######## trace_capture_ctrl ########
===== config.mk =====
export PLATFORM = sky130hd
export DESIGN_NAME = trace_capture_ctrl
export DESIGN_NICKNAME = d
export VERILOG_FILES = /design/src/rtl/trace_capture_ctrl_pkg.sv /design/src/rtl/trace_downcounter.sv /design/src/rtl/trace_capture_ctrl.sv
export SDC_FILE = /design/constraint.sdc
export NUM_CORES = 1
export LEC_CHECK = 0
export ABC_AREA = 1
export CORE_AREA = 2 2 85 103
export CTS_CLUSTER_DIAMETER = 120
export CTS_CLUSTER_SIZE = 16
export DETAILED_ROUTE_END_ITERATION = 8
export DIE_AREA = 0 0 87 105
export PLACE_DENSITY = 0.69
export RECOVER_POWER = 100
export SYNTH_ARGS = -nofsm -noshare
export SYNTH_HDL_FRONTEND = slang
export SYNTH_SLANG_ARGS = --single-unit

===== constraint.sdc =====
create_clock -name trace_clk -period 2.7 [get_ports trace_clk]
set_input_delay 0.675 -clock trace_clk [delete_from_list [all_inputs] [get_ports trace_clk]]
set_output_delay 0.675 -clock trace_clk [all_outputs]
set_load 0.02 [all_outputs]

===== src/rtl/trace_capture_ctrl_pkg.sv =====
// Shared widths, state encoding and helpers for the trace capture sequencer.
// The state encodings are the values reg_trace reads back from O_state.
package trace_capture_ctrl_pkg;

  localparam int MATCH_RULES   = 8;
  localparam int COUNT_WIDTH   = 16;
  localparam int TIMEOUT_WIDTH = 24;
  localparam int HOLDOFF_WIDTH = 8;

  typedef enum logic [2:0] {
    ST_IDLE      = 3'd0,
    ST_WAIT_SYNC = 3'd1,
    ST_ARMED     = 3'd2,
    ST_HOLDOFF   = 3'd3,
    ST_CAPTURE   = 3'd4,
    ST_DONE      = 3'd5
  } trace_state_e;

  function automatic logic state_is_busy(input trace_state_e s);
    return (s == ST_WAIT_SYNC) || (s == ST_ARMED) || (s == ST_HOLDOFF) || (s == ST_CAPTURE);
  endfunction

endpackage


===== src/rtl/trace_downcounter.sv =====
// Loadable down-counter with zero flag; load wins over decrement, holds at zero.
// One-cycle latency from load/enable to count; no backpressure.
module trace_downcounter #(
  parameter int pWIDTH = 8
) (
  input  logic              i_clk,
  input  logic              i_reset,
  input  logic              i_load,
  input  logic [pWIDTH-1:0] i_load_val,
  input  logic              i_en,
  output logic              o_zero
);

  logic [pWIDTH-1:0] r_count;

  always_ff @(posedge i_clk) begin
    if (i_reset) begin
      r_count <= '0;
    end else if (i_load) begin
      r_count <= i_load_val;
    end else if (i_en && (r_count != '0)) begin
      r_count <= r_count - pWIDTH'(1);
    end
  end

  assign o_zero = (r_count == '0);

endmodule


===== src/rtl/trace_capture_ctrl.sv =====
// Trace capture sequencer: arm -> sync -> trigger -> holdoff -> N frame writes -> done.
// FIFO write is combinational (0 latency); a full FIFO drops the frame and ends capture. Optional armed timeout: TRACE_CAPTURE_TIMEOUT_EN.
module trace_capture_ctrl
  import trace_capture_ctrl_pkg::*;
#(
  parameter int pMATCH_RULES   = MATCH_RULES,
  parameter int pCOUNT_WIDTH   = COUNT_WIDTH,
  parameter int pTIMEOUT_WIDTH = TIMEOUT_WIDTH
) (
  input  logic                      trace_clk,
  input  logic                      reset_i,
  input  logic                      I_arm,
  input  logic                      I_abort,
  input  logic                      I_synchronized,
  input  logic [pMATCH_RULES-1:0]   I_match,
  input  logic [pMATCH_RULES-1:0]   I_trig_enable,
  input  logic                      I_soft_trig,
  input  logic                      I_soft_trig_enable,
  input  logic                      I_data_valid,
  input  logic                      I_fifo_full,
  input  logic [pCOUNT_WIDTH-1:0]   I_max_samples,
  input  logic [HOLDOFF_WIDTH-1:0]  I_holdoff,
  input  logic [pTIMEOUT_WIDTH-1:0] I_timeout,
  output logic                      O_fifo_wr,
  output logic                      O_trig_out,
  output logic                      O_busy,
  output logic                      O_done,
  output logic                      O_overflow,
  output logic                      O_timed_out,
  output logic [2:0]                O_state,
  output logic [pCOUNT_WIDTH-1:0]   O_sample_count
);

  trace_state_e             r_state, w_next_state;
  logic [pCOUNT_WIDTH-1:0]  r_max, r_count;
  logic [HOLDOFF_WIDTH-1:0] r_holdoff;
  logic                     r_trig_out, r_done, r_overflow;
  logic                     w_arm, w_trig, w_write, w_full_drop, w_count_hit;
  logic                     w_hold_zero, w_timeout_hit;

  assign w_arm       = I_arm && !I_abort && ((r_state == ST_IDLE) || (r_state == ST_DONE));
  assign w_trig      = (r_state == ST_ARMED) &&
                       ((|(I_match & I_trig_enable)) || (I_soft_trig && I_soft_trig_enable));
  assign w_write     = !reset_i && I_data_valid && !I_fifo_full && (r_state == ST_CAPTURE);
  assign w_full_drop = I_data_valid && I_fifo_full && (r_state == ST_CAPTURE);
  assign w_count_hit = w_write && (r_max != '0) && ((r_count + pCOUNT_WIDTH'(1)) == r_max);

  // Loaded with holdoff-1 so HOLDOFF lasts exactly holdoff cycles.
  trace_downcounter #(.pWIDTH(HOLDOFF_WIDTH)) u_holdoff_cnt (
    .i_clk      (trace_clk),
    .i_reset    (reset_i),
    .i_load     (w_trig),
    .i_load_val (r_holdoff - HOLDOFF_WIDTH'(1)),
    .i_en       (r_state == ST_HOLDOFF),
    .o_zero     (w_hold_zero)
  );

`ifdef TRACE_CAPTURE_TIMEOUT_EN
  logic [pTIMEOUT_WIDTH-1:0] r_timeout;
  logic                      r_timed_out, w_timeout_zero;

  trace_downcounter #(.pWIDTH(pTIMEOUT_WIDTH)) u_timeout_cnt (
    .i_clk      (trace_clk),
    .i_reset    (reset_i),
    .i_load     (w_arm),
    .i_load_val (I_timeout - pTIMEOUT_WIDTH'(1)),
    .i_en       ((r_state == ST_WAIT_SYNC) || (r_state == ST_ARMED)),
    .o_zero     (w_timeout_zero)
  );

  // A trigger seen on the expiry cycle still wins.
  assign w_timeout_hit = (r_timeout != '0) && w_timeout_zero &&
                         ((r_state == ST_WAIT_SYNC) || ((r_state == ST_ARMED) && !w_trig));

  always_ff @(posedge trace_clk) begin
    if (reset_i) begin
      r_timeout   <= '0;
      r_timed_out <= 1'b0;
    end else if (w_arm) begin
      r_timeout   <= I_timeout;
      r_timed_out <= 1'b0;
    end else if (w_timeout_hit && !I_abort) begin
      r_timed_out <= 1'b1;
    end
  end

  assign O_timed_out = r_timed_out;
`else
  logic w_unused_timeout;
  assign w_unused_timeout = ^I_timeout;
  assign w_timeout_hit    = 1'b0;
  assign O_timed_out      = 1'b0;
`endif

  always_ff @(posedge trace_clk) begin
    if (reset_i) r_state <= ST_IDLE;
    else         r_state <= w_next_state;
  end

  always_comb begin
    w_next_state = r_state;
    if (I_abort) begin
      w_next_state = ST_IDLE;
    end else begin
      case (r_state)
        ST_IDLE, ST_DONE: if (I_arm) w_next_state = ST_WAIT_SYNC;
        ST_WAIT_SYNC: begin
          if (w_timeout_hit)       w_next_state = ST_DONE;
          else if (I_synchronized) w_next_state = ST_ARMED;
        end
        ST_ARMED: begin
          if (w_trig)             w_next_state = (r_holdoff != '0) ? ST_HOLDOFF : ST_CAPTURE;
          else if (w_timeout_hit) w_next_state = ST_DONE;
        end
        ST_HOLDOFF: if (w_hold_zero) w_next_state = ST_CAPTURE;
        ST_CAPTURE: if (w_count_hit || w_full_drop || !I_synchronized) w_next_state = ST_DONE;
        default: w_next_state = ST_IDLE;
      endcase
    end
  end

  always_ff @(posedge trace_clk) begin
    if (reset_i) begin
      r_max      <= '0;
      r_count    <= '0;
      r_holdoff  <= '0;
      r_trig_out <= 1'b0;
      r_done     <= 1'b0;
      r_overflow <= 1'b0;
    end else begin
      r_trig_out <= w_trig;
      if (w_arm) begin
        r_max      <= I_max_samples;
        r_holdoff  <= I_holdoff;
        r_count    <= '0;
        r_done     <= 1'b0;
        r_overflow <= 1'b0;
      end else begin
        // Unlimited captures saturate rather than wrap.
        if (w_write && (r_count != '1)) r_count <= r_count + pCOUNT_WIDTH'(1);
        if (w_full_drop && !I_abort)    r_overflow <= 1'b1;
        if ((r_state != ST_DONE) && (w_next_state == ST_DONE)) r_done <= 1'b1;
      end
    end
  end

  assign O_fifo_wr      = w_write;
  assign O_trig_out     = r_trig_out;
  assign O_busy         = state_is_busy(r_state);
  assign O_done         = r_done;
  assign O_overflow     = r_overflow;
  assign O_state        = r_state;
  assign O_sample_count = r_count;

endmodule

**trace_capture_ctrl: M1 wires**

The bar under the picture is 20 um long.
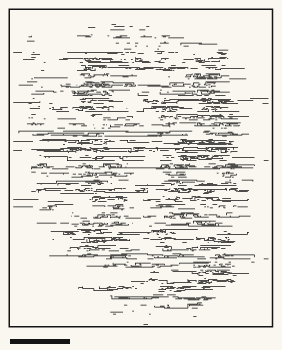
- nets with wire on the layer: 568
- share of all routed wire: 42%
- main direction: horizontal
- wire length on this layer: 3,500 um
detailed-route wire length: 8329 um
DR vias: 3,422
met1 usage: 0.2053

**trace_capture_ctrl: the metal 2 layer**

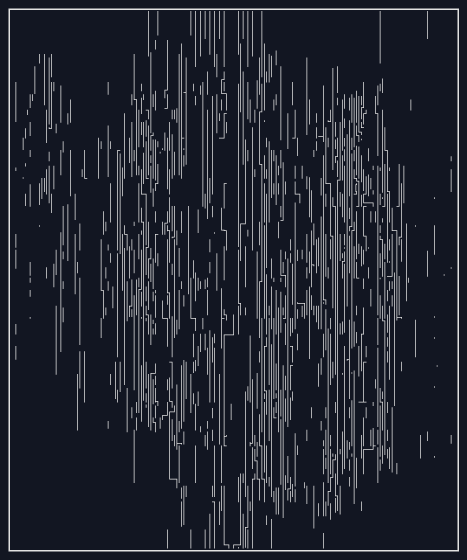
- share of all routed wire: 52%
- wire length on this layer: 4,370 um
GR Util met2: 0.3473

==> qor.yml <==
job:
  warning_count: 50
  maxCapViolCount: 0
pwr:
  seq_cell_power_w: 0.000849
  power.leakage_nw: 1.963
  pg_comb_w: 0.000280
  p_clk_w: 0.000564
outcome:
  status: "finished clean"
synthesis:
  synth_area_sq_um: 3172
  syn_inst: 497
critical_path:
  critPathCapture: "O_fifo_wr"
  critPathArrivalTime_ps: 1900
layout:
  postLayoutCellArea_sq_um: 4175
  buf_share: 0.2005
  finalNonFillerCells: 676
die:
  dieHeight_um: 105
  io-pin-count: 98
global_route:
  met3_usage: 0.03239
[worst max-delay path, cell delays in order]
cell and delay (ps):
clkdlybuf4s50_1 420, inv_1 70, nand2_1 50, nor2_1 90, nand2_1 90, inv_1 150, dlygate4sd2_1 360
[Yosys cell counts, drive strengths merged (2+ instances only)]
cell type / number
nand4: 14
buf: 4
clkbuf: 9
a21oi: 36
inv: 68
nand3: 41
a31oi: 2
o21bai: 3
nor3: 6
xor2: 6
nand2: 113
a211oi: 2
a221oi: 2
o21ai: 55
nand3b: 3
nor2: 70
dfxtp: 54
ha: 2

######## if_fetch_queue_flat ########
## config.mk

```make
export PLATFORM = sky130hd
export DESIGN_NAME = if_fetch_queue_flat
export DESIGN_NICKNAME = d
export VERILOG_FILES = /design/src/rtl/if_fetch_queue_pkg.sv /design/src/rtl/if_fetch_queue_if.sv /design/src/rtl/if_fetch_queue_sync_fifo.sv /design/src/rtl/if_fetch_queue.sv /design/src/flat_wrapper.sv
export SDC_FILE = /design/constraint.sdc
export NUM_CORES = 1
export LEC_CHECK = 0
export CAP_MARGIN = 20
export CORE_ASPECT_RATIO = 1.1
export CORE_MARGIN = 2
export CORE_UTILIZATION = 58
export CTS_CLUSTER_DIAMETER = 150
export DETAILED_ROUTE_END_ITERATION = 8
export PLACE_DENSITY = 0.85
export SLEW_MARGIN = 20
export SYNTH_ARGS = -nofsm -noshare
export SYNTH_HDL_FRONTEND = slang
export SYNTH_SLANG_ARGS = --single-unit
export TNS_END_PERCENT = 10
```

## constraint.sdc

```tcl
create_clock -name clk -period 7.15 [get_ports clk]
set_input_delay 1.0725 -clock clk [delete_from_list [all_inputs] [get_ports clk]]
set_output_delay 1.0725 -clock clk [all_outputs]
set_load 0.03 [all_outputs]
```

## src/rtl/if_fetch_queue_pkg.sv

```systemverilog
// Shared definitions for the instruction fetch stage: bus widths, chip-enable
// levels and the NOP encoding shown to decode while no instruction is ready.
package if_fetch_queue_pkg;

    localparam int InstAddrBus = 32;
    localparam int InstBus     = 32;

    localparam logic ChipEnable  = 1'b1;
    localparam logic ChipDisable = 1'b0;

    // addi x0, x0, 0
    localparam logic [31:0] NopInst = 32'h0000_0013;

endpackage

```

## src/rtl/if_fetch_queue_if.sv

```systemverilog
// Fetch-to-decode handshake: the fetch stage drives the head entry, decode
// answers with ready.
interface if_fetch_queue_if #(
    parameter int AW = if_fetch_queue_pkg::InstAddrBus,
    parameter int DW = if_fetch_queue_pkg::InstBus
);
    logic          id_valid;
    logic          id_ready;
    logic [AW-1:0] id_pc;
    logic [DW-1:0] id_inst;

    modport master (output id_valid, output id_pc, output id_inst, input id_ready);
    modport slave  (input id_valid, input id_pc, input id_inst, output id_ready);
endinterface

```

## src/rtl/if_fetch_queue_sync_fifo.sv

```systemverilog
// Small prefetch FIFO with a combinational head read so decode sees the oldest
// entry in the same cycle it becomes valid; flush empties it in one cycle.
module sync_fifo #(
    parameter int DEPTH = 4,
    parameter int W     = 64
) (
    input  logic                     clk,
    input  logic                     rst,
    input  logic                     push,
    input  logic                     pop,
    input  logic                     flush,
    input  logic [W-1:0]             wdata,
    output logic [$clog2(DEPTH):0]   count,
    output logic [W-1:0]             head
);
    localparam int PW = $clog2(DEPTH);
    localparam int CW = PW + 1;

    logic [W-1:0]  mem_q [DEPTH];
    logic [PW-1:0] wr_ptr_q, wr_ptr_d;
    logic [PW-1:0] rd_ptr_q, rd_ptr_d;
    logic [CW-1:0] count_q, count_d;

    // Pointers are exactly log2(DEPTH) wide, so incrementing wraps modulo DEPTH.
    always_comb begin
        wr_ptr_d = wr_ptr_q;
        rd_ptr_d = rd_ptr_q;
        count_d  = count_q;
        if (flush) begin
            wr_ptr_d = '0;
            rd_ptr_d = '0;
            count_d  = '0;
        end else begin
            if (push) wr_ptr_d = wr_ptr_q + PW'(1);
            if (pop)  rd_ptr_d = rd_ptr_q + PW'(1);
            count_d = count_q + CW'(push) - CW'(pop);
        end
    end

    always_ff @(posedge clk) begin
        if (rst) begin
            wr_ptr_q <= '0;
            rd_ptr_q <= '0;
            count_q  <= '0;
        end else begin
            wr_ptr_q <= wr_ptr_d;
            rd_ptr_q <= rd_ptr_d;
            count_q  <= count_d;
        end
    end

    always_ff @(posedge clk) begin
        if (push && !flush && !rst) mem_q[wr_ptr_q] <= wdata;
    end

    assign head  = mem_q[rd_ptr_q];
    assign count = count_q;

endmodule

```

## src/rtl/if_fetch_queue.sv

```systemverilog
// Instruction fetch stage: issues PC-register addresses to a 1-cycle ROM,
// buffers returned {pc, inst} pairs and hands them to decode over valid/ready.
module if_fetch_queue
    import if_fetch_queue_pkg::*;
#(
    parameter int DEPTH = 4,
    parameter int AW    = InstAddrBus,
    parameter int DW    = InstBus
) (
    input  logic                    clk,
    input  logic                    rst,
    input  logic [AW-1:0]           pc_i,
    input  logic                    ce_i,
    output logic                    stall_o,
    output logic                    rom_ce_o,
    output logic [AW-1:0]           rom_addr_o,
    input  logic [DW-1:0]           rom_data_i,
    input  logic                    flush_i,
    output logic [$clog2(DEPTH):0]  count_o,
    if_fetch_queue_if.master        id
);
    localparam int CW = $clog2(DEPTH) + 1;

    logic          req_v_q, req_v_d;
    logic [AW-1:0] req_pc_q, req_pc_d;

    logic            issue;
    logic            push;
    logic            pop;
    logic            stall;
    logic            head_valid;
    logic [CW-1:0]   count;
    logic [CW:0]     credit_used;
    logic [AW+DW-1:0] head;

    // A slot is reserved for every in-flight read, so a push never finds the
    // FIFO full; pops deliberately do not return credit in the same cycle.
    assign credit_used = {1'b0, count} + {{CW{1'b0}}, req_v_q};
    assign stall       = credit_used >= (CW+1)'(DEPTH);

    assign issue      = ce_i & ~stall & ~flush_i & ~rst;
    assign rom_ce_o   = issue ? ChipEnable : ChipDisable;
    assign rom_addr_o = pc_i;
    assign stall_o    = stall;

    always_comb begin
        req_v_d  = issue;
        req_pc_d = issue ? pc_i : req_pc_q;
    end

    always_ff @(posedge clk) begin
        if (rst) begin
            req_v_q  <= 1'b0;
            req_pc_q <= '0;
        end else begin
            req_v_q  <= req_v_d;
            req_pc_q <= req_pc_d;
        end
    end

    // ROM data landing in a flush cycle belongs to the discarded path.
    assign push = req_v_q & ~flush_i & ~rst;
    assign pop  = head_valid & id.id_ready & ~flush_i;

    sync_fifo #(
        .DEPTH (DEPTH),
        .W     (AW + DW)
    ) u_fifo (
        .clk   (clk),
        .rst   (rst),
        .push  (push),
        .pop   (pop),
        .flush (flush_i),
        .wdata ({req_pc_q, rom_data_i}),
        .count (count),
        .head  (head)
    );

    assign head_valid = (count != '0);
    assign count_o    = count;

    assign id.id_valid = head_valid;
    assign id.id_pc    = head_valid ? head[AW+DW-1:DW] : '0;
    assign id.id_inst  = head_valid ? head[DW-1:0] : DW'(NopInst);

endmodule

```

## src/flat_wrapper.sv

```systemverilog
// flat-port wrapper written by rule: the top's interface ports become plain ports
module if_fetch_queue_flat import if_fetch_queue_pkg::*;
#(
    parameter int DEPTH = 4,
    parameter int AW    = InstAddrBus,
    parameter int DW    = InstBus
)
  (clk, rst, pc_i, ce_i, stall_o, rom_ce_o, rom_addr_o, rom_data_i, flush_i, count_o, id_id_valid, id_id_pc, id_id_inst, id_id_ready);
  if_fetch_queue_if #(.AW(AW), .DW(DW)) id_i ();
  input  logic clk;
  input  logic rst;
  input  logic [AW-1:0] pc_i;
  input  logic ce_i;
  output logic stall_o;
  output logic rom_ce_o;
  output logic [AW-1:0] rom_addr_o;
  input  logic [DW-1:0] rom_data_i;
  input  logic flush_i;
  output logic [$clog2(DEPTH):0] count_o;
  output wire logic [$bits(id_i.id_valid)-1:0] id_id_valid;
  output wire logic [$bits(id_i.id_pc)-1:0] id_id_pc;
  output wire logic [$bits(id_i.id_inst)-1:0] id_id_inst;
  input wire logic [$bits(id_i.id_ready)-1:0] id_id_ready;
  assign id_id_valid = id_i.id_valid;
  assign id_id_pc = id_i.id_pc;
  assign id_id_inst = id_i.id_inst;
  assign id_i.id_ready = id_id_ready;
  if_fetch_queue #(.DEPTH(DEPTH), .AW(AW), .DW(DW)) u_core (.clk(clk), .rst(rst), .pc_i(pc_i), .ce_i(ce_i), .stall_o(stall_o), .rom_ce_o(rom_ce_o), .rom_addr_o(rom_addr_o), .rom_data_i(rom_data_i), .flush_i(flush_i), .count_o(count_o), .id(id_i));
endmodule
```

**if_fetch_queue_flat: the metal 2 layer**

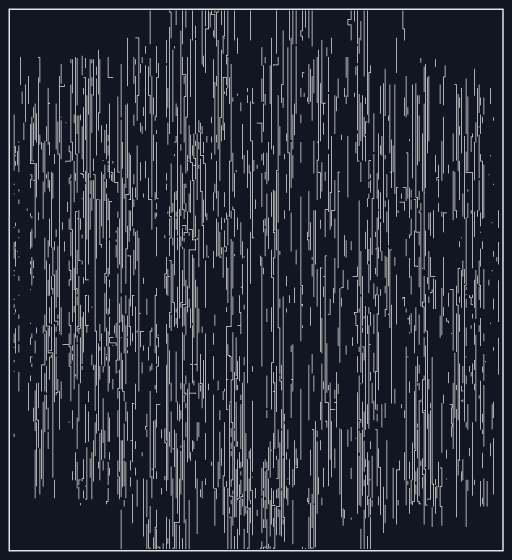
- share of all routed wire: 52%
- main direction: vertical
- longest straight run: 50.3 um
- wire length on this layer: 11,900 um
- nets with wire on the layer: 776
GR Util met2: 0.3772
DR vias: 6,008
detailed-route wire length: 22,920 um

**if_fetch_queue_flat: M3 wires**

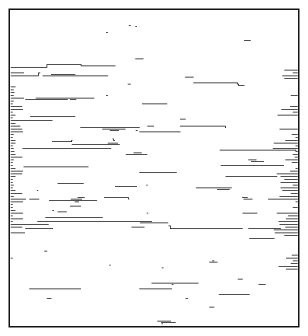
- main direction: horizontal
- longest straight run: 55.4 um
- share of all routed wire: 6.3%
- nets with wire on the layer: 150
- wire length on this layer: 1,440 um
GR Util met3: 0.03070

==> qor.yml <==
clock_tree:
  insertion_delay_ps: 530
  clk_transition_reported_paths_ps: 60
  cts_setup_buffers: 0
  numCtsBuffers: 29
  hold_buffers: 0
  cts_resized: 0
  cts.sinks: 298
  cts_tree: "done"
synthesis:
  ys_warn_count: 0
  top_cell: "edfxtp_1"
  simple_gate_share: 0.06825
  synthAoiAreaFrac: 0.02545
  mux_area_frac: 0.1235
  async_reset_ff_frac: 0
  edf_count: 256
  netlist_logic_family_top: "multiplexers"
  yosysTopAreaCell: "edfxtp_1"
  syn_inst: 636
die:
  fp.coreArea_sq_um: 19860
  fp_util: 0.5916
  placementRows: 54
  fp.dieW_um: 139.7
sta:
  fin_crit_sh: 0.6254
  finalWorstSetupSlack_ps: 2678
  max_slew_margin: 0.3106
  holdWs_ps: 497.4
  max_freq_mhz: 223.6
  final.min_clock_period_ps: 4472
  setup-tns-final_ps: 0
  rsz0062_at_grt: "no"
critical_path:
  slowest_delay_ps: 880
  r2r-start: "u_core.u_fifo.count[1]"
  cp-end-kind: "output port"
  startpoint: "u_core.u_fifo.count[1]"
  cp_max_fo: 64
  slowest_stage: "clkinv_2"
  critPathKind: "flop to output port"
  cp_cell_sequence: "nor3_1 -> clkinv_2 -> and2_1 -> clkdlybuf4s50_1"
  crit_required_ps: 6080
layout:
  finalNonFillerCells: 1047
  top_register: "u_core.u_fifo.mem_q"
  final_nets: 850
  lay_top_cells: "256 x edfxtp_1, 170 x clkdlybuf4s50_1, 64 x and2_1, 64 x mux4_2, 40 x dfxtp_1"
global_route:
  first_global_vias: 6362
  grt_max_degree: 65
  met1_usage: 0.2876
  grt_antenna_before_repair: 0
placed_design:
  portBuffers: 170
  gp_congestion: 0.7231
routing:
  viasPerCell: 5.738
  dr_wl_met2_um: 11930
  wl_per_cell_um: 21.89
min_path:
  holdPathEnd: "u_core.req_pc_q[29]"
  hold_depth: 2
pwr:
  ir_drop_v: 0.0001737
  power.leakage_nw: 4.668
outcome:
  status: "finished clean"
job:
  warning_count: 29
**if_fetch_queue_flat: the metal 4 layer**

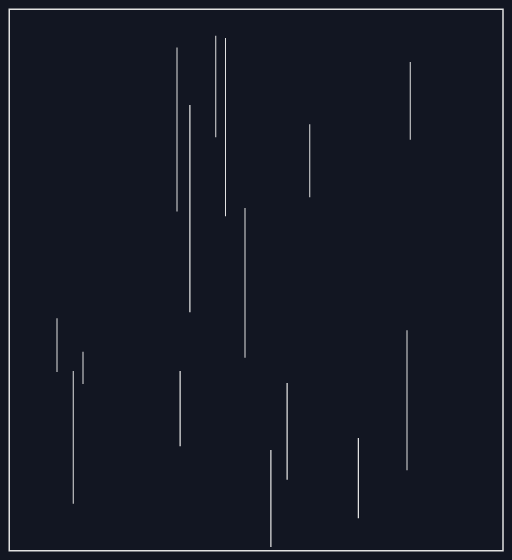
- wire length on this layer: 467 um
- nets with wire on the layer: 9
- share of all routed wire: 2.0%
- longest straight run: 58.5 um

-- worst max-delay path: cells and delay by family, from the launching register on --
kind / cells / cell delay, ps
buf+inv: 2 / 1520
flops: 1 / 370
simple gates: 2 / 970
-- area by class of cell --
class / instances / area [sq um]
clock inverter: 7 / 41.29
multi-input combinational: 263 / 2716
fill: 1184 / 5599
sequential: 298 / 8533
tap: 252 / 315.3
inverter: 7 / 27.53
clock buffer: 46 / 899.6
timing repair buffer: 174 / 1732
-- power by group --
part,total (W),switching (W),internal [W]
sequential,0.00191,0.0000138,0.00190
combinational,0.000140,0.0000725,0.0000671
clock,0.00147,0.000609,0.000859

######## macro_fifo8_incr3 ########
<file path="config.mk">
export PLATFORM = sky130hd
export DESIGN_NAME = macro_fifo8_incr3
export DESIGN_NICKNAME = d
export VERILOG_FILES = /design/src/rtl/macro_fifo8_incr3.sv
export SDC_FILE = /design/constraint.sdc
export NUM_CORES = 1
export LEC_CHECK = 0
export CORE_MARGIN = 2
export CORE_UTILIZATION = 40
export DETAILED_ROUTE_END_ITERATION = 8
export GPL_TIMING_DRIVEN = 0
export PLACE_DENSITY_LB_ADDON = 0.2
export SYNTH_ARGS = -nofsm -noshare
export SYNTH_HDL_FRONTEND = slang
export SYNTH_SLANG_ARGS = --single-unit
export TNS_END_PERCENT = 100
</file>
<file path="constraint.sdc">
create_clock -name clk -period 5.8 [get_ports clk]
set_input_delay 0.58 -clock clk [delete_from_list [all_inputs] [get_ports clk]]
set_output_delay 0.58 -clock clk [all_outputs]
set_load 0.02 [all_outputs]
</file>
<file path="src/rtl/macro_fifo8_incr3.sv">
// macro_fifo8_incr3: 8-entry first-word-fall-through FIFO.
// The read and write pointers step through 3-bit increment ROM macros.
// Each wrap carry toggles that pointer's phase bit. All outputs decode
// from registered pointer/phase state and storage; there is no bypass.

// Small ROM macro: q = (a + 1) mod 8, c = 1 when a wraps from 7 to 0.
module macro_incr3_rom (
    input  logic [2:0] a,
    output logic [2:0] q,
    output logic       c
);

    // Table lookup for the next index and its wrap carry.
    always_comb begin
        // NOTE: every output is given a default before the case, so no path can leave it unassigned and infer a latch.
        q = 3'd0;
        c = 1'b0;
        case (a)
            3'd0: begin q = 3'd1; c = 1'b0; end
            3'd1: begin q = 3'd2; c = 1'b0; end
            3'd2: begin q = 3'd3; c = 1'b0; end
            3'd3: begin q = 3'd4; c = 1'b0; end
            3'd4: begin q = 3'd5; c = 1'b0; end
            3'd5: begin q = 3'd6; c = 1'b0; end
            3'd6: begin q = 3'd7; c = 1'b0; end
            3'd7: begin q = 3'd0; c = 1'b1; end
            default: begin q = 3'd0; c = 1'b0; end
        endcase
    end

endmodule

module macro_fifo8_incr3 #(
    parameter int DATA_WIDTH = 32
) (
    input  logic                  clk,
    input  logic                  resetn,
    input  logic                  i_flush,
    input  logic                  i_valid,
    input  logic [DATA_WIDTH-1:0] i_data,
    output logic                  o_ready,
    output logic                  o_valid,
    output logic [DATA_WIDTH-1:0] o_data,
    input  logic                  i_ready,
    output logic [3:0]            o_count,
    output logic                  o_full,
    output logic                  o_empty
);

    logic [2:0]            wr_ptr_q, wr_ptr_d;
    logic                  wr_phase_q, wr_phase_d;
    logic [2:0]            rd_ptr_q, rd_ptr_d;
    logic                  rd_phase_q, rd_phase_d;
    logic [DATA_WIDTH-1:0] mem [0:7];

    logic [2:0] wr_ptr_inc, rd_ptr_inc;
    logic       wr_carry, rd_carry;
    logic       push, pop;
    logic       ptr_eq;

    macro_incr3_rom u_wr_incr (
        .a (wr_ptr_q),
        .q (wr_ptr_inc),
        .c (wr_carry)
    );

    macro_incr3_rom u_rd_incr (
        .a (rd_ptr_q),
        .q (rd_ptr_inc),
        .c (rd_carry)
    );

    // Status decode: equal pointers mean empty when phases agree, full when they differ.
    always_comb begin
        ptr_eq  = (wr_ptr_q == rd_ptr_q);
        o_empty = ptr_eq && (wr_phase_q == rd_phase_q);
        o_full  = ptr_eq && (wr_phase_q != rd_phase_q);
        o_ready = !o_full;
        o_valid = !o_empty;
        o_count = {wr_phase_q ^ rd_phase_q, 3'b000} + {1'b0, wr_ptr_q} - {1'b0, rd_ptr_q};
        o_data  = mem[rd_ptr_q];
        push    = i_valid && o_ready;
        pop     = o_valid && i_ready;
    end

    // Next pointer/phase state; flush overrides both push and pop.
    always_comb begin
        wr_ptr_d   = wr_ptr_q;
        wr_phase_d = wr_phase_q;
        rd_ptr_d   = rd_ptr_q;
        rd_phase_d = rd_phase_q;
        if (i_flush) begin
            wr_ptr_d   = 3'd0;
            wr_phase_d = 1'b0;
            rd_ptr_d   = 3'd0;
            rd_phase_d = 1'b0;
        end else begin
            if (push) begin
                wr_ptr_d   = wr_ptr_inc;
                wr_phase_d = wr_phase_q ^ wr_carry;
            end
            if (pop) begin
                rd_ptr_d   = rd_ptr_inc;
                rd_phase_d = rd_phase_q ^ rd_carry;
            end
        end
    end

    // Pointer and phase registers with asynchronous reset.
    always_ff @(posedge clk or negedge resetn) begin
        // NOTE: sequential state uses non-blocking assignments so every flop samples pre-edge values.
        if (!resetn) begin
            wr_ptr_q   <= 3'd0;
            wr_phase_q <= 1'b0;
            rd_ptr_q   <= 3'd0;
            rd_phase_q <= 1'b0;
        end else begin
            wr_ptr_q   <= wr_ptr_d;
            wr_phase_q <= wr_phase_d;
            rd_ptr_q   <= rd_ptr_d;
            rd_phase_q <= rd_phase_d;
        end
    end

    // Storage write on an accepted push; a flush suppresses the write.
    always_ff @(posedge clk) begin
        // NOTE: the storage array has no reset; pointers alone define which entries are valid.
        if (push && !i_flush) begin
            mem[wr_ptr_q] <= i_data;
        end
    end

endmodule

</file>
**macro_fifo8_incr3: M1 wires**

The bar under the picture is 50 um long.
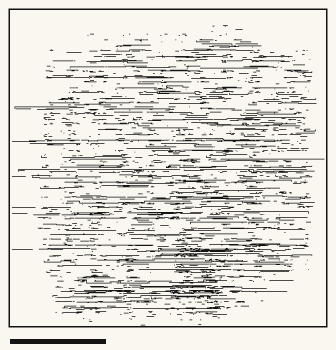
- wire length on this layer: 8,460 um
- nets with wire on the layer: 629
- main direction: horizontal
- longest straight run: 53.8 um
- share of all routed wire: 40%
DR vias: 5,100
detailed-route wire length: 21,040 um
met1 usage: 0.2052

==> sequential cells by signal, indices dropped and copies added (netlist names) <==
register    flops
rd_phase_q      1
rd_ptr_q        3
wr_ptr_q        3
wr_phase_q      1
mem           256
==> worst paths after layout <==
kind | endpoint | slack, ps
worst max-delay path | o_empty | 1480
worst min-delay path | wr_ptr_q[1] | 360
worst max register to register | mem[4][24] | 1500
worst min register to register | wr_ptr_q[2] | 650
max in group asynchronous | rd_ptr_q[2] | 5160
min in group clk | wr_ptr_q[2] | 650
==> qor.yml <==
synthesis:
  yosysUniqueCellTypes: 32
  ys_sh_xor: 0.006724
  top_cell: "edfxtp_1"
  synthAoiAreaFrac: 0.008191
  ys_sh_adder: 0.01051
  simple_gate_share: 0.04866
  ys.flops: 264
  avgSynthCellArea_sq_um: 20.03
  fp_nets: 556
  ys_warn_count: 0
  top_area_frac: 0.7511
critical_path:
  crit_cells: 9
  cp_max_fo: 10
  slowest_stage: "clkdlybuf4s50_1"
  crit_family: "buffers and inverters"
  cp_num_buf_inv: 6
  slowest_delay_ps: 590
  r2r-start: "rd_ptr_q[2]"
routing:
  dr_wl_met2_um: 11090
  routed.top_layer: "met4"
  wl_per_cell_um: 21.36
  antenna_left: 0
clock_tree:
  clockRootBuffer: "clkbuf_16"
  h-tree-depth: 1
  cts.sinks: 264
  insertion_delay_ps: 530
  cts_buffer_depth: 3
  cts_resized: 0
placed_design:
  numPlacedInstances: 938
  place_ws_ps: 1453
sta:
  finalWorstSetupSlack_ps: 1475
  maxSlewViolCount: 0
  hold_viol_final: 0
  max_slew_margin: 0.3341
pwr:
  power_frac_clock: 0.358
  power-top-group: "sequential cells"
  p_clk_w: 0.00160
  power.internal_w: 0.003430
  p_total_w: 0.004467
layout:
  drive_above_1_share: 0.2183
  buf_share: 0.09003
  seq_cells: 264
  fin_util: 0.4973
  lay_top_cells: "256 x edfxtp_1, 100 x nand2_1, 76 x clkdlybuf4s50_1"
die:
  io-pin-count: 77
  fp.coreArea_sq_um: 25180
  fp_util: 0.4064
outcome:
  status: "finished clean"
global_route:
  grt_overflow: 0
  grt-busiest-layer: "met2"
  track_usage: 0.1641
  first_global_vias: 5467
min_path:
  hold_class: "input port to async pin"

######## fifo_wr_arbiter ########
**fifo_wr_arbiter: M1 wires**

The bar under the picture is 20 um long.
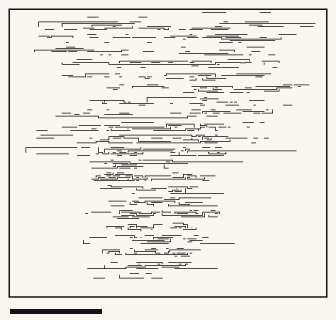
===== src/rtl/fifo_wr_arbiter.sv =====
// Round-robin arbiter that lets NUM_REQ producers share one sync FIFO write port.
// A grant is held for a whole packet (until last) or until the holder stalls for TIMEOUT cycles.
module fifo_wr_arbiter #(
    parameter int NUM_REQ    = 4,
    parameter int DATA_WIDTH = 8,
    parameter int TIMEOUT    = 15
) (
    input  logic                          clk,
    input  logic                          rst_n,
    input  logic [NUM_REQ-1:0]            req_valid,
    input  logic [NUM_REQ*DATA_WIDTH-1:0] req_data,
    input  logic [NUM_REQ-1:0]            req_last,
    output logic [NUM_REQ-1:0]            req_ready,
    input  logic                          fifo_full,
    output logic                          fifo_w_en,
    output logic [DATA_WIDTH-1:0]         fifo_wdata,
    output logic [$clog2(NUM_REQ)-1:0]    grant_id,
    output logic                          locked
);

    localparam int IDW = $clog2(NUM_REQ);
    localparam logic [7:0] STALL_LAST = 8'(TIMEOUT - 1);

    typedef enum logic [0:0] {
        ST_IDLE = 1'b0,
        ST_LOCK = 1'b1
    } state_t;

    state_t           state_r;
    logic [IDW-1:0]   grant_id_r;
    logic [IDW-1:0]   rr_ptr_r;
    logic [7:0]       stall_r;

    logic [IDW-1:0]   sel_s;
    logic [IDW-1:0]   next_id_s;
    logic             gvalid_s;
    logic             glast_s;
    logic             beat_s;

    assign grant_id = grant_id_r;
    assign locked   = (state_r == ST_LOCK);

    // Round-robin pick: scan downward in offset so the lowest offset from rr_ptr wins.
    always_comb begin
        int idx;
        idx   = 0;
        sel_s = '0;
        for (int k = NUM_REQ - 1; k >= 0; k--) begin
            idx = (int'(rr_ptr_r) + k) % NUM_REQ;
            if (req_valid[IDW'(idx)]) begin
                sel_s = IDW'(idx);
            end else begin
                sel_s = sel_s;
            end
        end
    end

    // Signals of the current grant holder and the pointer that follows it.
    always_comb begin
        gvalid_s  = req_valid[grant_id_r];
        glast_s   = req_last[grant_id_r];
        next_id_s = (grant_id_r == IDW'(NUM_REQ - 1)) ? '0 : grant_id_r + IDW'(1);
    end

    // Handshake outputs; reset forces them low even if the state register is stale.
    always_comb begin
        req_ready  = '0;
        fifo_w_en  = 1'b0;
        beat_s     = 1'b0;
        fifo_wdata = req_data[int'(grant_id_r) * DATA_WIDTH +: DATA_WIDTH];
        if (rst_n && (state_r == ST_LOCK)) begin
            req_ready[grant_id_r] = !fifo_full;
            beat_s                = gvalid_s && !fifo_full;
            fifo_w_en             = beat_s;
        end else begin
            req_ready = '0;
            fifo_w_en = 1'b0;
        end
    end

    // Grant FSM with stall timeout; full-blocked cycles neither transfer nor count as stalls.
    always_ff @(posedge clk) begin
        if (!rst_n) begin
            state_r    <= ST_IDLE;
            grant_id_r <= '0;
            rr_ptr_r   <= '0;
            stall_r    <= 8'd0;
        end else begin
            case (state_r)
                ST_IDLE: begin
                    stall_r <= 8'd0;
                    if (|req_valid) begin
                        grant_id_r <= sel_s;
                        state_r    <= ST_LOCK;
                    end else begin
                        state_r    <= ST_IDLE;
                    end
                end
                ST_LOCK: begin
                    if (beat_s) begin
                        stall_r <= 8'd0;
                        if (glast_s) begin
                            state_r  <= ST_IDLE;
                            rr_ptr_r <= next_id_s;
                        end else begin
                            state_r  <= ST_LOCK;
                        end
                    end else if (!gvalid_s) begin
                        if (stall_r == STALL_LAST) begin
                            stall_r  <= 8'd0;
                            state_r  <= ST_IDLE;
                            rr_ptr_r <= next_id_s;
                        end else begin
                            stall_r  <= stall_r + 8'd1;
                        end
                    end else begin
                        stall_r <= stall_r;
                    end
                end
                default: begin
                    state_r <= ST_IDLE;
                    stall_r <= 8'd0;
                end
            endcase
        end
    end

endmodule


===== config.mk =====
export PLATFORM = sky130hd
export DESIGN_NAME = fifo_wr_arbiter
export DESIGN_NICKNAME = d
export VERILOG_FILES = /design/src/rtl/fifo_wr_arbiter.sv
export SDC_FILE = /design/constraint.sdc
export NUM_CORES = 1
export LEC_CHECK = 0
export CORE_ASPECT_RATIO = 0.9
export CORE_MARGIN = 2
export CORE_UTILIZATION = 30
export DETAILED_ROUTE_END_ITERATION = 10
export PLACE_DENSITY = 0.74
export SLEW_MARGIN = 30
export SYNTH_ARGS = -nofsm -noshare
export SYNTH_HDL_FRONTEND = slang
export SYNTH_SLANG_ARGS = --single-unit

===== constraint.sdc =====
create_clock -name clk -period 2.4 [get_ports clk]
set_input_delay 0.48 -clock clk [delete_from_list [all_inputs] [get_ports clk]]
set_output_delay 0.48 -clock clk [all_outputs]
set_load 0.005 [all_outputs]

==> qor.yml <==
clock_tree:
  h-tree-depth: 1
  hold_buffers: 0
  cts_tree: "done"
  insertion_delay_ps: 240
  cts_resized: 3
routing:
  drt_iter0_markers: 21
  m1WireLength_um: 1502
  routed.top_layer: "met4"
  wl_met3_um: 83
  wl_per_cell_um: 14.91
min_path:
  holdPathEnd: "stall_r[7]"
  min_from: "stall_r[7]"
  hold_class: "flop to flop"
die:
  fp.dieW_um: 68.33
  fp_util: 0.3059
  taps: 46
job:
  warning_count: 30
layout:
  seq_cells: 13
  fin_util: 0.5091
  buffers: 69
  dominant_cells: "multi-input combinational cells"
  layout_top_cell: "clkdlybuf4s50_1"
  clkbuf_count: 4
  area_growth_pct: 66.41
  seq_share: 0.1406
  clkCellAreaFrac: 0.02423
  diodes: 0
global_route:
  first_global_vias: 1183
  met3_usage: 0.02162
  track_usage: 0.1673
  grt-busiest-layer: "met2"
  grt_max_degree: 13
critical_path:
  critPathKind: "input port to output port"
  slowest_stage: "mux4_2"
  critPathArrivalTime_ps: 1850
  r2r-start: "grant_id[0]"
  critical_path.startpoint_type: "input port"
  reg2reg_setup_slack_ps: 440
  worst_path_most_repeated_cell: "clkdlybuf4s50_1"
  cp_num_buf_inv: 2
  crit_cells: 3
  critPathCapture: "fifo_wdata[2]"
synthesis:
  fp_nets: 167
  synthTopCellsByArea: "dfxtp_1 23%, mux4_2 20%, ha_1 6.7%"
  ys_warn_count: 0
  ys_seq_frac: 0.2329
  ys_sh_adder: 0.06719
  ys.flops: 13
  syn_inst: 118
  yosysTopAreaCell: "dfxtp_1"
  top_cell: "dfxtp_1"
  synth_area_sq_um: 1117
  edf_count: 0
  async_reset_ff_frac: 0
  top_cells_by_count: "13 x dfxtp_1, 10 x mux4_2, 8 x inv_1, 8 x nor2_1"
pwr:
  seq_cell_power_w: 0.000232
  pwr-share-comb: 0.340
  switching_share: 0.2486
  power-top-group: "sequential cells"
  power_frac_seq: 0.361
  power.leakage_nw: 0.7264
placed_design:
  portBuffers: 58
sta:
  worst_pin_slew_ps: 398.6
  final.min_clock_period_ps: 2326
outcome:
  status: "finished clean"
Notes on 'M1 wires' of fifo_wr_arbiter above:
- nets with wire on the layer: 208
- wire length on this layer: 1,500 um
- longest straight run: 23.5 um
met1 usage: 0.2222
DR vias: 1,225
detailed-route wire length: 3444 um

-- metrics by stage --
step	setup slack (ps)	hold slack (ps)	area, sq um	TNS [ps]	power, W
2_1_floorplan	551.2	504.3	1117	0	0.0003176
3_3_place_gp	-106.2	541.0	1803	-327.1	0.0004461
3_5_place_dp	-117.5	557.8	1803	-385.6	0.0004552
4_1_cts	34.71	578.5	1857	0	0.0006497
5_1_grt	26.60	615.9	1859	0	0.0006785
6_report	73.52	581.1	1859	0	0.0006441
-- flip-flops by register name, indices dropped and copies added (netlist names) --
signal and flops:
locked 1, stall_r 8, rr_ptr_r 2, grant_id 2

######## dct_mac_seq ########
**dct_mac_seq: the metal 4 layer**

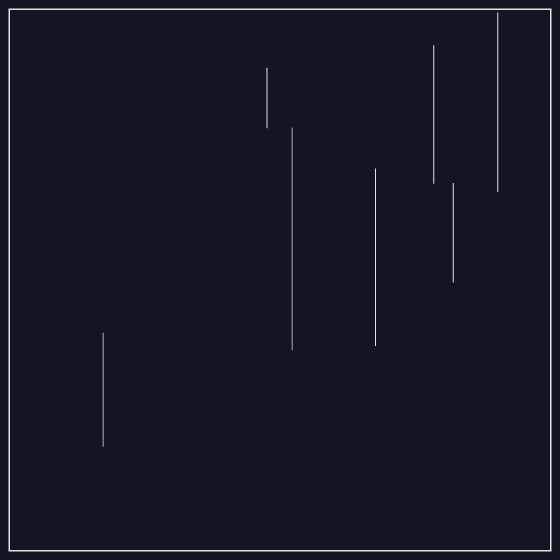
**dct_mac_seq: M3 wires**

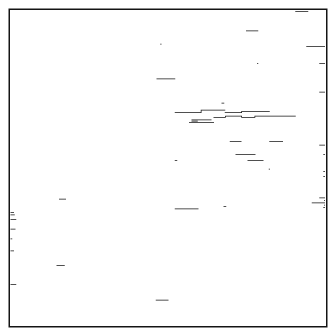
**config.mk**
```make
export PLATFORM = sky130hd
export DESIGN_NAME = dct_mac_seq
export DESIGN_NICKNAME = d
export VERILOG_FILES = /design/src/rtl/dct_mac_seq.sv
export SDC_FILE = /design/constraint.sdc
export NUM_CORES = 1
export LEC_CHECK = 0
export CAP_MARGIN = 20
export CORE_UTILIZATION = 24
export CTS_CLUSTER_DIAMETER = 150
export DETAILED_ROUTE_END_ITERATION = 16
export HOLD_SLACK_MARGIN = 0.08
export PLACE_DENSITY = 0.4
export SLEW_MARGIN = 20
export SYNTH_ARGS = -nofsm -noshare
export SYNTH_HDL_FRONTEND = slang
export SYNTH_SLANG_ARGS = --single-unit
```
**constraint.sdc**
```tcl
create_clock -name clk -period 3.32 [get_ports clk]
set_input_delay 0.996 -clock clk [delete_from_list [all_inputs] [get_ports clk]]
set_output_delay 0.996 -clock clk [all_outputs]
set_load 0.01 [all_outputs]
```
**src/rtl/dct_mac_seq.sv**
```systemverilog
// dct_mac_seq: eight-term signed multiply-accumulate for DCT rows.
//
// Pairs (din, coef) are accepted with a valid/ready handshake. Every eight
// accepted pairs form one block. The block's sum of products is presented on
// result with out_valid, and it is held until the consumer takes it.
//
// Ports:
//   clk        rising-edge clock
//   rst        asynchronous reset, active low
//   dclr       synchronous abort of the block in progress
//   in_valid   din/coef pair presented
//   in_ready   pair is accepted this cycle when in_valid is also high
//   din        signed sample, DWIDTH bits
//   coef       signed coefficient, CWIDTH bits
//   out_valid  result holds a completed 8-term sum
//   out_ready  consumer takes the result this cycle
//   result     signed sum of 8 products, RWIDTH bits
//
// The pipeline has two register stages: a product register (p1) and the
// accumulator/result register. A pair presented in cycle c therefore produces
// its result, visible to the consumer, in cycle c+2.
module dct_mac_seq #(
  parameter  int DWIDTH = 8,
  parameter  int CWIDTH = 12,
  localparam int RWIDTH = DWIDTH + CWIDTH + 3
) (
  input  logic                     clk,
  input  logic                     rst,
  input  logic                     dclr,
  input  logic                     in_valid,
  output logic                     in_ready,
  input  logic signed [DWIDTH-1:0] din,
  input  logic signed [CWIDTH-1:0] coef,
  output logic                     out_valid,
  input  logic                     out_ready,
  output logic signed [RWIDTH-1:0] result
);

  localparam int PWIDTH = DWIDTH + CWIDTH;

  logic [2:0]               cnt;
  logic signed [PWIDTH-1:0] p1;
  logic                     p1_vld;
  logic                     p1_last;
  logic signed [RWIDTH-1:0] acc;
  logic                     acc_empty;
  logic signed [RWIDTH-1:0] p1_ext;
  logic signed [RWIDTH-1:0] sum_next;
  logic                     accept;

  // Input stalls only while a finished result is waiting to be taken. A new
  // last product cannot arrive during a stall, because a full block of fresh
  // accepts is needed first. For this reason the held result is never
  // overwritten.
  assign in_ready = ~(out_valid & ~out_ready);
  assign accept   = in_valid & in_ready;

  // Stage-2 adder input. The product is sign-extended to the result width.
  // The first product of a block replaces the accumulator instead of being
  // added to it.
  always_comb begin
    p1_ext   = {{(RWIDTH - PWIDTH){p1[PWIDTH-1]}}, p1};
    sum_next = acc_empty ? p1_ext : acc + p1_ext;
  end

  // Stage 1: register the product of every accepted pair.
  // The pair taken at cnt == 7 is tagged as the last pair of its block.
  // An abort drops any pair accepted in the same cycle and restarts the count.
  always_ff @(posedge clk or negedge rst) begin
    if (!rst) begin
      cnt     <= '0;
      p1      <= '0;
      p1_vld  <= 1'b0;
      p1_last <= 1'b0;
    end else if (dclr) begin
      cnt     <= '0;
      p1_vld  <= 1'b0;
      p1_last <= 1'b0;
    end else if (accept) begin
      p1      <= din * coef;
      p1_vld  <= 1'b1;
      p1_last <= (cnt == 3'd7);
      cnt     <= cnt + 3'd1;
    end else begin
      p1_vld  <= 1'b0;
      p1_last <= 1'b0;
    end
  end

  // Stage 2: accumulate the products.
  // When the last product arrives, the final sum goes to result and the
  // accumulator is rearmed for the next block.
  // The out_valid update is independent of the abort. A handshake still
  // retires the held result, and a new last product has priority over the
  // handshake clear. This keeps back-to-back blocks free of bubbles.
  always_ff @(posedge clk or negedge rst) begin
    if (!rst) begin
      acc       <= '0;
      acc_empty <= 1'b1;
      result    <= '0;
      out_valid <= 1'b0;
    end else begin
      if (dclr) begin
        acc       <= '0;
        acc_empty <= 1'b1;
      end else if (p1_vld) begin
        if (p1_last) begin
          result    <= sum_next;
          acc       <= '0;
          acc_empty <= 1'b1;
        end else begin
          acc       <= sum_next;
          acc_empty <= 1'b0;
        end
      end

      if (!dclr && p1_vld && p1_last) begin
        out_valid <= 1'b1;
      end else if (out_ready) begin
        out_valid <= 1'b0;
      end
    end
  end

endmodule

```
==> qor.yml <==
sta:
  hold_viol_final: 0
  setup_viol: 15
  finalWorstSetupSlack_ps: -1797
  rsz0062_at_grt: "yes"
  final.min_clock_period_ps: 5117
  max_slew_margin: 0.6128
placed_design:
  numPlacedInstances: 1355
  portBuffers: 49
  dp_hpwl_um: 15830
synthesis:
  top_cells_by_count: "115 x nand2_1, 111 x inv_1, 80 x fa_1, 72 x dfrtp_1, 61 x ha_1"
  ys_seq_frac: 0.2438
  syn_inst: 843
  synthTopCellsByArea: "dfrtp_1 24%, fa_1 21%, ha_1 10%"
  synth_area_sq_um: 7498
  synth-area-yosys_sq_um: 7498
  ys_sh_xor: 0.04088
  yosys_most_used_dff: "dfrtp_1"
  ys_cells: 843
  synthAoiAreaFrac: 0.1425
  netlist_logic_family_top: "adder cells"
  ys_warn_count: 0
  mux_area_frac: 0.01769
pwr:
  switching_share: 0.4211
  pg_comb_w: 0.00533
  p_per_area_nw_per_um2: 738.7
  ir_drop_v: 0.0003187
  p_sw_w: 0.003194
  power_frac_seq: 0.158
  p_clk_w: 0.00106
  pwr-share-comb: 0.702
routing:
  m1WireLength_um: 9716
  first_pass_iters: 4
  antenna_left: 0
  drc: 0
  viasPerCell: 4.386
  dr_wl_met2_um: 9556
  wl_met3_um: 268
  drt_iter0_markers: 215
layout:
  clkbuf_count: 9
  fin_util: 0.3348
  clkCellAreaFrac: 0.03120
  comb_cells: 628
  buf_share: 0.1473
  seq_share: 0.1780
  area_growth_pct: 36.93
  diodes: 0
  seq_cells: 73
clock_tree:
  cts_tree: "done"
  cts.sinks: 73
  h-tree-depth: 3
  clk_transition_reported_paths_ps: 60
global_route:
  track_usage: 0.1322
  grt_overflow: 0
critical_path:
  regToRegEndpoint: "acc[20]"
  cp_cell_sequence: "buf_8 -> buf_4 -> and2_4 -> fa_1 -> fa_2 -> fa_1 -> inv_1 -> fa_2 -> inv_2 -> ha_4 -> o41a_4 -> a2111oi_4 -> nor4_1 -> or4_1 -> mux2i_1 -> a211o_1"
  r2r_cells: 10
  startpoint: "din[6]"
  slowest_stage: "fa_1"
  critPathArrivalTime_ps: 5350
  crit_cells: 16
min_path:
  hold_class: "flop to flop"
  min_from: "result[18]"
outcome:
  failed_checks: "negative setup slack"
  status: "finished with violations"
## Picture notes: 'the metal 4 layer' of dct_mac_seq
- main direction: vertical
- nets with wire on the layer: 4
- share of all routed wire: 1.6%
DR vias: 6,110
detailed-route wire length: 19,870 um

## Picture notes: 'M3 wires' of dct_mac_seq
- wire length on this layer: 269 um
- nets with wire on the layer: 30
GR Util met3: 0.01357

==> through the flow <==
step	TNS (ps)	worst slack, ps	instance area (sq um)
after CTS	-19100	-1947	10050
after detailed placement	-31980	-2720	9275
after global routing	-19120	-1937	10270
after global placement	-31760	-2675	9275
final	-16880	-1797	10270
after floorplan	-18060	-2002	7725
==> flip-flops by register name, summed over array words and instances, names as in the netlist <==
signal	cells
acc	23
acc_empty	1
cnt	3
out_valid	1
p1	20
p1_last	1
p1_vld	1
result	23

######## compare_exchange_stage ########
<file path="config.mk">
export PLATFORM = sky130hd
export DESIGN_NAME = compare_exchange_stage
export DESIGN_NICKNAME = d
export VERILOG_FILES = /design/src/rtl/compare_exchange_stage.sv
export SDC_FILE = /design/constraint.sdc
export NUM_CORES = 1
export LEC_CHECK = 0
export ABC_CLOCK_PERIOD_IN_PS = 5500
export CAP_MARGIN = 20
export CORE_MARGIN = 2
export CORE_UTILIZATION = 45
export DETAILED_ROUTE_END_ITERATION = 7
export DONT_BUFFER_PORTS = 1
export GPL_TIMING_DRIVEN = 0
export PLACE_DENSITY_LB_ADDON = 0.08
export SLEW_MARGIN = 0
export SYNTH_ARGS = -nofsm -noshare
export SYNTH_HDL_FRONTEND = slang
export SYNTH_SLANG_ARGS = --single-unit
</file>
<file path="constraint.sdc">
create_clock -name clk -period 5.5 [get_ports clk]
set_input_delay 1.65 -clock clk [delete_from_list [all_inputs] [get_ports clk]]
set_output_delay 1.65 -clock clk [all_outputs]
set_load 0.1 [all_outputs]
</file>
<file path="src/rtl/compare_exchange_stage.sv">
// Compare-exchange stage for bitonic-style sorting networks.
// Pairs lane i with lane i+STRIDE, orders each pair per its direction bit,
// carries tags with values, and counts swaps. One output register plus a
// skid register give full throughput with a registered in_ready.
// Ports:
//   clk, reset (sync, active-low)
//   in_data/in_index/in_dir/in_valid -> in_ready   : upstream beat
//   out_data/out_index/out_swaps/out_valid <- out_ready : downstream beat
module compare_exchange_stage #(
    parameter int LANES       = 8,
    parameter int STRIDE      = 1,
    parameter int DATA_WIDTH  = 16,
    parameter int INDEX_WIDTH = 8
) (
    input  logic                              clk,
    input  logic                              reset,
    input  logic [LANES*DATA_WIDTH-1:0]       in_data,
    input  logic [LANES*INDEX_WIDTH-1:0]      in_index,
    input  logic [LANES/2-1:0]                in_dir,
    input  logic                              in_valid,
    output logic                              in_ready,
    output logic [LANES*DATA_WIDTH-1:0]       out_data,
    output logic [LANES*INDEX_WIDTH-1:0]      out_index,
    output logic                              out_valid,
    input  logic                              out_ready,
    output logic [$clog2(LANES/2+1)-1:0]      out_swaps
);

    localparam int PAIRS = LANES / 2;
    localparam int SW    = $clog2(PAIRS + 1);
    localparam int SSAFE = (STRIDE < 1) ? 1 : STRIDE;

    generate
        if (LANES < 2 || (LANES % 2) != 0 || STRIDE < 1 ||
            (LANES % (2 * SSAFE)) != 0) begin : g_bad_params
            $error("compare_exchange_stage: illegal LANES/STRIDE");
        end
    endgenerate

    typedef enum logic [1:0] {
        EMPTY = 2'd0,
        ONE   = 2'd1,
        FULL  = 2'd2
    } state_e;

    // Exchanged view of the current input beat
    logic [LANES*DATA_WIDTH-1:0]  ex_data;
    logic [LANES*INDEX_WIDTH-1:0] ex_index;
    logic [SW-1:0]                ex_swaps;
    logic [DATA_WIDTH-1:0]        va, vb;
    logic [INDEX_WIDTH-1:0]       ia, ib;
    logic                         hi_above, hi_below, do_swap;
    int                           lo, hi;

    always_comb begin
        ex_data  = in_data;
        ex_index = in_index;
        ex_swaps = '0;
        va       = '0;
        vb       = '0;
        ia       = '0;
        ib       = '0;
        hi_above = 1'b0;
        hi_below = 1'b0;
        do_swap  = 1'b0;
        lo       = 0;
        hi       = 0;
        for (int p = 0; p < PAIRS; p++) begin
            // p-th pair in ascending order of its low lane
            lo = (p / SSAFE) * 2 * SSAFE + (p % SSAFE);
            hi = lo + SSAFE;
            va = in_data[lo*DATA_WIDTH +: DATA_WIDTH];
            vb = in_data[hi*DATA_WIDTH +: DATA_WIDTH];
            ia = in_index[lo*INDEX_WIDTH +: INDEX_WIDTH];
            ib = in_index[hi*INDEX_WIDTH +: INDEX_WIDTH];
            // (value, index) ordering; equal keys never swap
            hi_above = (vb > va) || (vb == va && ib > ia);
            hi_below = (vb < va) || (vb == va && ib < ia);
            do_swap  = in_dir[p] ? hi_above : hi_below;
            if (do_swap) begin
                ex_data[lo*DATA_WIDTH +: DATA_WIDTH]    = vb;
                ex_data[hi*DATA_WIDTH +: DATA_WIDTH]    = va;
                ex_index[lo*INDEX_WIDTH +: INDEX_WIDTH] = ib;
                ex_index[hi*INDEX_WIDTH +: INDEX_WIDTH] = ia;
                ex_swaps = ex_swaps + SW'(1);
            end
        end
    end

    state_e                       state_q, state_d;
    logic                         in_ready_q, in_ready_d;
    logic [LANES*DATA_WIDTH-1:0]  out_data_q, out_data_d;
    logic [LANES*INDEX_WIDTH-1:0] out_index_q, out_index_d;
    logic [SW-1:0]                out_swaps_q, out_swaps_d;
    logic [LANES*DATA_WIDTH-1:0]  skid_data_q, skid_data_d;
    logic [LANES*INDEX_WIDTH-1:0] skid_index_q, skid_index_d;
    logic [SW-1:0]                skid_swaps_q, skid_swaps_d;
    logic                         in_xfer, out_xfer;

    always_comb begin
        state_d      = state_q;
        out_data_d   = out_data_q;
        out_index_d  = out_index_q;
        out_swaps_d  = out_swaps_q;
        skid_data_d  = skid_data_q;
        skid_index_d = skid_index_q;
        skid_swaps_d = skid_swaps_q;
        in_xfer      = in_valid && in_ready_q;
        out_xfer     = (state_q != EMPTY) && out_ready;
        unique case (state_q)
            EMPTY: begin
                if (in_xfer) begin
                    out_data_d  = ex_data;
                    out_index_d = ex_index;
                    out_swaps_d = ex_swaps;
                    state_d     = ONE;
                end
            end
            ONE: begin
                if (in_xfer && !out_xfer) begin
                    skid_data_d  = ex_data;
                    skid_index_d = ex_index;
                    skid_swaps_d = ex_swaps;
                    state_d      = FULL;
                end else if (in_xfer) begin
                    out_data_d  = ex_data;
                    out_index_d = ex_index;
                    out_swaps_d = ex_swaps;
                end else if (out_xfer) begin
                    state_d = EMPTY;
                end
            end
            FULL: begin
                if (out_xfer) begin
                    out_data_d  = skid_data_q;
                    out_index_d = skid_index_q;
                    out_swaps_d = skid_swaps_q;
                    state_d     = ONE;
                end
            end
            default: state_d = EMPTY;
        endcase
        // Registered view of "skid register empty" for the next cycle
        in_ready_d = (state_d != FULL);
    end

    always_ff @(posedge clk) begin
        if (!reset) begin
            state_q      <= EMPTY;
            in_ready_q   <= 1'b0;
            out_data_q   <= '0;
            out_index_q  <= '0;
            out_swaps_q  <= '0;
            skid_data_q  <= '0;
            skid_index_q <= '0;
            skid_swaps_q <= '0;
        end else begin
            state_q      <= state_d;
            in_ready_q   <= in_ready_d;
            out_data_q   <= out_data_d;
            out_index_q  <= out_index_d;
            out_swaps_q  <= out_swaps_d;
            skid_data_q  <= skid_data_d;
            skid_index_q <= skid_index_d;
            skid_swaps_q <= skid_swaps_d;
        end
    end

    assign in_ready  = in_ready_q;
    assign out_valid = (state_q != EMPTY);
    assign out_data  = out_data_q;
    assign out_index = out_index_q;
    assign out_swaps = out_swaps_q;

endmodule
</file>
==> qor.yml <==
global_route:
  track_usage: 0.3730
  met1_usage: 0.4681
  grt-busiest-layer: "met2"
  first_global_vias: 24419
  grt_max_degree: 13
routing:
  dr_wl_met2_um: 45730
  viasPerCell: 6.901
  antenna_left: 0
  wl_met3_um: 11630
  first_pass_iters: 8
  drc: 0
sta:
  max_slew_margin: 0.1606
  max_freq_mhz: 190.6
  rsz0062_at_grt: "no"
  setup_viol: 0
  setup-tns-final_ps: 0
  worst_pin_slew_ps: 1248
  fin_crit_sh: 0.9539
  skew_ps: 29.81
  hold_viol_final: 0
clock_tree:
  h-tree-depth: 2
  cts_buffer_depth: 3
  hold_buffers: 0
  clk_transition_reported_paths_ps: 60
  cts_tree: "done"
  insertion_delay_ps: 600
critical_path:
  cp_max_fo: 10
  cp_num_buf_inv: 2
  slowest_stage: "or3_1"
  critPathArrivalTime_ps: 5730
  cp_cell_sequence: "inv_1 -> ha_1 -> a21o_1 -> a21o_1 -> a21oi_1 -> o22ai_1 -> a211oi_1 -> o211ai_2 -> nand2_2 -> buf_2 -> ha_1 -> or3_1 -> and2_1 -> ha_1 -> nor3_2 -> a31o_1 -> a21oi_1"
placed_design:
  gp_congestion: 0.9900
  dpl_cell_area_sq_um: 23790
  numPlacedInstances: 3626
  dp_hpwl_um: 76980
  place_ws_ps: -449.9
die:
  fp.coreArea_sq_um: 50170
  dieArea_sq_um: 52730
synthesis:
  synthTopCellsByArea: "dfxtp_1 34%, nand3_1 8.4%, o21ai_0 5.4%"
  mux_area_frac: 0
  async_reset_ff_frac: 0
  avgSynthCellArea_sq_um: 7.769
  ys_sh_adder: 0.05407
  netlist_logic_family_top: "AND-OR/OR-AND gates"
  top_cells_by_count: "393 x dfxtp_1, 383 x nand3_1, 264 x clkbuf_1, 248 x o21ai_0, 212 x a21oi_1"
  ys_cells: 2949
  ys_sh_xor: 0.0003823
  yosysTopAreaCell: "dfxtp_1"
  top_cell: "dfxtp_1"
  yosysUniqueCellTypes: 57
  ys.flops: 393
  fp_nets: 3248
  ys_warn_count: 0
outcome:
  status: "finished clean"
pwr:
  switching_share: 0.3814
  ir_drop_v: 0.0002557
  pwr-share-comb: 0.172
  seq_cell_power_w: 0.00405
  power.leakage_nw: 9.067
layout:
  layout_top_cell: "dfxtp_1"
  area_growth_pct: 10.88
  postLayoutCellArea_sq_um: 25400
job:
  maxCapViolCount: 0
worst paths after layout:
| path | to | depth (start not counted) |
|---|---|---|
| worst min register to register | skid_swaps_q[1] | 2 |
| worst min-delay path | skid_swaps_q[1] | 2 |
| worst max register to register | skid_index_q[48] | 7 |
| worst max-delay path | out_swaps[1] | 17 |
final cells by class:
cell class	instances	area [sq um]
Clock buffer	65	1364
Multi-Input combinational cell	2128	13330
Sequential cell	393	7868
Buffer	327	1345
Tap cell	672	840.8
Clock inverter	15	232.7
Fill cell	4953	24770
Inverter	100	375.4
Timing Repair Buffer	8	48.80
**compare_exchange_stage: M1 wires**

The bar under the picture is 50 um long.
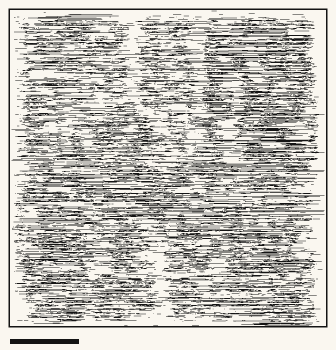
- longest straight run: 86.0 um
- nets with wire on the layer: 3,202
- main direction: horizontal
- share of all routed wire: 39%
- wire length on this layer: 39.9 mm
DR vias: 25,589
detailed-route wire length: 102,100 um

**compare_exchange_stage: the metal 2 layer**

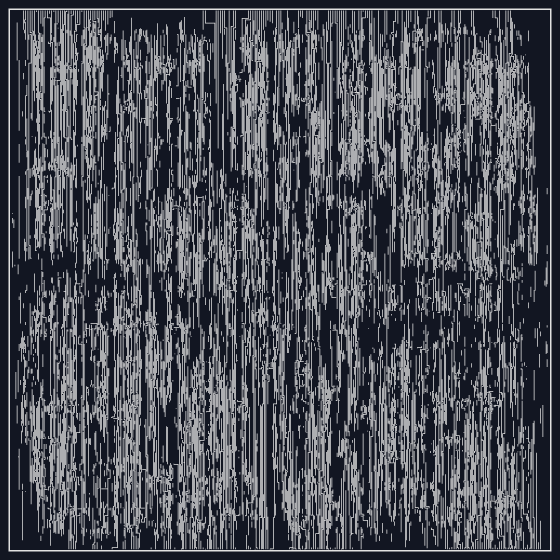
- share of all routed wire: 45%
- main direction: vertical
- nets with wire on the layer: 2,846
- longest straight run: 85.3 um
- wire length on this layer: 45.7 mm
GR Util met2: 0.5926

**compare_exchange_stage: M3 wires**

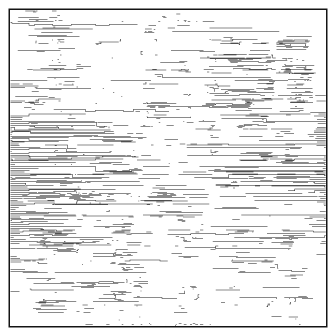
- wire length on this layer: 11,600 um
- main direction: horizontal
- nets with wire on the layer: 565
GR Util met3: 0.1125


######## writeback_arbiter ########
**writeback_arbiter: M1 wires**

The bar under the picture is 50 um long.
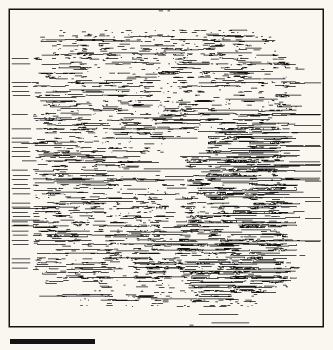
**writeback_arbiter: the metal 2 layer**

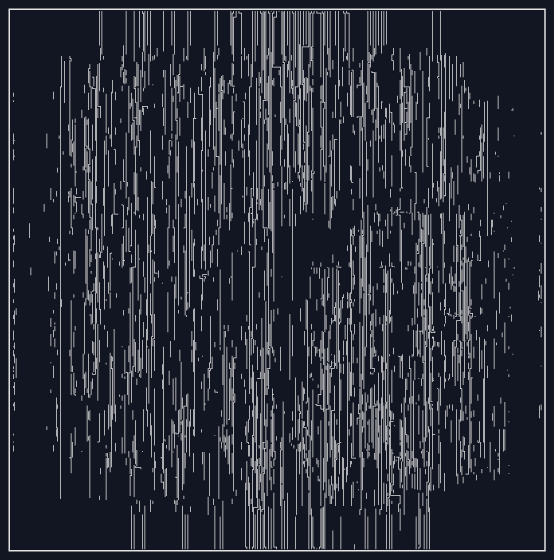
<file path="src/rtl/wb_pkg.sv">
// Shared types and constants for the write-back stage: the side-result entry
// carried through the FIFO and onto the register-file write port.
package wb_pkg;

    typedef struct packed {
        logic [4:0]  rd;
        logic [31:0] result;
        logic        fp;
    } wb_entry_t;

    localparam int        WB_FIFO_DEPTH_DEFAULT = 4;
    localparam logic [4:0] REG_X0               = 5'd0;

endpackage

</file>
<file path="src/rtl/wb_fifo.sv">
// Synchronous FIFO of write-back entries. The head is presented combinationally;
// the pointers wrap naturally because DEPTH is a power of two.
module wb_fifo
    import wb_pkg::*;
#(
    parameter int DEPTH = WB_FIFO_DEPTH_DEFAULT
) (
    input  logic                     clk,
    input  logic                     rst,
    input  logic                     push,
    input  wb_entry_t                push_data,
    input  logic                     pop,
    output wb_entry_t                head,
    output logic                     full,
    output logic                     empty,
    output logic [$clog2(DEPTH):0]   count
);

    localparam int PTR_W   = $clog2(DEPTH);
    localparam int COUNT_W = PTR_W + 1;

    wb_entry_t        mem [DEPTH];
    logic [PTR_W-1:0] wr_ptr;
    logic [PTR_W-1:0] rd_ptr;
    logic             push_ok;
    logic             pop_ok;

    assign full    = (count == COUNT_W'(DEPTH));
    assign empty   = (count == '0);
    assign push_ok = push && !full;
    assign pop_ok  = pop && !empty;
    assign head    = mem[rd_ptr];

    // NOTE: storage is not reset; the count alone decides which entries are live,
    // so stale data in an empty slot is never observed.
    always_ff @(posedge clk) begin
        if (push_ok) begin
            mem[wr_ptr] <= push_data;
        end
    end

    always_ff @(posedge clk) begin
        if (rst) begin
            wr_ptr <= '0;
            rd_ptr <= '0;
            count  <= '0;
        end else begin
            if (push_ok) begin
                wr_ptr <= wr_ptr + 1'b1;
            end
            if (pop_ok) begin
                rd_ptr <= rd_ptr + 1'b1;
            end
            case ({push_ok, pop_ok})
                2'b10:   count <= count + 1'b1;
                2'b01:   count <= count - 1'b1;
                default: count <= count;
            endcase
        end
    end

endmodule

</file>
<file path="src/rtl/writeback_arbiter.sv">
// Write-back stage: merges pipeline, FPU and load results onto the shared register
// write port and tracks outstanding long-latency destinations for decode.
module writeback_arbiter
    import wb_pkg::*;
#(
    parameter int FIFO_DEPTH = WB_FIFO_DEPTH_DEFAULT
) (
    input  logic        clk,
    input  logic        rst,
    input  logic        pipe_valid,
    input  logic [4:0]  pipe_rd,
    input  logic [31:0] pipe_result,
    input  logic        pipe_fp,
    input  logic        fpu_valid,
    input  logic [4:0]  fpu_rd,
    input  logic [31:0] fpu_result,
    input  logic        fpu_fp,
    output logic        fpu_ready,
    input  logic        ld_valid,
    input  logic [4:0]  ld_rd,
    input  logic [31:0] ld_result,
    input  logic        ld_fp,
    output logic        ld_ready,
    input  logic        issue_valid,
    input  logic [4:0]  issue_rd,
    input  logic        issue_fp,
    output logic [4:0]  rd_w,
    output logic [31:0] result_w,
    output logic        reg_write_w,
    output logic        fpu_reg_write_w,
    output logic [31:0] busy_int,
    output logic [31:0] busy_fp
);

    localparam int COUNT_W = $clog2(FIFO_DEPTH) + 1;

    logic               fifo_push;
    logic               fifo_pop;
    logic               fifo_full;
    logic               fifo_empty;
    logic [COUNT_W-1:0] fifo_count;
    wb_entry_t          push_entry;
    wb_entry_t          head_entry;
    wb_entry_t          sel_entry;
    logic               sel_valid;
    logic [31:0]        busy_int_next;
    logic [31:0]        busy_fp_next;

    // FPU has fixed priority over the load unit for the single enqueue slot.
    assign fpu_ready = !fifo_full && !rst;
    assign ld_ready  = !fifo_full && !fpu_valid && !rst;
    assign fifo_push = (fpu_valid && fpu_ready) || (ld_valid && ld_ready);

    assign fifo_pop  = !pipe_valid && !fifo_empty;
    assign sel_valid = pipe_valid || fifo_pop;

    // NOTE: every variable assigned in an always_comb gets a default first, so no
    // path through the block can leave it unassigned and infer a latch.
    always_comb begin
        push_entry = '{rd: ld_rd, result: ld_result, fp: ld_fp};
        if (fpu_valid) begin
            push_entry = '{rd: fpu_rd, result: fpu_result, fp: fpu_fp};
        end

        sel_entry = head_entry;
        if (pipe_valid) begin
            sel_entry = '{rd: pipe_rd, result: pipe_result, fp: pipe_fp};
        end
    end

    // Clear for the dequeued destination first, then set for a new issue, so a
    // newer op claiming the same register keeps it busy.
    always_comb begin
        busy_int_next = busy_int;
        busy_fp_next  = busy_fp;
        if (fifo_pop) begin
            if (head_entry.fp) begin
                busy_fp_next[head_entry.rd] = 1'b0;
            end else begin
                busy_int_next[head_entry.rd] = 1'b0;
            end
        end
        if (issue_valid) begin
            if (issue_fp) begin
                busy_fp_next[issue_rd] = 1'b1;
            end else if (issue_rd != REG_X0) begin
                busy_int_next[issue_rd] = 1'b1;
            end
        end
    end

    wb_fifo #(
        .DEPTH (FIFO_DEPTH)
    ) u_fifo (
        .clk       (clk),
        .rst       (rst),
        .push      (fifo_push),
        .push_data (push_entry),
        .pop       (fifo_pop),
        .head      (head_entry),
        .full      (fifo_full),
        .empty     (fifo_empty),
        .count     (fifo_count)
    );

    // NOTE: sequential state is written with non-blocking assignments so every
    // register samples pre-edge values regardless of block ordering.
    always_ff @(posedge clk) begin
        if (rst) begin
            rd_w            <= REG_X0;
            result_w        <= '0;
            reg_write_w     <= 1'b0;
            fpu_reg_write_w <= 1'b0;
            busy_int        <= '0;
            busy_fp         <= '0;
        end else begin
            if (sel_valid) begin
                rd_w     <= sel_entry.rd;
                result_w <= sel_entry.result;
            end
            reg_write_w     <= sel_valid && !sel_entry.fp && (sel_entry.rd != REG_X0);
            fpu_reg_write_w <= sel_valid && sel_entry.fp;
            busy_int        <= busy_int_next;
            busy_fp         <= busy_fp_next;
        end
    end

    count_in_range: assert property (@(posedge clk) fifo_count <= COUNT_W'(FIFO_DEPTH));

endmodule

</file>
<file path="config.mk">
export PLATFORM = sky130hd
export DESIGN_NAME = writeback_arbiter
export DESIGN_NICKNAME = d
export VERILOG_FILES = /design/src/rtl/wb_pkg.sv /design/src/rtl/wb_fifo.sv /design/src/rtl/writeback_arbiter.sv
export SDC_FILE = /design/constraint.sdc
export NUM_CORES = 1
export LEC_CHECK = 0
export CAP_MARGIN = 0
export CELL_PAD_IN_SITES_DETAIL_PLACEMENT = 0
export CELL_PAD_IN_SITES_GLOBAL_PLACEMENT = 1
export CORE_AREA = 10 10 173 175
export CTS_BUF_LIST = sky130_fd_sc_hd__clkbuf_8
export DETAILED_ROUTE_END_ITERATION = 8
export DIE_AREA = 0 0 183 185
export PLACE_DENSITY_LB_ADDON = 0.1
export SYNTH_ARGS = -nofsm -noshare
export SYNTH_HDL_FRONTEND = slang
export SYNTH_SLANG_ARGS = --single-unit
</file>
<file path="constraint.sdc">
create_clock -name clk -period 3.38 [get_ports clk]
set_input_delay 0.338 -clock clk [delete_from_list [all_inputs] [get_ports clk]]
set_output_delay 0.338 -clock clk [all_outputs]
set_load 0.05 [all_outputs]
</file>
==> qor.yml <==
layout:
  inv_count: 9
  lay_top_cells: "228 x clkdlybuf4s50_1, 152 x edfxtp_1, 123 x nand2_1"
  dominant_cells: "flip-flops and latches"
  fin_util: 0.5448
  seq_area_sq_um: 6812
  diodes: 0
  comb_cells: 518
  buffers: 263
  finalNonFillerCells: 1478
routing:
  wl_per_cell_um: 20.87
  viasPerCell: 5.481
  antenna_left: 0
critical_path:
  critPathArrivalTime_ps: 2210
  startpoint: "u_fifo.count[0]"
  cp_max_fo: 5
  crit_family: "buffers and inverters"
  critical_path.startpoint_type: "flop"
  cp_cell_sequence: "nor2_1 -> a21oi_1 -> nor2b_1 -> clkdlybuf4s50_1"
pwr:
  p_clk_w: 0.00272
  pg_comb_w: 0.00296
  pwr-share-comb: 0.305
  p_sw_w: 0.003317
  power-top-group: "sequential cells"
  p_per_area_nw_per_um2: 670.5
  power.internal_w: 0.006390
  switching_share: 0.3417
  seq_cell_power_w: 0.00402
synthesis:
  synthAoiAreaFrac: 0.1401
  syn_inst: 864
  top_area_frac: 0.4183
  ys_warn_count: 0
  yosysUniqueCellTypes: 41
  yosysTopAreaCell: "edfxtp_1"
  avgSynthCellArea_sq_um: 12.63
  simple_gate_share: 0.07751
  ys_cells: 864
  synth_area_sq_um: 10910
  mux_area_frac: 0.1176
global_route:
  grt_overflow: 0
  grt_antenna_before_repair: 2
  grt_max_degree: 65
  track_usage: 0.1744
die:
  dieHeight_um: 185
  io-pin-count: 231
  fp.dieW_um: 183
  dieArea_sq_um: 33860
clock_tree:
  h-tree-depth: 2
  hold_buffers: 0
  cts.sinks: 264
  cts_tree: "done"
placed_design:
  portBuffers: 230
job:
  warning_count: 29
  maxCapViolCount: 0
outcome:
  status: "finished clean"
sta:
  setup-tns-final_ps: 0
  worst_pin_slew_ps: 786.4
  final.min_clock_period_ps: 2551
  hold_viol_final: 0
min_path:
  holdPathEnd: "rd_w[4]"
  hold_depth: 3
Notes on 'M1 wires' of writeback_arbiter above:
- main direction: horizontal
- wire length on this layer: 13,600 um
detailed-route wire length: 30,840 um
DR vias: 8,101
met1 usage: 0.2250

Notes on 'the metal 2 layer' of writeback_arbiter above:
- nets with wire on the layer: 998
- wire length on this layer: 14,800 um
GR Util met2: 0.2891

[routing by layer]
layer	wire, um	share of wire	GRT usage	vias to the layer above
li1	-	-	-	3811
met1	13560	0.44	0.2250	3945
met2	14780	0.48	0.2891	303
met3	2057	0.067	0.04389	40
met4	424	0.014	0.04000	2
met5	18	0.00058	0	-
[cells by family (layout without fill, tap and decap cells)]
logic type,after synthesis,count (layout)
adder cells (fa/ha/maj),6,6
AND-OR/OR-AND,233,233
multiplexers,76,76
AND/OR/NAND/NOR,198,198
flip-flops,264,264
XOR/XNOR,5,5
buffers and inverters,82,355

######## waxwing_test_1 ########
**waxwing_test_1: M1 wires**

The bar under the picture is 20 um long.
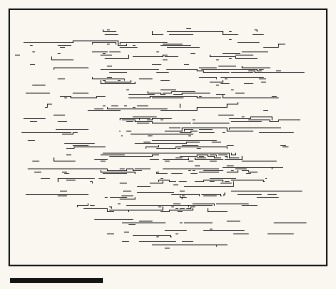
**waxwing_test_1: the metal 2 layer**

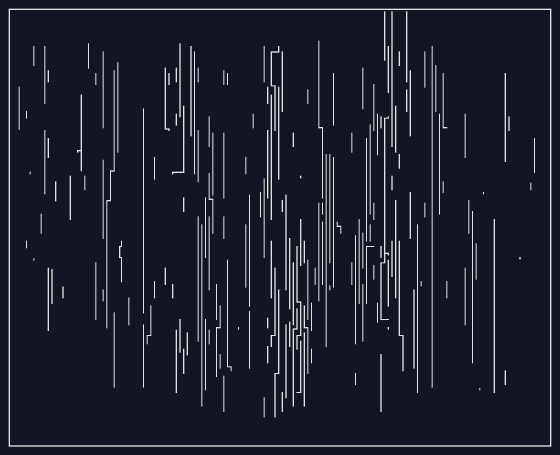
File: src/rtl/waxwing_test_1.sv
// Waxwing 8-bit accumulator CPU test-build top: single-cycle core, 32-entry demo ROM,
// 2-flop switch synchronizer and LED register. Optional WAXWING_SLOWCLK_EN adds a step prescaler.
module waxwing_test_1 #(
   parameter int PRESCALE_BITS = 24
) (
   input  logic       Clk,
   input  logic       Rst_n,
   input  logic [6:0] Switch,
   output logic [7:0] LED
);

   typedef enum logic [2:0] {
      OP_LDI  = 3'b000,
      OP_ADDI = 3'b001,
      OP_IN   = 3'b010,
      OP_OUT  = 3'b011,
      OP_JMP  = 3'b100,
      OP_JZ   = 3'b101,
      OP_SUBI = 3'b110,
      OP_XORI = 3'b111
   } op_e;

   logic [4:0] pc_q, pc_d;
   logic [7:0] a_q, a_d;
   logic [7:0] led_q, led_d;
   logic [6:0] sw_s1_q, sw_s2_q;
   logic       step_en;
   logic [7:0] instr;
   op_e        op;
   logic [7:0] arg8;

   // Echo switches; all-off shows 8'h1F. Unused slots jump home.
   function automatic logic [7:0] rom_rd(input logic [4:0] addr);
      logic [7:0] w;
      case (addr)
         5'd0:    w = {OP_IN,  5'd0};
         5'd1:    w = {OP_JZ,  5'd4};
         5'd2:    w = {OP_OUT, 5'd0};
         5'd3:    w = {OP_JMP, 5'd0};
         5'd4:    w = {OP_LDI, 5'd31};
         5'd5:    w = {OP_OUT, 5'd0};
         5'd6:    w = {OP_JMP, 5'd0};
         default: w = 8'h80;
      endcase
      return w;
   endfunction

`ifdef WAXWING_SLOWCLK_EN
   logic [PRESCALE_BITS-1:0] cnt_q;

   // The CPU steps on the edge where the counter rolls over to zero.
   always_ff @(posedge Clk or negedge Rst_n) begin
      if (!Rst_n) cnt_q <= '0;
      else        cnt_q <= cnt_q + {{(PRESCALE_BITS-1){1'b0}}, 1'b1};
   end

   assign step_en = &cnt_q;
`else
   if (PRESCALE_BITS < 1) begin : g_prescale_range
   end

   assign step_en = 1'b1;
`endif

   assign instr = rom_rd(pc_q);
   assign op    = op_e'(instr[7:5]);
   assign arg8  = {3'b000, instr[4:0]};

   always_comb begin
      pc_d  = pc_q + 5'd1;
      a_d   = a_q;
      led_d = led_q;
      case (op)
         OP_LDI:  a_d = arg8;
         OP_ADDI: a_d = a_q + arg8;
         OP_IN:   a_d = {1'b0, sw_s2_q};
         OP_OUT:  led_d = a_q;
         OP_JMP:  pc_d = instr[4:0];
         OP_JZ:   if (a_q == 8'h00) pc_d = instr[4:0];
         OP_SUBI: a_d = a_q - arg8;
         OP_XORI: a_d = a_q ^ arg8;
         default: ;
      endcase
   end

   always_ff @(posedge Clk or negedge Rst_n) begin
      if (!Rst_n) begin
         pc_q    <= '0;
         a_q     <= '0;
         led_q   <= '0;
         sw_s1_q <= '0;
         sw_s2_q <= '0;
      end else begin
         sw_s1_q <= Switch;
         sw_s2_q <= sw_s1_q;
         if (step_en) begin
            pc_q  <= pc_d;
            a_q   <= a_d;
            led_q <= led_d;
         end
      end
   end

   assign LED = led_q;

endmodule

File: config.mk
export PLATFORM = sky130hd
export DESIGN_NAME = waxwing_test_1
export DESIGN_NICKNAME = d
export VERILOG_FILES = /design/src/rtl/waxwing_test_1.sv
export SDC_FILE = /design/constraint.sdc
export NUM_CORES = 1
export LEC_CHECK = 0
export CAP_MARGIN = 20
export CELL_PAD_IN_SITES_DETAIL_PLACEMENT = 1
export CELL_PAD_IN_SITES_GLOBAL_PLACEMENT = 2
export CORE_ASPECT_RATIO = 0.8
export CORE_UTILIZATION = 42
export CTS_BUF_LIST = sky130_fd_sc_hd__clkbuf_2 sky130_fd_sc_hd__clkbuf_4 sky130_fd_sc_hd__clkbuf_8
export DETAILED_ROUTE_END_ITERATION = 16
export MAX_ROUTING_LAYER = met4
export PLACE_DENSITY = 0.91
export SYNTH_ARGS = -nofsm -noshare
export SYNTH_HDL_FRONTEND = slang
export SYNTH_SLANG_ARGS = --single-unit
File: constraint.sdc
create_clock -name Clk -period 6.24 [get_ports Clk]
set_clock_uncertainty 0.2 [all_clocks]
set_input_delay 1.248 -clock Clk [delete_from_list [all_inputs] [get_ports Clk]]
set_output_delay 1.248 -clock Clk [all_outputs]
set_load 0.005 [all_outputs]
==> qor.yml <==
synthesis:
  ys_cells: 117
  avgSynthCellArea_sq_um: 12.49
  fp_nets: 131
  top_cells_by_count: "35 x dfrtp_1, 9 x inv_1, 8 x mux2_2, 6 x nand2_1"
  ys_seq_frac: 0.5993
  synthTopCellsByArea: "dfrtp_1 60%, mux2_2 6.2%, ha_1 4.3%"
  yosysTopAreaCell: "dfrtp_1"
  async_reset_ff_frac: 1.000
outcome:
  status: "finished clean"
critical_path:
  reg2reg_setup_slack_ps: 3730
  critical_path.startpoint_type: "flop"
  crit_family: "buffers and inverters"
  cp_max_fo: 2
  crit_required_ps: 4790
  r2r_cells: 6
  startpoint: "LED[4]"
die:
  placementRows: 18
  taps: 40
job:
  maxCapViolCount: 0
placed_design:
  dpl_cell_area_sq_um: 1642
  place_ws_ps: 3735
routing:
  first_pass_iters: 4
layout:
  dominant_cells: "flip-flops and latches"
  drive_above_1_share: 0.1971
  comb_share: 0.2923
  buffers: 17
  area_growth_pct: 20.38
  postLayoutCellArea_sq_um: 1759
  final_nets: 150
  fill_cells: 344
min_path:
  hold_class: "flop to flop"
  holdPathEnd: "sw_s2_q[0]"
sta:
  setup-tns-final_ps: 0
  maxSlewViolCount: 0
  rsz0062_at_grt: "no"
  max_slew_margin: 0.6186
clock_tree:
  clk_transition_reported_paths_ps: 70
  cts.sinks: 35
  h-tree-depth: 2
global_route:
  first_global_vias: 877
  grt_antenna_before_repair: 0
pwr:
  p_per_area_nw_per_um2: 436.2
About 'M1 wires' of waxwing_test_1:
- wire length on this layer: 1,250 um
- nets with wire on the layer: 128
- longest straight run: 27.1 um
- share of all routed wire: 47%
- main direction: horizontal
met1 usage: 0.2218
detailed-route wire length: 2651 um
DR vias: 898

About 'the metal 2 layer' of waxwing_test_1:
- wire length on this layer: 1,230 um
- longest straight run: 42.8 um
GR Util met2: 0.2663

==> report_power, final <==
group | total (W) | internal [W] | switching (W)
Clock | 0.000209 | 0.000129 | 0.0000801
Combinational | 0.000228 | 0.000121 | 0.000107
Sequential | 0.000331 | 0.000283 | 0.0000480
Total | 0.000767 | 0.000533 | 0.000235
==> metal layers <==
layer / routed length, um / up-vias / GRT usage
met5: 0 / - / -
met4: 47 / 0 / 0.1146
met3: 126 / 5 / 0.05625
met2: 1231 / 22 / 0.2663
met1: 1245 / 434 / 0.2218
li1: - / 437 / -

######## dbus_line_bridge ########
**dbus_line_bridge: M1 wires**

The bar under the picture is 100 um long.
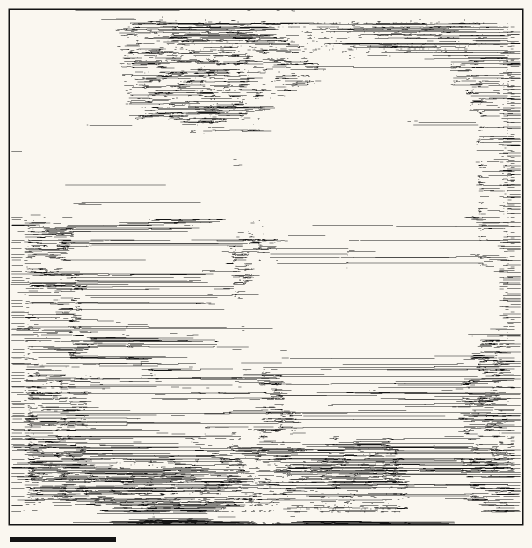
**dbus_line_bridge: the metal 2 layer**

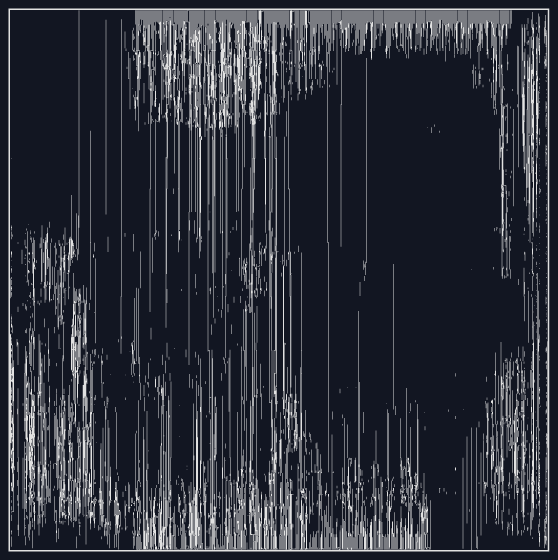
**config.mk**
```make
export PLATFORM = sky130hd
export DESIGN_NAME = dbus_line_bridge
export DESIGN_NICKNAME = d
export VERILOG_FILES = /design/src/rtl/bus_pkg.sv /design/src/rtl/line_lane_mux.sv /design/src/rtl/dbus_line_bridge.sv
export SDC_FILE = /design/constraint.sdc
export NUM_CORES = 1
export LEC_CHECK = 0
export CAP_MARGIN = 5
export CORE_AREA = 10 10 473 475
export CTS_CLUSTER_SIZE = 14
export DETAILED_ROUTE_END_ITERATION = 8
export DIE_AREA = 0 0 483 485
export HOLD_SLACK_MARGIN = 0.15
export PLACE_DENSITY = 0.3
export SLEW_MARGIN = 10
export SYNTH_ARGS = -nofsm -noshare
export SYNTH_HDL_FRONTEND = slang
export SYNTH_SLANG_ARGS = --single-unit
```
**constraint.sdc**
```tcl
create_clock -name clk -period 3.25 [get_ports clk]
set_clock_uncertainty 0.1 [all_clocks]
set_input_delay 0.4875 -clock clk [delete_from_list [all_inputs] [get_ports clk]]
set_output_delay 0.4875 -clock clk [all_outputs]
set_load 0.02 [all_outputs]
```
**src/rtl/bus_pkg.sv**
```systemverilog
// Shared bus definitions: line geometry, bridge state encoding, error word.
package bus_pkg;

    localparam int          LINE_W   = 512;
    localparam int          IDX_W    = 4;
    localparam logic [31:0] ERR_DATA = 32'hDEAD_BEEF;

    typedef enum logic [1:0] {
        IDLE = 2'd0,
        REQ  = 2'd1,
        DONE = 2'd2
    } bus_state_e;

endpackage

```
**src/rtl/line_lane_mux.sv**
```systemverilog
// Word/line lane steering: selects one 32-bit word out of a line and places a
// 4-bit byte mask into the matching lane of a line-wide byte mask.
module line_lane_mux #(
    parameter int LINE_W = 512
) (
    input  logic [LINE_W-1:0]   line,
    input  logic [3:0]          idx,
    input  logic [3:0]          dm,
    output logic [31:0]         word,
    output logic [LINE_W/8-1:0] line_dm
);

    localparam int DM_W = LINE_W / 8;

    // Lane select and mask placement, both indexed by the word index.
    always_comb begin
        word    = line[{idx, 5'b00000} +: 32];
        line_dm = {{(DM_W-4){1'b0}}, dm} << {idx, 2'b00};
    end

endmodule

```
**src/rtl/dbus_line_bridge.sv**
```systemverilog
// DBus word access to Wishbone line-cycle bridge with bounded-wait timeout.
// A word access stalls the CPU (nak) until the line cycle is acknowledged or
// times out; the response is presented for one DONE cycle.
module dbus_line_bridge
    import bus_pkg::*;
#(
    parameter int          LINE_W   = bus_pkg::LINE_W,
    parameter int          TIMEOUT  = 1024,
    parameter logic [31:0] ERR_DATA = bus_pkg::ERR_DATA
) (
    input  logic                clk,
    input  logic                rst,
    input  logic                en,
    input  logic [31:0]         addr,
    input  logic [31:0]         din,
    input  logic [3:0]          dm,
    output logic [31:0]         dout,
    output logic                nak,
    output logic [31:0]         ws_addr,
    output logic [LINE_W-1:0]   ws_din,
    output logic [LINE_W/8-1:0] ws_dm,
    output logic                ws_cyc,
    output logic                ws_stb,
    output logic                ws_we,
    input  logic                ws_ack,
    input  logic [LINE_W-1:0]   ws_dout,
    output logic                err
);

    localparam int CNT_W = (TIMEOUT > 2) ? $clog2(TIMEOUT) : 1;

    bus_state_e           state_r;
    bus_state_e           next_state_s;
    logic [CNT_W-1:0]     cnt_r;
    logic [3:0]           idx_r;
    logic [3:0]           idx_sel_s;
    logic                 timeout_s;
    logic                 nak_s;
    logic [31:0]          rd_word_s;
    logic [LINE_W/8-1:0]  place_dm_s;
    logic [31:0]          dout_r;
    logic [31:0]          ws_addr_r;
    logic [LINE_W-1:0]    ws_din_r;
    logic [LINE_W/8-1:0]  ws_dm_r;
    logic                 ws_cyc_r;
    logic                 ws_stb_r;
    logic                 ws_we_r;
    logic                 err_r;

    // The mask is placed from the live address while idle; the read word is
    // selected with the latched index while the cycle is outstanding.
    assign idx_sel_s = (state_r == IDLE) ? addr[5:2] : idx_r;
    assign timeout_s = (state_r == REQ) && (cnt_r == CNT_W'(TIMEOUT - 1));

    line_lane_mux #(
        .LINE_W (LINE_W)
    ) u_lane_mux (
        .line    (ws_dout),
        .idx     (idx_sel_s),
        .dm      (dm),
        .word    (rd_word_s),
        .line_dm (place_dm_s)
    );

    // State register.
    always_ff @(posedge clk) begin
        if (rst) begin
            state_r <= IDLE;
        end else begin
            state_r <= next_state_s;
        end
    end

    // Next-state decode and the combinational stall request.
    always_comb begin
        next_state_s = state_r;
        nak_s        = 1'b0;
        case (state_r)
            IDLE: begin
                nak_s = en;
                if (en) begin
                    next_state_s = REQ;
                end else begin
                    next_state_s = IDLE;
                end
            end
            REQ: begin
                nak_s = 1'b1;
                if (ws_ack || timeout_s) begin
                    next_state_s = DONE;
                end else begin
                    next_state_s = REQ;
                end
            end
            DONE: begin
                next_state_s = IDLE;
            end
            default: begin
                next_state_s = IDLE;
            end
        endcase
    end

    // Request latching, Wishbone strobes, timeout counter and response data.
    always_ff @(posedge clk) begin
        if (rst) begin
            cnt_r     <= '0;
            idx_r     <= 4'd0;
            dout_r    <= 32'd0;
            ws_addr_r <= 32'd0;
            ws_din_r  <= '0;
            ws_dm_r   <= '0;
            ws_cyc_r  <= 1'b0;
            ws_stb_r  <= 1'b0;
            ws_we_r   <= 1'b0;
            err_r     <= 1'b0;
        end else begin
            case (state_r)
                IDLE: begin
                    cnt_r <= '0;
                    if (en) begin
                        idx_r     <= addr[5:2];
                        ws_addr_r <= {addr[31:6], 6'b000000};
                        ws_din_r  <= {(LINE_W/32){din}};
                        ws_dm_r   <= place_dm_s;
                        ws_we_r   <= (dm != 4'b0000);
                        ws_cyc_r  <= 1'b1;
                        ws_stb_r  <= 1'b1;
                    end
                end
                REQ: begin
                    cnt_r <= cnt_r + CNT_W'(1);
                    if (ws_ack) begin
                        ws_cyc_r <= 1'b0;
                        ws_stb_r <= 1'b0;
                        if (!ws_we_r) begin
                            dout_r <= rd_word_s;
                        end
                    end else if (timeout_s) begin
                        ws_cyc_r <= 1'b0;
                        ws_stb_r <= 1'b0;
                        err_r    <= 1'b1;
                        if (!ws_we_r) begin
                            dout_r <= ERR_DATA;
                        end
                    end
                end
                DONE: begin
                    cnt_r <= '0;
                end
                default: begin
                    cnt_r    <= '0;
                    ws_cyc_r <= 1'b0;
                    ws_stb_r <= 1'b0;
                end
            endcase
        end
    end

    assign nak     = nak_s;
    assign dout    = dout_r;
    assign ws_addr = ws_addr_r;
    assign ws_din  = ws_din_r;
    assign ws_dm   = ws_dm_r;
    assign ws_cyc  = ws_cyc_r;
    assign ws_stb  = ws_stb_r;
    assign ws_we   = ws_we_r;
    assign err     = err_r;

endmodule

```
==> qor.yml <==
outcome:
  status: "finished clean"
layout:
  lay_top_cells: "1,218 x clkdlybuf4s50_1, 403 x nand2_1, 173 x dfxtp_1"
  inv_count: 5
  comb_share: 0.2375
  comb_cells: 1126
  area_growth_pct: 94.32
  clkCellAreaFrac: 0.02185
  seq_cells: 173
  layout_top_cell: "clkdlybuf4s50_1"
  postLayoutCellArea_sq_um: 27720
  final_nets: 3259
  final-comb-area_sq_um: 6584
  fin_util: 0.1295
  diodes: 25
  seq_share: 0.1250
  buffers: 1351
sta:
  max_slew_margin: 0.2623
  rsz0062_at_grt: "no"
  finalWorstSetupSlack_ps: 185.9
  final.min_clock_period_ps: 3064
  setup_viol: 0
critical_path:
  critPathKind: "flop to flop"
  slowest_stage: "dfxtp_1"
  r2r-start: "state_r[0]"
  critPathArrivalTime_ps: 3360
  cp_num_buf_inv: 3
  slowest_delay_ps: 720
  regToRegEndpoint: "dout[9]"
  cp_cell_sequence: "nor2_4 -> buf_4 -> and3_1 -> o21ai_2 -> buf_4 -> a21oi_1 -> nor3_1 -> buf_4 -> a311oi_1"
  cp-end-kind: "flop"
  startpoint: "state_r[0]"
pwr:
  ir_drop_v: 0.0004390
  power_frac_clock: 0.272
  p_clk_w: 0.00244
  power.leakage_nw: 9.252
  power-top-group: "combinational cells"
routing:
  m1WireLength_um: 60330
  drc: 0
  first_pass_iters: 5
  routed.top_layer: "met5"
  viasPerCell: 2.996
job:
  warning_count: 31
synthesis:
  yosysUniqueCellTypes: 56
  async_reset_ff_frac: 0
  ys_sh_xor: 0.004912
  synthAoiAreaFrac: 0.1732
  yosysTopAreaCell: "buf_4"
  synth-area-yosys_sq_um: 14260
  simple_gate_share: 0.1814
  ys_seq_frac: 0.2428
global_route:
  grt_antenna_before_repair: 86
  grt_pass1_wl_um: 179200
clock_tree:
  clockRootBuffer: "clkbuf_16"
  cts_tree: "done"
placed_design:
  gp_congestion: 0.7868
  portBuffers: 1220
die:
  taps: 2838
  io-pin-count: 1229
  placementRows: 170
min_path:
  hold_depth: 2
  min_from: "rst"
About 'M1 wires' of dbus_line_bridge:
- share of all routed wire: 43%
- main direction: horizontal
detailed-route wire length: 139,700 um
DR vias: 16,627
met1 usage: 0.1390

About 'the metal 2 layer' of dbus_line_bridge:
- wire length on this layer: 67.9 mm
- longest straight run: 249 um
- nets with wire on the layer: 2,785
- main direction: vertical
- share of all routed wire: 49%
GR Util met2: 0.1939

[metrics by stage]
stage / total power [W] / hold slack (ps) / instances / setup TNS, ps
2_1_floorplan: 0.004458 / 329.9 / 1920 / 0
3_3_place_gp: 0.006702 / 343.4 / 5493 / -462.3
3_5_place_dp: 0.006684 / 345.7 / 5493 / -445.3
4_1_cts: 0.009285 / 267.6 / 5525 / 0
5_1_grt: 0.009492 / 300.7 / 5531 / 0
6_report: 0.008969 / 321.9 / 5550 / 0

######## sum_latch_uart_core ########
$ cat src/rtl/sum_latch_uart_pkg.sv
// Shared types, constants and width helpers for the sum-latch UART core.
package sum_latch_uart_pkg;

  typedef enum logic [1:0] {IDLE, START, DATA, STOP} tx_state_t;

  localparam logic UART_IDLE  = 1'b1;
  localparam logic UART_START = 1'b0;

  function automatic int unsigned calc_sum_w(input int unsigned data_w,
                                             input int unsigned num_ops);
    int unsigned w;
    w = data_w + $clog2(num_ops);
    return (w < data_w + 1) ? data_w + 1 : w;
  endfunction

  function automatic int unsigned calc_num_bytes(input int unsigned sum_w);
    return (sum_w + 7) / 8;
  endfunction

endpackage

$ cat src/rtl/uart_tx_8n1.sv
// 8N1 UART transmitter; accepts a new byte in IDLE or in the last stop cycle.
module uart_tx_8n1
  import sum_latch_uart_pkg::*;
#(
  parameter int unsigned CLKS_PER_BIT = 868
) (
  input  logic       clk,
  input  logic       reset_n,
  input  logic       tx_start,
  input  logic [7:0] tx_byte,
  output logic       txd,
  output logic       tx_done
);

  localparam int unsigned CntW = $clog2(CLKS_PER_BIT);
  localparam logic [CntW-1:0] CntLoad = CntW'(CLKS_PER_BIT - 1);

  tx_state_t       state_q, state_d;
  logic [CntW-1:0] cnt_q, cnt_d;
  logic [2:0]      bit_q, bit_d;
  logic [7:0]      shreg_q, shreg_d;
  logic            txd_q, txd_d;

  always_comb begin
    state_d = state_q;
    cnt_d   = cnt_q;
    bit_d   = bit_q;
    shreg_d = shreg_q;
    tx_done = 1'b0;
    unique case (state_q)
      IDLE: begin
        if (tx_start) begin
          state_d = START;
          cnt_d   = CntLoad;
          shreg_d = tx_byte;
        end
      end
      START: begin
        if (cnt_q == '0) begin
          state_d = DATA;
          cnt_d   = CntLoad;
          bit_d   = 3'd0;
        end else begin
          cnt_d = cnt_q - 1'b1;
        end
      end
      DATA: begin
        if (cnt_q == '0) begin
          cnt_d = CntLoad;
          if (bit_q == 3'd7) begin
            state_d = STOP;
          end else begin
            bit_d   = bit_q + 3'd1;
            shreg_d = {1'b0, shreg_q[7:1]};
          end
        end else begin
          cnt_d = cnt_q - 1'b1;
        end
      end
      STOP: begin
        if (cnt_q == '0) begin
          tx_done = 1'b1;
          // Chaining straight into START keeps multi-byte frames gap-free.
          if (tx_start) begin
            state_d = START;
            cnt_d   = CntLoad;
            shreg_d = tx_byte;
          end else begin
            state_d = IDLE;
          end
        end else begin
          cnt_d = cnt_q - 1'b1;
        end
      end
      default: state_d = IDLE;
    endcase

    case (state_d)
      START:   txd_d = UART_START;
      DATA:    txd_d = shreg_d[0];
      default: txd_d = UART_IDLE;
    endcase
  end

  always_ff @(posedge clk or negedge reset_n) begin
    if (!reset_n) begin
      state_q <= IDLE;
      cnt_q   <= '0;
      bit_q   <= 3'd0;
      shreg_q <= 8'd0;
      txd_q   <= UART_IDLE;
    end else begin
      state_q <= state_d;
      cnt_q   <= cnt_d;
      bit_q   <= bit_d;
      shreg_q <= shreg_d;
      txd_q   <= txd_d;
    end
  end

  assign txd = txd_q;

endmodule

$ cat src/rtl/sum_latch_uart_core.sv
// Latches NUM_OPS operands on synchronised save strobes, keeps their running sum and
// transmits it over UART (LSB byte first) after every save.
module sum_latch_uart_core
  import sum_latch_uart_pkg::*;
#(
  parameter int unsigned DATA_W       = 4,
  parameter int unsigned NUM_OPS      = 2,
  parameter int unsigned CLKS_PER_BIT = 868,
  parameter int unsigned SYNC_STAGES  = 2,
  localparam int unsigned SUM_W       = calc_sum_w(DATA_W, NUM_OPS),
  localparam int unsigned NUM_BYTES   = calc_num_bytes(SUM_W)
) (
  input  logic               clk,
  input  logic               reset_n,
  input  logic [NUM_OPS-1:0] save_n,
  input  logic [DATA_W-1:0]  data_input,
  output logic               uart_txd,
  output logic               uart_tx_busy,
  output logic [SUM_W-1:0]   sum_out
);

  localparam int unsigned SnapW = NUM_BYTES * 8;
  localparam int unsigned IdxW  = (NUM_BYTES > 1) ? $clog2(NUM_BYTES) : 1;

  logic [SYNC_STAGES-1:0][NUM_OPS-1:0] sync_q;
  logic [NUM_OPS-1:0]                  prev_q, save_pulse;
  logic [NUM_OPS-1:0][DATA_W-1:0]      operand_q;
  logic                                save_seen_q;
  logic [SUM_W-1:0]                    sum_d, sum_q;
  logic                                pending_q, active_q;
  logic [SnapW-1:0]                    snap_q, sum_ext;
  logic [IdxW-1:0]                     byte_idx_q;
  logic                                start_new, start_next, last_byte;
  logic                                tx_start, tx_done;
  logic [7:0]                          tx_byte;

  // Released level is 1, so leaving reset never looks like a falling edge.
  always_ff @(posedge clk or negedge reset_n) begin
    if (!reset_n) begin
      sync_q <= '1;
      prev_q <= '1;
    end else begin
      sync_q <= {sync_q[SYNC_STAGES-2:0], save_n};
      prev_q <= sync_q[SYNC_STAGES-1];
    end
  end

  assign save_pulse = prev_q & ~sync_q[SYNC_STAGES-1];

  always_ff @(posedge clk or negedge reset_n) begin
    if (!reset_n) begin
      operand_q   <= '0;
      save_seen_q <= 1'b0;
    end else begin
      save_seen_q <= |save_pulse;
      for (int k = 0; k < NUM_OPS; k++) begin
        if (save_pulse[k]) operand_q[k] <= data_input;
      end
    end
  end

  always_comb begin
    sum_d = '0;
    for (int k = 0; k < NUM_OPS; k++) sum_d = sum_d + SUM_W'(operand_q[k]);
  end

  assign sum_ext    = SnapW'(sum_q);
  assign last_byte  = (byte_idx_q == IdxW'(NUM_BYTES - 1));
  assign start_new  = pending_q & ~active_q;
  assign start_next = tx_done & ~last_byte;
  assign tx_start   = start_new | start_next;
  assign tx_byte    = start_new ? sum_ext[7:0] : snap_q[7:0];

  always_ff @(posedge clk or negedge reset_n) begin
    if (!reset_n) begin
      sum_q      <= '0;
      pending_q  <= 1'b0;
      active_q   <= 1'b0;
      snap_q     <= '0;
      byte_idx_q <= '0;
    end else begin
      sum_q <= sum_d;
      // A save landing while a frame starts must not be lost: set wins over clear.
      if (save_seen_q)    pending_q <= 1'b1;
      else if (start_new) pending_q <= 1'b0;
      if (start_new)                  active_q <= 1'b1;
      else if (tx_done && last_byte)  active_q <= 1'b0;
      if (start_new) begin
        snap_q     <= sum_ext >> 8;
        byte_idx_q <= '0;
      end else if (start_next) begin
        snap_q     <= snap_q >> 8;
        byte_idx_q <= byte_idx_q + 1'b1;
      end
    end
  end

  uart_tx_8n1 #(
    .CLKS_PER_BIT(CLKS_PER_BIT)
  ) u_tx (
    .clk     (clk),
    .reset_n (reset_n),
    .tx_start(tx_start),
    .tx_byte (tx_byte),
    .txd     (uart_txd),
    .tx_done (tx_done)
  );

  assign uart_tx_busy = active_q;
  assign sum_out      = sum_q;

endmodule

$ cat config.mk
export PLATFORM = sky130hd
export DESIGN_NAME = sum_latch_uart_core
export DESIGN_NICKNAME = d
export VERILOG_FILES = /design/src/rtl/sum_latch_uart_pkg.sv /design/src/rtl/uart_tx_8n1.sv /design/src/rtl/sum_latch_uart_core.sv
export SDC_FILE = /design/constraint.sdc
export NUM_CORES = 1
export LEC_CHECK = 0
export CORE_ASPECT_RATIO = 0.75
export CORE_UTILIZATION = 53
export DETAILED_ROUTE_END_ITERATION = 8
export PLACE_DENSITY = 0.79
export SETUP_SLACK_MARGIN = 0.3
export SYNTH_ARGS = -nofsm -noshare
export SYNTH_HDL_FRONTEND = slang
export SYNTH_SLANG_ARGS = --single-unit
$ cat constraint.sdc
create_clock -name clk -period 2.3 [get_ports clk]
set_input_delay 0.46 -clock clk [delete_from_list [all_inputs] [get_ports clk]]
set_output_delay 0.46 -clock clk [all_outputs]
set_load 0.03 [all_outputs]
**sum_latch_uart_core: M1 wires**

The bar under the picture is 20 um long.
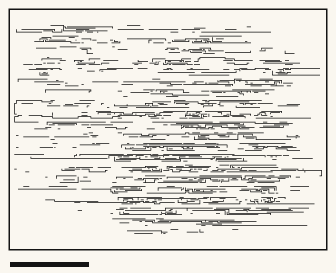
- wire length on this layer: 2,570 um
- share of all routed wire: 50%
- longest straight run: 23.9 um
- main direction: horizontal
met1 usage: 0.3430
detailed-route wire length: 5153 um
DR vias: 1,874

==> qor.yml <==
outcome:
  status: "finished clean"
layout:
  final-comb-area_sq_um: 1204
  diodes: 0
  final_nets: 293
  top_register: "u_tx.cnt_q"
  area_growth_pct: 21.72
  drive_above_1_share: 0.2591
  buffers: 37
  seq_cells: 47
  comb_cells: 165
  layout_top_cell: "dfrtp_1"
  top_regs: "u_tx.cnt_q (10), operand_q (8), u_tx.shreg_q (8)"
pwr:
  power_frac_seq: 0.378
  power.leakage_nw: 1.310
  pg_comb_w: 0.00146
  p_clk_w: 0.000533
  ir_drop_v: 0.0006590
routing:
  routed.top_layer: "met4"
  drc: 0
  wl_met3_um: 217
critical_path:
  slowest_delay_ps: 540
  r2r_cells: 9
  cp-end-kind: "flop"
  regToRegEndpoint: "u_tx.shreg_q[2]"
  crit_cells: 9
  reg2reg_setup_slack_ps: 270
  crit_required_ps: 2550
  cp_max_fo: 5
  cp_num_buf_inv: 2
clock_tree:
  cts.sinks: 47
  cts_resized: 8
  cts_buffer_depth: 2
  insertion_delay_ps: 300
sta:
  holdWs_ps: 77.80
  rsz0062_at_grt: "yes"
  skew_ps: 4.395
  max_freq_mhz: 492.2
  setup-tns-final_ps: 0
  final.min_clock_period_ps: 2032
synthesis:
  mux_area_frac: 0.04085
  synth_area_sq_um: 2420
  simple_gate_share: 0.1686
  yosys_most_used_dff: "dfrtp_1"
  synthTopCellsByArea: "dfrtp_1 41%, dfstp_2 7.6%, ha_1 5.7%"
  top_cells_by_count: "40 x dfrtp_1, 22 x nand2_1, 22 x o21ai_0, 21 x nor2_1, 17 x inv_1"
  ys_sh_adder: 0.06515
  synthAoiAreaFrac: 0.1763
  yosysTopAreaCell: "dfrtp_1"
  edf_count: 0
  ys.flops: 47
  ys_sh_xor: 0.01086
  ys_seq_frac: 0.4897
die:
  placementRows: 20
  taps: 55
  fp_util: 0.5756
min_path:
  hold_class: "input port to async pin"
global_route:
  grt_pass1_wl_um: 8618
  grt_antenna_before_repair: 0
  grt_overflow: 0
  track_usage: 0.2399
placed_design:
  portBuffers: 14
job:
  warning_count: 32
[metrics by stage]
stage               power (W)  setup slack [ps]    util  std cells
detailed placement   0.002436             196.7  0.6396        310
floorplan            0.002045             281.8       -        239
global placement     0.002399             256.7  0.6396        310
global route         0.003409             165.4  0.7006        329
finish               0.003197             268.3  0.7006        329
CTS                  0.003093             274.7  0.6851        327
[layer usage]
layer / global-route usage / vias to the layer above
met1: 0.3430 / 919
li1: - / 909
met3: 0.06015 / 8
met2: 0.3565 / 38
met4: 0.08929 / 0
met5: 0 / -

######## controls_debounce_flat ########
**controls_debounce_flat: M1 wires**

The bar under the picture is 20 um long.
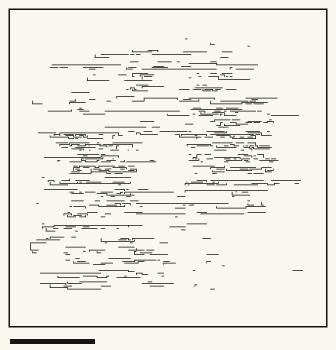
**controls_debounce_flat: the metal 2 layer**

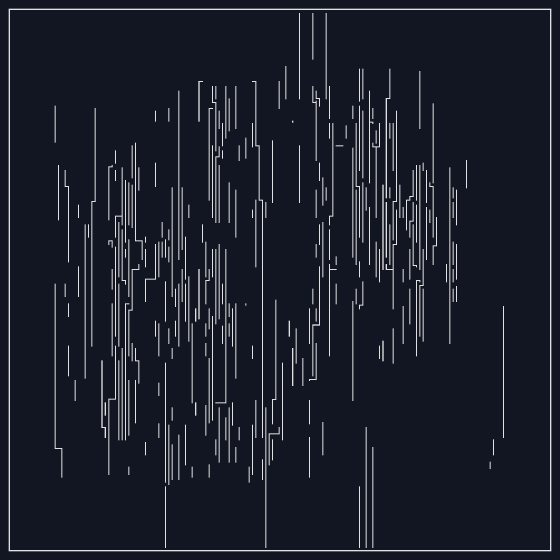
### src/rtl/controls_debounce_pkg.sv
// ---------------------------------------------------------------------------
// ctrl_pkg -- shared definitions for the controls_debounce button front end.
//   btn_state_t     : per-channel FSM state encoding
//   cnt_width()     : counter width able to hold 0..max_count
//   DEF_*           : default timing constants (in clk cycles)
// ---------------------------------------------------------------------------
package ctrl_pkg;

   typedef enum logic [1:0] {
      RELEASED    = 2'd0,
      PRESSED     = 2'd1,
      HELD_DELAY  = 2'd2,
      HELD_REPEAT = 2'd3
   } btn_state_t;

   localparam int unsigned DEF_DEBOUNCE_CYCLES = 10000;
   localparam int unsigned DEF_REPEAT_DELAY    = 5000000;
   localparam int unsigned DEF_REPEAT_PERIOD   = 1000000;

   function automatic int unsigned cnt_width(input int unsigned max_count);
      return (max_count == 0) ? 1 : $clog2(max_count + 1);
   endfunction

endpackage

### src/rtl/controls_debounce_if.sv
// ---------------------------------------------------------------------------
// controls_debounce_if -- button pins in, debounced level/pulses out.
//   btns        : raw asynchronous button pins
//   btn_level   : debounced pressed state (1 = pressed)
//   btn_press   : one-cycle pulse per accepted press (and per repeat)
//   btn_release : one-cycle pulse per accepted release
//   btn_any     : registered OR of btn_level
// master = pin/consumer side, slave = the debouncer.
// ---------------------------------------------------------------------------
interface controls_debounce_if #(
   parameter int unsigned N_CH = 2
);
   logic [N_CH-1:0] btns;
   logic [N_CH-1:0] btn_level;
   logic [N_CH-1:0] btn_press;
   logic [N_CH-1:0] btn_release;
   logic            btn_any;

   modport master (output btns, input btn_level, btn_press, btn_release, btn_any);
   modport slave  (input btns, output btn_level, btn_press, btn_release, btn_any);
endinterface

### src/rtl/controls_debounce_chan.sv
// ---------------------------------------------------------------------------
// debounce_chan -- one button channel: 2-flop synchroniser, polarity fix,
// stable-time debounce counter, press/release FSM and (when
// CTRL_AUTOREPEAT_EN is defined) auto-repeat of btn_press while held.
//   clk, rst    : clock, asynchronous active-low reset
//   pin         : raw asynchronous pin
//   btn_level   : debounced pressed state
//   btn_press   : one-cycle press / repeat pulse
//   btn_release : one-cycle release pulse
// ---------------------------------------------------------------------------
module debounce_chan
   import ctrl_pkg::*;
#(
   parameter int unsigned DEBOUNCE_CYCLES = DEF_DEBOUNCE_CYCLES,
   parameter bit          ACTIVE_LOW      = 1'b0,
   parameter int unsigned REPEAT_DELAY    = DEF_REPEAT_DELAY,
   parameter int unsigned REPEAT_PERIOD   = DEF_REPEAT_PERIOD
) (
   input  logic clk,
   input  logic rst,
   input  logic pin,
   output logic btn_level,
   output logic btn_press,
   output logic btn_release
);

   if (DEBOUNCE_CYCLES == 0 || REPEAT_DELAY == 0 || REPEAT_PERIOD == 0) begin : g_bad_param
      $error("debounce_chan: DEBOUNCE_CYCLES, REPEAT_DELAY and REPEAT_PERIOD must be >= 1");
   end

   localparam int unsigned    DW     = cnt_width(DEBOUNCE_CYCLES);
   localparam logic [DW-1:0]  D_LAST = DW'(DEBOUNCE_CYCLES - 1);

   logic [1:0]    sync_q;
   logic          s;
   logic [DW-1:0] db_cnt_q, db_cnt_d;
   logic          level_q, level_d;
   logic          press_q, press_d;
   logic          release_q, release_d;
   logic          accept;
   btn_state_t    state_q, state_d;

   assign s      = sync_q[1] ^ ACTIVE_LOW;
   // Level change is accepted on the D-th consecutive differing sample.
   assign accept = (s != level_q) && (db_cnt_q == D_LAST);

`ifdef CTRL_AUTOREPEAT_EN
   localparam int unsigned    RW     = cnt_width((REPEAT_DELAY > REPEAT_PERIOD) ? REPEAT_DELAY
                                                                                : REPEAT_PERIOD);
   localparam logic [RW-1:0]  R_DLY  = RW'(REPEAT_DELAY - 1);
   localparam logic [RW-1:0]  R_PER  = RW'(REPEAT_PERIOD - 1);

   logic [RW-1:0] rpt_cnt_q, rpt_cnt_d;
`endif

   always_comb begin
      level_d  = level_q;
      db_cnt_d = '0;
      if (accept)
         level_d = s;
      else if (s != level_q)
         db_cnt_d = db_cnt_q + DW'(1);
   end

   always_comb begin
      state_d   = state_q;
      press_d   = 1'b0;
      release_d = 1'b0;
`ifdef CTRL_AUTOREPEAT_EN
      rpt_cnt_d = '0;
      case (state_q)
         RELEASED: begin
            if (accept && s) begin
               state_d = HELD_DELAY;
               press_d = 1'b1;
            end
         end
         HELD_DELAY, HELD_REPEAT: begin
            // A release wins over a coincident repeat so press/release never overlap.
            if (accept && !s) begin
               state_d   = RELEASED;
               release_d = 1'b1;
            end else if (rpt_cnt_q == ((state_q == HELD_DELAY) ? R_DLY : R_PER)) begin
               state_d = HELD_REPEAT;
               press_d = 1'b1;
            end else begin
               rpt_cnt_d = rpt_cnt_q + RW'(1);
            end
         end
         default: state_d = RELEASED;
      endcase
`else
      case (state_q)
         RELEASED: begin
            if (accept && s) begin
               state_d = PRESSED;
               press_d = 1'b1;
            end
         end
         PRESSED: begin
            if (accept && !s) begin
               state_d   = RELEASED;
               release_d = 1'b1;
            end
         end
         default: state_d = RELEASED;
      endcase
`endif
   end

   always_ff @(posedge clk or negedge rst) begin
      if (!rst) begin
         sync_q    <= '0;
         db_cnt_q  <= '0;
         level_q   <= 1'b0;
         press_q   <= 1'b0;
         release_q <= 1'b0;
         state_q   <= RELEASED;
`ifdef CTRL_AUTOREPEAT_EN
         rpt_cnt_q <= '0;
`endif
      end else begin
         sync_q    <= {sync_q[0], pin};
         db_cnt_q  <= db_cnt_d;
         level_q   <= level_d;
         press_q   <= press_d;
         release_q <= release_d;
         state_q   <= state_d;
`ifdef CTRL_AUTOREPEAT_EN
         rpt_cnt_q <= rpt_cnt_d;
`endif
      end
   end

   assign btn_level   = level_q;
   assign btn_press   = press_q;
   assign btn_release = release_q;

endmodule

### src/rtl/controls_debounce.sv
// ---------------------------------------------------------------------------
// controls_debounce -- N_CH-channel button front end. Each pin is
// synchronised, debounced and turned into a clean level plus one-cycle
// press/release pulses; btn_any is a registered OR of all levels.
// Optional auto-repeat of held buttons: define CTRL_AUTOREPEAT_EN.
//   clk : system clock
//   rst : asynchronous active-low reset
//   bus : controls_debounce_if.slave (btns in; btn_level, btn_press,
//         btn_release, btn_any out)
// ---------------------------------------------------------------------------
module controls_debounce
   import ctrl_pkg::*;
#(
   parameter int unsigned N_CH            = 2,
   parameter int unsigned DEBOUNCE_CYCLES = DEF_DEBOUNCE_CYCLES,
   parameter bit          ACTIVE_LOW      = 1'b0,
   parameter int unsigned REPEAT_DELAY    = DEF_REPEAT_DELAY,
   parameter int unsigned REPEAT_PERIOD   = DEF_REPEAT_PERIOD
) (
   input  logic                 clk,
   input  logic                 rst,
   controls_debounce_if.slave   bus
);

   logic [N_CH-1:0] level_w;
   logic [N_CH-1:0] press_w;
   logic [N_CH-1:0] release_w;
   logic            any_q;

   for (genvar i = 0; i < N_CH; i++) begin : g_chan
      debounce_chan #(
         .DEBOUNCE_CYCLES (DEBOUNCE_CYCLES),
         .ACTIVE_LOW      (ACTIVE_LOW),
         .REPEAT_DELAY    (REPEAT_DELAY),
         .REPEAT_PERIOD   (REPEAT_PERIOD)
      ) u_chan (
         .clk         (clk),
         .rst         (rst),
         .pin         (bus.btns[i]),
         .btn_level   (level_w[i]),
         .btn_press   (press_w[i]),
         .btn_release (release_w[i])
      );
   end

   always_ff @(posedge clk or negedge rst) begin
      if (!rst)
         any_q <= 1'b0;
      else
         any_q <= |level_w;
   end

   assign bus.btn_level   = level_w;
   assign bus.btn_press   = press_w;
   assign bus.btn_release = release_w;
   assign bus.btn_any     = any_q;

endmodule
### src/flat_wrapper.sv
// flat-port wrapper written by rule: the top's interface ports become plain ports
module controls_debounce_flat import ctrl_pkg::*;
#(
   parameter int unsigned N_CH            = 2,
   parameter int unsigned DEBOUNCE_CYCLES = DEF_DEBOUNCE_CYCLES,
   parameter bit          ACTIVE_LOW      = 1'b0,
   parameter int unsigned REPEAT_DELAY    = DEF_REPEAT_DELAY,
   parameter int unsigned REPEAT_PERIOD   = DEF_REPEAT_PERIOD
)
  (clk, rst, bus_btns, bus_btn_level, bus_btn_press, bus_btn_release, bus_btn_any);
  controls_debounce_if #(.N_CH(N_CH)) bus_i ();
  input  logic clk;
  input  logic rst;
  input wire logic [$bits(bus_i.btns)-1:0] bus_btns;
  output wire logic [$bits(bus_i.btn_level)-1:0] bus_btn_level;
  output wire logic [$bits(bus_i.btn_press)-1:0] bus_btn_press;
  output wire logic [$bits(bus_i.btn_release)-1:0] bus_btn_release;
  output wire logic [$bits(bus_i.btn_any)-1:0] bus_btn_any;
  assign bus_i.btns = bus_btns;
  assign bus_btn_level = bus_i.btn_level;
  assign bus_btn_press = bus_i.btn_press;
  assign bus_btn_release = bus_i.btn_release;
  assign bus_btn_any = bus_i.btn_any;
  controls_debounce #(.N_CH(N_CH), .DEBOUNCE_CYCLES(DEBOUNCE_CYCLES), .ACTIVE_LOW(ACTIVE_LOW), .REPEAT_DELAY(REPEAT_DELAY), .REPEAT_PERIOD(REPEAT_PERIOD)) u_core (.clk(clk), .rst(rst), .bus(bus_i));
endmodule
### config.mk
export PLATFORM = sky130hd
export DESIGN_NAME = controls_debounce_flat
export DESIGN_NICKNAME = d
export VERILOG_FILES = /design/src/rtl/controls_debounce_pkg.sv /design/src/rtl/controls_debounce_if.sv /design/src/rtl/controls_debounce_chan.sv /design/src/rtl/controls_debounce.sv /design/src/flat_wrapper.sv
export SDC_FILE = /design/constraint.sdc
export NUM_CORES = 1
export LEC_CHECK = 0
export CAP_MARGIN = 30
export CORE_MARGIN = 5
export CORE_UTILIZATION = 45
export CTS_CLUSTER_DIAMETER = 50
export DETAILED_ROUTE_END_ITERATION = 8
export GPL_TIMING_DRIVEN = 0
export PLACE_DENSITY = 0.69
export SETUP_SLACK_MARGIN = 0.2
export SLEW_MARGIN = 40
export SYNTH_ARGS = -nofsm -noshare
export SYNTH_HDL_FRONTEND = slang
export SYNTH_HIERARCHICAL = 1
export SYNTH_SLANG_ARGS = --single-unit
### constraint.sdc
create_clock -name clk -period 2.5 [get_ports clk]
set_clock_uncertainty 0.1 [all_clocks]
set_input_delay 0.375 -clock clk [delete_from_list [all_inputs] [get_ports clk]]
set_output_delay 0.375 -clock clk [all_outputs]
set_load 0.005 [all_outputs]
==> qor.yml <==
pwr:
  p_clk_w: 0.000398
  switching_share: 0.2121
  ir_drop_v: 0.0004174
  power.leakage_nw: 0.8888
  power_frac_seq: 0.606
layout:
  fill_cells: 342
  comb_cells: 125
  buffers: 13
  finalNonFillerCells: 247
  area_growth_pct: 13.47
  final_nets: 202
  seq_area_sq_um: 1026
  layout_top_cell: "dfrtp_1"
sta:
  max_freq_mhz: 487.4
  fin_crit_sh: 0.8207
  rsz0062_at_grt: "no"
  final.min_clock_period_ps: 2052
  max_slew_margin: 0.6678
  setup-tns-final_ps: 0
routing:
  viasPerCell: 5.162
  wl_per_cell_um: 12.83
  dr_wl_met2_um: 1651
  routed.top_layer: "met4"
global_route:
  met3_usage: 0.04054
  track_usage: 0.1380
  grt_overflow: 0
  grt_antenna_before_repair: 0
critical_path:
  regToRegEndpoint: "u_core/g_chan[1].u_chan/btn_press"
  critPathCapture: "u_core/g_chan[1].u_chan/btn_press"
  critical_path.startpoint_type: "flop"
  critPathArrivalTime_ps: 2170
  cp_num_buf_inv: 0
  crit_family: "simple AND/OR/NAND/NOR gates"
  cp_max_fo: 5
  critPathKind: "flop to flop"
job:
  warning_count: 26
placed_design:
  portBuffers: 10
  gp_congestion: 0.8281
  numPlacedInstances: 238
clock_tree:
  hold_buffers: 1
  clockRootBuffer: "clkbuf_8"
  cts.sinks: 41
  insertion_delay_ps: 280
  h-tree-depth: 2
  cts_tree: "done"
  cts_buffer_depth: 2
  clk_transition_reported_paths_ps: 70
outcome:
  status: "finished clean"
synthesis:
  synthAoiAreaFrac: 0.01077
  yosysTopAreaCell: "dfrtp_1"
  syn_inst: 178
  synth-area-yosys_sq_um: 1858
  top_area_frac: 0.5522
  synthTopCellsByArea: "dfrtp_1 55%, xnor2_1 11%, nor2_1 6.9%"
  netlist_logic_family_top: "simple AND/OR/NAND/NOR gates"
  yosys_most_used_dff: "dfrtp_1"
  async_reset_ff_frac: 1.000
  ys_seq_frac: 0.5522
die:
  fp.coreArea_sq_um: 4000
min_path:
  min_from: "u_core/g_chan[1].u_chan/sync_q[0]"
  hold_class: "flop to flop"
## Picture notes: 'M1 wires' of controls_debounce_flat
- nets with wire on the layer: 188
- main direction: horizontal
- wire length on this layer: 1,370 um
detailed-route wire length: 3170 um
met1 usage: 0.1563
DR vias: 1,275

## Picture notes: 'the metal 2 layer' of controls_debounce_flat
- nets with wire on the layer: 169
- share of all routed wire: 52%
GR Util met2: 0.2411

## worst register-to-register path, stage by stage (launching register included)
cell      delay [ps]
dfrtp_1          430
or4b_2           690
nor4_1           470
nand3b_1         190
nor2_1           120
## state kept, by name, summed over array words and instances (netlist names)
name,cells
u_core/bus.btn_any,1
u_core/g_chan.u_chan/btn_level,2
u_core/g_chan.u_chan/btn_press,2
u_core/g_chan.u_chan/btn_release,2
u_core/g_chan.u_chan/db_cnt_q,28
u_core/g_chan.u_chan/state_q,2
u_core/g_chan.u_chan/sync_q,4

######## md6button_reader ########
**md6button_reader: M1 wires**

The bar under the picture is 20 um long.
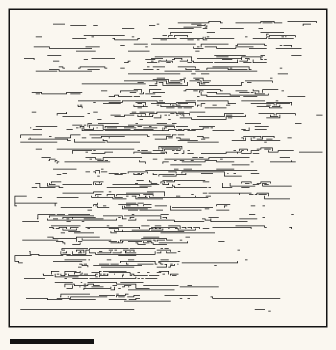
**md6button_reader: the metal 2 layer**

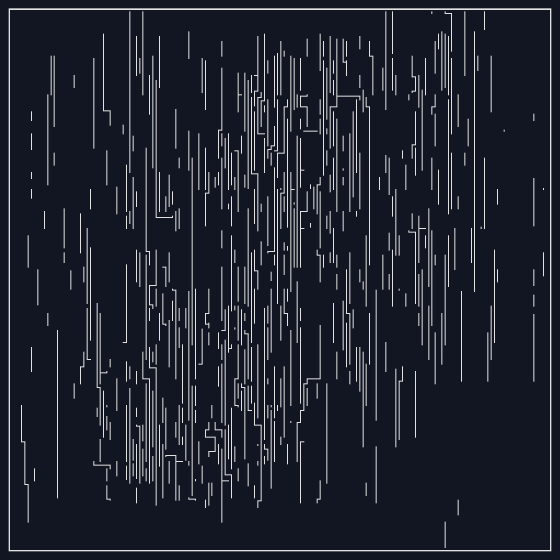
--- src/rtl/md6button_reader.sv ---
// Scans a Mega Drive 6-button pad through its TH/select line and presents active-low button states.
// Shadow registers collect one full scan; the outputs update together with a one-cycle scan_done pulse.
module md6button_reader #(
  parameter int PHASE_CYCLES = 200,
  parameter int IDLE_CYCLES  = 40000
) (
  input  logic       system_clock,
  input  logic       reset,
  input  logic [5:0] md_d,
  output logic       md_sel,
  output logic       up,
  output logic       down,
  output logic       left,
  output logic       right,
  output logic       i,
  output logic       ii,
  output logic       iii,
  output logic       iv,
  output logic       v,
  output logic       vi,
  output logic       select,
  output logic       start,
  output logic       six_button,
  output logic       scan_done
);

  localparam int MAXC = (IDLE_CYCLES > PHASE_CYCLES) ? IDLE_CYCLES : PHASE_CYCLES;
  localparam int CW   = $clog2(MAXC + 1);

  // Encoding chosen so that bit 0 set means an even phase (select low).
  typedef enum logic [3:0] {
    IDLE = 4'd0, PH0 = 4'd1, PH1 = 4'd2, PH2 = 4'd3, PH3 = 4'd4,
    PH4  = 4'd5, PH5 = 4'd6, PH6 = 4'd7, PH7 = 4'd8
  } state_t;

  state_t        state_q, state_d;
  logic [CW-1:0] cnt_q, cnt_d;
  logic          md_sel_q, md_sel_d;
  logic          last;

  logic [5:0] sync1_q, sync2_q;
  logic sh_up_q, sh_down_q, sh_left_q, sh_right_q, sh_a_q, sh_b_q, sh_c_q, sh_start_q;
  logic sh_x_q, sh_y_q, sh_z_q, sh_mode_q, sh_six_q;
  logic up_q, down_q, left_q, right_q, i_q, ii_q, iii_q, iv_q, v_q, vi_q;
  logic select_q, start_q, six_q, done_q;

  always_ff @(posedge system_clock or posedge reset) begin
    if (reset) begin
      state_q  <= IDLE;
      cnt_q    <= '0;
      md_sel_q <= 1'b1;
    end else begin
      state_q  <= state_d;
      cnt_q    <= cnt_d;
      md_sel_q <= md_sel_d;
    end
  end

  always_comb begin
    state_d = state_q;
    cnt_d   = cnt_q + 1'b1;
    last    = (state_q == IDLE) ? (cnt_q == CW'(IDLE_CYCLES - 1))
                                : (cnt_q == CW'(PHASE_CYCLES - 1));
    if (last) begin
      cnt_d = '0;
      case (state_q)
        IDLE:    state_d = PH0;
        PH7:     state_d = IDLE;
        default: state_d = state_t'(state_q + 4'd1);
      endcase
    end
    md_sel_d = ~state_d[0];
  end

  always_ff @(posedge system_clock or posedge reset) begin
    if (reset) begin
      sync1_q    <= '1;
      sync2_q    <= '1;
      sh_up_q    <= 1'b1;
      sh_down_q  <= 1'b1;
      sh_left_q  <= 1'b1;
      sh_right_q <= 1'b1;
      sh_a_q     <= 1'b1;
      sh_b_q     <= 1'b1;
      sh_c_q     <= 1'b1;
      sh_start_q <= 1'b1;
      sh_x_q     <= 1'b1;
      sh_y_q     <= 1'b1;
      sh_z_q     <= 1'b1;
      sh_mode_q  <= 1'b1;
      sh_six_q   <= 1'b0;
    end else begin
      sync1_q <= md_d;
      sync2_q <= sync1_q;
      if (last) begin
        case (state_q)
          PH0: begin
            sh_a_q     <= sync2_q[4];
            sh_start_q <= sync2_q[5];
          end
          PH1: begin
            sh_up_q    <= sync2_q[0];
            sh_down_q  <= sync2_q[1];
            sh_left_q  <= sync2_q[2];
            sh_right_q <= sync2_q[3];
            sh_b_q     <= sync2_q[4];
            sh_c_q     <= sync2_q[5];
          end
          PH4: sh_six_q <= (sync2_q[3:0] == 4'b0000);
          PH5: begin
            sh_z_q    <= sync2_q[0];
            sh_y_q    <= sync2_q[1];
            sh_x_q    <= sync2_q[2];
            sh_mode_q <= sync2_q[3];
          end
          default: ;
        endcase
      end
    end
  end

  always_ff @(posedge system_clock or posedge reset) begin
    if (reset) begin
      {up_q, down_q, left_q, right_q} <= 4'hF;
      {i_q, ii_q, iii_q, iv_q, v_q, vi_q} <= 6'h3F;
      select_q <= 1'b1;
      start_q  <= 1'b1;
      six_q    <= 1'b0;
      done_q   <= 1'b0;
    end else begin
      done_q <= (state_q == PH7) && last;
      if ((state_q == PH7) && last) begin
        up_q     <= sh_up_q;
        down_q   <= sh_down_q;
        left_q   <= sh_left_q;
        right_q  <= sh_right_q;
        i_q      <= sh_c_q;
        ii_q     <= sh_b_q;
        iii_q    <= sh_a_q;
        start_q  <= sh_start_q;
        // A 3-button pad has no X/Y/Z/Mode, so those read as released.
        iv_q     <= sh_six_q ? sh_x_q    : 1'b1;
        v_q      <= sh_six_q ? sh_y_q    : 1'b1;
        vi_q     <= sh_six_q ? sh_z_q    : 1'b1;
        select_q <= sh_six_q ? sh_mode_q : 1'b1;
        six_q    <= sh_six_q;
      end
    end
  end

  assign md_sel     = md_sel_q;
  assign up         = up_q;
  assign down       = down_q;
  assign left       = left_q;
  assign right      = right_q;
  assign i          = i_q;
  assign ii         = ii_q;
  assign iii        = iii_q;
  assign iv         = iv_q;
  assign v          = v_q;
  assign vi         = vi_q;
  assign select     = select_q;
  assign start      = start_q;
  assign six_button = six_q;
  assign scan_done  = done_q;

endmodule

--- config.mk ---
export PLATFORM = sky130hd
export DESIGN_NAME = md6button_reader
export DESIGN_NICKNAME = d
export VERILOG_FILES = /design/src/rtl/md6button_reader.sv
export SDC_FILE = /design/constraint.sdc
export NUM_CORES = 1
export LEC_CHECK = 0
export ABC_AREA = 1
export CAP_MARGIN = 5
export CORE_UTILIZATION = 52
export CTS_CLUSTER_SIZE = 25
export DETAILED_ROUTE_END_ITERATION = 16
export HOLD_SLACK_MARGIN = 0.1
export PLACE_DENSITY = 0.87
export SYNTH_ARGS = -nofsm -noshare
export SYNTH_HDL_FRONTEND = slang
export SYNTH_SLANG_ARGS = --single-unit
--- constraint.sdc ---
create_clock -name system_clock -period 2 [get_ports system_clock]
set_input_delay 0.6 -clock system_clock [delete_from_list [all_inputs] [get_ports system_clock]]
set_output_delay 0.6 -clock system_clock [all_outputs]
set_load 0.05 [all_outputs]
==> qor.yml <==
sta:
  fin_crit_sh: 0.9236
  skew_ps: 11.62
  rsz0062_at_grt: "no"
clock_tree:
  cts_resized: 0
  cts_setup_buffers: 0
  h-tree-depth: 3
critical_path:
  cp-end-kind: "flop"
  crit_family: "simple AND/OR/NAND/NOR gates"
  critPathKind: "flop to flop"
  slowest_delay_ps: 380
  critPathArrivalTime_ps: 2110
  crit_cells: 12
pwr:
  p_sw_w: 0.0004924
  power_frac_seq: 0.520
  pwr-share-comb: 0.018
  power_frac_clock: 0.462
layout:
  comb_share: 0.3081
  top_register: "cnt_q"
  dominant_cells: "flip-flops and latches"
  fin_util: 0.6768
  drive_above_1_share: 0.2445
synthesis:
  ys_sh_adder: 0.02218
  ys.flops: 60
  top_area_frac: 0.3447
  synthTopCellsByArea: "dfstp_2 34%, dfrtp_1 20%, nand2_1 14%"
  simple_gate_share: 0.2941
  yosysUniqueCellTypes: 32
global_route:
  grt_pass1_wl_um: 9032
  grt-busiest-layer: "met2"
outcome:
  status: "finished clean"
routing:
  drc: 0
  antenna_left: 0
  first_pass_iters: 4
job:
  warning_count: 29
die:
  fp_util: 0.5452
  dieHeight_um: 75.65
min_path:
  hold_depth: 0
  min_from: "sync1_q[1]"
Notes on 'M1 wires' of md6button_reader above:
- main direction: horizontal
- longest straight run: 27.1 um
- nets with wire on the layer: 340
- wire length on this layer: 2,550 um
- share of all routed wire: 47%
met1 usage: 0.3112
detailed-route wire length: 5445 um

Notes on 'the metal 2 layer' of md6button_reader above:
- nets with wire on the layer: 282
- longest straight run: 36.4 um
- main direction: vertical
- wire length on this layer: 2,510 um
GR Util met2: 0.3224
DR vias: 2,149

[stage by stage]
step / hold slack [ps] / cell area (sq um) / std cells
final: 355.7 / 3501 / 434
after global routing: 359.8 / 3501 / 434
after CTS: 356.1 / 3495 / 434
after detailed placement: 346.8 / 3291 / 418
after global placement: 345.7 / 3291 / 418
after floorplan: 345.2 / 2824 / 323
[logic make-up (layout without fill, tap and decap cells)]
kind of cell,count (synthesis),in the layout
DFF,60,60
and+or+nand+nor,185,185
adders and majority gates,5,5
xor gates and xnor gates,12,12
AOI/OAI and AO/OA,15,15
buffers and inverters,46,87

######## cpu_beat_gen ########
**cpu_beat_gen: M1 wires**

The bar under the picture is 10 um long.
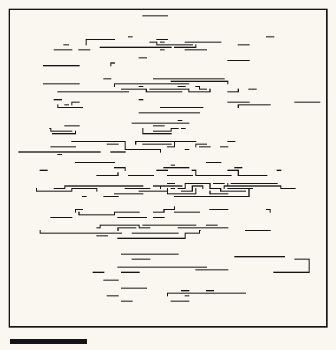
--- config.mk ---
export PLATFORM = sky130hd
export DESIGN_NAME = cpu_beat_gen
export DESIGN_NICKNAME = d
export VERILOG_FILES = /design/src/rtl/cpu_beat_gen.sv
export SDC_FILE = /design/constraint.sdc
export NUM_CORES = 1
export LEC_CHECK = 0
export ABC_CLOCK_PERIOD_IN_PS = 1580
export CAP_MARGIN = 0
export CORE_MARGIN = 2
export CORE_UTILIZATION = 43
export CTS_CLUSTER_DIAMETER = 80
export CTS_CLUSTER_SIZE = 8
export DETAILED_ROUTE_END_ITERATION = 10
export PLACE_DENSITY = 0.84
export SLEW_MARGIN = 0
export SYNTH_ARGS = -nofsm -noshare
export SYNTH_HDL_FRONTEND = slang
export SYNTH_SLANG_ARGS = --single-unit
--- constraint.sdc ---
create_clock -name t3 -period 1.58 [get_ports t3]
set_clock_uncertainty 0.05 [all_clocks]
set_input_delay 0.158 -clock t3 [delete_from_list [all_inputs] [get_ports t3]]
set_output_delay 0.158 -clock t3 [all_outputs]
set_load 0.005 [all_outputs]
--- src/rtl/cpu_beat_gen.sv ---
// Beat (W-phase) timing generator for the hard-wired cpu controller: sequences W1/W2/W3 per short/long/stop.
// Optional BEAT_SINGLE_STEP_EN adds step_mode, which forces a halt after every machine cycle.
module cpu_beat_gen #(
  parameter int CNT_WIDTH = 8
) (
  input  logic                 t3,
  input  logic                 clr,
  input  logic                 start,
  input  logic                 short,
  input  logic                 long,
  input  logic                 stop,
`ifdef BEAT_SINGLE_STEP_EN
  input  logic                 step_mode,
`endif
  output logic                 w1,
  output logic                 w2,
  output logic                 w3,
  output logic                 running,
  output logic                 cycle_end,
  output logic [CNT_WIDTH-1:0] cycle_cnt
);

  typedef enum logic [1:0] {IDLE, W1, W2, W3} state_t;

  state_t state, state_nxt;
  logic   halt;

`ifdef BEAT_SINGLE_STEP_EN
  assign halt = stop | step_mode;
`else
  assign halt = stop;
`endif

  always_comb begin
    cycle_end = 1'b0;
    state_nxt = state;
    case (state)
      IDLE: if (start) state_nxt = W1;
      W1:   if (short) cycle_end = 1'b1;
            else       state_nxt = W2;
      W2:   if (long)  state_nxt = W3;
            else       cycle_end = 1'b1;
      W3:   cycle_end = 1'b1;
      default: state_nxt = IDLE;
    endcase
    // stop is only honoured on the final beat, and it overrides start there
    if (cycle_end) state_nxt = halt ? IDLE : W1;
  end

  // Beat outputs are registered copies of the next-state decode, so they track state exactly
  always_ff @(posedge t3 or negedge clr) begin
    if (!clr) begin
      state     <= IDLE;
      w1        <= 1'b0;
      w2        <= 1'b0;
      w3        <= 1'b0;
      running   <= 1'b0;
      cycle_cnt <= '0;
    end else begin
      state   <= state_nxt;
      w1      <= (state_nxt == W1);
      w2      <= (state_nxt == W2);
      w3      <= (state_nxt == W3);
      running <= (state_nxt != IDLE);
      if (cycle_end) cycle_cnt <= cycle_cnt + CNT_WIDTH'(1);
    end
  end

endmodule

==> qor.yml <==
routing:
  viasPerCell: 4.817
  first_pass_iters: 4
  drt_iter0_markers: 4
pwr:
  power.internal_w: 0.001049
  power-top-group: "combinational cells"
  pwr-share-comb: 0.436
global_route:
  grt_util_met2: 0.2188
  grt_max_degree: 15
  met3_usage: 0.04891
placed_design:
  numPlacedInstances: 87
  dpl_cell_area_sq_um: 815.8
  place_ws_ps: -164.9
clock_tree:
  cts_resized: 1
  clockRootBuffer: "clkbuf_4"
  insertion_delay_ps: 280
synthesis:
  syn_inst: 50
  ys_warn_count: 0
  synthTopCellsByArea: "dfrtp_1 59%, xnor2_1 5.9%, xor2_1 4.4%"
outcome:
  status: "finished clean"
critical_path:
  r2r_cells: 5
  r2r-start: "state[0]"
  critical_path.startpoint_type: "flop"
die:
  fp.dieW_um: 41.06
  taps: 15
layout:
  final_nets: 86
  fin_util: 0.6796
  seq_area_sq_um: 350.3
  buf_share: 0.2665
  lay_top_cells: "17 x clkdlybuf4s50_1, 14 x dfrtp_1, 7 x buf_4"
  postLayoutCellArea_sq_um: 873.3
job:
  maxCapViolCount: 0
Notes on 'M1 wires' of cpu_beat_gen above:
- main direction: horizontal
- longest straight run: 11.5 um
- share of all routed wire: 44%
- nets with wire on the layer: 73
detailed-route wire length: 1134 um
met1 usage: 0.2069

routing by layer:
metal	vias up	part of all wire
met1	208	0.44
met3	2	0.050
met2	14	0.49
met5	-	0
li1	224	-
met4	0	0.014
cells in the mapped netlist:
library cell	instances
nand3_1	1
xor2_1	3
xnor2_1	4
o21ai_1	1
a21oi_1	1
nor3b_1	1
nand2b_1	1
or2_1	2
clkinv_2	1
and2_1	1
inv_1	1
nand4_1	3
nor3_2	2
nor3_1	1
buf_6	1
nor2b_1	2
ha_1	1
dfrtp_1	14
mux2_2	1
nand2_1	5
o21ai_0	1
nor2_1	2

######## bomb_game_ctrl_flat ########
**bomb_game_ctrl_flat: the metal 2 layer**

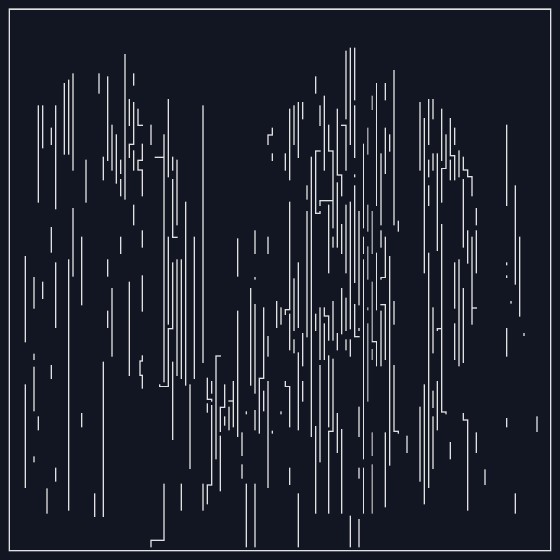
## config.mk

```make
export PLATFORM = sky130hd
export DESIGN_NAME = bomb_game_ctrl_flat
export DESIGN_NICKNAME = d
export VERILOG_FILES = /design/src/rtl/bomb_game_ctrl_if.sv /design/src/rtl/bomb_game_ctrl.sv /design/src/flat_wrapper.sv
export SDC_FILE = /design/constraint.sdc
export NUM_CORES = 1
export LEC_CHECK = 0
export CORE_UTILIZATION = 53
export DETAILED_ROUTE_END_ITERATION = 8
export PLACE_DENSITY_LB_ADDON = 0.25
export SYNTH_ARGS = -nofsm -noshare
export SYNTH_HDL_FRONTEND = slang
export SYNTH_SLANG_ARGS = --single-unit
```

## constraint.sdc

```tcl
create_clock -name clk -period 3 [get_ports clk]
set_input_delay 0.6 -clock clk [delete_from_list [all_inputs] [get_ports clk]]
set_output_delay 0.6 -clock clk [all_outputs]
set_load 0.005 [all_outputs]
```

## src/rtl/bomb_game_ctrl_if.sv

```systemverilog
// Board/display-side signal bundle for bomb_game_ctrl.
// master: the controller; slave: the board switches and display block.
// Optional macro BOMB_STRIKE_EN adds the strike indicator.
interface bomb_game_ctrl_if #(
    parameter int NWIRE = 4
) ();
    localparam int KW = $clog2(NWIRE);

    logic             power_sw;
    logic             start_btn;
    logic [NWIRE-1:0] wire_cut;
    logic [KW-1:0]    key_idx;
    logic             fail_in;
    logic             disp_en;
    logic             fuse_run;
    logic             disp_clr;
    logic             defused;
    logic             exploded;
    logic [3:0]       score;
    logic [2:0]       state;
`ifdef BOMB_STRIKE_EN
    logic             strike;
`endif

    modport master (
        input  power_sw, start_btn, wire_cut, key_idx, fail_in,
`ifdef BOMB_STRIKE_EN
        output strike,
`endif
        output disp_en, fuse_run, disp_clr, defused, exploded, score, state
    );

    modport slave (
        output power_sw, start_btn, wire_cut, key_idx, fail_in,
`ifdef BOMB_STRIKE_EN
        input  strike,
`endif
        input  disp_en, fuse_run, disp_clr, defused, exploded, score, state
    );
endinterface

```

## src/rtl/bomb_game_ctrl.sv

```systemverilog
// Game sequencer for the bomb dot-matrix display: power gating, arming,
// wire-cut / fuse-fail watch and defused/exploded outcome with a hold time.
// Optional macro BOMB_STRIKE_EN: first wrong cut gives a strike, second explodes.
//
// state   | meaning
// --------+-----------------------------------------------
// OFF     | power switch off, display disabled
// IDLE    | display on, waiting for a debounced start
// ARM     | one cycle: clear display, latch the key wire
// RUN     | fuse burning, watching cuts and fail flag
// DEFUSED | correct wire cut; hold, then wait for wires restored
// BOOM    | wrong wire or fuse burnt; hold, then wait for wires restored
module bomb_game_ctrl #(
    parameter int NWIRE    = 4,
    parameter int DEB_CYC  = 16,
    parameter int HOLD_CYC = 200
) (
    input  logic              clk,
    input  logic              rst,
    bomb_game_ctrl_if.master  bus
);
    localparam int KW = $clog2(NWIRE);
    localparam int DW = $clog2(DEB_CYC + 1);
    localparam int HW = $clog2(HOLD_CYC + 1);

    typedef enum logic [2:0] {
        S_OFF     = 3'd0,
        S_IDLE    = 3'd1,
        S_ARM     = 3'd2,
        S_RUN     = 3'd3,
        S_DEFUSED = 3'd4,
        S_BOOM    = 3'd5
    } state_t;

    state_t           state_q, state_nx;
    logic             power_s1, power_s;
    logic             btn_s1, btn_s;
    logic [NWIRE-1:0] cut_s1, cut_s;
    logic [DW-1:0]    deb_cnt;
    logic             btn_lvl;
    logic             start_p;
    logic             fail_q;
    logic             fail_rise;
    logic [KW-1:0]    key_q;
    logic [HW-1:0]    hold_q;
    logic [3:0]       score_q;
    logic [NWIRE-1:0] key_oh;
    logic             cut_key;
    logic             cut_bad;
`ifdef BOMB_STRIKE_EN
    logic             strike_q;
    logic             strike_set;
    logic [NWIRE-1:0] mask_q;
`endif

    assign fail_rise = bus.fail_in & ~fail_q;
    assign key_oh    = NWIRE'(1) << key_q;
    assign cut_key   = cut_s[key_q];
`ifdef BOMB_STRIKE_EN
    assign cut_bad   = |(cut_s & ~key_oh & ~mask_q);
`else
    assign cut_bad   = |(cut_s & ~key_oh);
`endif

    // Two-stage synchronizers for the board inputs, plus fail_in history.
    always_ff @(posedge clk or negedge rst) begin
        if (!rst) begin
            power_s1 <= 1'b0;
            power_s  <= 1'b0;
            btn_s1   <= 1'b0;
            btn_s    <= 1'b0;
            cut_s1   <= '0;
            cut_s    <= '0;
            fail_q   <= 1'b0;
        end else begin
            power_s1 <= bus.power_sw;
            power_s  <= power_s1;
            btn_s1   <= bus.start_btn;
            btn_s    <= btn_s1;
            cut_s1   <= bus.wire_cut;
            cut_s    <= cut_s1;
            fail_q   <= bus.fail_in;
        end
    end

    // Debounce: accept a new button level after DEB_CYC consecutive differing cycles.
    always_ff @(posedge clk or negedge rst) begin
        if (!rst) begin
            deb_cnt <= '0;
            btn_lvl <= 1'b0;
            start_p <= 1'b0;
        end else begin
            start_p <= 1'b0;
            if (btn_s == btn_lvl) begin
                deb_cnt <= '0;
            end else if (deb_cnt == DW'(DEB_CYC - 1)) begin
                deb_cnt <= '0;
                btn_lvl <= btn_s;
                start_p <= btn_s;
            end else begin
                deb_cnt <= deb_cnt + 1'b1;
            end
        end
    end

    // State register.
    always_ff @(posedge clk or negedge rst) begin
        if (!rst) state_q <= S_OFF;
        else      state_q <= state_nx;
    end

    // Next-state logic; power-off overrides every other transition.
    always_comb begin
        state_nx = state_q;
`ifdef BOMB_STRIKE_EN
        strike_set = 1'b0;
`endif
        case (state_q)
            S_OFF:   if (power_s) state_nx = S_IDLE;
            S_IDLE:  if (start_p && (cut_s == '0)) state_nx = S_ARM;
            S_ARM:   state_nx = S_RUN;
            S_RUN: begin
`ifdef BOMB_STRIKE_EN
                if (fail_rise || (cut_bad && strike_q)) state_nx = S_BOOM;
                else if (cut_bad)                       strike_set = 1'b1;
                else if (cut_key)                       state_nx = S_DEFUSED;
`else
                if (fail_rise || cut_bad) state_nx = S_BOOM;
                else if (cut_key)         state_nx = S_DEFUSED;
`endif
            end
            S_DEFUSED, S_BOOM:
                if ((hold_q == '0) && (cut_s == '0)) state_nx = S_IDLE;
            default: state_nx = S_OFF;
        endcase
        if (!power_s) state_nx = S_OFF;
    end

    // Round datapath: key latch, result hold timer, score, strike tracking.
    always_ff @(posedge clk or negedge rst) begin
        if (!rst) begin
            key_q   <= '0;
            hold_q  <= '0;
            score_q <= '0;
`ifdef BOMB_STRIKE_EN
            strike_q <= 1'b0;
            mask_q   <= '0;
`endif
        end else begin
            if (state_q == S_ARM) key_q <= bus.key_idx;
            if ((state_q == S_RUN) && ((state_nx == S_DEFUSED) || (state_nx == S_BOOM)))
                hold_q <= HW'(HOLD_CYC - 1);
            else if (hold_q != '0)
                hold_q <= hold_q - 1'b1;
            if ((state_q == S_RUN) && (state_nx == S_DEFUSED) && (score_q != 4'd15))
                score_q <= score_q + 1'b1;
`ifdef BOMB_STRIKE_EN
            if ((state_q == S_ARM) || (state_q == S_OFF)) begin
                strike_q <= 1'b0;
                mask_q   <= '0;
            end else if (strike_set) begin
                strike_q <= 1'b1;
                mask_q   <= mask_q | (cut_s & ~key_oh);
            end
`endif
        end
    end

    // Output decode from the state register only.
    always_comb begin
        bus.disp_en  = 1'b0;
        bus.fuse_run = 1'b0;
        bus.disp_clr = 1'b0;
        bus.defused  = 1'b0;
        bus.exploded = 1'b0;
        case (state_q)
            S_IDLE:    bus.disp_en = 1'b1;
            S_ARM: begin
                bus.disp_en  = 1'b1;
                bus.disp_clr = 1'b1;
            end
            S_RUN: begin
                bus.disp_en  = 1'b1;
                bus.fuse_run = 1'b1;
            end
            S_DEFUSED: begin
                bus.disp_en = 1'b1;
                bus.defused = 1'b1;
            end
            S_BOOM: begin
                bus.disp_en  = 1'b1;
                bus.exploded = 1'b1;
            end
            default: ;
        endcase
    end

    assign bus.score = score_q;
    assign bus.state = state_q;
`ifdef BOMB_STRIKE_EN
    assign bus.strike = strike_q;
`endif
endmodule

```

## src/flat_wrapper.sv

```systemverilog
// flat-port wrapper written by rule: the top's interface ports become plain ports
module bomb_game_ctrl_flat 
#(
    parameter int NWIRE    = 4,
    parameter int DEB_CYC  = 16,
    parameter int HOLD_CYC = 200
)
  (clk, rst, bus_power_sw, bus_start_btn, bus_wire_cut, bus_key_idx, bus_fail_in, bus_disp_en, bus_fuse_run, bus_disp_clr, bus_defused, bus_exploded, bus_score, bus_state);
  bomb_game_ctrl_if #(.NWIRE(NWIRE)) bus_i ();
  input  logic clk;
  input  logic rst;
  input wire logic [$bits(bus_i.power_sw)-1:0] bus_power_sw;
  input wire logic [$bits(bus_i.start_btn)-1:0] bus_start_btn;
  input wire logic [$bits(bus_i.wire_cut)-1:0] bus_wire_cut;
  input wire logic [$bits(bus_i.key_idx)-1:0] bus_key_idx;
  input wire logic [$bits(bus_i.fail_in)-1:0] bus_fail_in;
  output wire logic [$bits(bus_i.disp_en)-1:0] bus_disp_en;
  output wire logic [$bits(bus_i.fuse_run)-1:0] bus_fuse_run;
  output wire logic [$bits(bus_i.disp_clr)-1:0] bus_disp_clr;
  output wire logic [$bits(bus_i.defused)-1:0] bus_defused;
  output wire logic [$bits(bus_i.exploded)-1:0] bus_exploded;
  output wire logic [$bits(bus_i.score)-1:0] bus_score;
  output wire logic [$bits(bus_i.state)-1:0] bus_state;
  assign bus_i.power_sw = bus_power_sw;
  assign bus_i.start_btn = bus_start_btn;
  assign bus_i.wire_cut = bus_wire_cut;
  assign bus_i.key_idx = bus_key_idx;
  assign bus_i.fail_in = bus_fail_in;
  assign bus_disp_en = bus_i.disp_en;
  assign bus_fuse_run = bus_i.fuse_run;
  assign bus_disp_clr = bus_i.disp_clr;
  assign bus_defused = bus_i.defused;
  assign bus_exploded = bus_i.exploded;
  assign bus_score = bus_i.score;
  assign bus_state = bus_i.state;
  bomb_game_ctrl #(.NWIRE(NWIRE), .DEB_CYC(DEB_CYC), .HOLD_CYC(HOLD_CYC)) u_core (.clk(clk), .rst(rst), .bus(bus_i));
endmodule
```

==> qor.yml <==
job:
  warning_count: 27
critical_path:
  crit_required_ps: 2400
  reg2reg_setup_slack_ps: 820
  critPathArrivalTime_ps: 1730
global_route:
  met3_usage: 0.07483
  track_usage: 0.2062
  grt_antenna_before_repair: 0
  grt_pass1_wl_um: 4809
synthesis:
  avgSynthCellArea_sq_um: 11.48
  yosysTopAreaCell: "dfrtp_1"
  ys_sh_xor: 0.05951
  yosys_most_used_dff: "dfrtp_1"
  synth_area_sq_um: 1619
  syn_inst: 141
  synthAoiAreaFrac: 0.08037
min_path:
  hold_class: "flop to flop"
  hold_depth: 0
routing:
  drc: 2
  first_pass_iters: 7
  viasPerCell: 5.739
  drt_iter0_markers: 36
placed_design:
  place_ws_ps: 800.5
  gp_congestion: 0.8149
  numPlacedInstances: 191
pwr:
  power.internal_w: 0.0007167
  pg_comb_w: 0.0000510
  p_total_w: 0.0009287
  p_clk_w: 0.000352
  p_sw_w: 0.0002119
die:
  io-pin-count: 23
  taps: 31
layout:
  layout_top_cell: "dfrtp_1"
  fill_cells: 220
  largest_reg_flops: 8
  fin_util: 0.6882
  clkbuf_count: 5
  lay_top_cells: "37 x dfrtp_1, 22 x clkdlybuf4s50_1, 11 x nand2_1"
outcome:
  status: "finished with violations"
  failed_checks: "design-rule violations"
clock_tree:
  insertion_delay_ps: 350
sta:
  setup_viol: 0
## Picture notes: 'the metal 2 layer' of bomb_game_ctrl_flat
- longest straight run: 29.6 um
- nets with wire on the layer: 160
- share of all routed wire: 50%
- wire length on this layer: 1,410 um
- main direction: vertical
detailed-route wire length: 2831 um
GR Util met2: 0.3462
DR vias: 1,142

-- synthesized netlist by cell type (all sizes together), types with 4 or more instances --
cell    n
a21oi   4
and2    5
dfrtp  37
ha      4
inv     8
mux2    4
nand2  11
nor2    9
nor4b   4
o21ai   8
xor2    8
-- worst max-delay path, cell delays in order, from the launching register on --
cell and delay [ps]:
dfrtp_1 510, nor2_1 170, nand2_1 120, inv_1 80, clkdlybuf4s50_1 490
-- metal layers --
layer / share of wire / up-vias
met5: 0 / -
met4: 0.021 / 0
met3: 0.055 / 7
met2: 0.50 / 37
met1: 0.43 / 552
li1: - / 546

######## alu_pipe ########
**alu_pipe: M1 wires**

The bar under the picture is 20 um long.
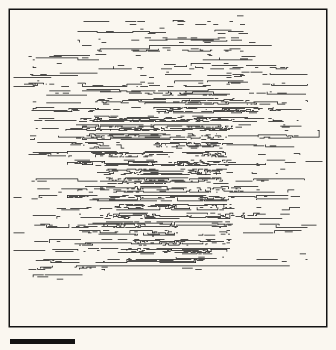
**alu_pipe: the metal 2 layer**

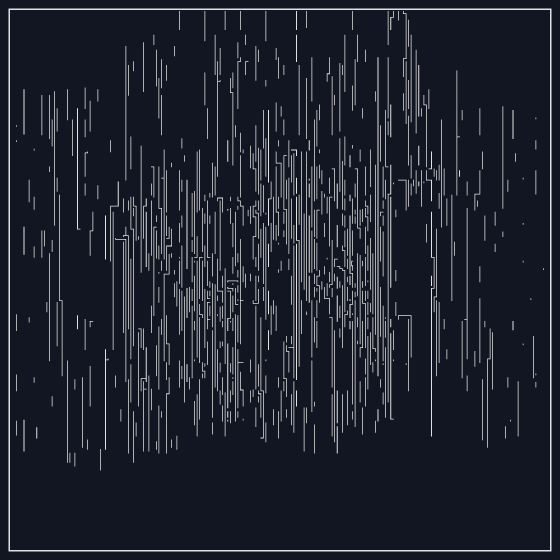
$ cat src/rtl/alu_pipe_pkg.sv
// Shared definitions for the alu_pipe block: opcode encoding, flag bit
// positions and widths. Imported by alu_pipe_core and alu_pipe.
package alu_pipe_pkg;

    localparam int OP_W    = 4;
    localparam int FLAGS_W = 5;

    // Opcode encoding; 11..15 are reserved and reported as illegal.
    typedef enum logic [OP_W-1:0] {
        OP_ADD   = 4'd0,
        OP_SUB   = 4'd1,
        OP_AND   = 4'd2,
        OP_OR    = 4'd3,
        OP_XOR   = 4'd4,
        OP_SLT   = 4'd5,
        OP_SLTU  = 4'd6,
        OP_SLL   = 4'd7,
        OP_SRL   = 4'd8,
        OP_SRA   = 4'd9,
        OP_PASSA = 4'd10
    } op_e;

    // Bit positions inside the flags vector {illegal, ovf, neg, carry, zero}.
    localparam int FLG_ZERO  = 0;
    localparam int FLG_CARRY = 1;
    localparam int FLG_NEG   = 2;
    localparam int FLG_OVF   = 3;
    localparam int FLG_ILL   = 4;

endpackage

$ cat src/rtl/alu_pipe_core.sv
// Combinational ALU datapath for alu_pipe: op/a/b -> result/flags.
// Optional feature macro ALU_PIPE_SAT_EN: when defined, ADD and SUB saturate
// to the signed max/min on overflow instead of wrapping.
module alu_pipe_core
    import alu_pipe_pkg::*;
#(
    parameter int WIDTH = 8
) (
    input  logic [OP_W-1:0]    op,
    input  logic [WIDTH-1:0]   a,
    input  logic [WIDTH-1:0]   b,
    output logic [WIDTH-1:0]   result,
    output logic [FLAGS_W-1:0] flags
);

    localparam int SH_W = $clog2(WIDTH);
    localparam logic [WIDTH-1:0] SMAX = {1'b0, {(WIDTH-1){1'b1}}};
    localparam logic [WIDTH-1:0] SMIN = {1'b1, {(WIDTH-1){1'b0}}};

    logic [WIDTH:0]     sum;
    logic [WIDTH:0]     diff;
    logic [SH_W-1:0]    shamt;
    logic               add_ovf;
    logic               sub_ovf;
    logic               lt_s;
    logic               lt_u;
    logic [WIDTH-1:0]   res;
    logic               carry;
    logic               ovf;
    logic               ill;

    // SUB is formed as a + ~b + 1 so its carry-out means a >= b (unsigned).
    assign sum   = {1'b0, a} + {1'b0, b};
    assign diff  = {1'b0, a} + {1'b0, ~b} + {{WIDTH{1'b0}}, 1'b1};
    assign shamt = b[SH_W-1:0];

    // Signed overflow: result sign disagrees with what the operand signs imply.
    assign add_ovf = (a[WIDTH-1] == b[WIDTH-1]) && (sum[WIDTH-1]  != a[WIDTH-1]);
    assign sub_ovf = (a[WIDTH-1] != b[WIDTH-1]) && (diff[WIDTH-1] != a[WIDTH-1]);
    assign lt_s    = $signed(a) < $signed(b);
    assign lt_u    = a < b;

    // Opcode decode; on overflow the sign of a tells which rail was crossed.
    always_comb begin
        res   = '0;
        carry = 1'b0;
        ovf   = 1'b0;
        ill   = 1'b0;
        case (op)
            OP_ADD: begin
                res   = sum[WIDTH-1:0];
                carry = sum[WIDTH];
                ovf   = add_ovf;
`ifdef ALU_PIPE_SAT_EN
                if (add_ovf) res = a[WIDTH-1] ? SMIN : SMAX;
`endif
            end
            OP_SUB: begin
                res   = diff[WIDTH-1:0];
                carry = diff[WIDTH];
                ovf   = sub_ovf;
`ifdef ALU_PIPE_SAT_EN
                if (sub_ovf) res = a[WIDTH-1] ? SMIN : SMAX;
`endif
            end
            OP_AND:   res = a & b;
            OP_OR:    res = a | b;
            OP_XOR:   res = a ^ b;
            OP_SLT:   res = {{(WIDTH-1){1'b0}}, lt_s};
            OP_SLTU:  res = {{(WIDTH-1){1'b0}}, lt_u};
            OP_SLL:   res = a << shamt;
            OP_SRL:   res = a >> shamt;
            OP_SRA:   res = $unsigned($signed(a) >>> shamt);
            OP_PASSA: res = a;
            default:  ill = 1'b1;
        endcase
    end

    // zero/neg come from the final (possibly saturated) result.
    always_comb begin
        result           = res;
        flags            = '0;
        flags[FLG_ZERO]  = (res == '0);
        flags[FLG_CARRY] = carry;
        flags[FLG_NEG]   = res[WIDTH-1];
        flags[FLG_OVF]   = ovf;
        flags[FLG_ILL]   = ill;
    end

endmodule

$ cat src/rtl/alu_pipe.sv
// Two-stage pipelined ALU with valid/ready on both sides.
// S1 registers the operation, S2 registers the computed result and flags.
// Optional feature macro ALU_PIPE_SAT_EN (see alu_pipe_core): saturating ADD/SUB.
module alu_pipe
    import alu_pipe_pkg::*;
#(
    parameter int WIDTH = 8,
    parameter int TAG_W = 2
) (
    input  logic               clk,
    input  logic               rst_n,
    input  logic               in_valid,
    output logic               in_ready,
    input  logic [OP_W-1:0]    in_op,
    input  logic [WIDTH-1:0]   in_a,
    input  logic [WIDTH-1:0]   in_b,
    input  logic [TAG_W-1:0]   in_tag,
    output logic               out_valid,
    input  logic               out_ready,
    output logic [WIDTH-1:0]   out_result,
    output logic [TAG_W-1:0]   out_tag,
    output logic [FLAGS_W-1:0] out_flags
);

    logic               s1_v;
    logic [OP_W-1:0]    s1_op;
    logic [WIDTH-1:0]   s1_a;
    logic [WIDTH-1:0]   s1_b;
    logic [TAG_W-1:0]   s1_tag;

    logic               s2_v;
    logic [WIDTH-1:0]   s2_result;
    logic [FLAGS_W-1:0] s2_flags;
    logic [TAG_W-1:0]   s2_tag;

    logic [WIDTH-1:0]   core_result;
    logic [FLAGS_W-1:0] core_flags;
    logic               advance_s2;

    // Each stage may load whenever the stage after it can take its contents,
    // so a full pipe still accepts and drains in the same cycle.
    assign advance_s2 = !s2_v || out_ready;
    assign in_ready   = !s1_v || advance_s2;

    alu_pipe_core #(.WIDTH(WIDTH)) u_core (
        .op     (s1_op),
        .a      (s1_a),
        .b      (s1_b),
        .result (core_result),
        .flags  (core_flags)
    );

    // S1: capture the offered operation when the input handshake completes.
    always_ff @(posedge clk or negedge rst_n) begin
        if (!rst_n) begin
            s1_v   <= 1'b0;
            s1_op  <= '0;
            s1_a   <= '0;
            s1_b   <= '0;
            s1_tag <= '0;
        end else if (in_ready) begin
            s1_v <= in_valid;
            if (in_valid) begin
                s1_op  <= in_op;
                s1_a   <= in_a;
                s1_b   <= in_b;
                s1_tag <= in_tag;
            end
        end
    end

    // S2: register the ALU output; holds stable while downstream stalls.
    always_ff @(posedge clk or negedge rst_n) begin
        if (!rst_n) begin
            s2_v      <= 1'b0;
            s2_result <= '0;
            s2_flags  <= '0;
            s2_tag    <= '0;
        end else if (advance_s2) begin
            s2_v <= s1_v;
            if (s1_v) begin
                s2_result <= core_result;
                s2_flags  <= core_flags;
                s2_tag    <= s1_tag;
            end
        end
    end

    assign out_valid  = s2_v;
    assign out_result = s2_result;
    assign out_flags  = s2_flags;
    assign out_tag    = s2_tag;

endmodule
$ cat config.mk
export PLATFORM = sky130hd
export DESIGN_NAME = alu_pipe
export DESIGN_NICKNAME = d
export VERILOG_FILES = /design/src/rtl/alu_pipe_pkg.sv /design/src/rtl/alu_pipe_core.sv /design/src/rtl/alu_pipe.sv
export SDC_FILE = /design/constraint.sdc
export NUM_CORES = 1
export LEC_CHECK = 0
export CORE_MARGIN = 2
export CORE_UTILIZATION = 40
export CTS_BUF_LIST = sky130_fd_sc_hd__clkbuf_16
export DETAILED_ROUTE_END_ITERATION = 8
export GPL_ROUTABILITY_DRIVEN = 0
export GPL_TIMING_DRIVEN = 1
export PLACE_DENSITY = 0.64
export SETUP_SLACK_MARGIN = 0.05
export SYNTH_ARGS = -nofsm -noshare
export SYNTH_HDL_FRONTEND = slang
export SYNTH_HIERARCHICAL = 1
export SYNTH_SLANG_ARGS = --single-unit
$ cat constraint.sdc
create_clock -name clk -period 7.3 [get_ports clk]
set_input_delay 1.46 -clock clk [delete_from_list [all_inputs] [get_ports clk]]
set_output_delay 1.46 -clock clk [all_outputs]
set_load 0.01 [all_outputs]
==> qor.yml <==
critical_path:
  crit_cells: 3
  reg2reg_setup_slack_ps: 3830
  cp_max_fo: 3
  cp_num_buf_inv: 2
  critical_path.startpoint_type: "input port"
  startpoint: "out_ready"
  cp-end-kind: "output port"
  critPathKind: "input port to output port"
  slowest_stage: "clkdlybuf4s50_1"
  cp_cell_sequence: "clkdlybuf4s50_1 -> nand3b_4 -> clkdlybuf4s50_1"
  critPathArrivalTime_ps: 2620
  crit_family: "buffers and inverters"
clock_tree:
  h-tree-depth: 2
  clk_transition_reported_paths_ps: 60
  numCtsBuffers: 5
  cts_setup_buffers: 0
layout:
  area_growth_pct: 16.37
  layout_top_cell: "clkdlybuf4s50_1"
  clkbuf_count: 5
  comb_cells: 259
  comb_share: 0.5548
  fill_cells: 813
  final_nets: 425
  seq_share: 0.2396
  inv_count: 24
  postLayoutCellArea_sq_um: 4073
synthesis:
  syn_inst: 347
  netlist_logic_family_top: "multiplexers"
  ys_sh_xor: 0.005005
  top_area_frac: 0.2789
  fp_nets: 400
  synthTopCellsByArea: "dfrtp_1 28%, mux2_4 9.0%, ha_1 8.9%"
  async_reset_ff_frac: 1.000
  mux_area_frac: 0.2320
  synth-area-yosys_sq_um: 3500
  yosysTopAreaCell: "dfrtp_1"
  avgSynthCellArea_sq_um: 10.09
  ys_sh_adder: 0.1008
job:
  warning_count: 43
min_path:
  hold_depth: 1
  hold_class: "flop to flop"
sta:
  worst_pin_slew_ps: 1021
  finalWorstSetupSlack_ps: 3216
  rsz0062_at_grt: "no"
  setup_viol: 0
global_route:
  grt-busiest-layer: "met2"
  grt_max_degree: 40
  met3_usage: 0.03453
  track_usage: 0.1824
  grt_pass1_wl_um: 14190
  grt_overflow: 0
die:
  placementRows: 34
  fp.coreArea_sq_um: 8593
  fp.dieW_um: 97.54
pwr:
  p_per_area_nw_per_um2: 270.2
placed_design:
  numPlacedInstances: 473
  place_ws_ps: 3211
  dp_hpwl_um: 6361
  dpl_cell_area_sq_um: 3884
routing:
  wl_per_cell_um: 17.85
outcome:
  status: "finished clean"
About 'M1 wires' of alu_pipe:
- longest straight run: 65.8 um
- wire length on this layer: 3,940 um
- nets with wire on the layer: 360
- share of all routed wire: 46%
- main direction: horizontal
met1 usage: 0.2572
DR vias: 2,933
detailed-route wire length: 8586 um

About 'the metal 2 layer' of alu_pipe:
- longest straight run: 57.5 um
- wire length on this layer: 3,750 um
- nets with wire on the layer: 360
- main direction: vertical
- share of all routed wire: 44%
GR Util met2: 0.2775

==> report_power, final <==
group | leakage (nW) | switching (W) | internal (W)
Combinational | 1.20 | 0.000222 | 0.000256
Sequential | 0.465 | 0.0000768 | 0.000265
Clock | 0.0952 | 0.0000856 | 0.000195
Total | 1.76 | 0.000385 | 0.000716
==> routing by layer <==
metal,routed length (um),vias to the layer above,share of wire
li1,-,1337,-
met5,0,-,0
met2,3745,155,0.44
met1,3935,1407,0.46
met4,244,0,0.028
met3,661,34,0.077

######## stream_rr_arbiter ########
**stream_rr_arbiter: M1 wires**

The bar under the picture is 20 um long.
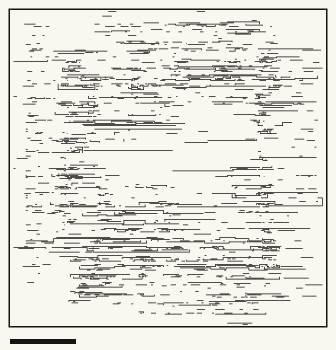
**stream_rr_arbiter: the metal 2 layer**

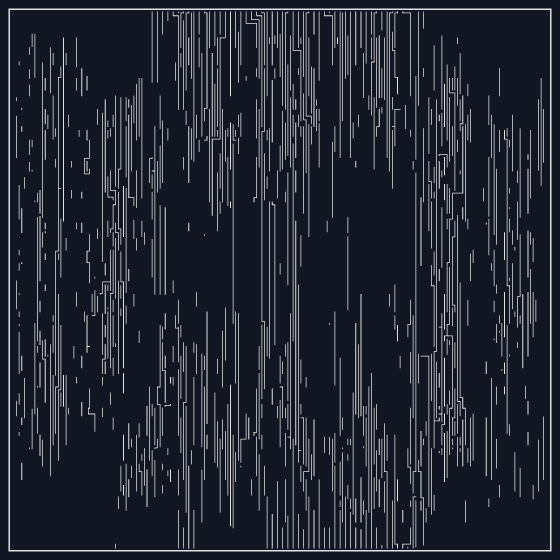
--- src/rtl/stream_rr_arbiter.sv ---
// stream_rr_arbiter: round-robin merge of valid/ready streams, grant locked per packet, registered output
module stream_rr_arbiter #(
  parameter int NUM_INPUTS = 4,
  parameter int DATA_WIDTH = 32,
  localparam int SEL_WIDTH = $clog2(NUM_INPUTS)
) (
  input  logic                             clk,
  input  logic                             reset,
  input  logic [NUM_INPUTS*DATA_WIDTH-1:0] in_data,
  input  logic [NUM_INPUTS-1:0]            in_last,
  input  logic [NUM_INPUTS-1:0]            in_valid,
  output logic [NUM_INPUTS-1:0]            in_ready,
  output logic [DATA_WIDTH-1:0]            out_data,
  output logic                             out_last,
  output logic [SEL_WIDTH-1:0]             out_sel,
  output logic                             out_valid,
  input  logic                             out_ready
);
  typedef enum logic {IDLE, LOCKED} state_t;
  state_t state_q, state_d;
  logic [SEL_WIDTH-1:0] rr_ptr_q, rr_ptr_d, grant_q, grant_d, pick;
  logic [SEL_WIDTH-1:0] out_sel_q, out_sel_d;
  logic [DATA_WIDTH-1:0] out_data_q, out_data_d;
  logic out_last_q, out_last_d, out_valid_q, out_valid_d, accept;
  // descending scan so the requester closest to rr_ptr overrides the rest
  always_comb begin
    int idx;
    idx = 0;
    pick = rr_ptr_q;
    for (int k = NUM_INPUTS - 1; k >= 0; k--) begin
      idx = int'(rr_ptr_q) + k;
      idx = idx >= NUM_INPUTS ? idx - NUM_INPUTS : idx;
      if (in_valid[idx[SEL_WIDTH-1:0]]) pick = idx[SEL_WIDTH-1:0];
    end
  end
  always_comb begin
    in_ready = '0;
    if (state_q == LOCKED && !reset) in_ready[grant_q] = !out_valid_q || out_ready;
    accept = state_q == LOCKED && in_valid[grant_q] && in_ready[grant_q];
    state_d = state_q;
    grant_d = grant_q;
    rr_ptr_d = rr_ptr_q;
    if (state_q == IDLE && |in_valid) begin
      state_d = LOCKED;
      grant_d = pick;
    end
    if (accept && in_last[grant_q]) begin
      state_d = IDLE;
      rr_ptr_d = grant_q == SEL_WIDTH'(NUM_INPUTS - 1) ? '0 : grant_q + 1'b1;
    end
    out_data_d = accept ? in_data[grant_q*DATA_WIDTH +: DATA_WIDTH] : out_data_q;
    out_last_d = accept ? in_last[grant_q] : out_last_q;
    out_sel_d = accept ? grant_q : out_sel_q;
    out_valid_d = accept ? 1'b1 : (out_ready ? 1'b0 : out_valid_q);
  end
  always_ff @(posedge clk) begin
    if (reset) begin
      state_q <= IDLE;
      rr_ptr_q <= '0;
      grant_q <= '0;
      out_data_q <= '0;
      out_last_q <= 1'b0;
      out_sel_q <= '0;
      out_valid_q <= 1'b0;
    end else begin
      state_q <= state_d;
      rr_ptr_q <= rr_ptr_d;
      grant_q <= grant_d;
      out_data_q <= out_data_d;
      out_last_q <= out_last_d;
      out_sel_q <= out_sel_d;
      out_valid_q <= out_valid_d;
    end
  end
  assign out_data = out_data_q;
  assign out_last = out_last_q;
  assign out_sel = out_sel_q;
  assign out_valid = out_valid_q;
endmodule

--- config.mk ---
export PLATFORM = sky130hd
export DESIGN_NAME = stream_rr_arbiter
export DESIGN_NICKNAME = d
export VERILOG_FILES = /design/src/rtl/stream_rr_arbiter.sv
export SDC_FILE = /design/constraint.sdc
export NUM_CORES = 1
export LEC_CHECK = 0
export CORE_MARGIN = 1
export CORE_UTILIZATION = 34
export DETAILED_ROUTE_END_ITERATION = 10
export PLACE_DENSITY = 0.77
export SYNTH_ARGS = -nofsm -noshare
export SYNTH_HDL_FRONTEND = slang
export SYNTH_SLANG_ARGS = --single-unit
--- constraint.sdc ---
create_clock -name clk -period 2.1 [get_ports clk]
set_input_delay 0.63 -clock clk [delete_from_list [all_inputs] [get_ports clk]]
set_output_delay 0.63 -clock clk [all_outputs]
set_load 0.02 [all_outputs]
==> qor.yml <==
outcome:
  status: "finished clean"
critical_path:
  critPathKind: "input port to output port"
  critical_path.startpoint_type: "input port"
global_route:
  grt_antenna_before_repair: 0
synthesis:
  ys_sh_xor: 0
  syn_inst: 265
  yosys_most_used_dff: "dfxtp_1"
clock_tree:
  insertion_delay_ps: 290
  cts_buffer_depth: 2
layout:
  fill_cells: 738
  seq_area_sq_um: 823.3
  seq_cells: 41
  final-comb-area_sq_um: 1893
pwr:
  power-top-group: "sequential cells"
sta:
  max_slew_margin: 0.6989
  setup_viol: 0
  worst_pin_slew_ps: 451.6
job:
  warning_count: 29
placed_design:
  portBuffers: 178
routing:
  drc: 0
Notes on 'M1 wires' of stream_rr_arbiter above:
- share of all routed wire: 37%
- main direction: horizontal
met1 usage: 0.2217
DR vias: 3,021
detailed-route wire length: 9355 um

Notes on 'the metal 2 layer' of stream_rr_arbiter above:
- wire length on this layer: 5,190 um
- share of all routed wire: 55%
- main direction: vertical
GR Util met2: 0.4060

through the flow:
stage | total power, W | setup WS [ps] | cells
floorplan | 0.001186 | 6.480 | 265
global placement | 0.001545 | -743.3 | 539
detailed placement | 0.001558 | -814.3 | 539
CTS | 0.002059 | 46.71 | 548
global route | 0.002136 | 38.72 | 548
finish | 0.002045 | 92.29 | 548
repair_timing:
action,CTS,global route
pin swaps,4,0
hold buffers,0,0
buffers inserted,1,0
resized,28,1
setup endpoints to repair,8,27
worst max-delay path, cell delays in order:
cell and delay [ps]:
buf_2 80, nand2b_4 110, nor3b_4 260, and2_4 190, buf_6 110

######## trng_conditioner_flat ########
## src/rtl/trng_pkg.sv

```systemverilog
// Shared helpers for the TRNG conditioner: counter-width function and the
// von Neumann pair-state encoding.
package trng_pkg;

  // Bits needed to hold the values 0..n-1 (at least one bit).
  function automatic int cw(input int n);
    return (n <= 2) ? 1 : $clog2(n);
  endfunction

  typedef enum logic {
    PAIR_EMPTY = 1'b0,
    PAIR_HALF  = 1'b1
  } pair_e;

endpackage

```

## src/rtl/trng_conditioner_if.sv

```systemverilog
// Valid/ready word port between the conditioner and its consumer.
interface trng_conditioner_if #(
  parameter int WORD_W = 8
) ();
  logic [WORD_W-1:0] o_data;
  logic              o_valid;
  logic              i_ready;

  modport master (output o_data, output o_valid, input i_ready);
  modport slave  (input o_data, input o_valid, output i_ready);
endinterface

```

## src/rtl/trng_rct_health.sv

```systemverilog
// Repetition-count health test on the raw sample stream with a sticky fail flag.
module trng_rct_health
  import trng_pkg::*;
#(
  parameter int RCT_LIMIT = 32
) (
  input  logic clk,
  input  logic rst_n,
  input  logic en_i,
  input  logic strobe_i,
  input  logic raw_i,
  input  logic clr_fail_i,
  output logic fail_o
);

  localparam int RCT_W = cw(RCT_LIMIT + 1);
  localparam logic [RCT_W-1:0] LIMIT = RCT_W'(RCT_LIMIT);

  logic [RCT_W-1:0] run_q, run_d, run_nxt;
  logic             prev_q, prev_d;
  logic             fail_q, fail_d;
  logic             trip;

  always_comb begin
    // Saturate at the limit so a long run never wraps back below it.
    run_nxt = RCT_W'(1);
    if (raw_i == prev_q) run_nxt = (run_q == LIMIT) ? run_q : run_q + 1'b1;
    trip   = strobe_i && (run_nxt == LIMIT);
    prev_d = strobe_i ? raw_i : prev_q;
    run_d  = run_q;
    if (!en_i || clr_fail_i) run_d = '0;
    else if (strobe_i)       run_d = run_nxt;
    fail_d = trip | (fail_q & ~clr_fail_i);
  end

  always_ff @(posedge clk or negedge rst_n) begin
    if (!rst_n) begin
      run_q  <= '0;
      prev_q <= 1'b0;
      fail_q <= 1'b0;
    end else begin
      run_q  <= run_d;
      prev_q <= prev_d;
      fail_q <= fail_d;
    end
  end

  assign fail_o = fail_q;

endmodule

```

## src/rtl/trng_conditioner.sv

```systemverilog
// Ring-oscillator sampler: sync, channel XOR, decimation, optional von Neumann
// debias, health test and word packing onto a valid/ready port.
module trng_conditioner
  import trng_pkg::*;
#(
  parameter int N_RO        = 4,
  parameter int SYNC_STAGES = 2,
  parameter int DECIM       = 4,
  parameter int WORD_W      = 8,
  parameter int RCT_LIMIT   = 32
) (
  input  logic                clk,
  input  logic                rst_n,
  input  logic                i_en,
  input  logic [N_RO-1:0]     ro_raw,
  input  logic [N_RO-1:0]     ch_mask,
  input  logic                vn_en,
  input  logic                clr_fail,
  trng_conditioner_if.master  out_if,
  output logic                o_health_fail,
  output logic                o_overrun
);

  localparam int DEC_W    = cw(DECIM);
  localparam int BITCNT_W = cw(WORD_W);

  logic [N_RO-1:0]     sync_q [SYNC_STAGES];
  logic                raw, strobe;
  logic [DEC_W-1:0]    dec_q, dec_d;
  pair_e               pair_q, pair_d;
  logic                first_q, first_d;
  logic                bit_vld, bit_val;
  logic [WORD_W-1:0]   shreg_q, shreg_d, new_word;
  logic [BITCNT_W-1:0] cnt_q, cnt_d;
  logic                pk_full_q, pk_full_d;
  logic [WORD_W-1:0]   out_data_q, out_data_d;
  logic                out_valid_q, out_valid_d;
  logic                ovr_q, ovr_d;
  logic                gate, accept, out_free, ovr_set;

  assign raw    = ^(sync_q[SYNC_STAGES-1] & ch_mask);
  assign strobe = i_en && (dec_q == DEC_W'(DECIM - 1));

  trng_rct_health #(.RCT_LIMIT(RCT_LIMIT)) u_rct (
    .clk        (clk),
    .rst_n      (rst_n),
    .en_i       (i_en),
    .strobe_i   (strobe),
    .raw_i      (raw),
    .clr_fail_i (clr_fail),
    .fail_o     (o_health_fail)
  );

  // Decimation and debias: a pending first half implies von Neumann mode, so
  // vn_en only matters while the pair is empty.
  always_comb begin
    dec_d   = (!i_en || strobe) ? '0 : dec_q + 1'b1;
    pair_d  = pair_q;
    first_d = first_q;
    bit_vld = 1'b0;
    bit_val = raw;
    if (!i_en || o_health_fail) begin
      pair_d = PAIR_EMPTY;
    end else if (strobe) begin
      if (pair_q == PAIR_HALF) begin
        pair_d  = PAIR_EMPTY;
        bit_vld = (first_q != raw);
        bit_val = first_q;
      end else if (vn_en) begin
        pair_d  = PAIR_HALF;
        first_d = raw;
      end else begin
        bit_vld = 1'b1;
      end
    end
  end

  // Packer and output register; a completed word waits in the packer while
  // the output register is occupied and not being drained.
  always_comb begin
    gate        = !i_en || o_health_fail;
    accept      = out_valid_q & out_if.i_ready;
    out_free    = !out_valid_q | accept;
    new_word    = {shreg_q[WORD_W-2:0], bit_val};
    shreg_d     = shreg_q;
    cnt_d       = cnt_q;
    pk_full_d   = pk_full_q;
    out_data_d  = out_data_q;
    out_valid_d = out_valid_q & ~accept;
    ovr_set     = 1'b0;
    if (gate) begin
      shreg_d   = '0;
      cnt_d     = '0;
      pk_full_d = 1'b0;
    end else if (pk_full_q) begin
      ovr_set = bit_vld;
      if (out_free) begin
        out_data_d  = shreg_q;
        out_valid_d = 1'b1;
        pk_full_d   = 1'b0;
        shreg_d     = '0;
      end
    end else if (bit_vld) begin
      shreg_d = new_word;
      if (cnt_q == BITCNT_W'(WORD_W - 1)) begin
        cnt_d = '0;
        if (out_free) begin
          out_data_d  = new_word;
          out_valid_d = 1'b1;
        end else begin
          pk_full_d = 1'b1;
        end
      end else begin
        cnt_d = cnt_q + 1'b1;
      end
    end
    ovr_d = ovr_set | (ovr_q & ~clr_fail);
  end

  always_ff @(posedge clk or negedge rst_n) begin
    if (!rst_n) begin
      for (int i = 0; i < SYNC_STAGES; i++) sync_q[i] <= '0;
      dec_q       <= '0;
      pair_q      <= PAIR_EMPTY;
      first_q     <= 1'b0;
      shreg_q     <= '0;
      cnt_q       <= '0;
      pk_full_q   <= 1'b0;
      out_data_q  <= '0;
      out_valid_q <= 1'b0;
      ovr_q       <= 1'b0;
    end else begin
      sync_q[0] <= ro_raw;
      for (int i = 1; i < SYNC_STAGES; i++) sync_q[i] <= sync_q[i-1];
      dec_q       <= dec_d;
      pair_q      <= pair_d;
      first_q     <= first_d;
      shreg_q     <= shreg_d;
      cnt_q       <= cnt_d;
      pk_full_q   <= pk_full_d;
      out_data_q  <= out_data_d;
      out_valid_q <= out_valid_d;
      ovr_q       <= ovr_d;
    end
  end

  assign out_if.o_data  = out_data_q;
  assign out_if.o_valid = out_valid_q;
  assign o_overrun      = ovr_q;

endmodule

```

## src/flat_wrapper.sv

```systemverilog
// flat-port wrapper written by rule: the top's interface ports become plain ports
module trng_conditioner_flat import trng_pkg::*;
#(
  parameter int N_RO        = 4,
  parameter int SYNC_STAGES = 2,
  parameter int DECIM       = 4,
  parameter int WORD_W      = 8,
  parameter int RCT_LIMIT   = 32
)
  (clk, rst_n, i_en, ro_raw, ch_mask, vn_en, clr_fail, o_health_fail, o_overrun, out_if_o_data, out_if_o_valid, out_if_i_ready);
  trng_conditioner_if #(.WORD_W(WORD_W)) out_if_i ();
  input  logic clk;
  input  logic rst_n;
  input  logic i_en;
  input  logic [N_RO-1:0] ro_raw;
  input  logic [N_RO-1:0] ch_mask;
  input  logic vn_en;
  input  logic clr_fail;
  output logic o_health_fail;
  output logic o_overrun;
  output wire logic [$bits(out_if_i.o_data)-1:0] out_if_o_data;
  output wire logic [$bits(out_if_i.o_valid)-1:0] out_if_o_valid;
  input wire logic [$bits(out_if_i.i_ready)-1:0] out_if_i_ready;
  assign out_if_o_data = out_if_i.o_data;
  assign out_if_o_valid = out_if_i.o_valid;
  assign out_if_i.i_ready = out_if_i_ready;
  trng_conditioner #(.N_RO(N_RO), .SYNC_STAGES(SYNC_STAGES), .DECIM(DECIM), .WORD_W(WORD_W), .RCT_LIMIT(RCT_LIMIT)) u_core (.clk(clk), .rst_n(rst_n), .i_en(i_en), .ro_raw(ro_raw), .ch_mask(ch_mask), .vn_en(vn_en), .clr_fail(clr_fail), .out_if(out_if_i), .o_health_fail(o_health_fail), .o_overrun(o_overrun));
endmodule
```

## config.mk

```make
export PLATFORM = sky130hd
export DESIGN_NAME = trng_conditioner_flat
export DESIGN_NICKNAME = d
export VERILOG_FILES = /design/src/rtl/trng_pkg.sv /design/src/rtl/trng_conditioner_if.sv /design/src/rtl/trng_rct_health.sv /design/src/rtl/trng_conditioner.sv /design/src/flat_wrapper.sv
export SDC_FILE = /design/constraint.sdc
export NUM_CORES = 1
export LEC_CHECK = 0
export CORE_UTILIZATION = 40
export CTS_BUF_LIST = sky130_fd_sc_hd__clkbuf_16
export DETAILED_ROUTE_END_ITERATION = 6
export PLACE_DENSITY = 0.63
export SLEW_MARGIN = 5
export SYNTH_ARGS = -nofsm -noshare
export SYNTH_HDL_FRONTEND = slang
export SYNTH_SLANG_ARGS = --single-unit
export TNS_END_PERCENT = 30
```

## constraint.sdc

```tcl
create_clock -name clk -period 3.2 [get_ports clk]
set_input_delay 0.48 -clock clk [delete_from_list [all_inputs] [get_ports clk]]
set_output_delay 0.48 -clock clk [all_outputs]
set_load 0.02 [all_outputs]
```

**trng_conditioner_flat: M1 wires**

The bar under the picture is 20 um long.
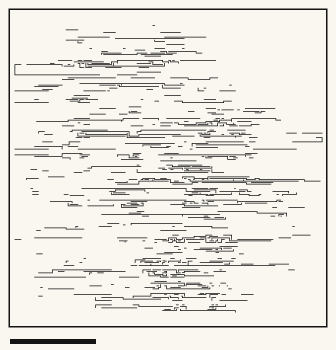
- main direction: horizontal
- wire length on this layer: 1,950 um
- nets with wire on the layer: 200
- longest straight run: 27.6 um
- share of all routed wire: 49%
detailed-route wire length: 3999 um
DR vias: 1,457
met1 usage: 0.2346

==> qor.yml <==
sta:
  hold_viol_final: 0
  rsz0062_at_grt: "no"
  max_freq_mhz: 437.9
layout:
  dominant_cells: "flip-flops and latches"
  seq_share: 0.4181
  clkCellAreaFrac: 0.06620
  fin_util: 0.5185
clock_tree:
  hold_buffers: 0
  cts.sinks: 42
  cts_setup_buffers: 0
  insertion_delay_ps: 280
  cts_buffer_depth: 2
pwr:
  power.leakage_nw: 1.152
  pg_comb_w: 0.000173
  p_clk_w: 0.000565
  pwr-share-comb: 0.133
  power-top-group: "sequential cells"
  power_frac_clock: 0.433
synthesis:
  fp_nets: 196
  mux_area_frac: 0.09218
  yosys_most_used_dff: "dfrtp_1"
  ys_sh_adder: 0.03032
  top_cells_by_count: "42 x dfrtp_1, 16 x mux2_2, 14 x nand2_1, 13 x o21ai_0, 11 x nor2_1"
placed_design:
  numPlacedInstances: 264
  dpl_cell_area_sq_um: 2347
  portBuffers: 24
critical_path:
  reg2reg_setup_slack_ps: 960
  startpoint: "ch_mask[3]"
  r2r_cells: 3
die:
  fp.coreArea_sq_um: 4848
  dieHeight_um: 73.82
  io-pin-count: 25
routing:
  antenna_left: 0
global_route:
  grt_max_degree: 43
  grt_antenna_before_repair: 0
outcome:
  status: "finished clean"
worst max-delay path: stages:
cell,delay (ps)
clkdlybuf4s50_1,460
nand2_1,60
xnor2_1,370
xnor3_1,320
nor2_2,190
o2111ai_4,230
mux2_2,330
layer usage:
| metal | global-route usage | vias to the layer above | part of all wire |
|---|---|---|---|
| met3 | 0.04252 | 4 | 0.052 |
| li1 | - | 690 | - |
| met2 | 0.2416 | 49 | 0.46 |
| met5 | 0 | - | 0 |
| met1 | 0.2346 | 714 | 0.49 |
| met4 | 0.04060 | 0 | 0.0048 |

######## if_id_stage_reg ########
--- config.mk ---
export PLATFORM = sky130hd
export DESIGN_NAME = if_id_stage_reg
export DESIGN_NICKNAME = d
export VERILOG_FILES = /design/src/rtl/if_id_stage_reg.sv
export SDC_FILE = /design/constraint.sdc
export NUM_CORES = 1
export LEC_CHECK = 0
export CORE_MARGIN = 3
export CORE_UTILIZATION = 40
export CTS_BUF_LIST = sky130_fd_sc_hd__clkbuf_16
export CTS_CLUSTER_DIAMETER = 200
export DETAILED_ROUTE_END_ITERATION = 8
export PLACE_DENSITY = 0.76
export SLEW_MARGIN = 20
export SYNTH_ARGS = -nofsm -noshare
export SYNTH_HDL_FRONTEND = slang
export SYNTH_SLANG_ARGS = --single-unit
--- constraint.sdc ---
create_clock -name clk -period 1.6 [get_ports clk]
set_input_delay 0.32 -clock clk [delete_from_list [all_inputs] [get_ports clk]]
set_output_delay 0.32 -clock clk [all_outputs]
set_load 0.03 [all_outputs]
--- src/rtl/if_id_stage_reg.sv ---
// IF/ID pipeline register with 1-entry skid buffer, stall/flush control and decode field split.
// Optional performance counters are built only when IF_ID_PERF_EN is defined.
module if_id_stage_reg #(
    parameter logic [31:0] NOP_INSTR = 32'h0000_0000,
    parameter int unsigned PC_INC    = 4
) (
    input  logic        clk,
    input  logic        rst_n,
    input  logic        if_valid,
    output logic        if_ready,
    input  logic [31:0] if_pc,
    input  logic [31:0] if_instr,
    input  logic        id_stall,
    input  logic        flush,
    output logic        id_valid,
    output logic [31:0] id_instr,
    output logic [31:0] id_pc_plus4,
    output logic [5:0]  id_opcode,
    output logic [4:0]  id_rs,
    output logic [4:0]  id_rt,
    output logic [4:0]  id_rd,
    output logic [4:0]  id_shamt,
    output logic [5:0]  id_funct,
    output logic [15:0] id_imm,
    output logic [25:0] id_jaddr,
    output logic [31:0] perf_stall_cycles,
    output logic [15:0] perf_flushes
);

    logic        main_valid_q, main_valid_d;
    logic [31:0] main_instr_q, main_instr_d;
    logic [31:0] main_pc4_q, main_pc4_d;
    logic        skid_valid_q, skid_valid_d;
    logic [31:0] skid_instr_q, skid_instr_d;
    logic [31:0] skid_pc4_q, skid_pc4_d;
    logic        accept;
    logic [31:0] in_pc4;

    // Ready depends on registered state only, so ID stall never reaches IF combinationally.
    assign if_ready = ~skid_valid_q;
    assign accept   = if_valid & if_ready;
    assign in_pc4   = if_pc + 32'(PC_INC);

    always_comb begin
        main_valid_d = main_valid_q;
        main_instr_d = main_instr_q;
        main_pc4_d   = main_pc4_q;
        skid_valid_d = skid_valid_q;
        skid_instr_d = skid_instr_q;
        skid_pc4_d   = skid_pc4_q;
        if (flush) begin
            main_valid_d = 1'b0;
            main_instr_d = NOP_INSTR;
            skid_valid_d = 1'b0;
        end else if (!id_stall) begin
            if (skid_valid_q) begin
                main_valid_d = 1'b1;
                main_instr_d = skid_instr_q;
                main_pc4_d   = skid_pc4_q;
                skid_valid_d = accept;
                if (accept) begin
                    skid_instr_d = if_instr;
                    skid_pc4_d   = in_pc4;
                end
            end else if (accept) begin
                main_valid_d = 1'b1;
                main_instr_d = if_instr;
                main_pc4_d   = in_pc4;
            end else begin
                main_valid_d = 1'b0;
                main_instr_d = NOP_INSTR;
            end
        end else if (accept) begin
            // Stalled: an empty main slot absorbs the beat, otherwise it parks in the skid.
            if (!main_valid_q) begin
                main_valid_d = 1'b1;
                main_instr_d = if_instr;
                main_pc4_d   = in_pc4;
            end else begin
                skid_valid_d = 1'b1;
                skid_instr_d = if_instr;
                skid_pc4_d   = in_pc4;
            end
        end
    end

    always_ff @(posedge clk or negedge rst_n) begin
        if (!rst_n) begin
            main_valid_q <= 1'b0;
            main_instr_q <= NOP_INSTR;
            main_pc4_q   <= 32'h0;
            skid_valid_q <= 1'b0;
            skid_instr_q <= NOP_INSTR;
            skid_pc4_q   <= 32'h0;
        end else begin
            main_valid_q <= main_valid_d;
            main_instr_q <= main_instr_d;
            main_pc4_q   <= main_pc4_d;
            skid_valid_q <= skid_valid_d;
            skid_instr_q <= skid_instr_d;
            skid_pc4_q   <= skid_pc4_d;
        end
    end

    assign id_valid    = main_valid_q;
    assign id_instr    = main_instr_q;
    assign id_pc_plus4 = main_pc4_q;
    assign id_opcode   = main_instr_q[31:26];
    assign id_rs       = main_instr_q[25:21];
    assign id_rt       = main_instr_q[20:16];
    assign id_rd       = main_instr_q[15:11];
    assign id_shamt    = main_instr_q[10:6];
    assign id_funct    = main_instr_q[5:0];
    assign id_imm      = main_instr_q[15:0];
    assign id_jaddr    = main_instr_q[25:0];

`ifdef IF_ID_PERF_EN
    logic [31:0] stall_cnt_q;
    logic [15:0] flush_cnt_q;

    // Both counters saturate rather than wrap.
    always_ff @(posedge clk or negedge rst_n) begin
        if (!rst_n) begin
            stall_cnt_q <= 32'h0;
            flush_cnt_q <= 16'h0;
        end else begin
            if (id_stall && main_valid_q && !flush && (stall_cnt_q != 32'hFFFF_FFFF)) begin
                stall_cnt_q <= stall_cnt_q + 32'd1;
            end
            if (flush && (main_valid_q || skid_valid_q) && (flush_cnt_q != 16'hFFFF)) begin
                flush_cnt_q <= flush_cnt_q + 16'd1;
            end
        end
    end

    assign perf_stall_cycles = stall_cnt_q;
    assign perf_flushes      = flush_cnt_q;
`else
    assign perf_stall_cycles = 32'h0;
    assign perf_flushes      = 16'h0;
`endif

endmodule

**if_id_stage_reg: track usage over the die**

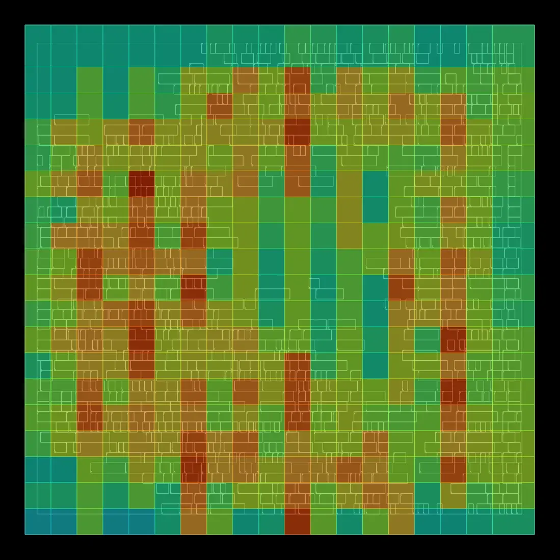
GRT Util Overall: 0.1868
met1 usage: 0.2242
GR Util met3: 0.05089
wire per inst: 15.55 um

**if_id_stage_reg: the metal 2 layer**

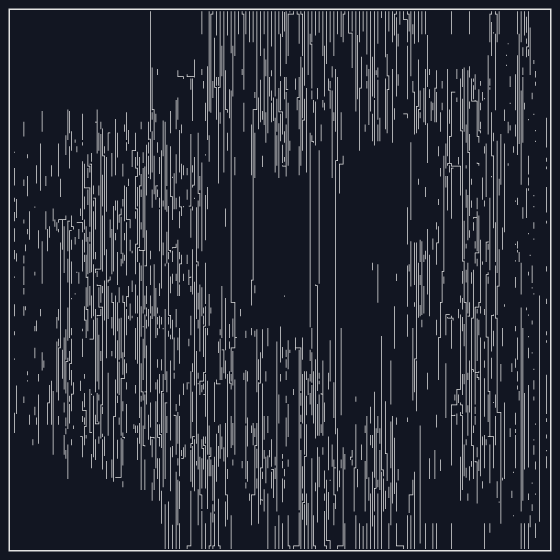
- longest straight run: 68.5 um
- main direction: vertical
- wire length on this layer: 9,030 um
DR vias: 5,371
detailed-route wire length: 17,270 um
GR Util met2: 0.3341

==> qor.yml <==
outcome:
  status: "finished clean"
critical_path:
  slowest_stage: "dfrtp_1"
  r2r_cells: 5
  cp-end-kind: "output port"
  slowest_delay_ps: 430
  startpoint: "id_instr[16]"
sta:
  holdWs_ps: 369.5
  setup_viol: 0
  max_freq_mhz: 633.4
  maxSlewViolCount: 0
synthesis:
  avgSynthCellArea_sq_um: 9.801
  async_reset_ff_frac: 1.000
  yosysTopAreaCell: "dfrtp_1"
  synthTopCellsByArea: "dfrtp_1 49%, buf_4 14%, mux2_2 6.4%"
  top_area_frac: 0.4860
  yosysUniqueCellTypes: 34
  syn_inst: 683
routing:
  routed.top_layer: "met5"
  wl_met3_um: 1109
  viasPerCell: 4.839
min_path:
  hold_depth: 2
  min_from: "if_pc[2]"
die:
  fp.dieW_um: 135.4
  io-pin-count: 257
layout:
  final-comb-area_sq_um: 2635
  clkCellAreaFrac: 0.06113
  diodes: 0
  dominant_cells: "flip-flops and latches"
pwr:
  power_frac_clock: 0.362
  power_frac_seq: 0.403
  pwr-share-comb: 0.236
  ir_drop_v: 0.0007022
  p_per_area_nw_per_um2: 1118
global_route:
  grt_max_degree: 54
placed_design:
  dp_hpwl_um: 12560
metrics by stage:
step | total power (W) | cells
6_report | 0.01050 | 1110
5_1_grt | 0.01102 | 1110
4_1_cts | 0.01060 | 1109
3_5_place_dp | 0.006994 | 1076
3_3_place_gp | 0.006911 | 1076
2_1_floorplan | 0.005929 | 730
power groups by stage:
stage	Combinational (W)	Clock, W	Sequential (W)
after global routing	0.00268	0.00403	0.00431
after detailed placement	0.00271	0	0.00429
final	0.00248	0.00380	0.00423
after global placement	0.00265	0	0.00426
after floorplan	0.00134	0	0.00459
after CTS	0.00250	0.00387	0.00423

######## vme_reg_master ########
**vme_reg_master: M3 wires**

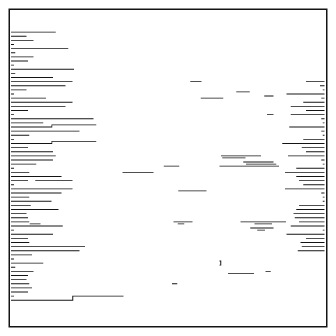
**vme_reg_master: M1 wires**

The bar under the picture is 20 um long.
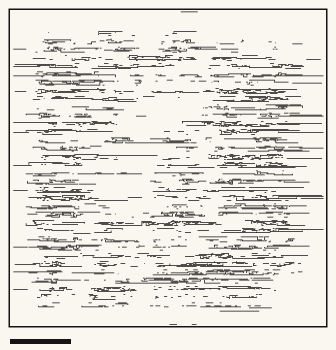
**vme_reg_master: nets reached from selected ports**

The bar under the picture is 20 um long.
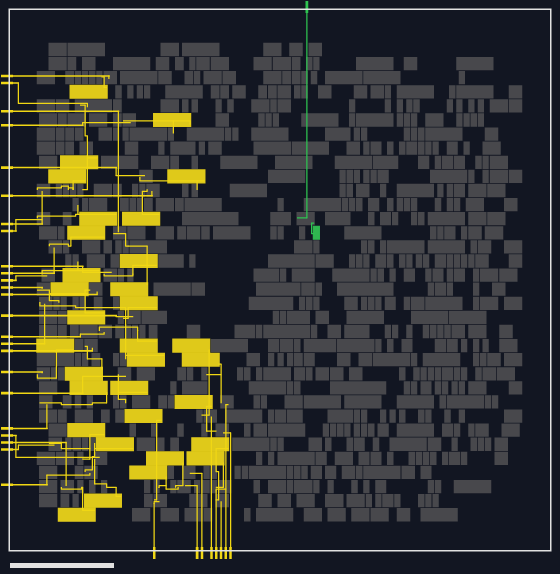
`config.mk`:
```
export PLATFORM = sky130hd
export DESIGN_NAME = vme_reg_master
export DESIGN_NICKNAME = d
export VERILOG_FILES = /design/src/rtl/vme_master_pkg.sv /design/src/rtl/vme_timeout_cnt.sv /design/src/rtl/vme_reg_master.sv
export SDC_FILE = /design/constraint.sdc
export NUM_CORES = 1
export LEC_CHECK = 0
export ABC_AREA = 1
export ABC_CLOCK_PERIOD_IN_PS = 1800
export CORE_MARGIN = 5
export CORE_UTILIZATION = 41
export CTS_CLUSTER_SIZE = 28
export DETAILED_ROUTE_END_ITERATION = 12
export PLACE_DENSITY = 0.76
export SLEW_MARGIN = 20
export SYNTH_ARGS = -nofsm -noshare
export SYNTH_HDL_FRONTEND = slang
export SYNTH_HIERARCHICAL = 1
export SYNTH_SLANG_ARGS = --single-unit
```
`constraint.sdc`:
```
create_clock -name Clk -period 1.8 [get_ports Clk]
set_input_delay 0.54 -clock Clk [delete_from_list [all_inputs] [get_ports Clk]]
set_output_delay 0.54 -clock Clk [all_outputs]
set_load 0.05 [all_outputs]
```
`src/rtl/vme_master_pkg.sv`:
```
// vme_master_pkg
// Shared definitions for the VME-style register bus initiator.
//   state_t      : initiator FSM states (IDLE, STROBE, WAIT, RESP)
//   DEF_ADDR_W   : default bus address width
//   DEF_DATA_W   : default bus data width
//   DEF_TIMEOUT  : default Done timeout in WAIT cycles
//   CNT_W        : width of the timeout counter
package vme_master_pkg;

    localparam int DEF_ADDR_W  = 16;
    localparam int DEF_DATA_W  = 32;
    localparam int DEF_TIMEOUT = 255;
    localparam int CNT_W       = 16;

    typedef enum logic [1:0] {
        IDLE   = 2'd0,
        STROBE = 2'd1,
        WAIT   = 2'd2,
        RESP   = 2'd3
    } state_t;

endpackage

```
`src/rtl/vme_timeout_cnt.sv`:
```
// vme_timeout_cnt
// Counts WAIT cycles for the initiator and flags expiry.
// Only instantiated when VME_MASTER_TIMEOUT_EN is defined.
// Ports:
//   clk     in  1      clock, rising edge
//   rst_n   in  1      synchronous active-low reset
//   clear   in  1      restart the count from zero
//   enable  in  1      count this cycle
//   limit   in  CNT_W  number of enabled cycles until expiry
//   expired out 1      this enabled cycle is the limit-th one
import vme_master_pkg::*;

module vme_timeout_cnt (
    input  logic             clk,
    input  logic             rst_n,
    input  logic             clear,
    input  logic             enable,
    input  logic [CNT_W-1:0] limit,
    output logic             expired
);

    logic [CNT_W-1:0] cnt;

    // Expiry is flagged in the cycle whose increment would make the count
    // equal the limit, so the FSM leaves WAIT after exactly 'limit' cycles.
    assign expired = enable && ((cnt + 1'b1) == limit);

    always_ff @(posedge clk) begin
        if (!rst_n || clear) begin
            cnt <= '0;
        end else if (enable && !expired) begin
            cnt <= cnt + 1'b1;
        end
    end

endmodule

```
`src/rtl/vme_reg_master.sv`:
```
// vme_reg_master
// Bus initiator for the VME-style register-block strobe/done interface.
// Takes single read/write commands on a valid/ready port, issues a one-cycle
// VMERdMem/VMEWrMem strobe, waits for the matching Done and returns the
// result on a valid/ready response port.
// Optional feature macro: VME_MASTER_TIMEOUT_EN (Done timeout, rsp_err=1).
// Ports:
//   Clk, rst_n                      clock, synchronous active-low reset
//   cmd_valid/ready/write/addr/wdata   command port
//   rsp_valid/ready/rdata/err          response port
//   busy                            FSM not in IDLE
//   VMEAddr, VMEWrData, VMERdMem, VMEWrMem   bus request side
//   VMERdData, VMERdDone, VMEWrDone          bus completion side
import vme_master_pkg::*;

module vme_reg_master #(
    parameter int ADDR_W  = DEF_ADDR_W,
    parameter int DATA_W  = DEF_DATA_W,
    parameter int TIMEOUT = DEF_TIMEOUT
) (
    input  logic              Clk,
    input  logic              rst_n,
    input  logic              cmd_valid,
    output logic              cmd_ready,
    input  logic              cmd_write,
    input  logic [ADDR_W-1:0] cmd_addr,
    input  logic [DATA_W-1:0] cmd_wdata,
    output logic              rsp_valid,
    input  logic              rsp_ready,
    output logic [DATA_W-1:0] rsp_rdata,
    output logic              rsp_err,
    output logic              busy,
    output logic [ADDR_W-1:0] VMEAddr,
    output logic [DATA_W-1:0] VMEWrData,
    output logic              VMERdMem,
    output logic              VMEWrMem,
    input  logic [DATA_W-1:0] VMERdData,
    input  logic              VMERdDone,
    input  logic              VMEWrDone
);

    state_t state_q;
    state_t state_d;
    logic   wr_q;
    logic   done_match;
    logic   timeout_hit;

    // Only the Done belonging to the outstanding access may complete it.
    assign done_match = wr_q ? VMEWrDone : VMERdDone;

`ifdef VME_MASTER_TIMEOUT_EN
    vme_timeout_cnt u_timeout_cnt (
        .clk     (Clk),
        .rst_n   (rst_n),
        .clear   (state_q == STROBE),
        .enable  (state_q == WAIT),
        .limit   (CNT_W'(TIMEOUT)),
        .expired (timeout_hit)
    );
`else
    assign timeout_hit = 1'b0;
`endif

    assign busy      = (state_q != IDLE);
    assign rsp_valid = (state_q == RESP);

    always_ff @(posedge Clk) begin
        if (!rst_n) begin
            state_q <= IDLE;
        end else begin
            state_q <= state_d;
        end
    end

    // cmd_ready is gated with rst_n so nothing is offered while reset is held.
    // A Done coinciding with timeout expiry still counts as a normal completion.
    always_comb begin
        state_d   = state_q;
        cmd_ready = 1'b0;
        VMERdMem  = 1'b0;
        VMEWrMem  = 1'b0;
        case (state_q)
            IDLE: begin
                cmd_ready = rst_n;
                if (cmd_valid) begin
                    state_d = STROBE;
                end
            end
            STROBE: begin
                VMEWrMem = wr_q;
                VMERdMem = ~wr_q;
                state_d  = WAIT;
            end
            WAIT: begin
                if (done_match || timeout_hit) begin
                    state_d = RESP;
                end
            end
            RESP: begin
                if (rsp_ready) begin
                    state_d = IDLE;
                end
            end
            default: state_d = IDLE;
        endcase
    end

    // Request fields are captured on accept and held until the next accept,
    // which keeps them stable from STROBE through RESP.
    always_ff @(posedge Clk) begin
        if (!rst_n) begin
            wr_q      <= 1'b0;
            VMEAddr   <= '0;
            VMEWrData <= '0;
            rsp_rdata <= '0;
            rsp_err   <= 1'b0;
        end else begin
            case (state_q)
                IDLE: begin
                    if (cmd_valid) begin
                        wr_q      <= cmd_write;
                        VMEAddr   <= cmd_addr;
                        VMEWrData <= cmd_wdata;
                        rsp_rdata <= '0;
                        rsp_err   <= 1'b0;
                    end
                end
                WAIT: begin
                    if (done_match) begin
                        if (!wr_q) begin
                            rsp_rdata <= VMERdData;
                        end
                    end else if (timeout_hit) begin
                        rsp_err <= 1'b1;
                    end
                end
                default: ;
            endcase
        end
    end

endmodule
```
==> qor.yml <==
synthesis:
  yosysTopAreaCell: "dfxtp_1"
  avgSynthCellArea_sq_um: 6.863
  yosysUniqueCellTypes: 23
  ys_seq_frac: 0.4568
  async_reset_ff_frac: 0
  ys.flops: 83
sta:
  hold_viol_final: 0
  skew_ps: 7.254
  setup_viol: 0
  setup-tns-final_ps: 0
routing:
  drc: 0
  dr_wl_met2_um: 4963
  viasPerCell: 4.625
layout:
  comb_cells: 335
  seq_cells: 83
  fill_cells: 795
  buffers: 190
  dominant_cells: "buffers"
  top_regs: "VMEWrData (32), rsp_rdata (32), VMEAddr (16)"
  seq_area_sq_um: 1669
  clkCellAreaFrac: 0.04287
  drive_above_1_share: 0.2003
global_route:
  grt_antenna_before_repair: 0
  first_global_vias: 3604
critical_path:
  cp-end-kind: "output port"
  cp_max_fo: 4
  r2r-start: "state_q[0]"
  regToRegEndpoint: "rsp_rdata[1]"
placed_design:
  numPlacedInstances: 788
  dp_hpwl_um: 7538
  place_ws_ps: -76.80
clock_tree:
  cts.sinks: 83
  cts_resized: 13
  hold_buffers: 0
die:
  dieArea_sq_um: 10850
min_path:
  hold_class: "flop to flop"
outcome:
  status: "finished clean"
About 'M3 wires' of vme_reg_master:
- nets with wire on the layer: 122
- wire length on this layer: 1,110 um
- main direction: horizontal
- share of all routed wire: 11%
- longest straight run: 26.9 um
GR Util met3: 0.08318
detailed-route wire length: 10,330 um

About 'M1 wires' of vme_reg_master:
- share of all routed wire: 40%
- wire length on this layer: 4,180 um
- main direction: horizontal
DR vias: 3,732
met1 usage: 0.2135

About 'nets reached from selected ports' of vme_reg_master:
- yellow: VMEWrData (bits 32; direction output; edge 24 left, 8 bottom; end cells 32; buffers 32; wire 979 um)
- green: VMEWrDone (bits 1; direction input; edge top; end cells 1; buffers 1; wire 44.4 um)
num ports: 173
number of port buffers: 171

## per-layer routing
| metal | up-vias | GRT usage |
|---|---|---|
| met4 | 0 | 0.05828 |
| met5 | - | 0 |
| met3 | 7 | 0.08318 |
| met1 | 1637 | 0.2135 |
| li1 | 1929 | - |
| met2 | 159 | 0.3147 |
## worst max-delay path, stage by stage, from the launching register on
cell	delay [ps]
dfxtp_4	380
inv_4	40
ha_4	170
nand2_4	60
clkinvlp_4	90
buf_12	150
## power by group
group	internal (W)	switching, W
Combinational	0.00280	0.00528
Clock	0.000962	0.000645
Sequential	0.00257	0.000415
Total	0.00634	0.00634

######## image_write ########
**config.mk**
```make
export PLATFORM = sky130hd
export DESIGN_NAME = image_write
export DESIGN_NICKNAME = d
export VERILOG_FILES = /design/src/rtl/image_write.sv
export SDC_FILE = /design/constraint.sdc
export NUM_CORES = 2
export LEC_CHECK = 0
export ABC_CLOCK_PERIOD_IN_PS = 6900
export CAP_MARGIN = 40
export CORE_MARGIN = 1
export CORE_UTILIZATION = 55
export CTS_BUF_LIST = sky130_fd_sc_hd__clkbuf_16
export DETAILED_ROUTE_END_ITERATION = 12
export GPL_TIMING_DRIVEN = 1
export HOLD_SLACK_MARGIN = 0.12
export PLACE_DENSITY_LB_ADDON = 0.15
export SLEW_MARGIN = 20
export SYNTH_ARGS = -nofsm -noshare
export SYNTH_HDL_FRONTEND = slang
export SYNTH_SLANG_ARGS = --single-unit
```
**constraint.sdc**
```tcl
create_clock -name clk -period 6.9 [get_ports clk]
set_input_delay 1.38 -clock clk [delete_from_list [all_inputs] [get_ports clk]]
set_output_delay 1.38 -clock clk [all_outputs]
set_load 0.01 [all_outputs]
```
**src/rtl/image_write.sv**
```systemverilog
// Result-stream writer: places a W x H x D segment into image memory row by row,
// starting at a base address with a configurable row pitch. Optional macro: IMAGE_WRITE_RELU_EN.
module image_write #(
  parameter int CFG_DWIDTH = 32,
  parameter int CFG_AWIDTH = 5,
  parameter int GROUP_NB   = 4,
  parameter int IMG_WIDTH  = 16,
  parameter int MEM_AWIDTH = 16,
  parameter logic [CFG_AWIDTH-1:0] CFG_IW_IMG_W  = CFG_AWIDTH'(8),
  parameter logic [CFG_AWIDTH-1:0] CFG_IW_IMG_DH = CFG_AWIDTH'(9),
  parameter logic [CFG_AWIDTH-1:0] CFG_IW_PITCH  = CFG_AWIDTH'(10),
  parameter logic [CFG_AWIDTH-1:0] CFG_IW_START  = CFG_AWIDTH'(11)
) (
  input  logic                          clk,
  input  logic                          rst,
  input  logic [CFG_DWIDTH-1:0]         cfg_data,
  input  logic [CFG_AWIDTH-1:0]         cfg_addr,
  input  logic                          cfg_valid,
  input  logic                          next,
  input  logic [GROUP_NB*IMG_WIDTH-1:0] result_bus,
  input  logic                          result_last,
  input  logic                          result_val,
  output logic                          result_rdy,
  output logic                          wr_val,
  output logic [MEM_AWIDTH-1:0]         wr_addr,
  output logic [GROUP_NB*IMG_WIDTH-1:0] wr_data,
  output logic                          done,
  output logic                          err_last
);

  localparam int BUS_W = GROUP_NB * IMG_WIDTH;

  typedef enum logic [3:0] {
    RESET  = 4'b0001,
    CONFIG = 4'b0010,
    LOAD   = 4'b0100,
    ACTIVE = 4'b1000
  } state_t;

  state_t      state, state_nxt;
  logic [1:0]  load_cnt;

  logic [31:0] cfg_w, cfg_dh, cfg_pitch, cfg_start;
  logic [31:0] w_q, h_q, d_q, pitch_q, start_q;
  logic [31:0] row_len, pitch, row_start, addr, col_cnt, row_cnt;

  logic accept, col_end, seg_end;

  assign accept  = result_val & result_rdy;
  assign col_end = (col_cnt == row_len - 32'd1);
  assign seg_end = col_end && (row_cnt == h_q - 32'd1);

`ifdef IMAGE_WRITE_RELU_EN
  function automatic logic [BUS_W-1:0] lane_fix(input logic [BUS_W-1:0] bus);
    logic [BUS_W-1:0] res;
    res = bus;
    for (int g = 0; g < GROUP_NB; g++) begin
      if (bus[(g+1)*IMG_WIDTH-1]) res[g*IMG_WIDTH +: IMG_WIDTH] = '0;
    end
    return res;
  endfunction
`else
  function automatic logic [BUS_W-1:0] lane_fix(input logic [BUS_W-1:0] bus);
    return bus;
  endfunction
`endif

  // NOTE: configuration registers are deliberately left out of reset so a
  // segment aborted by rst can be restarted with the previously written setup.
  always_ff @(posedge clk) begin
    if (cfg_valid) begin
      if (cfg_addr == CFG_IW_IMG_W)  cfg_w     <= cfg_data;
      if (cfg_addr == CFG_IW_IMG_DH) cfg_dh    <= cfg_data;
      if (cfg_addr == CFG_IW_PITCH)  cfg_pitch <= cfg_data;
      if (cfg_addr == CFG_IW_START)  cfg_start <= cfg_data;
    end
  end

  // NOTE: reset is synchronous, so only clk appears in the sensitivity list.
  always_ff @(posedge clk) begin
    if (rst) state <= RESET;
    else     state <= state_nxt;
  end

  // NOTE: every combinational output gets a default first so no latch is inferred.
  always_comb begin
    state_nxt  = state;
    result_rdy = 1'b0;
    unique case (state)
      RESET:   state_nxt = CONFIG;
      CONFIG:  if (next) state_nxt = LOAD;
      LOAD:    if (load_cnt == 2'd2) state_nxt = ACTIVE;
      ACTIVE: begin
        result_rdy = 1'b1;
        if (result_val && seg_end) state_nxt = RESET;
      end
      default: state_nxt = RESET;
    endcase
  end

  // Control and write port; everything here is visible at the ports and reset.
  always_ff @(posedge clk) begin
    if (rst) begin
      load_cnt <= '0;
      wr_val   <= 1'b0;
      wr_addr  <= '0;
      wr_data  <= '0;
      done     <= 1'b0;
      err_last <= 1'b0;
    end else begin
      load_cnt <= (state == LOAD) ? load_cnt + 2'd1 : 2'd0;
      wr_val   <= accept;
      done     <= accept && seg_end;
      wr_data  <= accept ? lane_fix(result_bus) : '0;
      if (accept) wr_addr <= addr[MEM_AWIDTH-1:0];
      if (state == CONFIG && next)
        err_last <= 1'b0;
      else if (accept && (result_last != seg_end))
        err_last <= 1'b1;
    end
  end

  // Segment geometry and address walk; re-initialised on every LOAD.
  always_ff @(posedge clk) begin
    if (state == LOAD) begin
      unique case (load_cnt)
        2'd0: begin
          w_q     <= cfg_w + 32'd1;
          h_q     <= {16'd0, cfg_dh[15:0]} + 32'd1;
          d_q     <= {16'd0, cfg_dh[31:16]} + 32'd1;
          pitch_q <= cfg_pitch;
          start_q <= cfg_start;
        end
        2'd1: row_len <= w_q * d_q;
        default: begin
          pitch     <= (pitch_q == 32'd0) ? row_len : pitch_q;
          row_start <= start_q;
          addr      <= start_q;
          col_cnt   <= '0;
          row_cnt   <= '0;
        end
      endcase
    end else if (accept) begin
      if (col_end) begin
        // The new row begins one pitch past the current row's start, not past addr.
        col_cnt   <= '0;
        row_cnt   <= row_cnt + 32'd1;
        row_start <= row_start + pitch;
        addr      <= row_start + pitch;
      end else begin
        col_cnt <= col_cnt + 32'd1;
        addr    <= addr + 32'd1;
      end
    end
  end

endmodule

```
**image_write: M1 wires**

The bar under the picture is 50 um long.
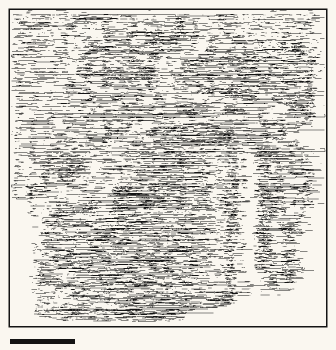
- longest straight run: 58.0 um
- main direction: horizontal
- wire length on this layer: 32.8 mm
- nets with wire on the layer: 3,580
- share of all routed wire: 43%
detailed-route wire length: 75,640 um
DR vias: 22,077

**image_write: the metal 2 layer**

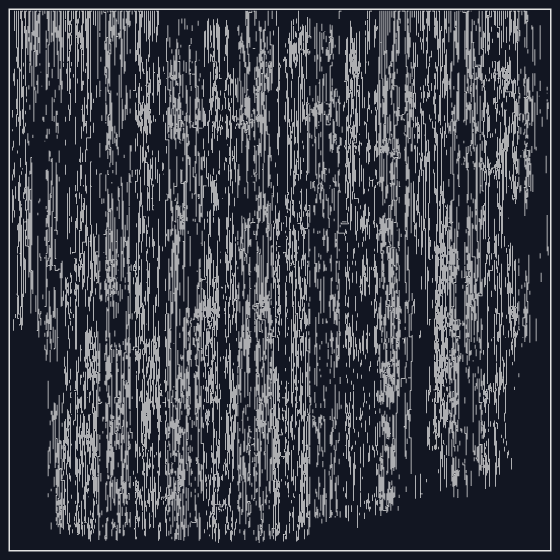
- wire length on this layer: 36.7 mm
- longest straight run: 58.1 um
- main direction: vertical
GR Util met2: 0.4193

==> qor.yml <==
synthesis:
  mux_area_frac: 0.003471
  top_cells_by_count: "370 x edfxtp_1, 365 x inv_1, 317 x and2_1, 316 x fa_1, 311 x nand2_1"
  top_cell: "edfxtp_1"
  yosysTopAreaCell: "edfxtp_1"
  async_reset_ff_frac: 0
  ys_warn_count: 0
  edf_count: 370
  ys_sh_adder: 0.2533
  simple_gate_share: 0.1769
  ys_seq_frac: 0.3974
sta:
  holdWs_ps: 406.9
  setup_viol: 0
  worst_pin_slew_ps: 949.3
  setup-tns-final_ps: 0
  finalWorstSetupSlack_ps: 76.22
  maxSlewViolCount: 0
  final.min_clock_period_ps: 6824
critical_path:
  cp_max_fo: 6
  slowest_delay_ps: 540
  critPathArrivalTime_ps: 7140
global_route:
  grt_max_degree: 65
  grt_antenna_before_repair: 5
layout:
  buf_share: 0.08347
  comb_share: 0.4798
  postLayoutCellArea_sq_um: 38000
  seq_cells: 459
  clkbuf_count: 46
  fin_util: 0.6549
  final_nets: 3830
  dominant_cells: "multi-input combinational cells"
  area_growth_pct: 17.14
placed_design:
  place_ws_ps: -189.7
  portBuffers: 190
  dp_hpwl_um: 58750
  numPlacedInstances: 3933
die:
  io-pin-count: 191
  taps: 765
  fp.dieW_um: 244.9
  dieHeight_um: 244.9
pwr:
  ir_drop_v: 0.0002149
  power-top-group: "sequential cells"
  pg_comb_w: 0.00288
  power_frac_seq: 0.376
min_path:
  hold_class: "flop to flop"
  hold_depth: 0
routing:
  first_pass_iters: 6
  antenna_left: 0
  drt_iter0_markers: 1376
  drc: 0
clock_tree:
  insertion_delay_ps: 580
  numCtsBuffers: 46
  cts.sinks: 459
outcome:
  status: "finished clean"
repair_timing:
action | CTS | global route
gates resized | 24 | 79
pin swaps | 24 | 46
endpoints found under the setup margin | 4 | 8
cloned | 0 | 1
buffers inserted | 18 | 17
worst max-delay path, delay by kind of cell, from the launching register on:
family	cells	cell delay (ps)
buf+inv	6	510
flops	1	440
simple gates	4	550
fa+ha+maj	9	3780
compound gates	5	1150
xor+xnor	1	140
per-layer routing:
layer	GRT usage	part of all wire	vias up
met5	0	0.00017	-
met4	0.06379	0.024	2
met3	0.04352	0.057	112
met2	0.4193	0.49	562
met1	0.3475	0.43	11032
li1	-	-	10369

######## expr_char_class ########
==> config.mk <==
export PLATFORM = sky130hd
export DESIGN_NAME = expr_char_class
export DESIGN_NICKNAME = d
export VERILOG_FILES = /design/src/rtl/expr_pkg.sv /design/src/rtl/expr_char_class.sv
export SDC_FILE = /design/constraint.sdc
export NUM_CORES = 1
export LEC_CHECK = 0
export CAP_MARGIN = 20
export CORE_AREA = 5 5 42 44
export DETAILED_ROUTE_END_ITERATION = 10
export DIE_AREA = 0 0 47 49
export GPL_TIMING_DRIVEN = 1
export PLACE_DENSITY = 0.39
export SYNTH_ARGS = -nofsm -noshare
export SYNTH_HDL_FRONTEND = slang
export SYNTH_SLANG_ARGS = --single-unit
export TNS_END_PERCENT = 1
==> constraint.sdc <==
create_clock -name vclk -period 0.8
set_input_delay 0.2 -clock vclk [all_inputs]
set_output_delay 0.2 -clock vclk [all_outputs]
set_load 0.02 [all_outputs]
==> src/rtl/expr_pkg.sv <==
// Shared types and ASCII constants for the streaming expression checker.
// The optional EXPR_SPACE_SKIP_EN build treats ' ' as whitespace (see expr_seq_checker).
package expr_pkg;

  typedef enum logic [1:0] {
    S_START,
    S_NUM,
    S_CLOSE,
    S_ERR
  } state_e;

  typedef enum logic [2:0] {
    C_DIGIT,
    C_OP,
    C_LPAR,
    C_RPAR,
    C_SPACE,
    C_OTHER
  } char_class_e;

  localparam logic [7:0] CH_PLUS  = 8'h2B;
  localparam logic [7:0] CH_MINUS = 8'h2D;
  localparam logic [7:0] CH_STAR  = 8'h2A;
  localparam logic [7:0] CH_LPAR  = 8'h28;
  localparam logic [7:0] CH_RPAR  = 8'h29;
  localparam logic [7:0] CH_SPACE = 8'h20;
  localparam logic [7:0] CH_0     = 8'h30;
  localparam logic [7:0] CH_9     = 8'h39;

  function automatic logic is_digit(input logic [7:0] ch);
    return (ch >= CH_0) && (ch <= CH_9);
  endfunction

endpackage

==> src/rtl/expr_char_class.sv <==
// Combinational ASCII byte classifier for the expression grammar.
// Space is always reported as C_SPACE; the FSM decides whether it is legal.
module expr_char_class
  import expr_pkg::*;
(
  input  logic [7:0]  ch,
  output char_class_e cls
);

  always_comb begin
    cls = C_OTHER;
    if (is_digit(ch)) begin
      cls = C_DIGIT;
    end else begin
      case (ch)
        CH_PLUS, CH_MINUS, CH_STAR: cls = C_OP;
        CH_LPAR:                    cls = C_LPAR;
        CH_RPAR:                    cls = C_RPAR;
        CH_SPACE:                   cls = C_SPACE;
        default:                    cls = C_OTHER;
      endcase
    end
  end

endmodule

==> qor.yml <==
routing:
  viasPerCell: 3.700
  first_pass_iters: 1
  drt_iter0_markers: 0
  wl_met3_um: 56
  wl_per_cell_um: 11.53
  antenna_left: 0
  m1WireLength_um: 234
pwr:
  pg_comb_w: 0.000117
  power_frac_clock: 0
  p_total_w: 0.0001173
  power-top-group: "combinational cells"
  power.internal_w: 0.00006614
  p_sw_w: 0.00005119
  ir_drop_v: 0.0001327
  p_per_area_nw_per_um2: 436.2
critical_path:
  crit_required_ps: 600
  critPathArrivalTime_ps: 890
  crit_cells: 5
  slowest_delay_ps: 190
  cp_max_fo: 5
  critPathKind: "input port to output port"
  crit_family: "AND-OR/OR-AND gates"
placed_design:
  numPlacedInstances: 40
  gp_congestion: 0.7078
  place_ws_ps: -1165
  dpl_cell_area_sq_um: 237.7
synthesis:
  syn_inst: 12
  yosysTopAreaCell: "nand2b_1"
  ys_warn_count: 0
  synth-area-yosys_sq_um: 81.33
  ys_cells: 12
global_route:
  grt_antenna_before_repair: 0
  met3_usage: 0.01107
  grt_overflow: 0
layout:
  seq_area_sq_um: 0
  comb_share: 0.5116
  clkCellAreaFrac: 0
  seq_cells: 0
  finalNonFillerCells: 40
  buffers: 12
  final-comb-area_sq_um: 137.6
  dominant_cells: "multi-input combinational cells"
  final_nets: 34
  area_growth_pct: 230.8
  comb_cells: 12
  inv_count: 0
  lay_top_cells: "5 x buf_6, 3 x buf_2, 2 x nand2b_4, 2 x buf_4"
  clkbuf_count: 0
  fin_util: 0.1920
  drive_above_1_share: 0.8750
  layout_top_cell: "buf_6"
  diodes: 0
  postLayoutCellArea_sq_um: 269.0
min_path:
  min_from: "ch[1]"
  hold_class: "input port to output port"
  hold_depth: 3
sta:
  max_slew_margin: 0.8776
  rsz0062_at_grt: "yes"
  fin_crit_sh: 1.360
  worst_pin_slew_ps: 182.4
  final.min_clock_period_ps: 1088
  finalWorstSetupSlack_ps: -288.3
  setup_viol: 3
die:
  dieHeight_um: 49
  fp.dieW_um: 47
clock_tree:
  cts_setup_buffers: 0
  hold_buffers: 0
job:
  warning_count: 36
outcome:
  failed_checks: "negative setup slack"
  status: "finished with violations"
## logic make-up (layout without fill, tap and decap cells)
| logic type | after synthesis | count (layout) | share of synthesized area |
|---|---|---|---|
| buf+inv | 0 | 12 | 0 |
| compound gates | 4 | 4 | 0.3076 |
| simple gates | 8 | 8 | 0.6921 |
## path summary, 6_finish.rpt
check	endpoint	slack (ps)
max	cls[2]	-290
min	cls[1]	700
## synthesized netlist by cell type
library cell	count
nand3_1	1
nor3b_2	1
nand2_1	1
o21ai_1	1
a21oi_1	1
nor2b_1	1
nor2_1	1
nor4_2	1
nand2b_1	2
o31ai_1	1
a21o_1	1
**expr_char_class: M1 wires**

The bar under the picture is 10 um long.
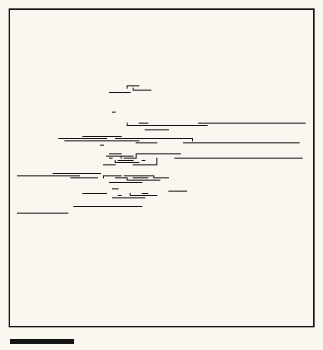
- share of all routed wire: 51%
- nets with wire on the layer: 26
- longest straight run: 19.8 um
- main direction: horizontal
- wire length on this layer: 234 um
detailed-route wire length: 461 um
met1 usage: 0.05652
DR vias: 148

**expr_char_class: the metal 2 layer**

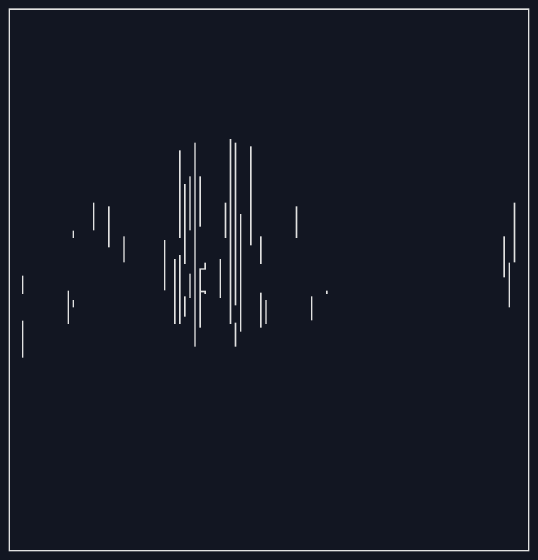
- wire length on this layer: 171 um
- share of all routed wire: 37%
- main direction: vertical
- longest straight run: 18.4 um
GR Util met2: 0.05204


######## regfile_param ########
**regfile_param: M1 wires**

The bar under the picture is 100 um long.
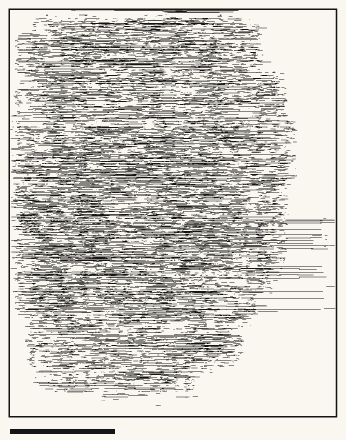
**regfile_param: the metal 2 layer**

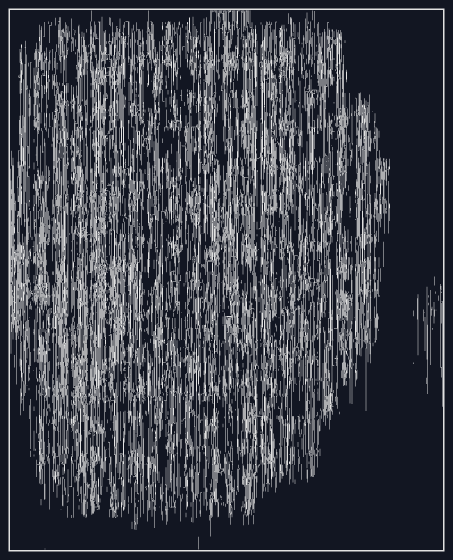
**regfile_param: M3 wires**

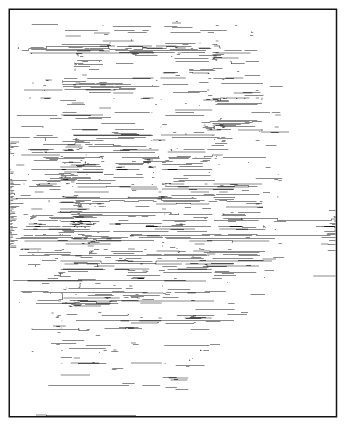
==> src/rtl/regfile_pkg.sv <==
// rtl/regfile_pkg.sv - shared state encoding and default sizes for the register file
package regfile_pkg;

  typedef enum logic {
    ST_INIT  = 1'b0,
    ST_READY = 1'b1
  } regfile_state_t;

  localparam int REGFILE_DATA_W = 32;
  localparam int REGFILE_ADDR_W = 5;

endpackage

==> src/rtl/regfile_init_seq.sv <==
// rtl/regfile_init_seq.sv - post-reset clear sequencer, one entry per cycle
module regfile_init_seq
  import regfile_pkg::*;
#(
  parameter int ADDR_W = REGFILE_ADDR_W
) (
  input  logic              i_clk,
  input  logic              i_rst,
  output logic              o_ready,
  output logic              o_clr_en,
  output logic [ADDR_W-1:0] o_clr_addr
);

  regfile_state_t    r_state;
  logic [ADDR_W-1:0] r_cnt;

  // Leaving INIT on the last entry means cnt never has to wrap in use.
  always_ff @(posedge i_clk) begin
    if (i_rst) begin
      r_state <= ST_INIT;
      r_cnt   <= '0;
    end else begin
      case (r_state)
        ST_INIT: begin
          r_cnt <= r_cnt + ADDR_W'(1);
          if (r_cnt == {ADDR_W{1'b1}}) r_state <= ST_READY;
        end
        ST_READY: r_cnt <= r_cnt;
      endcase
    end
  end

  assign o_ready    = (r_state == ST_READY);
  assign o_clr_en   = (r_state == ST_INIT);
  assign o_clr_addr = r_cnt;

endmodule

==> src/rtl/regfile_param.sv <==
// rtl/regfile_param.sv - 1W/2R register file with reset clear; REGFILE_BYPASS_EN adds write-to-read forwarding
module regfile_param
  import regfile_pkg::*;
#(
  parameter int DATA_W   = REGFILE_DATA_W,
  parameter int ADDR_W   = REGFILE_ADDR_W,
  parameter int ZERO_REG = 1
) (
  input  logic              i_clk,
  input  logic              i_rst,
  input  logic              i_regwr,
  input  logic [ADDR_W-1:0] i_rd,
  input  logic [ADDR_W-1:0] i_ra,
  input  logic [ADDR_W-1:0] i_rb,
  input  logic [DATA_W-1:0] i_data,
  output logic [DATA_W-1:0] o_outa,
  output logic [DATA_W-1:0] o_outb,
  output logic              o_ready
);

  localparam int DEPTH = 2 ** ADDR_W;

  logic [DATA_W-1:0] r_mem [DEPTH];

  logic              w_ready;
  logic              w_clr_en;
  logic [ADDR_W-1:0] w_clr_addr;
  logic              w_rd_zero;
  logic              w_ra_zero;
  logic              w_rb_zero;
  logic              w_wr_en;
  logic [DATA_W-1:0] w_vala;
  logic [DATA_W-1:0] w_valb;

  regfile_init_seq #(.ADDR_W(ADDR_W)) u_init_seq (
    .i_clk      (i_clk),
    .i_rst      (i_rst),
    .o_ready    (w_ready),
    .o_clr_en   (w_clr_en),
    .o_clr_addr (w_clr_addr)
  );

  assign w_rd_zero = (ZERO_REG != 0) && (i_rd == '0);
  assign w_ra_zero = (ZERO_REG != 0) && (i_ra == '0);
  assign w_rb_zero = (ZERO_REG != 0) && (i_rb == '0);
  assign w_wr_en   = w_ready && i_regwr && !i_rst && !w_rd_zero;

  // Clear port wins; the write port is only ever enabled once READY.
  always_ff @(posedge i_clk) begin
    if (w_clr_en && !i_rst) begin
      r_mem[w_clr_addr] <= '0;
    end else if (w_wr_en) begin
      r_mem[i_rd] <= i_data;
    end
  end

  always_comb begin
    w_vala = r_mem[i_ra];
    w_valb = r_mem[i_rb];
`ifdef REGFILE_BYPASS_EN
    if (w_ready && i_regwr && !w_rd_zero && (i_ra == i_rd)) w_vala = i_data;
    if (w_ready && i_regwr && !w_rd_zero && (i_rb == i_rd)) w_valb = i_data;
`endif
    if (w_ra_zero || !w_ready) w_vala = '0;
    if (w_rb_zero || !w_ready) w_valb = '0;
  end

  assign o_outa  = w_vala;
  assign o_outb  = w_valb;
  assign o_ready = w_ready;

endmodule

==> config.mk <==
export PLATFORM = sky130hd
export DESIGN_NAME = regfile_param
export DESIGN_NICKNAME = d
export VERILOG_FILES = /design/src/rtl/regfile_pkg.sv /design/src/rtl/regfile_init_seq.sv /design/src/rtl/regfile_param.sv
export SDC_FILE = /design/constraint.sdc
export NUM_CORES = 1
export LEC_CHECK = 0
export ABC_AREA = 0
export CORE_ASPECT_RATIO = 1.25
export CORE_MARGIN = 2
export CORE_UTILIZATION = 41
export DETAILED_ROUTE_END_ITERATION = 10
export GPL_ROUTABILITY_DRIVEN = 0
export PLACE_DENSITY_LB_ADDON = 0.25
export SLEW_MARGIN = 20
export SYNTH_ARGS = -nofsm -noshare
export SYNTH_HDL_FRONTEND = slang
export SYNTH_SLANG_ARGS = --single-unit
==> constraint.sdc <==
create_clock -name i_clk -period 9.75 [get_ports i_clk]
set_input_delay 1.95 -clock i_clk [delete_from_list [all_inputs] [get_ports i_clk]]
set_output_delay 1.95 -clock i_clk [all_outputs]
set_load 0.02 [all_outputs]
==> qor.yml <==
sta:
  skew_ps: 41.22
  maxSlewViolCount: 0
  fin_crit_sh: 0.7791
  max_freq_mhz: 131.6
  max_slew_margin: 0.1731
  final.min_clock_period_ps: 7597
  setup_viol: 0
critical_path:
  critPathCapture: "o_outa[1]"
  slowest_stage: "nor3_1"
  startpoint: "i_ra[2]"
  r2r_cells: 7
  cp-end-kind: "output port"
  slowest_delay_ps: 1060
  reg2reg_setup_slack_ps: 5850
global_route:
  grt-busiest-layer: "met2"
  grt_overflow: 0
  grt_antenna_before_repair: 12
min_path:
  hold_depth: 2
  min_from: "u_init_seq.o_clr_addr[1]"
  hold_class: "flop to flop"
layout:
  finalNonFillerCells: 4236
  final_nets: 2643
  area_growth_pct: 13.58
synthesis:
  ys_seq_frac: 0.6398
  ys.flops: 1030
  synthTopCellsByArea: "edfxtp_1 64%, mux4_2 21%, mux2i_1 6.0%"
  top_area_frac: 0.6373
  mux_area_frac: 0.2743
die:
  dieArea_sq_um: 120500
  placementRows: 140
clock_tree:
  clk_transition_reported_paths_ps: 70
  cts_setup_buffers: 0
  cts.sinks: 1030
placed_design:
  portBuffers: 114
routing:
  routed.top_layer: "met5"
pwr:
  p_total_w: 0.009455
outcome:
  status: "finished clean"
## Picture notes: 'M1 wires' of regfile_param
- main direction: horizontal
- share of all routed wire: 38%
met1 usage: 0.3377
DR vias: 28,163
detailed-route wire length: 154,700 um

## Picture notes: 'the metal 2 layer' of regfile_param
- longest straight run: 136 um
- nets with wire on the layer: 2,455
GR Util met2: 0.4105

## Picture notes: 'M3 wires' of regfile_param
- share of all routed wire: 9.6%
- wire length on this layer: 14,800 um
- main direction: horizontal
- longest straight run: 172 um
GR Util met3: 0.05332

-- layout make-up --
class,count,area share
sequential,1030,0.5633
clock buffer,120,0.04858
multi-input combinational,1252,0.3038
antenna,1,0.00004566
clock inverter,66,0.01397
timing repair buffer,202,0.03445
tap,1562,0.03566
inverter,3,0.0002055
-- flip-flops by register name (all words and copies together), names as in the netlist --
register	flops
u_init_seq.o_clr_addr	5
u_init_seq.o_ready	1
r_mem	1024
-- worst min-delay path: cells and delay by family (launching register included) --
| family | cells | cell delay, ps |
|---|---|---|
| flops | 1 | 380 |
| simple gates | 1 | 50 |
| mux | 1 | 180 |

######## alu_exec_unit ########
`config.mk`:
```
export PLATFORM = sky130hd
export DESIGN_NAME = alu_exec_unit
export DESIGN_NICKNAME = d
export VERILOG_FILES = /design/src/rtl/alu_exec_unit.sv
export SDC_FILE = /design/constraint.sdc
export NUM_CORES = 1
export LEC_CHECK = 0
export CELL_PAD_IN_SITES_DETAIL_PLACEMENT = 1
export CELL_PAD_IN_SITES_GLOBAL_PLACEMENT = 1
export CORE_MARGIN = 4
export CORE_UTILIZATION = 45
export CTS_CLUSTER_DIAMETER = 100
export DETAILED_ROUTE_END_ITERATION = 8
export GPL_TIMING_DRIVEN = 1
export PLACE_DENSITY = 0.85
export SLEW_MARGIN = 10
export SYNTH_ARGS = -nofsm -noshare
export SYNTH_HDL_FRONTEND = slang
export SYNTH_SLANG_ARGS = --single-unit
```
`constraint.sdc`:
```
create_clock -name clk -period 15 [get_ports clk]
set_input_delay 3.75 -clock clk [delete_from_list [all_inputs] [get_ports clk]]
set_output_delay 3.75 -clock clk [all_outputs]
set_load 0.005 [all_outputs]
```
`src/rtl/alu_exec_unit.sv`:
```
// alu_exec_unit: MIPS execute-stage ALU with single-cycle ops and an iterative shift-add MULTU into HI/LO.
module alu_exec_unit #(
  parameter int DATA_WIDTH  = 32,
  parameter int SHAMT_WIDTH = 5
) (
  input  logic                   clk,
  input  logic                   reset,
  input  logic                   start,
  input  logic [2:0]             ALUOp,
  input  logic [5:0]             ALUFunction,
  input  logic [DATA_WIDTH-1:0]  A,
  input  logic [DATA_WIDTH-1:0]  B,
  input  logic [SHAMT_WIDTH-1:0] shamt,
  output logic                   ready,
  output logic                   done,
  output logic [DATA_WIDTH-1:0]  result,
  output logic                   zero,
  output logic                   illegal
);
  localparam int W = DATA_WIDTH;
  typedef enum logic {IDLE, MUL} state_t;
  state_t state, state_nx;
  logic [W-1:0] hi, lo, mcand, mplier, acc, op_res;
  logic [SHAMT_WIDTH-1:0] cnt;
  logic [W:0] sum;
  logic is_mult, op_ill, last;
  always_comb begin
    op_res  = '0;
    op_ill  = 1'b0;
    is_mult = 1'b0;
    case (ALUOp)
      3'b111:
        case (ALUFunction)
          6'b100100: op_res = A & B;
          6'b100101: op_res = A | B;
          6'b100111: op_res = ~(A | B);
          6'b100000: op_res = A + B;
          6'b100010: op_res = A - B;
          6'b000000: op_res = B << shamt;
          6'b000010: op_res = B >> shamt;
          6'b011001: is_mult = 1'b1;
          6'b010000: op_res = hi;
          6'b010010: op_res = lo;
          default:   op_ill = 1'b1;
        endcase
      3'b110, 3'b010: op_res = A + B;
      3'b101: op_res = A | B;
      3'b011: op_res = A & B;
      3'b001: op_res = B << (W / 2);
      default: op_ill = 1'b1;
    endcase
  end
  // One shift-add step: conditional add into the upper half, then shift {acc, mplier} right with carry.
  assign sum   = {1'b0, acc} + {1'b0, {W{mplier[0]}} & mcand};
  assign last  = cnt == SHAMT_WIDTH'(W - 1);
  assign ready = state == IDLE;
  always_comb begin
    state_nx = state;
    if (state == IDLE && start && is_mult) state_nx = MUL;
    else if (state == MUL && last) state_nx = IDLE;
  end
  always_ff @(posedge clk or posedge reset)
    if (reset) state <= IDLE;
    else state <= state_nx;
  always_ff @(posedge clk or posedge reset) begin
    if (reset) begin
      cnt     <= '0;
      hi      <= '0;
      lo      <= '0;
      mcand   <= '0;
      mplier  <= '0;
      acc     <= '0;
      result  <= '0;
      zero    <= 1'b1;
      illegal <= 1'b0;
      done    <= 1'b0;
    end else begin
      done <= 1'b0;
      if (state == IDLE && start) begin
        if (is_mult) begin
          mcand  <= A;
          mplier <= B;
          acc    <= '0;
          cnt    <= '0;
        end else begin
          result  <= op_res;
          zero    <= op_res == '0;
          illegal <= op_ill;
          done    <= 1'b1;
        end
      end else if (state == MUL) begin
        acc    <= sum[W:1];
        mplier <= {sum[0], mplier[W-1:1]};
        cnt    <= cnt + 1'b1;
        if (last) begin
          hi      <= sum[W:1];
          lo      <= {sum[0], mplier[W-1:1]};
          result  <= {sum[0], mplier[W-1:1]};
          zero    <= {sum[0], mplier[W-1:1]} == '0;
          illegal <= 1'b0;
          done    <= 1'b1;
        end
      end
    end
  end
endmodule

```
**alu_exec_unit: M1 wires**

The bar under the picture is 50 um long.
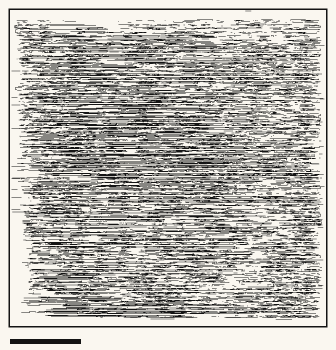
- main direction: horizontal
- longest straight run: 141 um
- share of all routed wire: 36%
- wire length on this layer: 45.7 mm
met1 usage: 0.5893
detailed-route wire length: 127,300 um
DR vias: 24,852

**alu_exec_unit: the metal 2 layer**

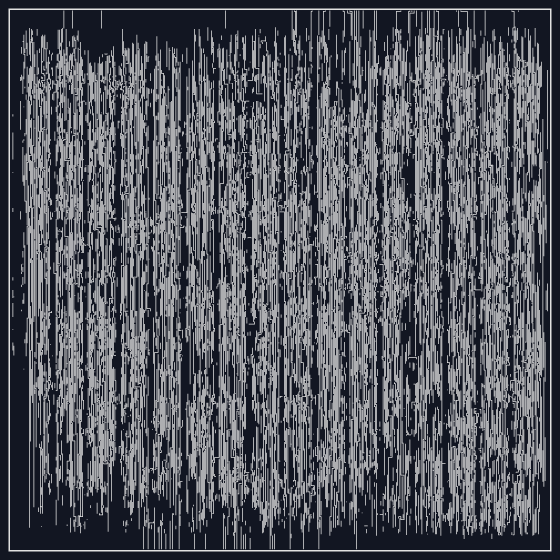
- wire length on this layer: 52.4 mm
- longest straight run: 128 um
- main direction: vertical
- share of all routed wire: 41%
- nets with wire on the layer: 2,615
GR Util met2: 0.7183

==> qor.yml <==
layout:
  buf_share: 0.06898
  clkbuf_count: 29
  inv_count: 112
  lay_top_cells: "548 x nand2_1, 225 x o21ai_0, 199 x dfrtp_1"
  layout_top_cell: "nand2_1"
  comb_share: 0.6313
min_path:
  holdPathEnd: "result[16]"
critical_path:
  critPathArrivalTime_ps: 9560
  regToRegEndpoint: "hi[30]"
  crit_cells: 14
  cp_max_fo: 12
routing:
  viasPerCell: 7.410
  wl_per_cell_um: 37.97
job:
  warning_count: 92
synthesis:
  yosysUniqueCellTypes: 93
  ys_cells: 2740
sta:
  final.min_clock_period_ps: 9180
  setup-tns-final_ps: 0
  holdWs_ps: 474.8
  worst_pin_slew_ps: 1477
  hold_viol_final: 0
global_route:
  grt_pass1_wl_um: 179800
pwr:
  power.leakage_nw: 10.01
  p_sw_w: 0.001025
clock_tree:
  clockRootBuffer: "clkbuf_16"
outcome:
  status: "finished clean"
placed_design:
  numPlacedInstances: 3303
**alu_exec_unit: M3 wires**

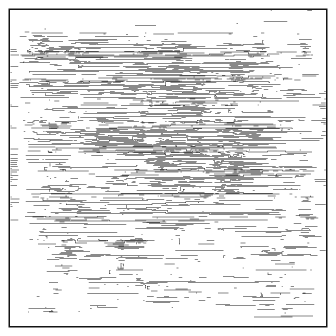
- main direction: horizontal
- wire length on this layer: 15,900 um
- share of all routed wire: 13%
- longest straight run: 162 um
GR Util met3: 0.1532

layer usage:
| metal | up-vias | GRT usage |
|---|---|---|
| li1 | 9884 | - |
| met3 | 682 | 0.1532 |
| met4 | 4 | 0.3701 |
| met1 | 12180 | 0.5893 |
| met2 | 2102 | 0.7183 |
| met5 | - | 0 |
kinds of logic (layout without fill, tap and decap cells):
group           after synthesis  count (layout)  share of synthesized area
flops                       201             201                     0.2396
buf+inv                     326             330                    0.06502
compound gates              807             807                     0.2565
mux                         132             132                    0.09613
other cells                   0              10                          0
simple gates               1060            1060                     0.2287
xor+xnor                     82              82                    0.03421
fa+ha+maj                   132             132                    0.07974

######## if_prefetch_queue16 ########
**if_prefetch_queue16: M1 wires**

The bar under the picture is 50 um long.
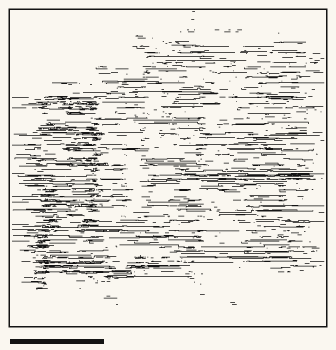
**if_prefetch_queue16: the metal 2 layer**

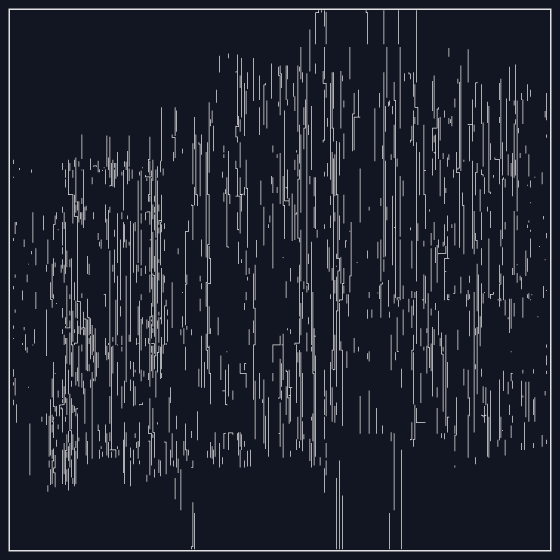
**if_prefetch_queue16: M3 wires**

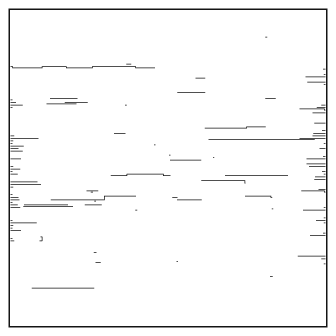
$ cat config.mk
export PLATFORM = sky130hd
export DESIGN_NAME = if_prefetch_queue16
export DESIGN_NICKNAME = d
export VERILOG_FILES = /design/src/rtl/if_prefetch_queue16.sv
export SDC_FILE = /design/constraint.sdc
export NUM_CORES = 1
export LEC_CHECK = 0
export CORE_MARGIN = 1
export CORE_UTILIZATION = 30
export DETAILED_ROUTE_END_ITERATION = 6
export HOLD_SLACK_MARGIN = 0.12
export PLACE_DENSITY = 0.5
export SYNTH_ARGS = -nofsm -noshare
export SYNTH_HDL_FRONTEND = slang
export SYNTH_SLANG_ARGS = --single-unit
$ cat constraint.sdc
create_clock -name clk1 -period 8.6 [get_ports clk1]
set_clock_uncertainty 0.2 [all_clocks]
set_input_delay 0.86 -clock clk1 [delete_from_list [all_inputs] [get_ports clk1]]
set_output_delay 0.86 -clock clk1 [all_outputs]
set_load 0.03 [all_outputs]
$ cat src/rtl/if_prefetch_queue16.sv
// Instruction prefetch unit: issues in-order fetches, buffers {ir, npc} in a
// circular queue toward ID, and flushes/discards stale words on redirect.
module if_prefetch_queue16 #(
  parameter int          DEPTH    = 4,
  parameter int          MAX_OUT  = 2,
  parameter int          AW       = 10,
  parameter logic [15:0] RESET_PC = 16'h0000
) (
  input  logic          clk1,
  input  logic          reset,
  output logic          imem_req,
  output logic [AW-1:0] imem_addr,
  input  logic          imem_ready,
  input  logic          imem_rvalid,
  input  logic [15:0]   imem_rdata,
  input  logic          redirect_valid,
  input  logic [15:0]   redirect_pc,
  input  logic          halt,
  output logic          id_valid,
  output logic [15:0]   id_ir,
  output logic [15:0]   id_npc,
  input  logic          id_ready
);

  localparam int PW = $clog2(DEPTH);
  localparam int CW = $clog2(DEPTH + 1);
  localparam int OW = $clog2(MAX_OUT + 1);
  localparam int TW = (MAX_OUT > 1) ? $clog2(MAX_OUT) : 1;
  localparam int SW = CW + OW;

  logic [15:0]   pc_q, pc_d;
  logic          imem_req_q, imem_req_d;
  logic [AW-1:0] imem_addr_q, imem_addr_d;
  logic [OW-1:0] out_q, out_d;
  logic [OW-1:0] drop_q, drop_d;
  logic [PW-1:0] rd_q, rd_d, wr_q, wr_d;
  logic [CW-1:0] cnt_q, cnt_d;
  logic [TW-1:0] tag_rd_q, tag_rd_d, tag_wr_q, tag_wr_d;

  logic [15:0] ir_mem_q  [DEPTH];
  logic [15:0] npc_mem_q [DEPTH];
  logic [15:0] tag_mem_q [MAX_OUT];

  logic          acc, rsp, push, pop, credit;
  logic [SW-1:0] oblig;

  function automatic logic [TW-1:0] tag_inc(input logic [TW-1:0] p);
    return (p == TW'(MAX_OUT - 1)) ? '0 : p + 1'b1;
  endfunction

  always_comb begin
    acc  = imem_req_q && imem_ready;
    rsp  = imem_rvalid && (out_q != '0);
    pop  = (cnt_q != '0) && id_ready && !redirect_valid;
    push = rsp && (drop_q == '0) && !redirect_valid;

    out_d    = out_q + OW'(acc) - OW'(rsp);
    drop_d   = (rsp && (drop_q != '0)) ? drop_q - 1'b1 : drop_q;
    tag_wr_d = acc ? tag_inc(tag_wr_q) : tag_wr_q;
    tag_rd_d = rsp ? tag_inc(tag_rd_q) : tag_rd_q;
    pc_d     = acc ? pc_q + 16'd1 : pc_q;
    wr_d     = wr_q + PW'(push);
    rd_d     = rd_q + PW'(pop);
    cnt_d    = cnt_q + CW'(push) - CW'(pop);
    // Pops are not credited; accepts and kept responses this cycle are,
    // so count + out can never exceed DEPTH and out never exceeds MAX_OUT.
    oblig    = SW'(cnt_q) + SW'(push) + SW'(out_d);

    if (redirect_valid) begin
      pc_d   = redirect_pc;
      drop_d = out_d;
      wr_d   = '0;
      rd_d   = '0;
      cnt_d  = '0;
      oblig  = SW'(out_d);
    end

    credit = (oblig < SW'(DEPTH)) && (out_d < OW'(MAX_OUT));

    if (imem_req_q && !imem_ready && !redirect_valid) begin
      imem_req_d  = 1'b1;
      imem_addr_d = imem_addr_q;
    end else begin
      imem_req_d  = !halt && credit;
      imem_addr_d = imem_req_d ? pc_d[AW-1:0] : imem_addr_q;
    end
  end

  always_ff @(posedge clk1) begin
    if (reset) begin
      pc_q        <= RESET_PC;
      imem_req_q  <= 1'b0;
      imem_addr_q <= '0;
      out_q       <= '0;
      drop_q      <= '0;
      rd_q        <= '0;
      wr_q        <= '0;
      cnt_q       <= '0;
      tag_rd_q    <= '0;
      tag_wr_q    <= '0;
    end else begin
      pc_q        <= pc_d;
      imem_req_q  <= imem_req_d;
      imem_addr_q <= imem_addr_d;
      out_q       <= out_d;
      drop_q      <= drop_d;
      rd_q        <= rd_d;
      wr_q        <= wr_d;
      cnt_q       <= cnt_d;
      tag_rd_q    <= tag_rd_d;
      tag_wr_q    <= tag_wr_d;
    end
  end

  // Storage carries data only; validity is tracked by the control state above.
  always_ff @(posedge clk1) begin
    if (push) begin
      ir_mem_q[wr_q]  <= imem_rdata;
      npc_mem_q[wr_q] <= tag_mem_q[tag_rd_q];
    end
    if (acc) begin
      tag_mem_q[tag_wr_q] <= pc_q + 16'd1;
    end
  end

  assign imem_req  = imem_req_q;
  assign imem_addr = imem_addr_q;
  assign id_valid  = (cnt_q != '0);
  assign id_ir     = id_valid ? ir_mem_q[rd_q]  : 16'h0000;
  assign id_npc    = id_valid ? npc_mem_q[rd_q] : 16'h0000;

endmodule

==> qor.yml <==
sta:
  max_slew_margin: 0.4657
  hold_viol_final: 0
  maxSlewViolCount: 0
  worst_pin_slew_ps: 800.5
layout:
  top_regs: "ir_mem_q (64), npc_mem_q (64), tag_mem_q (32)"
  finalNonFillerCells: 974
critical_path:
  crit_required_ps: 8790
  r2r-start: "imem_req"
routing:
  wl_met3_um: 860
  drc: 0
  antenna_left: 0
  m1WireLength_um: 7960
pwr:
  power.leakage_nw: 3.294
  ir_drop_v: 0.00009100
synthesis:
  ys_sh_xor: 0.03278
  mux_area_frac: 0.1146
  synth-area-yosys_sq_um: 8245
  ys_warn_count: 0
  ys_sh_adder: 0.01608
  top_cell: "edfxtp_1"
  synth_area_sq_um: 8245
outcome:
  status: "finished clean"
die:
  dieHeight_um: 167.8
  dieArea_sq_um: 28150
  placementRows: 60
job:
  warning_count: 26
placed_design:
  portBuffers: 82
  gp_congestion: 0.7847
global_route:
  grt_pass1_wl_um: 26550
min_path:
  hold_class: "flop to flop"
About 'M1 wires' of if_prefetch_queue16:
- nets with wire on the layer: 607
- share of all routed wire: 48%
DR vias: 4,595
met1 usage: 0.1680
detailed-route wire length: 16,570 um

About 'the metal 2 layer' of if_prefetch_queue16:
- share of all routed wire: 45%
- nets with wire on the layer: 576
- longest straight run: 65.3 um
- wire length on this layer: 7,430 um
GR Util met2: 0.1855

About 'M3 wires' of if_prefetch_queue16:
- nets with wire on the layer: 83
- longest straight run: 56.1 um
- main direction: horizontal
- share of all routed wire: 5.2%
- wire length on this layer: 861 um
GR Util met3: 0.02515

[cell type report]
type / instances / area (sq um)
clock buffer: 27 / 590.6
sequential: 201 / 5627
inverter: 12 / 45.04
multi-input combinational: 287 / 2480
clock inverter: 14 / 90.09
timing repair buffer: 92 / 895.9
fill: 2501 / 16800
tap: 341 / 426.7
[report_power, final]
| part | switching [W] | internal [W] |
|---|---|---|
| Combinational | 0.000151 | 0.000121 |
| Sequential | 0.0000339 | 0.00112 |
| Clock | 0.000368 | 0.000518 |

######## haar_idwt_recon_flat ########
File: src/rtl/haar_idwt_recon_if.sv
// Coefficient-pair input and reconstructed-sample output bus for haar_idwt_recon.
// The master side drives coefficients and out_ready; the slave side is the reconstruction block.
interface haar_idwt_recon_if;
  logic signed [31:0] in_approx;
  logic signed [31:0] in_detail;
  logic               in_valid;
  logic               in_ready;
  logic signed [31:0] out_signal;
  logic               out_valid;
  logic               out_ready;
  logic               out_phase;
  logic        [15:0] out_count;

  modport master (
    output in_approx, in_detail, in_valid, out_ready,
    input  in_ready, out_signal, out_valid, out_phase, out_count
  );

  modport slave (
    input  in_approx, in_detail, in_valid, out_ready,
    output in_ready, out_signal, out_valid, out_phase, out_count
  );
endinterface

File: src/rtl/haar_idwt_recon.sv
// One-level Haar inverse DWT: each (a, d) pair yields x[2n] = (a+d)/sqrt2, then x[2n+1] = (a-d)/sqrt2.
// Define HAAR_RECON_SAT_EN to saturate out-of-range samples instead of wrapping them.
module haar_idwt_recon #(
  parameter logic signed [15:0] COEFF = 16'sd5793,
  parameter int                 FRAC  = 13
) (
  input  logic               clk,
  input  logic               rst,
  input  logic               en,
  haar_idwt_recon_if.slave   bus
);

  typedef enum logic [1:0] {IDLE, EVEN, ODD} state_t;

  state_t             state, state_nx;
  logic signed [32:0] s, t;
  logic               phase, phase_nx;
  logic        [15:0] count;
  logic               ready_c;
  logic               accept, out_hs;
  logic signed [48:0] p_e, p_o;

  // Drop FRAC fraction bits; the top product bit supplies the sign of the Q2.29 result.
  function automatic logic [31:0] to_word(input logic signed [48:0] p);
`ifdef HAAR_RECON_SAT_EN
    logic signed [48:0] q;
    q = p >>> FRAC;
    if (q[48:31] != {18{q[31]}})
      return q[48] ? 32'h8000_0000 : 32'h7FFF_FFFF;
    return q[31:0];
`else
    return {p[48], p[FRAC+30:FRAC]};
`endif
  endfunction

  assign p_e = s * COEFF;
  assign p_o = t * COEFF;

  assign bus.in_ready   = rst & en & ready_c;
  assign accept         = bus.in_valid & bus.in_ready;
  assign out_hs         = bus.out_valid & bus.out_ready;
  assign bus.out_valid  = (state != IDLE);
  assign bus.out_phase  = phase;
  assign bus.out_count  = count;
  assign bus.out_signal = phase ? to_word(p_o) : to_word(p_e);

  // NOTE: every variable written here gets a default first so no path leaves it unassigned (no latch).
  always_comb begin
    state_nx = state;
    phase_nx = phase;
    ready_c  = 1'b0;
    unique case (state)
      IDLE: begin
        ready_c = 1'b1;
        if (bus.in_valid) begin
          state_nx = EVEN;
          phase_nx = 1'b0;
        end
      end
      EVEN: begin
        if (bus.out_ready) begin
          state_nx = ODD;
          phase_nx = 1'b1;
        end
      end
      ODD: begin
        // Taking the next pair while the odd sample leaves avoids a bubble cycle.
        ready_c = bus.out_ready;
        if (bus.out_ready) begin
          state_nx = bus.in_valid ? EVEN : IDLE;
          if (bus.in_valid) phase_nx = 1'b0;
        end
      end
      default: state_nx = IDLE;
    endcase
  end

  // NOTE: sequential state uses non-blocking assignments so all registers update from pre-edge values.
  always_ff @(posedge clk) begin
    if (!rst) begin
      state <= IDLE;
      s     <= '0;
      t     <= '0;
      phase <= 1'b0;
      count <= '0;
    end else if (!en) begin
      state <= IDLE;
      s     <= '0;
      t     <= '0;
      phase <= 1'b0;
    end else begin
      state <= state_nx;
      phase <= phase_nx;
      if (accept) begin
        s <= {bus.in_approx[31], bus.in_approx} + {bus.in_detail[31], bus.in_detail};
        t <= {bus.in_approx[31], bus.in_approx} - {bus.in_detail[31], bus.in_detail};
      end
      if (out_hs) count <= count + 16'd1;
    end
  end

endmodule
File: src/flat_wrapper.sv
// flat-port wrapper written by rule: the top's interface ports become plain ports
module haar_idwt_recon_flat 
#(
  parameter logic signed [15:0] COEFF = 16'sd5793,
  parameter int                 FRAC  = 13
)
  (clk, rst, en, bus_in_approx, bus_in_detail, bus_in_valid, bus_out_ready, bus_in_ready, bus_out_signal, bus_out_valid, bus_out_phase, bus_out_count);
  haar_idwt_recon_if bus_i ();
  input  logic clk;
  input  logic rst;
  input  logic en;
  input wire logic [$bits(bus_i.in_approx)-1:0] bus_in_approx;
  input wire logic [$bits(bus_i.in_detail)-1:0] bus_in_detail;
  input wire logic [$bits(bus_i.in_valid)-1:0] bus_in_valid;
  input wire logic [$bits(bus_i.out_ready)-1:0] bus_out_ready;
  output wire logic [$bits(bus_i.in_ready)-1:0] bus_in_ready;
  output wire logic [$bits(bus_i.out_signal)-1:0] bus_out_signal;
  output wire logic [$bits(bus_i.out_valid)-1:0] bus_out_valid;
  output wire logic [$bits(bus_i.out_phase)-1:0] bus_out_phase;
  output wire logic [$bits(bus_i.out_count)-1:0] bus_out_count;
  assign bus_i.in_approx = bus_in_approx;
  assign bus_i.in_detail = bus_in_detail;
  assign bus_i.in_valid = bus_in_valid;
  assign bus_i.out_ready = bus_out_ready;
  assign bus_in_ready = bus_i.in_ready;
  assign bus_out_signal = bus_i.out_signal;
  assign bus_out_valid = bus_i.out_valid;
  assign bus_out_phase = bus_i.out_phase;
  assign bus_out_count = bus_i.out_count;
  haar_idwt_recon #(.COEFF(COEFF), .FRAC(FRAC)) u_core (.clk(clk), .rst(rst), .en(en), .bus(bus_i));
endmodule
File: config.mk
export PLATFORM = sky130hd
export DESIGN_NAME = haar_idwt_recon_flat
export DESIGN_NICKNAME = d
export VERILOG_FILES = /design/src/rtl/haar_idwt_recon_if.sv /design/src/rtl/haar_idwt_recon.sv /design/src/flat_wrapper.sv
export SDC_FILE = /design/constraint.sdc
export NUM_CORES = 1
export LEC_CHECK = 0
export CORE_MARGIN = 2
export CORE_UTILIZATION = 60
export CTS_CLUSTER_DIAMETER = 100
export DETAILED_ROUTE_END_ITERATION = 8
export PLACE_DENSITY = 0.79
export SYNTH_ARGS = -nofsm -noshare
export SYNTH_HDL_FRONTEND = slang
export SYNTH_SLANG_ARGS = --single-unit
File: constraint.sdc
create_clock -name clk -period 10.4 [get_ports clk]
set_input_delay 1.56 -clock clk [delete_from_list [all_inputs] [get_ports clk]]
set_output_delay 1.56 -clock clk [all_outputs]
set_load 0.05 [all_outputs]
==> qor.yml <==
sta:
  fin_crit_sh: 0.8697
  max_slew_margin: 0.3586
synthesis:
  async_reset_ff_frac: 0
  ys_sh_adder: 0.5122
  top_area_frac: 0.2630
  mux_area_frac: 0.004476
critical_path:
  slowest_stage: "clkdlybuf4s50_1"
  crit_required_ps: 8840
  cp_cell_sequence: "ha_1 -> inv_1 -> fa_1 -> inv_1 -> fa_1 -> fa_1 -> ha_1 -> inv_1 -> fa_1 -> inv_1 -> ha_1 -> nand4_1 -> nor2_1 -> nand2_1 -> a2111oi_0 -> nor2_1 -> a31oi_1 -> a22o_1 -> a221oi_1 -> o21ai_1 -> nand3_1 -> a31oi_1 -> clkdlybuf4s50_1"
clock_tree:
  h-tree-depth: 3
  insertion_delay_ps: 370
global_route:
  grt-busiest-layer: "met2"
  track_usage: 0.2750
layout:
  comb_share: 0.7247
  finalNonFillerCells: 2928
routing:
  wl_per_cell_um: 16.20
outcome:
  status: "finished clean"
worst min-delay path: stages, from the launching register on:
cell and delay (ps):
dfxtp_2 330, nand2_1 50, a21oi_1 60
stage by stage:
step / cell area (sq um) / util / setup WS, ps
finish: 22300 / 0.6650 / 1356
global route: 22300 / 0.6650 / 964.5
CTS: 22300 / 0.6650 / 1428
detailed placement: 21960 / 0.6548 / 1824
global placement: 21960 / 0.6548 / 2010
floorplan: 20410 / - / 2784
**haar_idwt_recon_flat: M1 wires**

The bar under the picture is 50 um long.
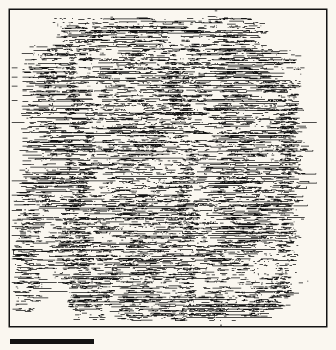
- share of all routed wire: 45%
- longest straight run: 59.8 um
- nets with wire on the layer: 3,050
met1 usage: 0.3673
detailed-route wire length: 47,420 um
DR vias: 15,999


######## height_digit_renderer ########
File: config.mk
export PLATFORM = sky130hd
export DESIGN_NAME = height_digit_renderer
export DESIGN_NICKNAME = d
export VERILOG_FILES = /design/src/rtl/height_digit_renderer.sv
export SDC_FILE = /design/constraint.sdc
export NUM_CORES = 1
export LEC_CHECK = 0
export CORE_MARGIN = 3
export CORE_UTILIZATION = 47
export CTS_CLUSTER_SIZE = 10
export DETAILED_ROUTE_END_ITERATION = 6
export HOLD_SLACK_MARGIN = 0.08
export PLACE_DENSITY = 0.75
export SLEW_MARGIN = 20
export SYNTH_ARGS = -nofsm -noshare
export SYNTH_HDL_FRONTEND = slang
export SYNTH_SLANG_ARGS = --single-unit
File: constraint.sdc
create_clock -name clk -period 1.4 [get_ports clk]
set_clock_uncertainty 0.05 [all_clocks]
set_input_delay 0.21 -clock clk [delete_from_list [all_inputs] [get_ports clk]]
set_output_delay 0.21 -clock clk [all_outputs]
set_load 0.01 [all_outputs]
File: src/rtl/height_digit_renderer.sv
// height_digit_renderer: binary height to decimal digits (double-dabble),
// frame-synchronous digit buffer and 2-stage glyph ROM pixel pipeline.
module height_digit_renderer #(
  parameter int          VALUE_W    = 10,
  parameter int          NUM_DIGITS = 3,
  parameter int          X0         = 256,
  parameter int          Y0         = 224,
  parameter logic [5:0]  BG_COLOR   = 6'b111111,
  parameter bit          LZ_BLANK   = 1'b1
) (
  input  logic               clk,
  input  logic               rst_n,
  input  logic [VALUE_W-1:0] value,
  input  logic               value_valid,
  output logic               value_ready,
  output logic               busy,
  input  logic               frame_start,
  input  logic [9:0]         x,
  input  logic [9:0]         y,
  output logic [3:0]         glyph_sel,
  output logic [4:0]         glyph_row,
  output logic [4:0]         glyph_col,
  input  logic [5:0]         glyph_data,
  output logic [5:0]         pixel_color,
  output logic               pixel_on
);
  localparam int BW = 4*(NUM_DIGITS+1);
  localparam int DW = 4*NUM_DIGITS;
  localparam int CW = $clog2(VALUE_W+1);
  localparam logic [DW-1:0] NINES = {NUM_DIGITS{4'd9}};
  typedef enum logic [1:0] {IDLE, SHIFT, LOAD} state_t;
  state_t state_q, state_d;
  logic [VALUE_W-1:0] val_q, val_d;
  logic [BW-1:0] bcd_q, bcd_d, adj;
  logic [CW-1:0] cnt_q, cnt_d;
  logic [DW-1:0] pend_q, pend_d, disp_q, disp_d;
  logic pflag_q, pflag_d;
  logic [9:0] dx, dy;
  logic [4:0] p;
  logic [3:0] dig, sel_d, sel_q;
  logic in_box, blank_d, run, inb_q, blank_q;
  logic [4:0] row_q, col_q;
  logic [5:0] color_q;
  logic on_q;
  always_comb begin
    adj = bcd_q;
    for (int i = 0; i < BW/4; i++)
      adj[4*i+:4] = bcd_q[4*i+:4] >= 4'd5 ? bcd_q[4*i+:4] + 4'd3 : bcd_q[4*i+:4];
    state_d = state_q;
    val_d = val_q;
    bcd_d = bcd_q;
    cnt_d = cnt_q;
    pend_d = pend_q;
    pflag_d = pflag_q;
    disp_d = disp_q;
    value_ready = state_q == IDLE;
    busy = state_q != IDLE;
    if (frame_start && pflag_q) begin
      disp_d = pend_q;
      pflag_d = 1'b0;
    end
    if (state_q == IDLE && value_valid) begin
      val_d = value;
      bcd_d = '0;
      cnt_d = CW'(VALUE_W);
      state_d = SHIFT;
    end
    if (state_q == SHIFT) begin
      {bcd_d, val_d} = {adj, val_q} << 1;
      cnt_d = cnt_q - CW'(1);
      state_d = cnt_q == CW'(1) ? LOAD : SHIFT;
    end
    // A LOAD wins over a coincident frame_start: the new digits wait a frame.
    if (state_q == LOAD) begin
      pend_d = bcd_q[BW-1-:4] != 4'd0 ? NINES : bcd_q[DW-1:0];
      pflag_d = 1'b1;
      disp_d = disp_q;
      state_d = IDLE;
    end
  end
  always_comb begin
    dx = x - 10'(X0);
    dy = y - 10'(Y0);
    p = dx[9:5];
    in_box = {1'b0, x} >= 11'(X0) && {1'b0, x} < 11'(X0 + 32*NUM_DIGITS) &&
             {1'b0, y} >= 11'(Y0) && {1'b0, y} < 11'(Y0 + 32);
    dig = '0;
    sel_d = '0;
    blank_d = 1'b0;
    run = 1'b1;
    // Position 0 is the most significant digit; run tracks "all zero so far".
    for (int i = 0; i < NUM_DIGITS; i++) begin
      dig = disp_q[4*(NUM_DIGITS-1-i)+:4];
      run = run && dig == 4'd0;
      if (in_box && p == 5'(i)) begin
        sel_d = dig;
        blank_d = LZ_BLANK && run && i != NUM_DIGITS-1;
      end
    end
  end
  always_ff @(posedge clk or negedge rst_n) begin
    if (!rst_n) begin
      state_q <= IDLE;
      val_q <= '0;
      bcd_q <= '0;
      cnt_q <= '0;
      pend_q <= '0;
      pflag_q <= 1'b0;
      disp_q <= '0;
      sel_q <= '0;
      row_q <= '0;
      col_q <= '0;
      inb_q <= 1'b0;
      blank_q <= 1'b0;
      color_q <= BG_COLOR;
      on_q <= 1'b0;
    end else begin
      state_q <= state_d;
      val_q <= val_d;
      bcd_q <= bcd_d;
      cnt_q <= cnt_d;
      pend_q <= pend_d;
      pflag_q <= pflag_d;
      disp_q <= disp_d;
      sel_q <= sel_d;
      row_q <= dy[4:0];
      col_q <= dx[4:0];
      inb_q <= in_box;
      blank_q <= blank_d;
      color_q <= inb_q && !blank_q && glyph_data != 6'h3f ? glyph_data : BG_COLOR;
      on_q <= inb_q && !blank_q && glyph_data != 6'h3f;
    end
  end
  assign glyph_sel = sel_q;
  assign glyph_row = row_q;
  assign glyph_col = col_q;
  assign pixel_color = color_q;
  assign pixel_on = on_q;
endmodule
==> qor.yml <==
sta:
  maxSlewViolCount: 0
  fin_crit_sh: 1.130
  hold_viol_final: 0
  setup_viol: 49
  max_freq_mhz: 632.4
  holdWs_ps: 102.6
  finalWorstSetupSlack_ps: -181.3
placed_design:
  portBuffers: 62
  gp_congestion: 0.7751
  dpl_cell_area_sq_um: 4626
  dp_hpwl_um: 5443
pwr:
  power_frac_seq: 0.371
  ir_drop_v: 0.001314
  seq_cell_power_w: 0.00362
  pwr-share-comb: 0.453
  p_per_area_nw_per_um2: 1869
critical_path:
  cp-end-kind: "flop"
  critical_path.startpoint_type: "flop"
  slowest_delay_ps: 440
  slowest_stage: "or3b_4"
  critPathCapture: "bcd_q[7]"
  cp_num_buf_inv: 1
  cp_max_fo: 6
layout:
  clkbuf_count: 10
  area_growth_pct: 48.52
  comb_share: 0.3368
  final_nets: 476
  fill_cells: 483
  layout_top_cell: "dfrtp_1"
  drive_above_1_share: 0.3645
  top_regs: "bcd_q (16), disp_q (12), pend_q (12)"
  seq_cells: 80
  buffers: 111
  seq_share: 0.3849
  inv_count: 15
  buf_share: 0.2019
  comb_cells: 206
  top_register: "bcd_q"
  final-comb-area_sq_um: 1759
global_route:
  grt_max_degree: 31
  first_global_vias: 2846
  grt_antenna_before_repair: 0
  track_usage: 0.2006
synthesis:
  ys.flops: 80
  ys_cells: 313
  ys_sh_xor: 0.01992
  synthTopCellsByArea: "dfrtp_1 53%, ha_1 4.6%, dfstp_2 4.5%"
  synth-area-yosys_sq_um: 3517
  yosysUniqueCellTypes: 49
  yosys_most_used_dff: "dfrtp_1"
  simple_gate_share: 0.1469
  top_cell: "dfrtp_1"
  fp_nets: 366
die:
  dieHeight_um: 92.51
  taps: 96
  fp.coreArea_sq_um: 7019
  placementRows: 30
clock_tree:
  insertion_delay_ps: 350
  h-tree-depth: 3
  numCtsBuffers: 9
  clk_transition_reported_paths_ps: 80
min_path:
  holdPathEnd: "inb_q"
outcome:
  failed_checks: "negative setup slack"
  status: "finished with violations"
routing:
  viasPerCell: 5.260
repair_timing:
action | 4_1_cts | 5_1_grt
cloned | 2 | 1
pin swaps | 16 | 21
setup endpoints to repair | 80 | 65
hold endpoints to repair | 70 | 0
hold buffers | 5 | 0
setup buffers | 6 | 4
gates resized | 86 | 56
through the flow:
step / setup TNS [ps] / utilization
after floorplan: -1061 / -
after global placement: -12140 / 0.6590
after detailed placement: -12740 / 0.6590
after CTS: -2532 / 0.7200
after global routing: -7446 / 0.7442
final: -4527 / 0.7442
**height_digit_renderer: M1 wires**

The bar under the picture is 20 um long.
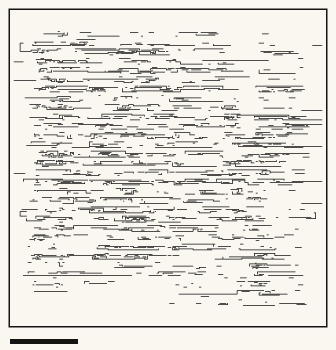
- nets with wire on the layer: 425
- wire length on this layer: 3,320 um
- share of all routed wire: 40%
- main direction: horizontal
detailed-route wire length: 8345 um
DR vias: 2,756
met1 usage: 0.2361

**height_digit_renderer: the metal 2 layer**

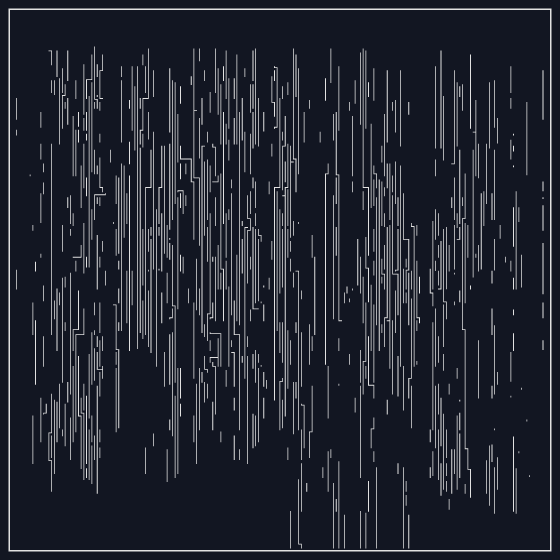
- nets with wire on the layer: 406
- share of all routed wire: 51%
GR Util met2: 0.3613

**height_digit_renderer: M3 wires**

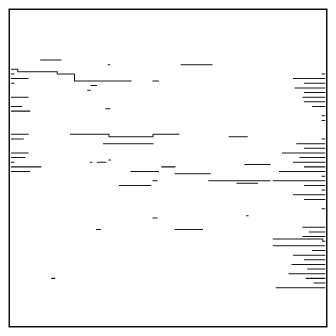
- wire length on this layer: 503 um
- main direction: horizontal
GR Util met3: 0.03493



==> screenshots <==
Nets reached from selected ports.
panel A
The bar under the picture is 20 um long.
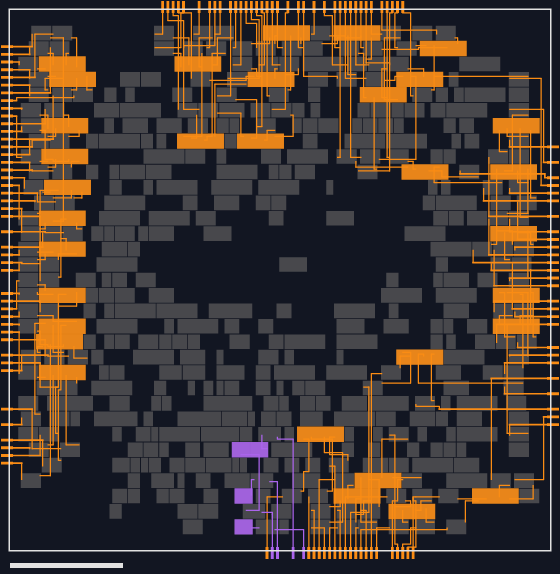
panel B
The bar under the picture is 20 um long.
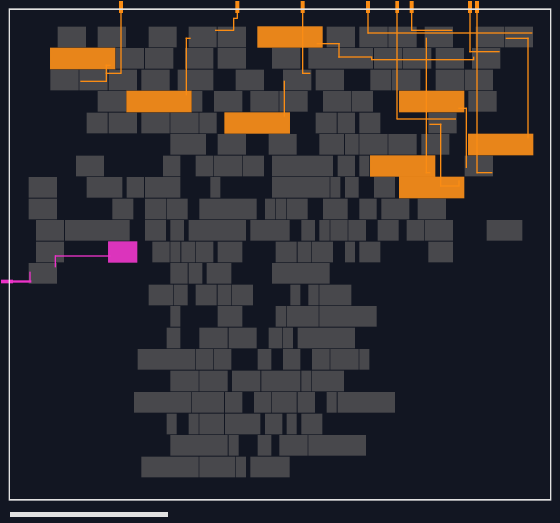
panel C
The bar under the picture is 20 um long.
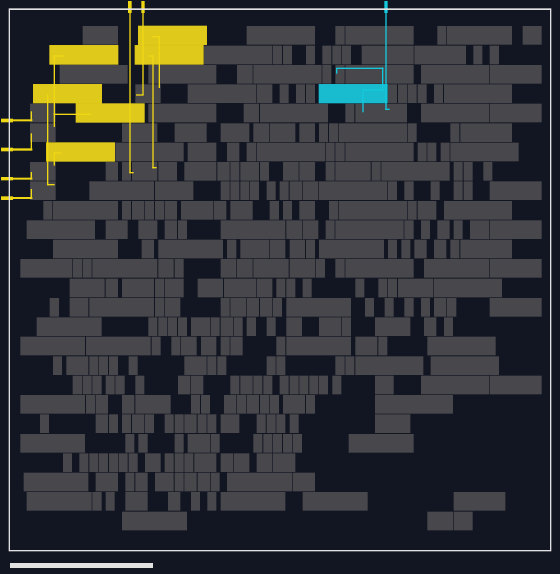
panel D
The bar under the picture is 10 um long.
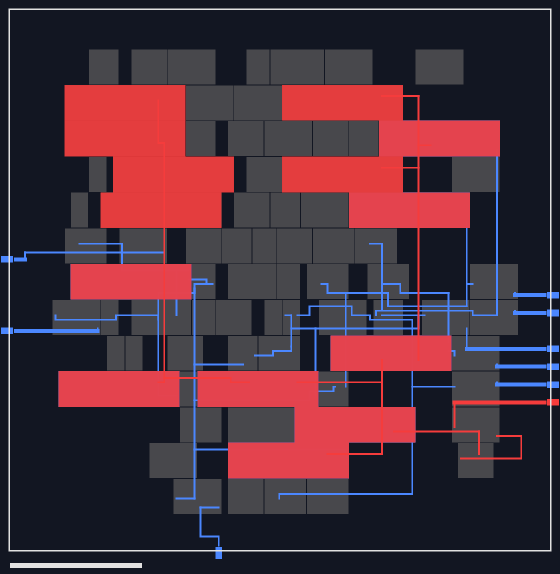
panel E
The bar under the picture is 20 um long.
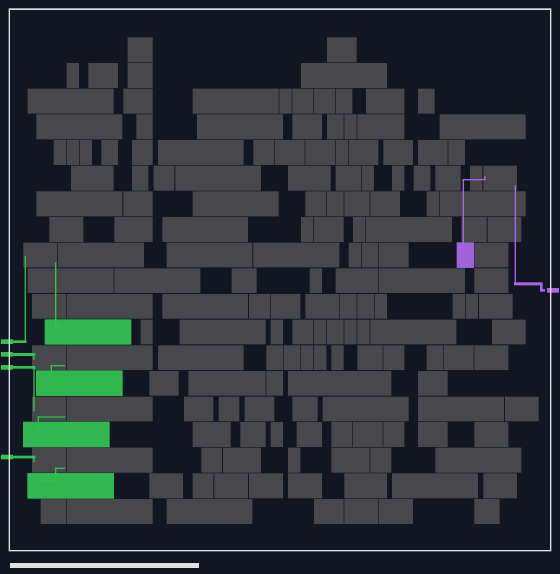
panel F
The bar under the picture is 10 um long.
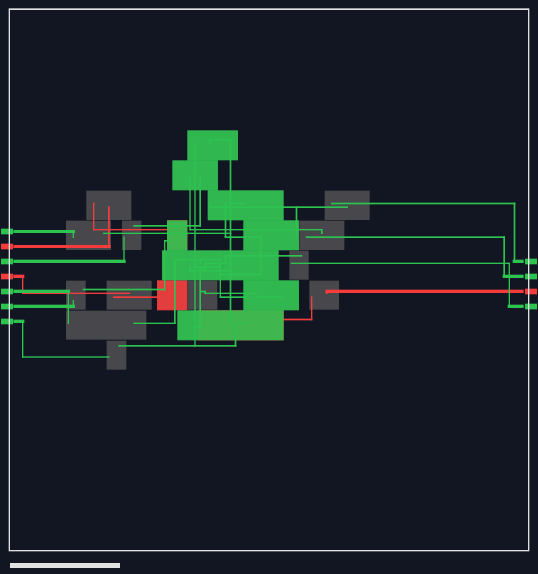
- bomb_game_ctrl_flat = panel E
- md6button_reader = panel C
- fifo_wr_arbiter = panel B
- stream_rr_arbiter = panel A
- cpu_beat_gen = panel D
- expr_char_class = panel F
Of these, smallest die: panel D
Of these, largest die: panel A

Key to panel B:
- magenta: fifo_full (bits 1; direction input; edge left; end cells 1; buffers 1; wire 11.5 um)
- orange: fifo_wdata (bits 8; direction output; edge top; end cells 8; buffers 8; wire 198 um)


## Gallery

Nets reached from selected ports.
picture 1
The bar under the picture is 20 um long.
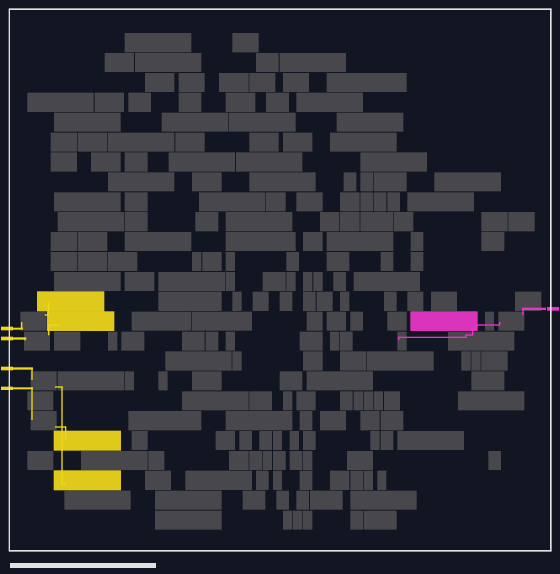
picture 2
The bar under the picture is 20 um long.
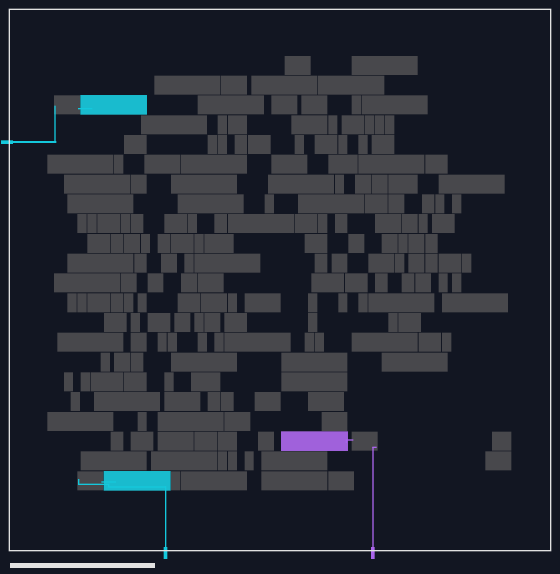
picture 3
The bar under the picture is 20 um long.
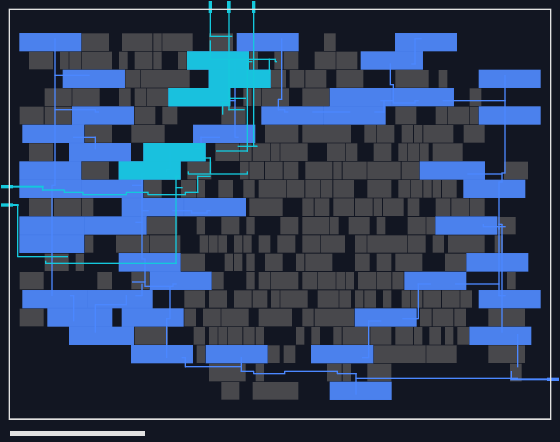
controls_debounce_flat: picture 2
sum_latch_uart_core: picture 3
trng_conditioner_flat: picture 1
Of these, most cells: picture 3

Key to picture 3:
- blue: reset_n (bits 1; direction input; edge right; end cells 47; buffers 3; wire 340 um)
- cyan: sum_out (bits 5; direction output; edge 3 top, 2 left; end cells 5; buffers 5; wire 182 um)

Power and IR drop assume default switching activity.
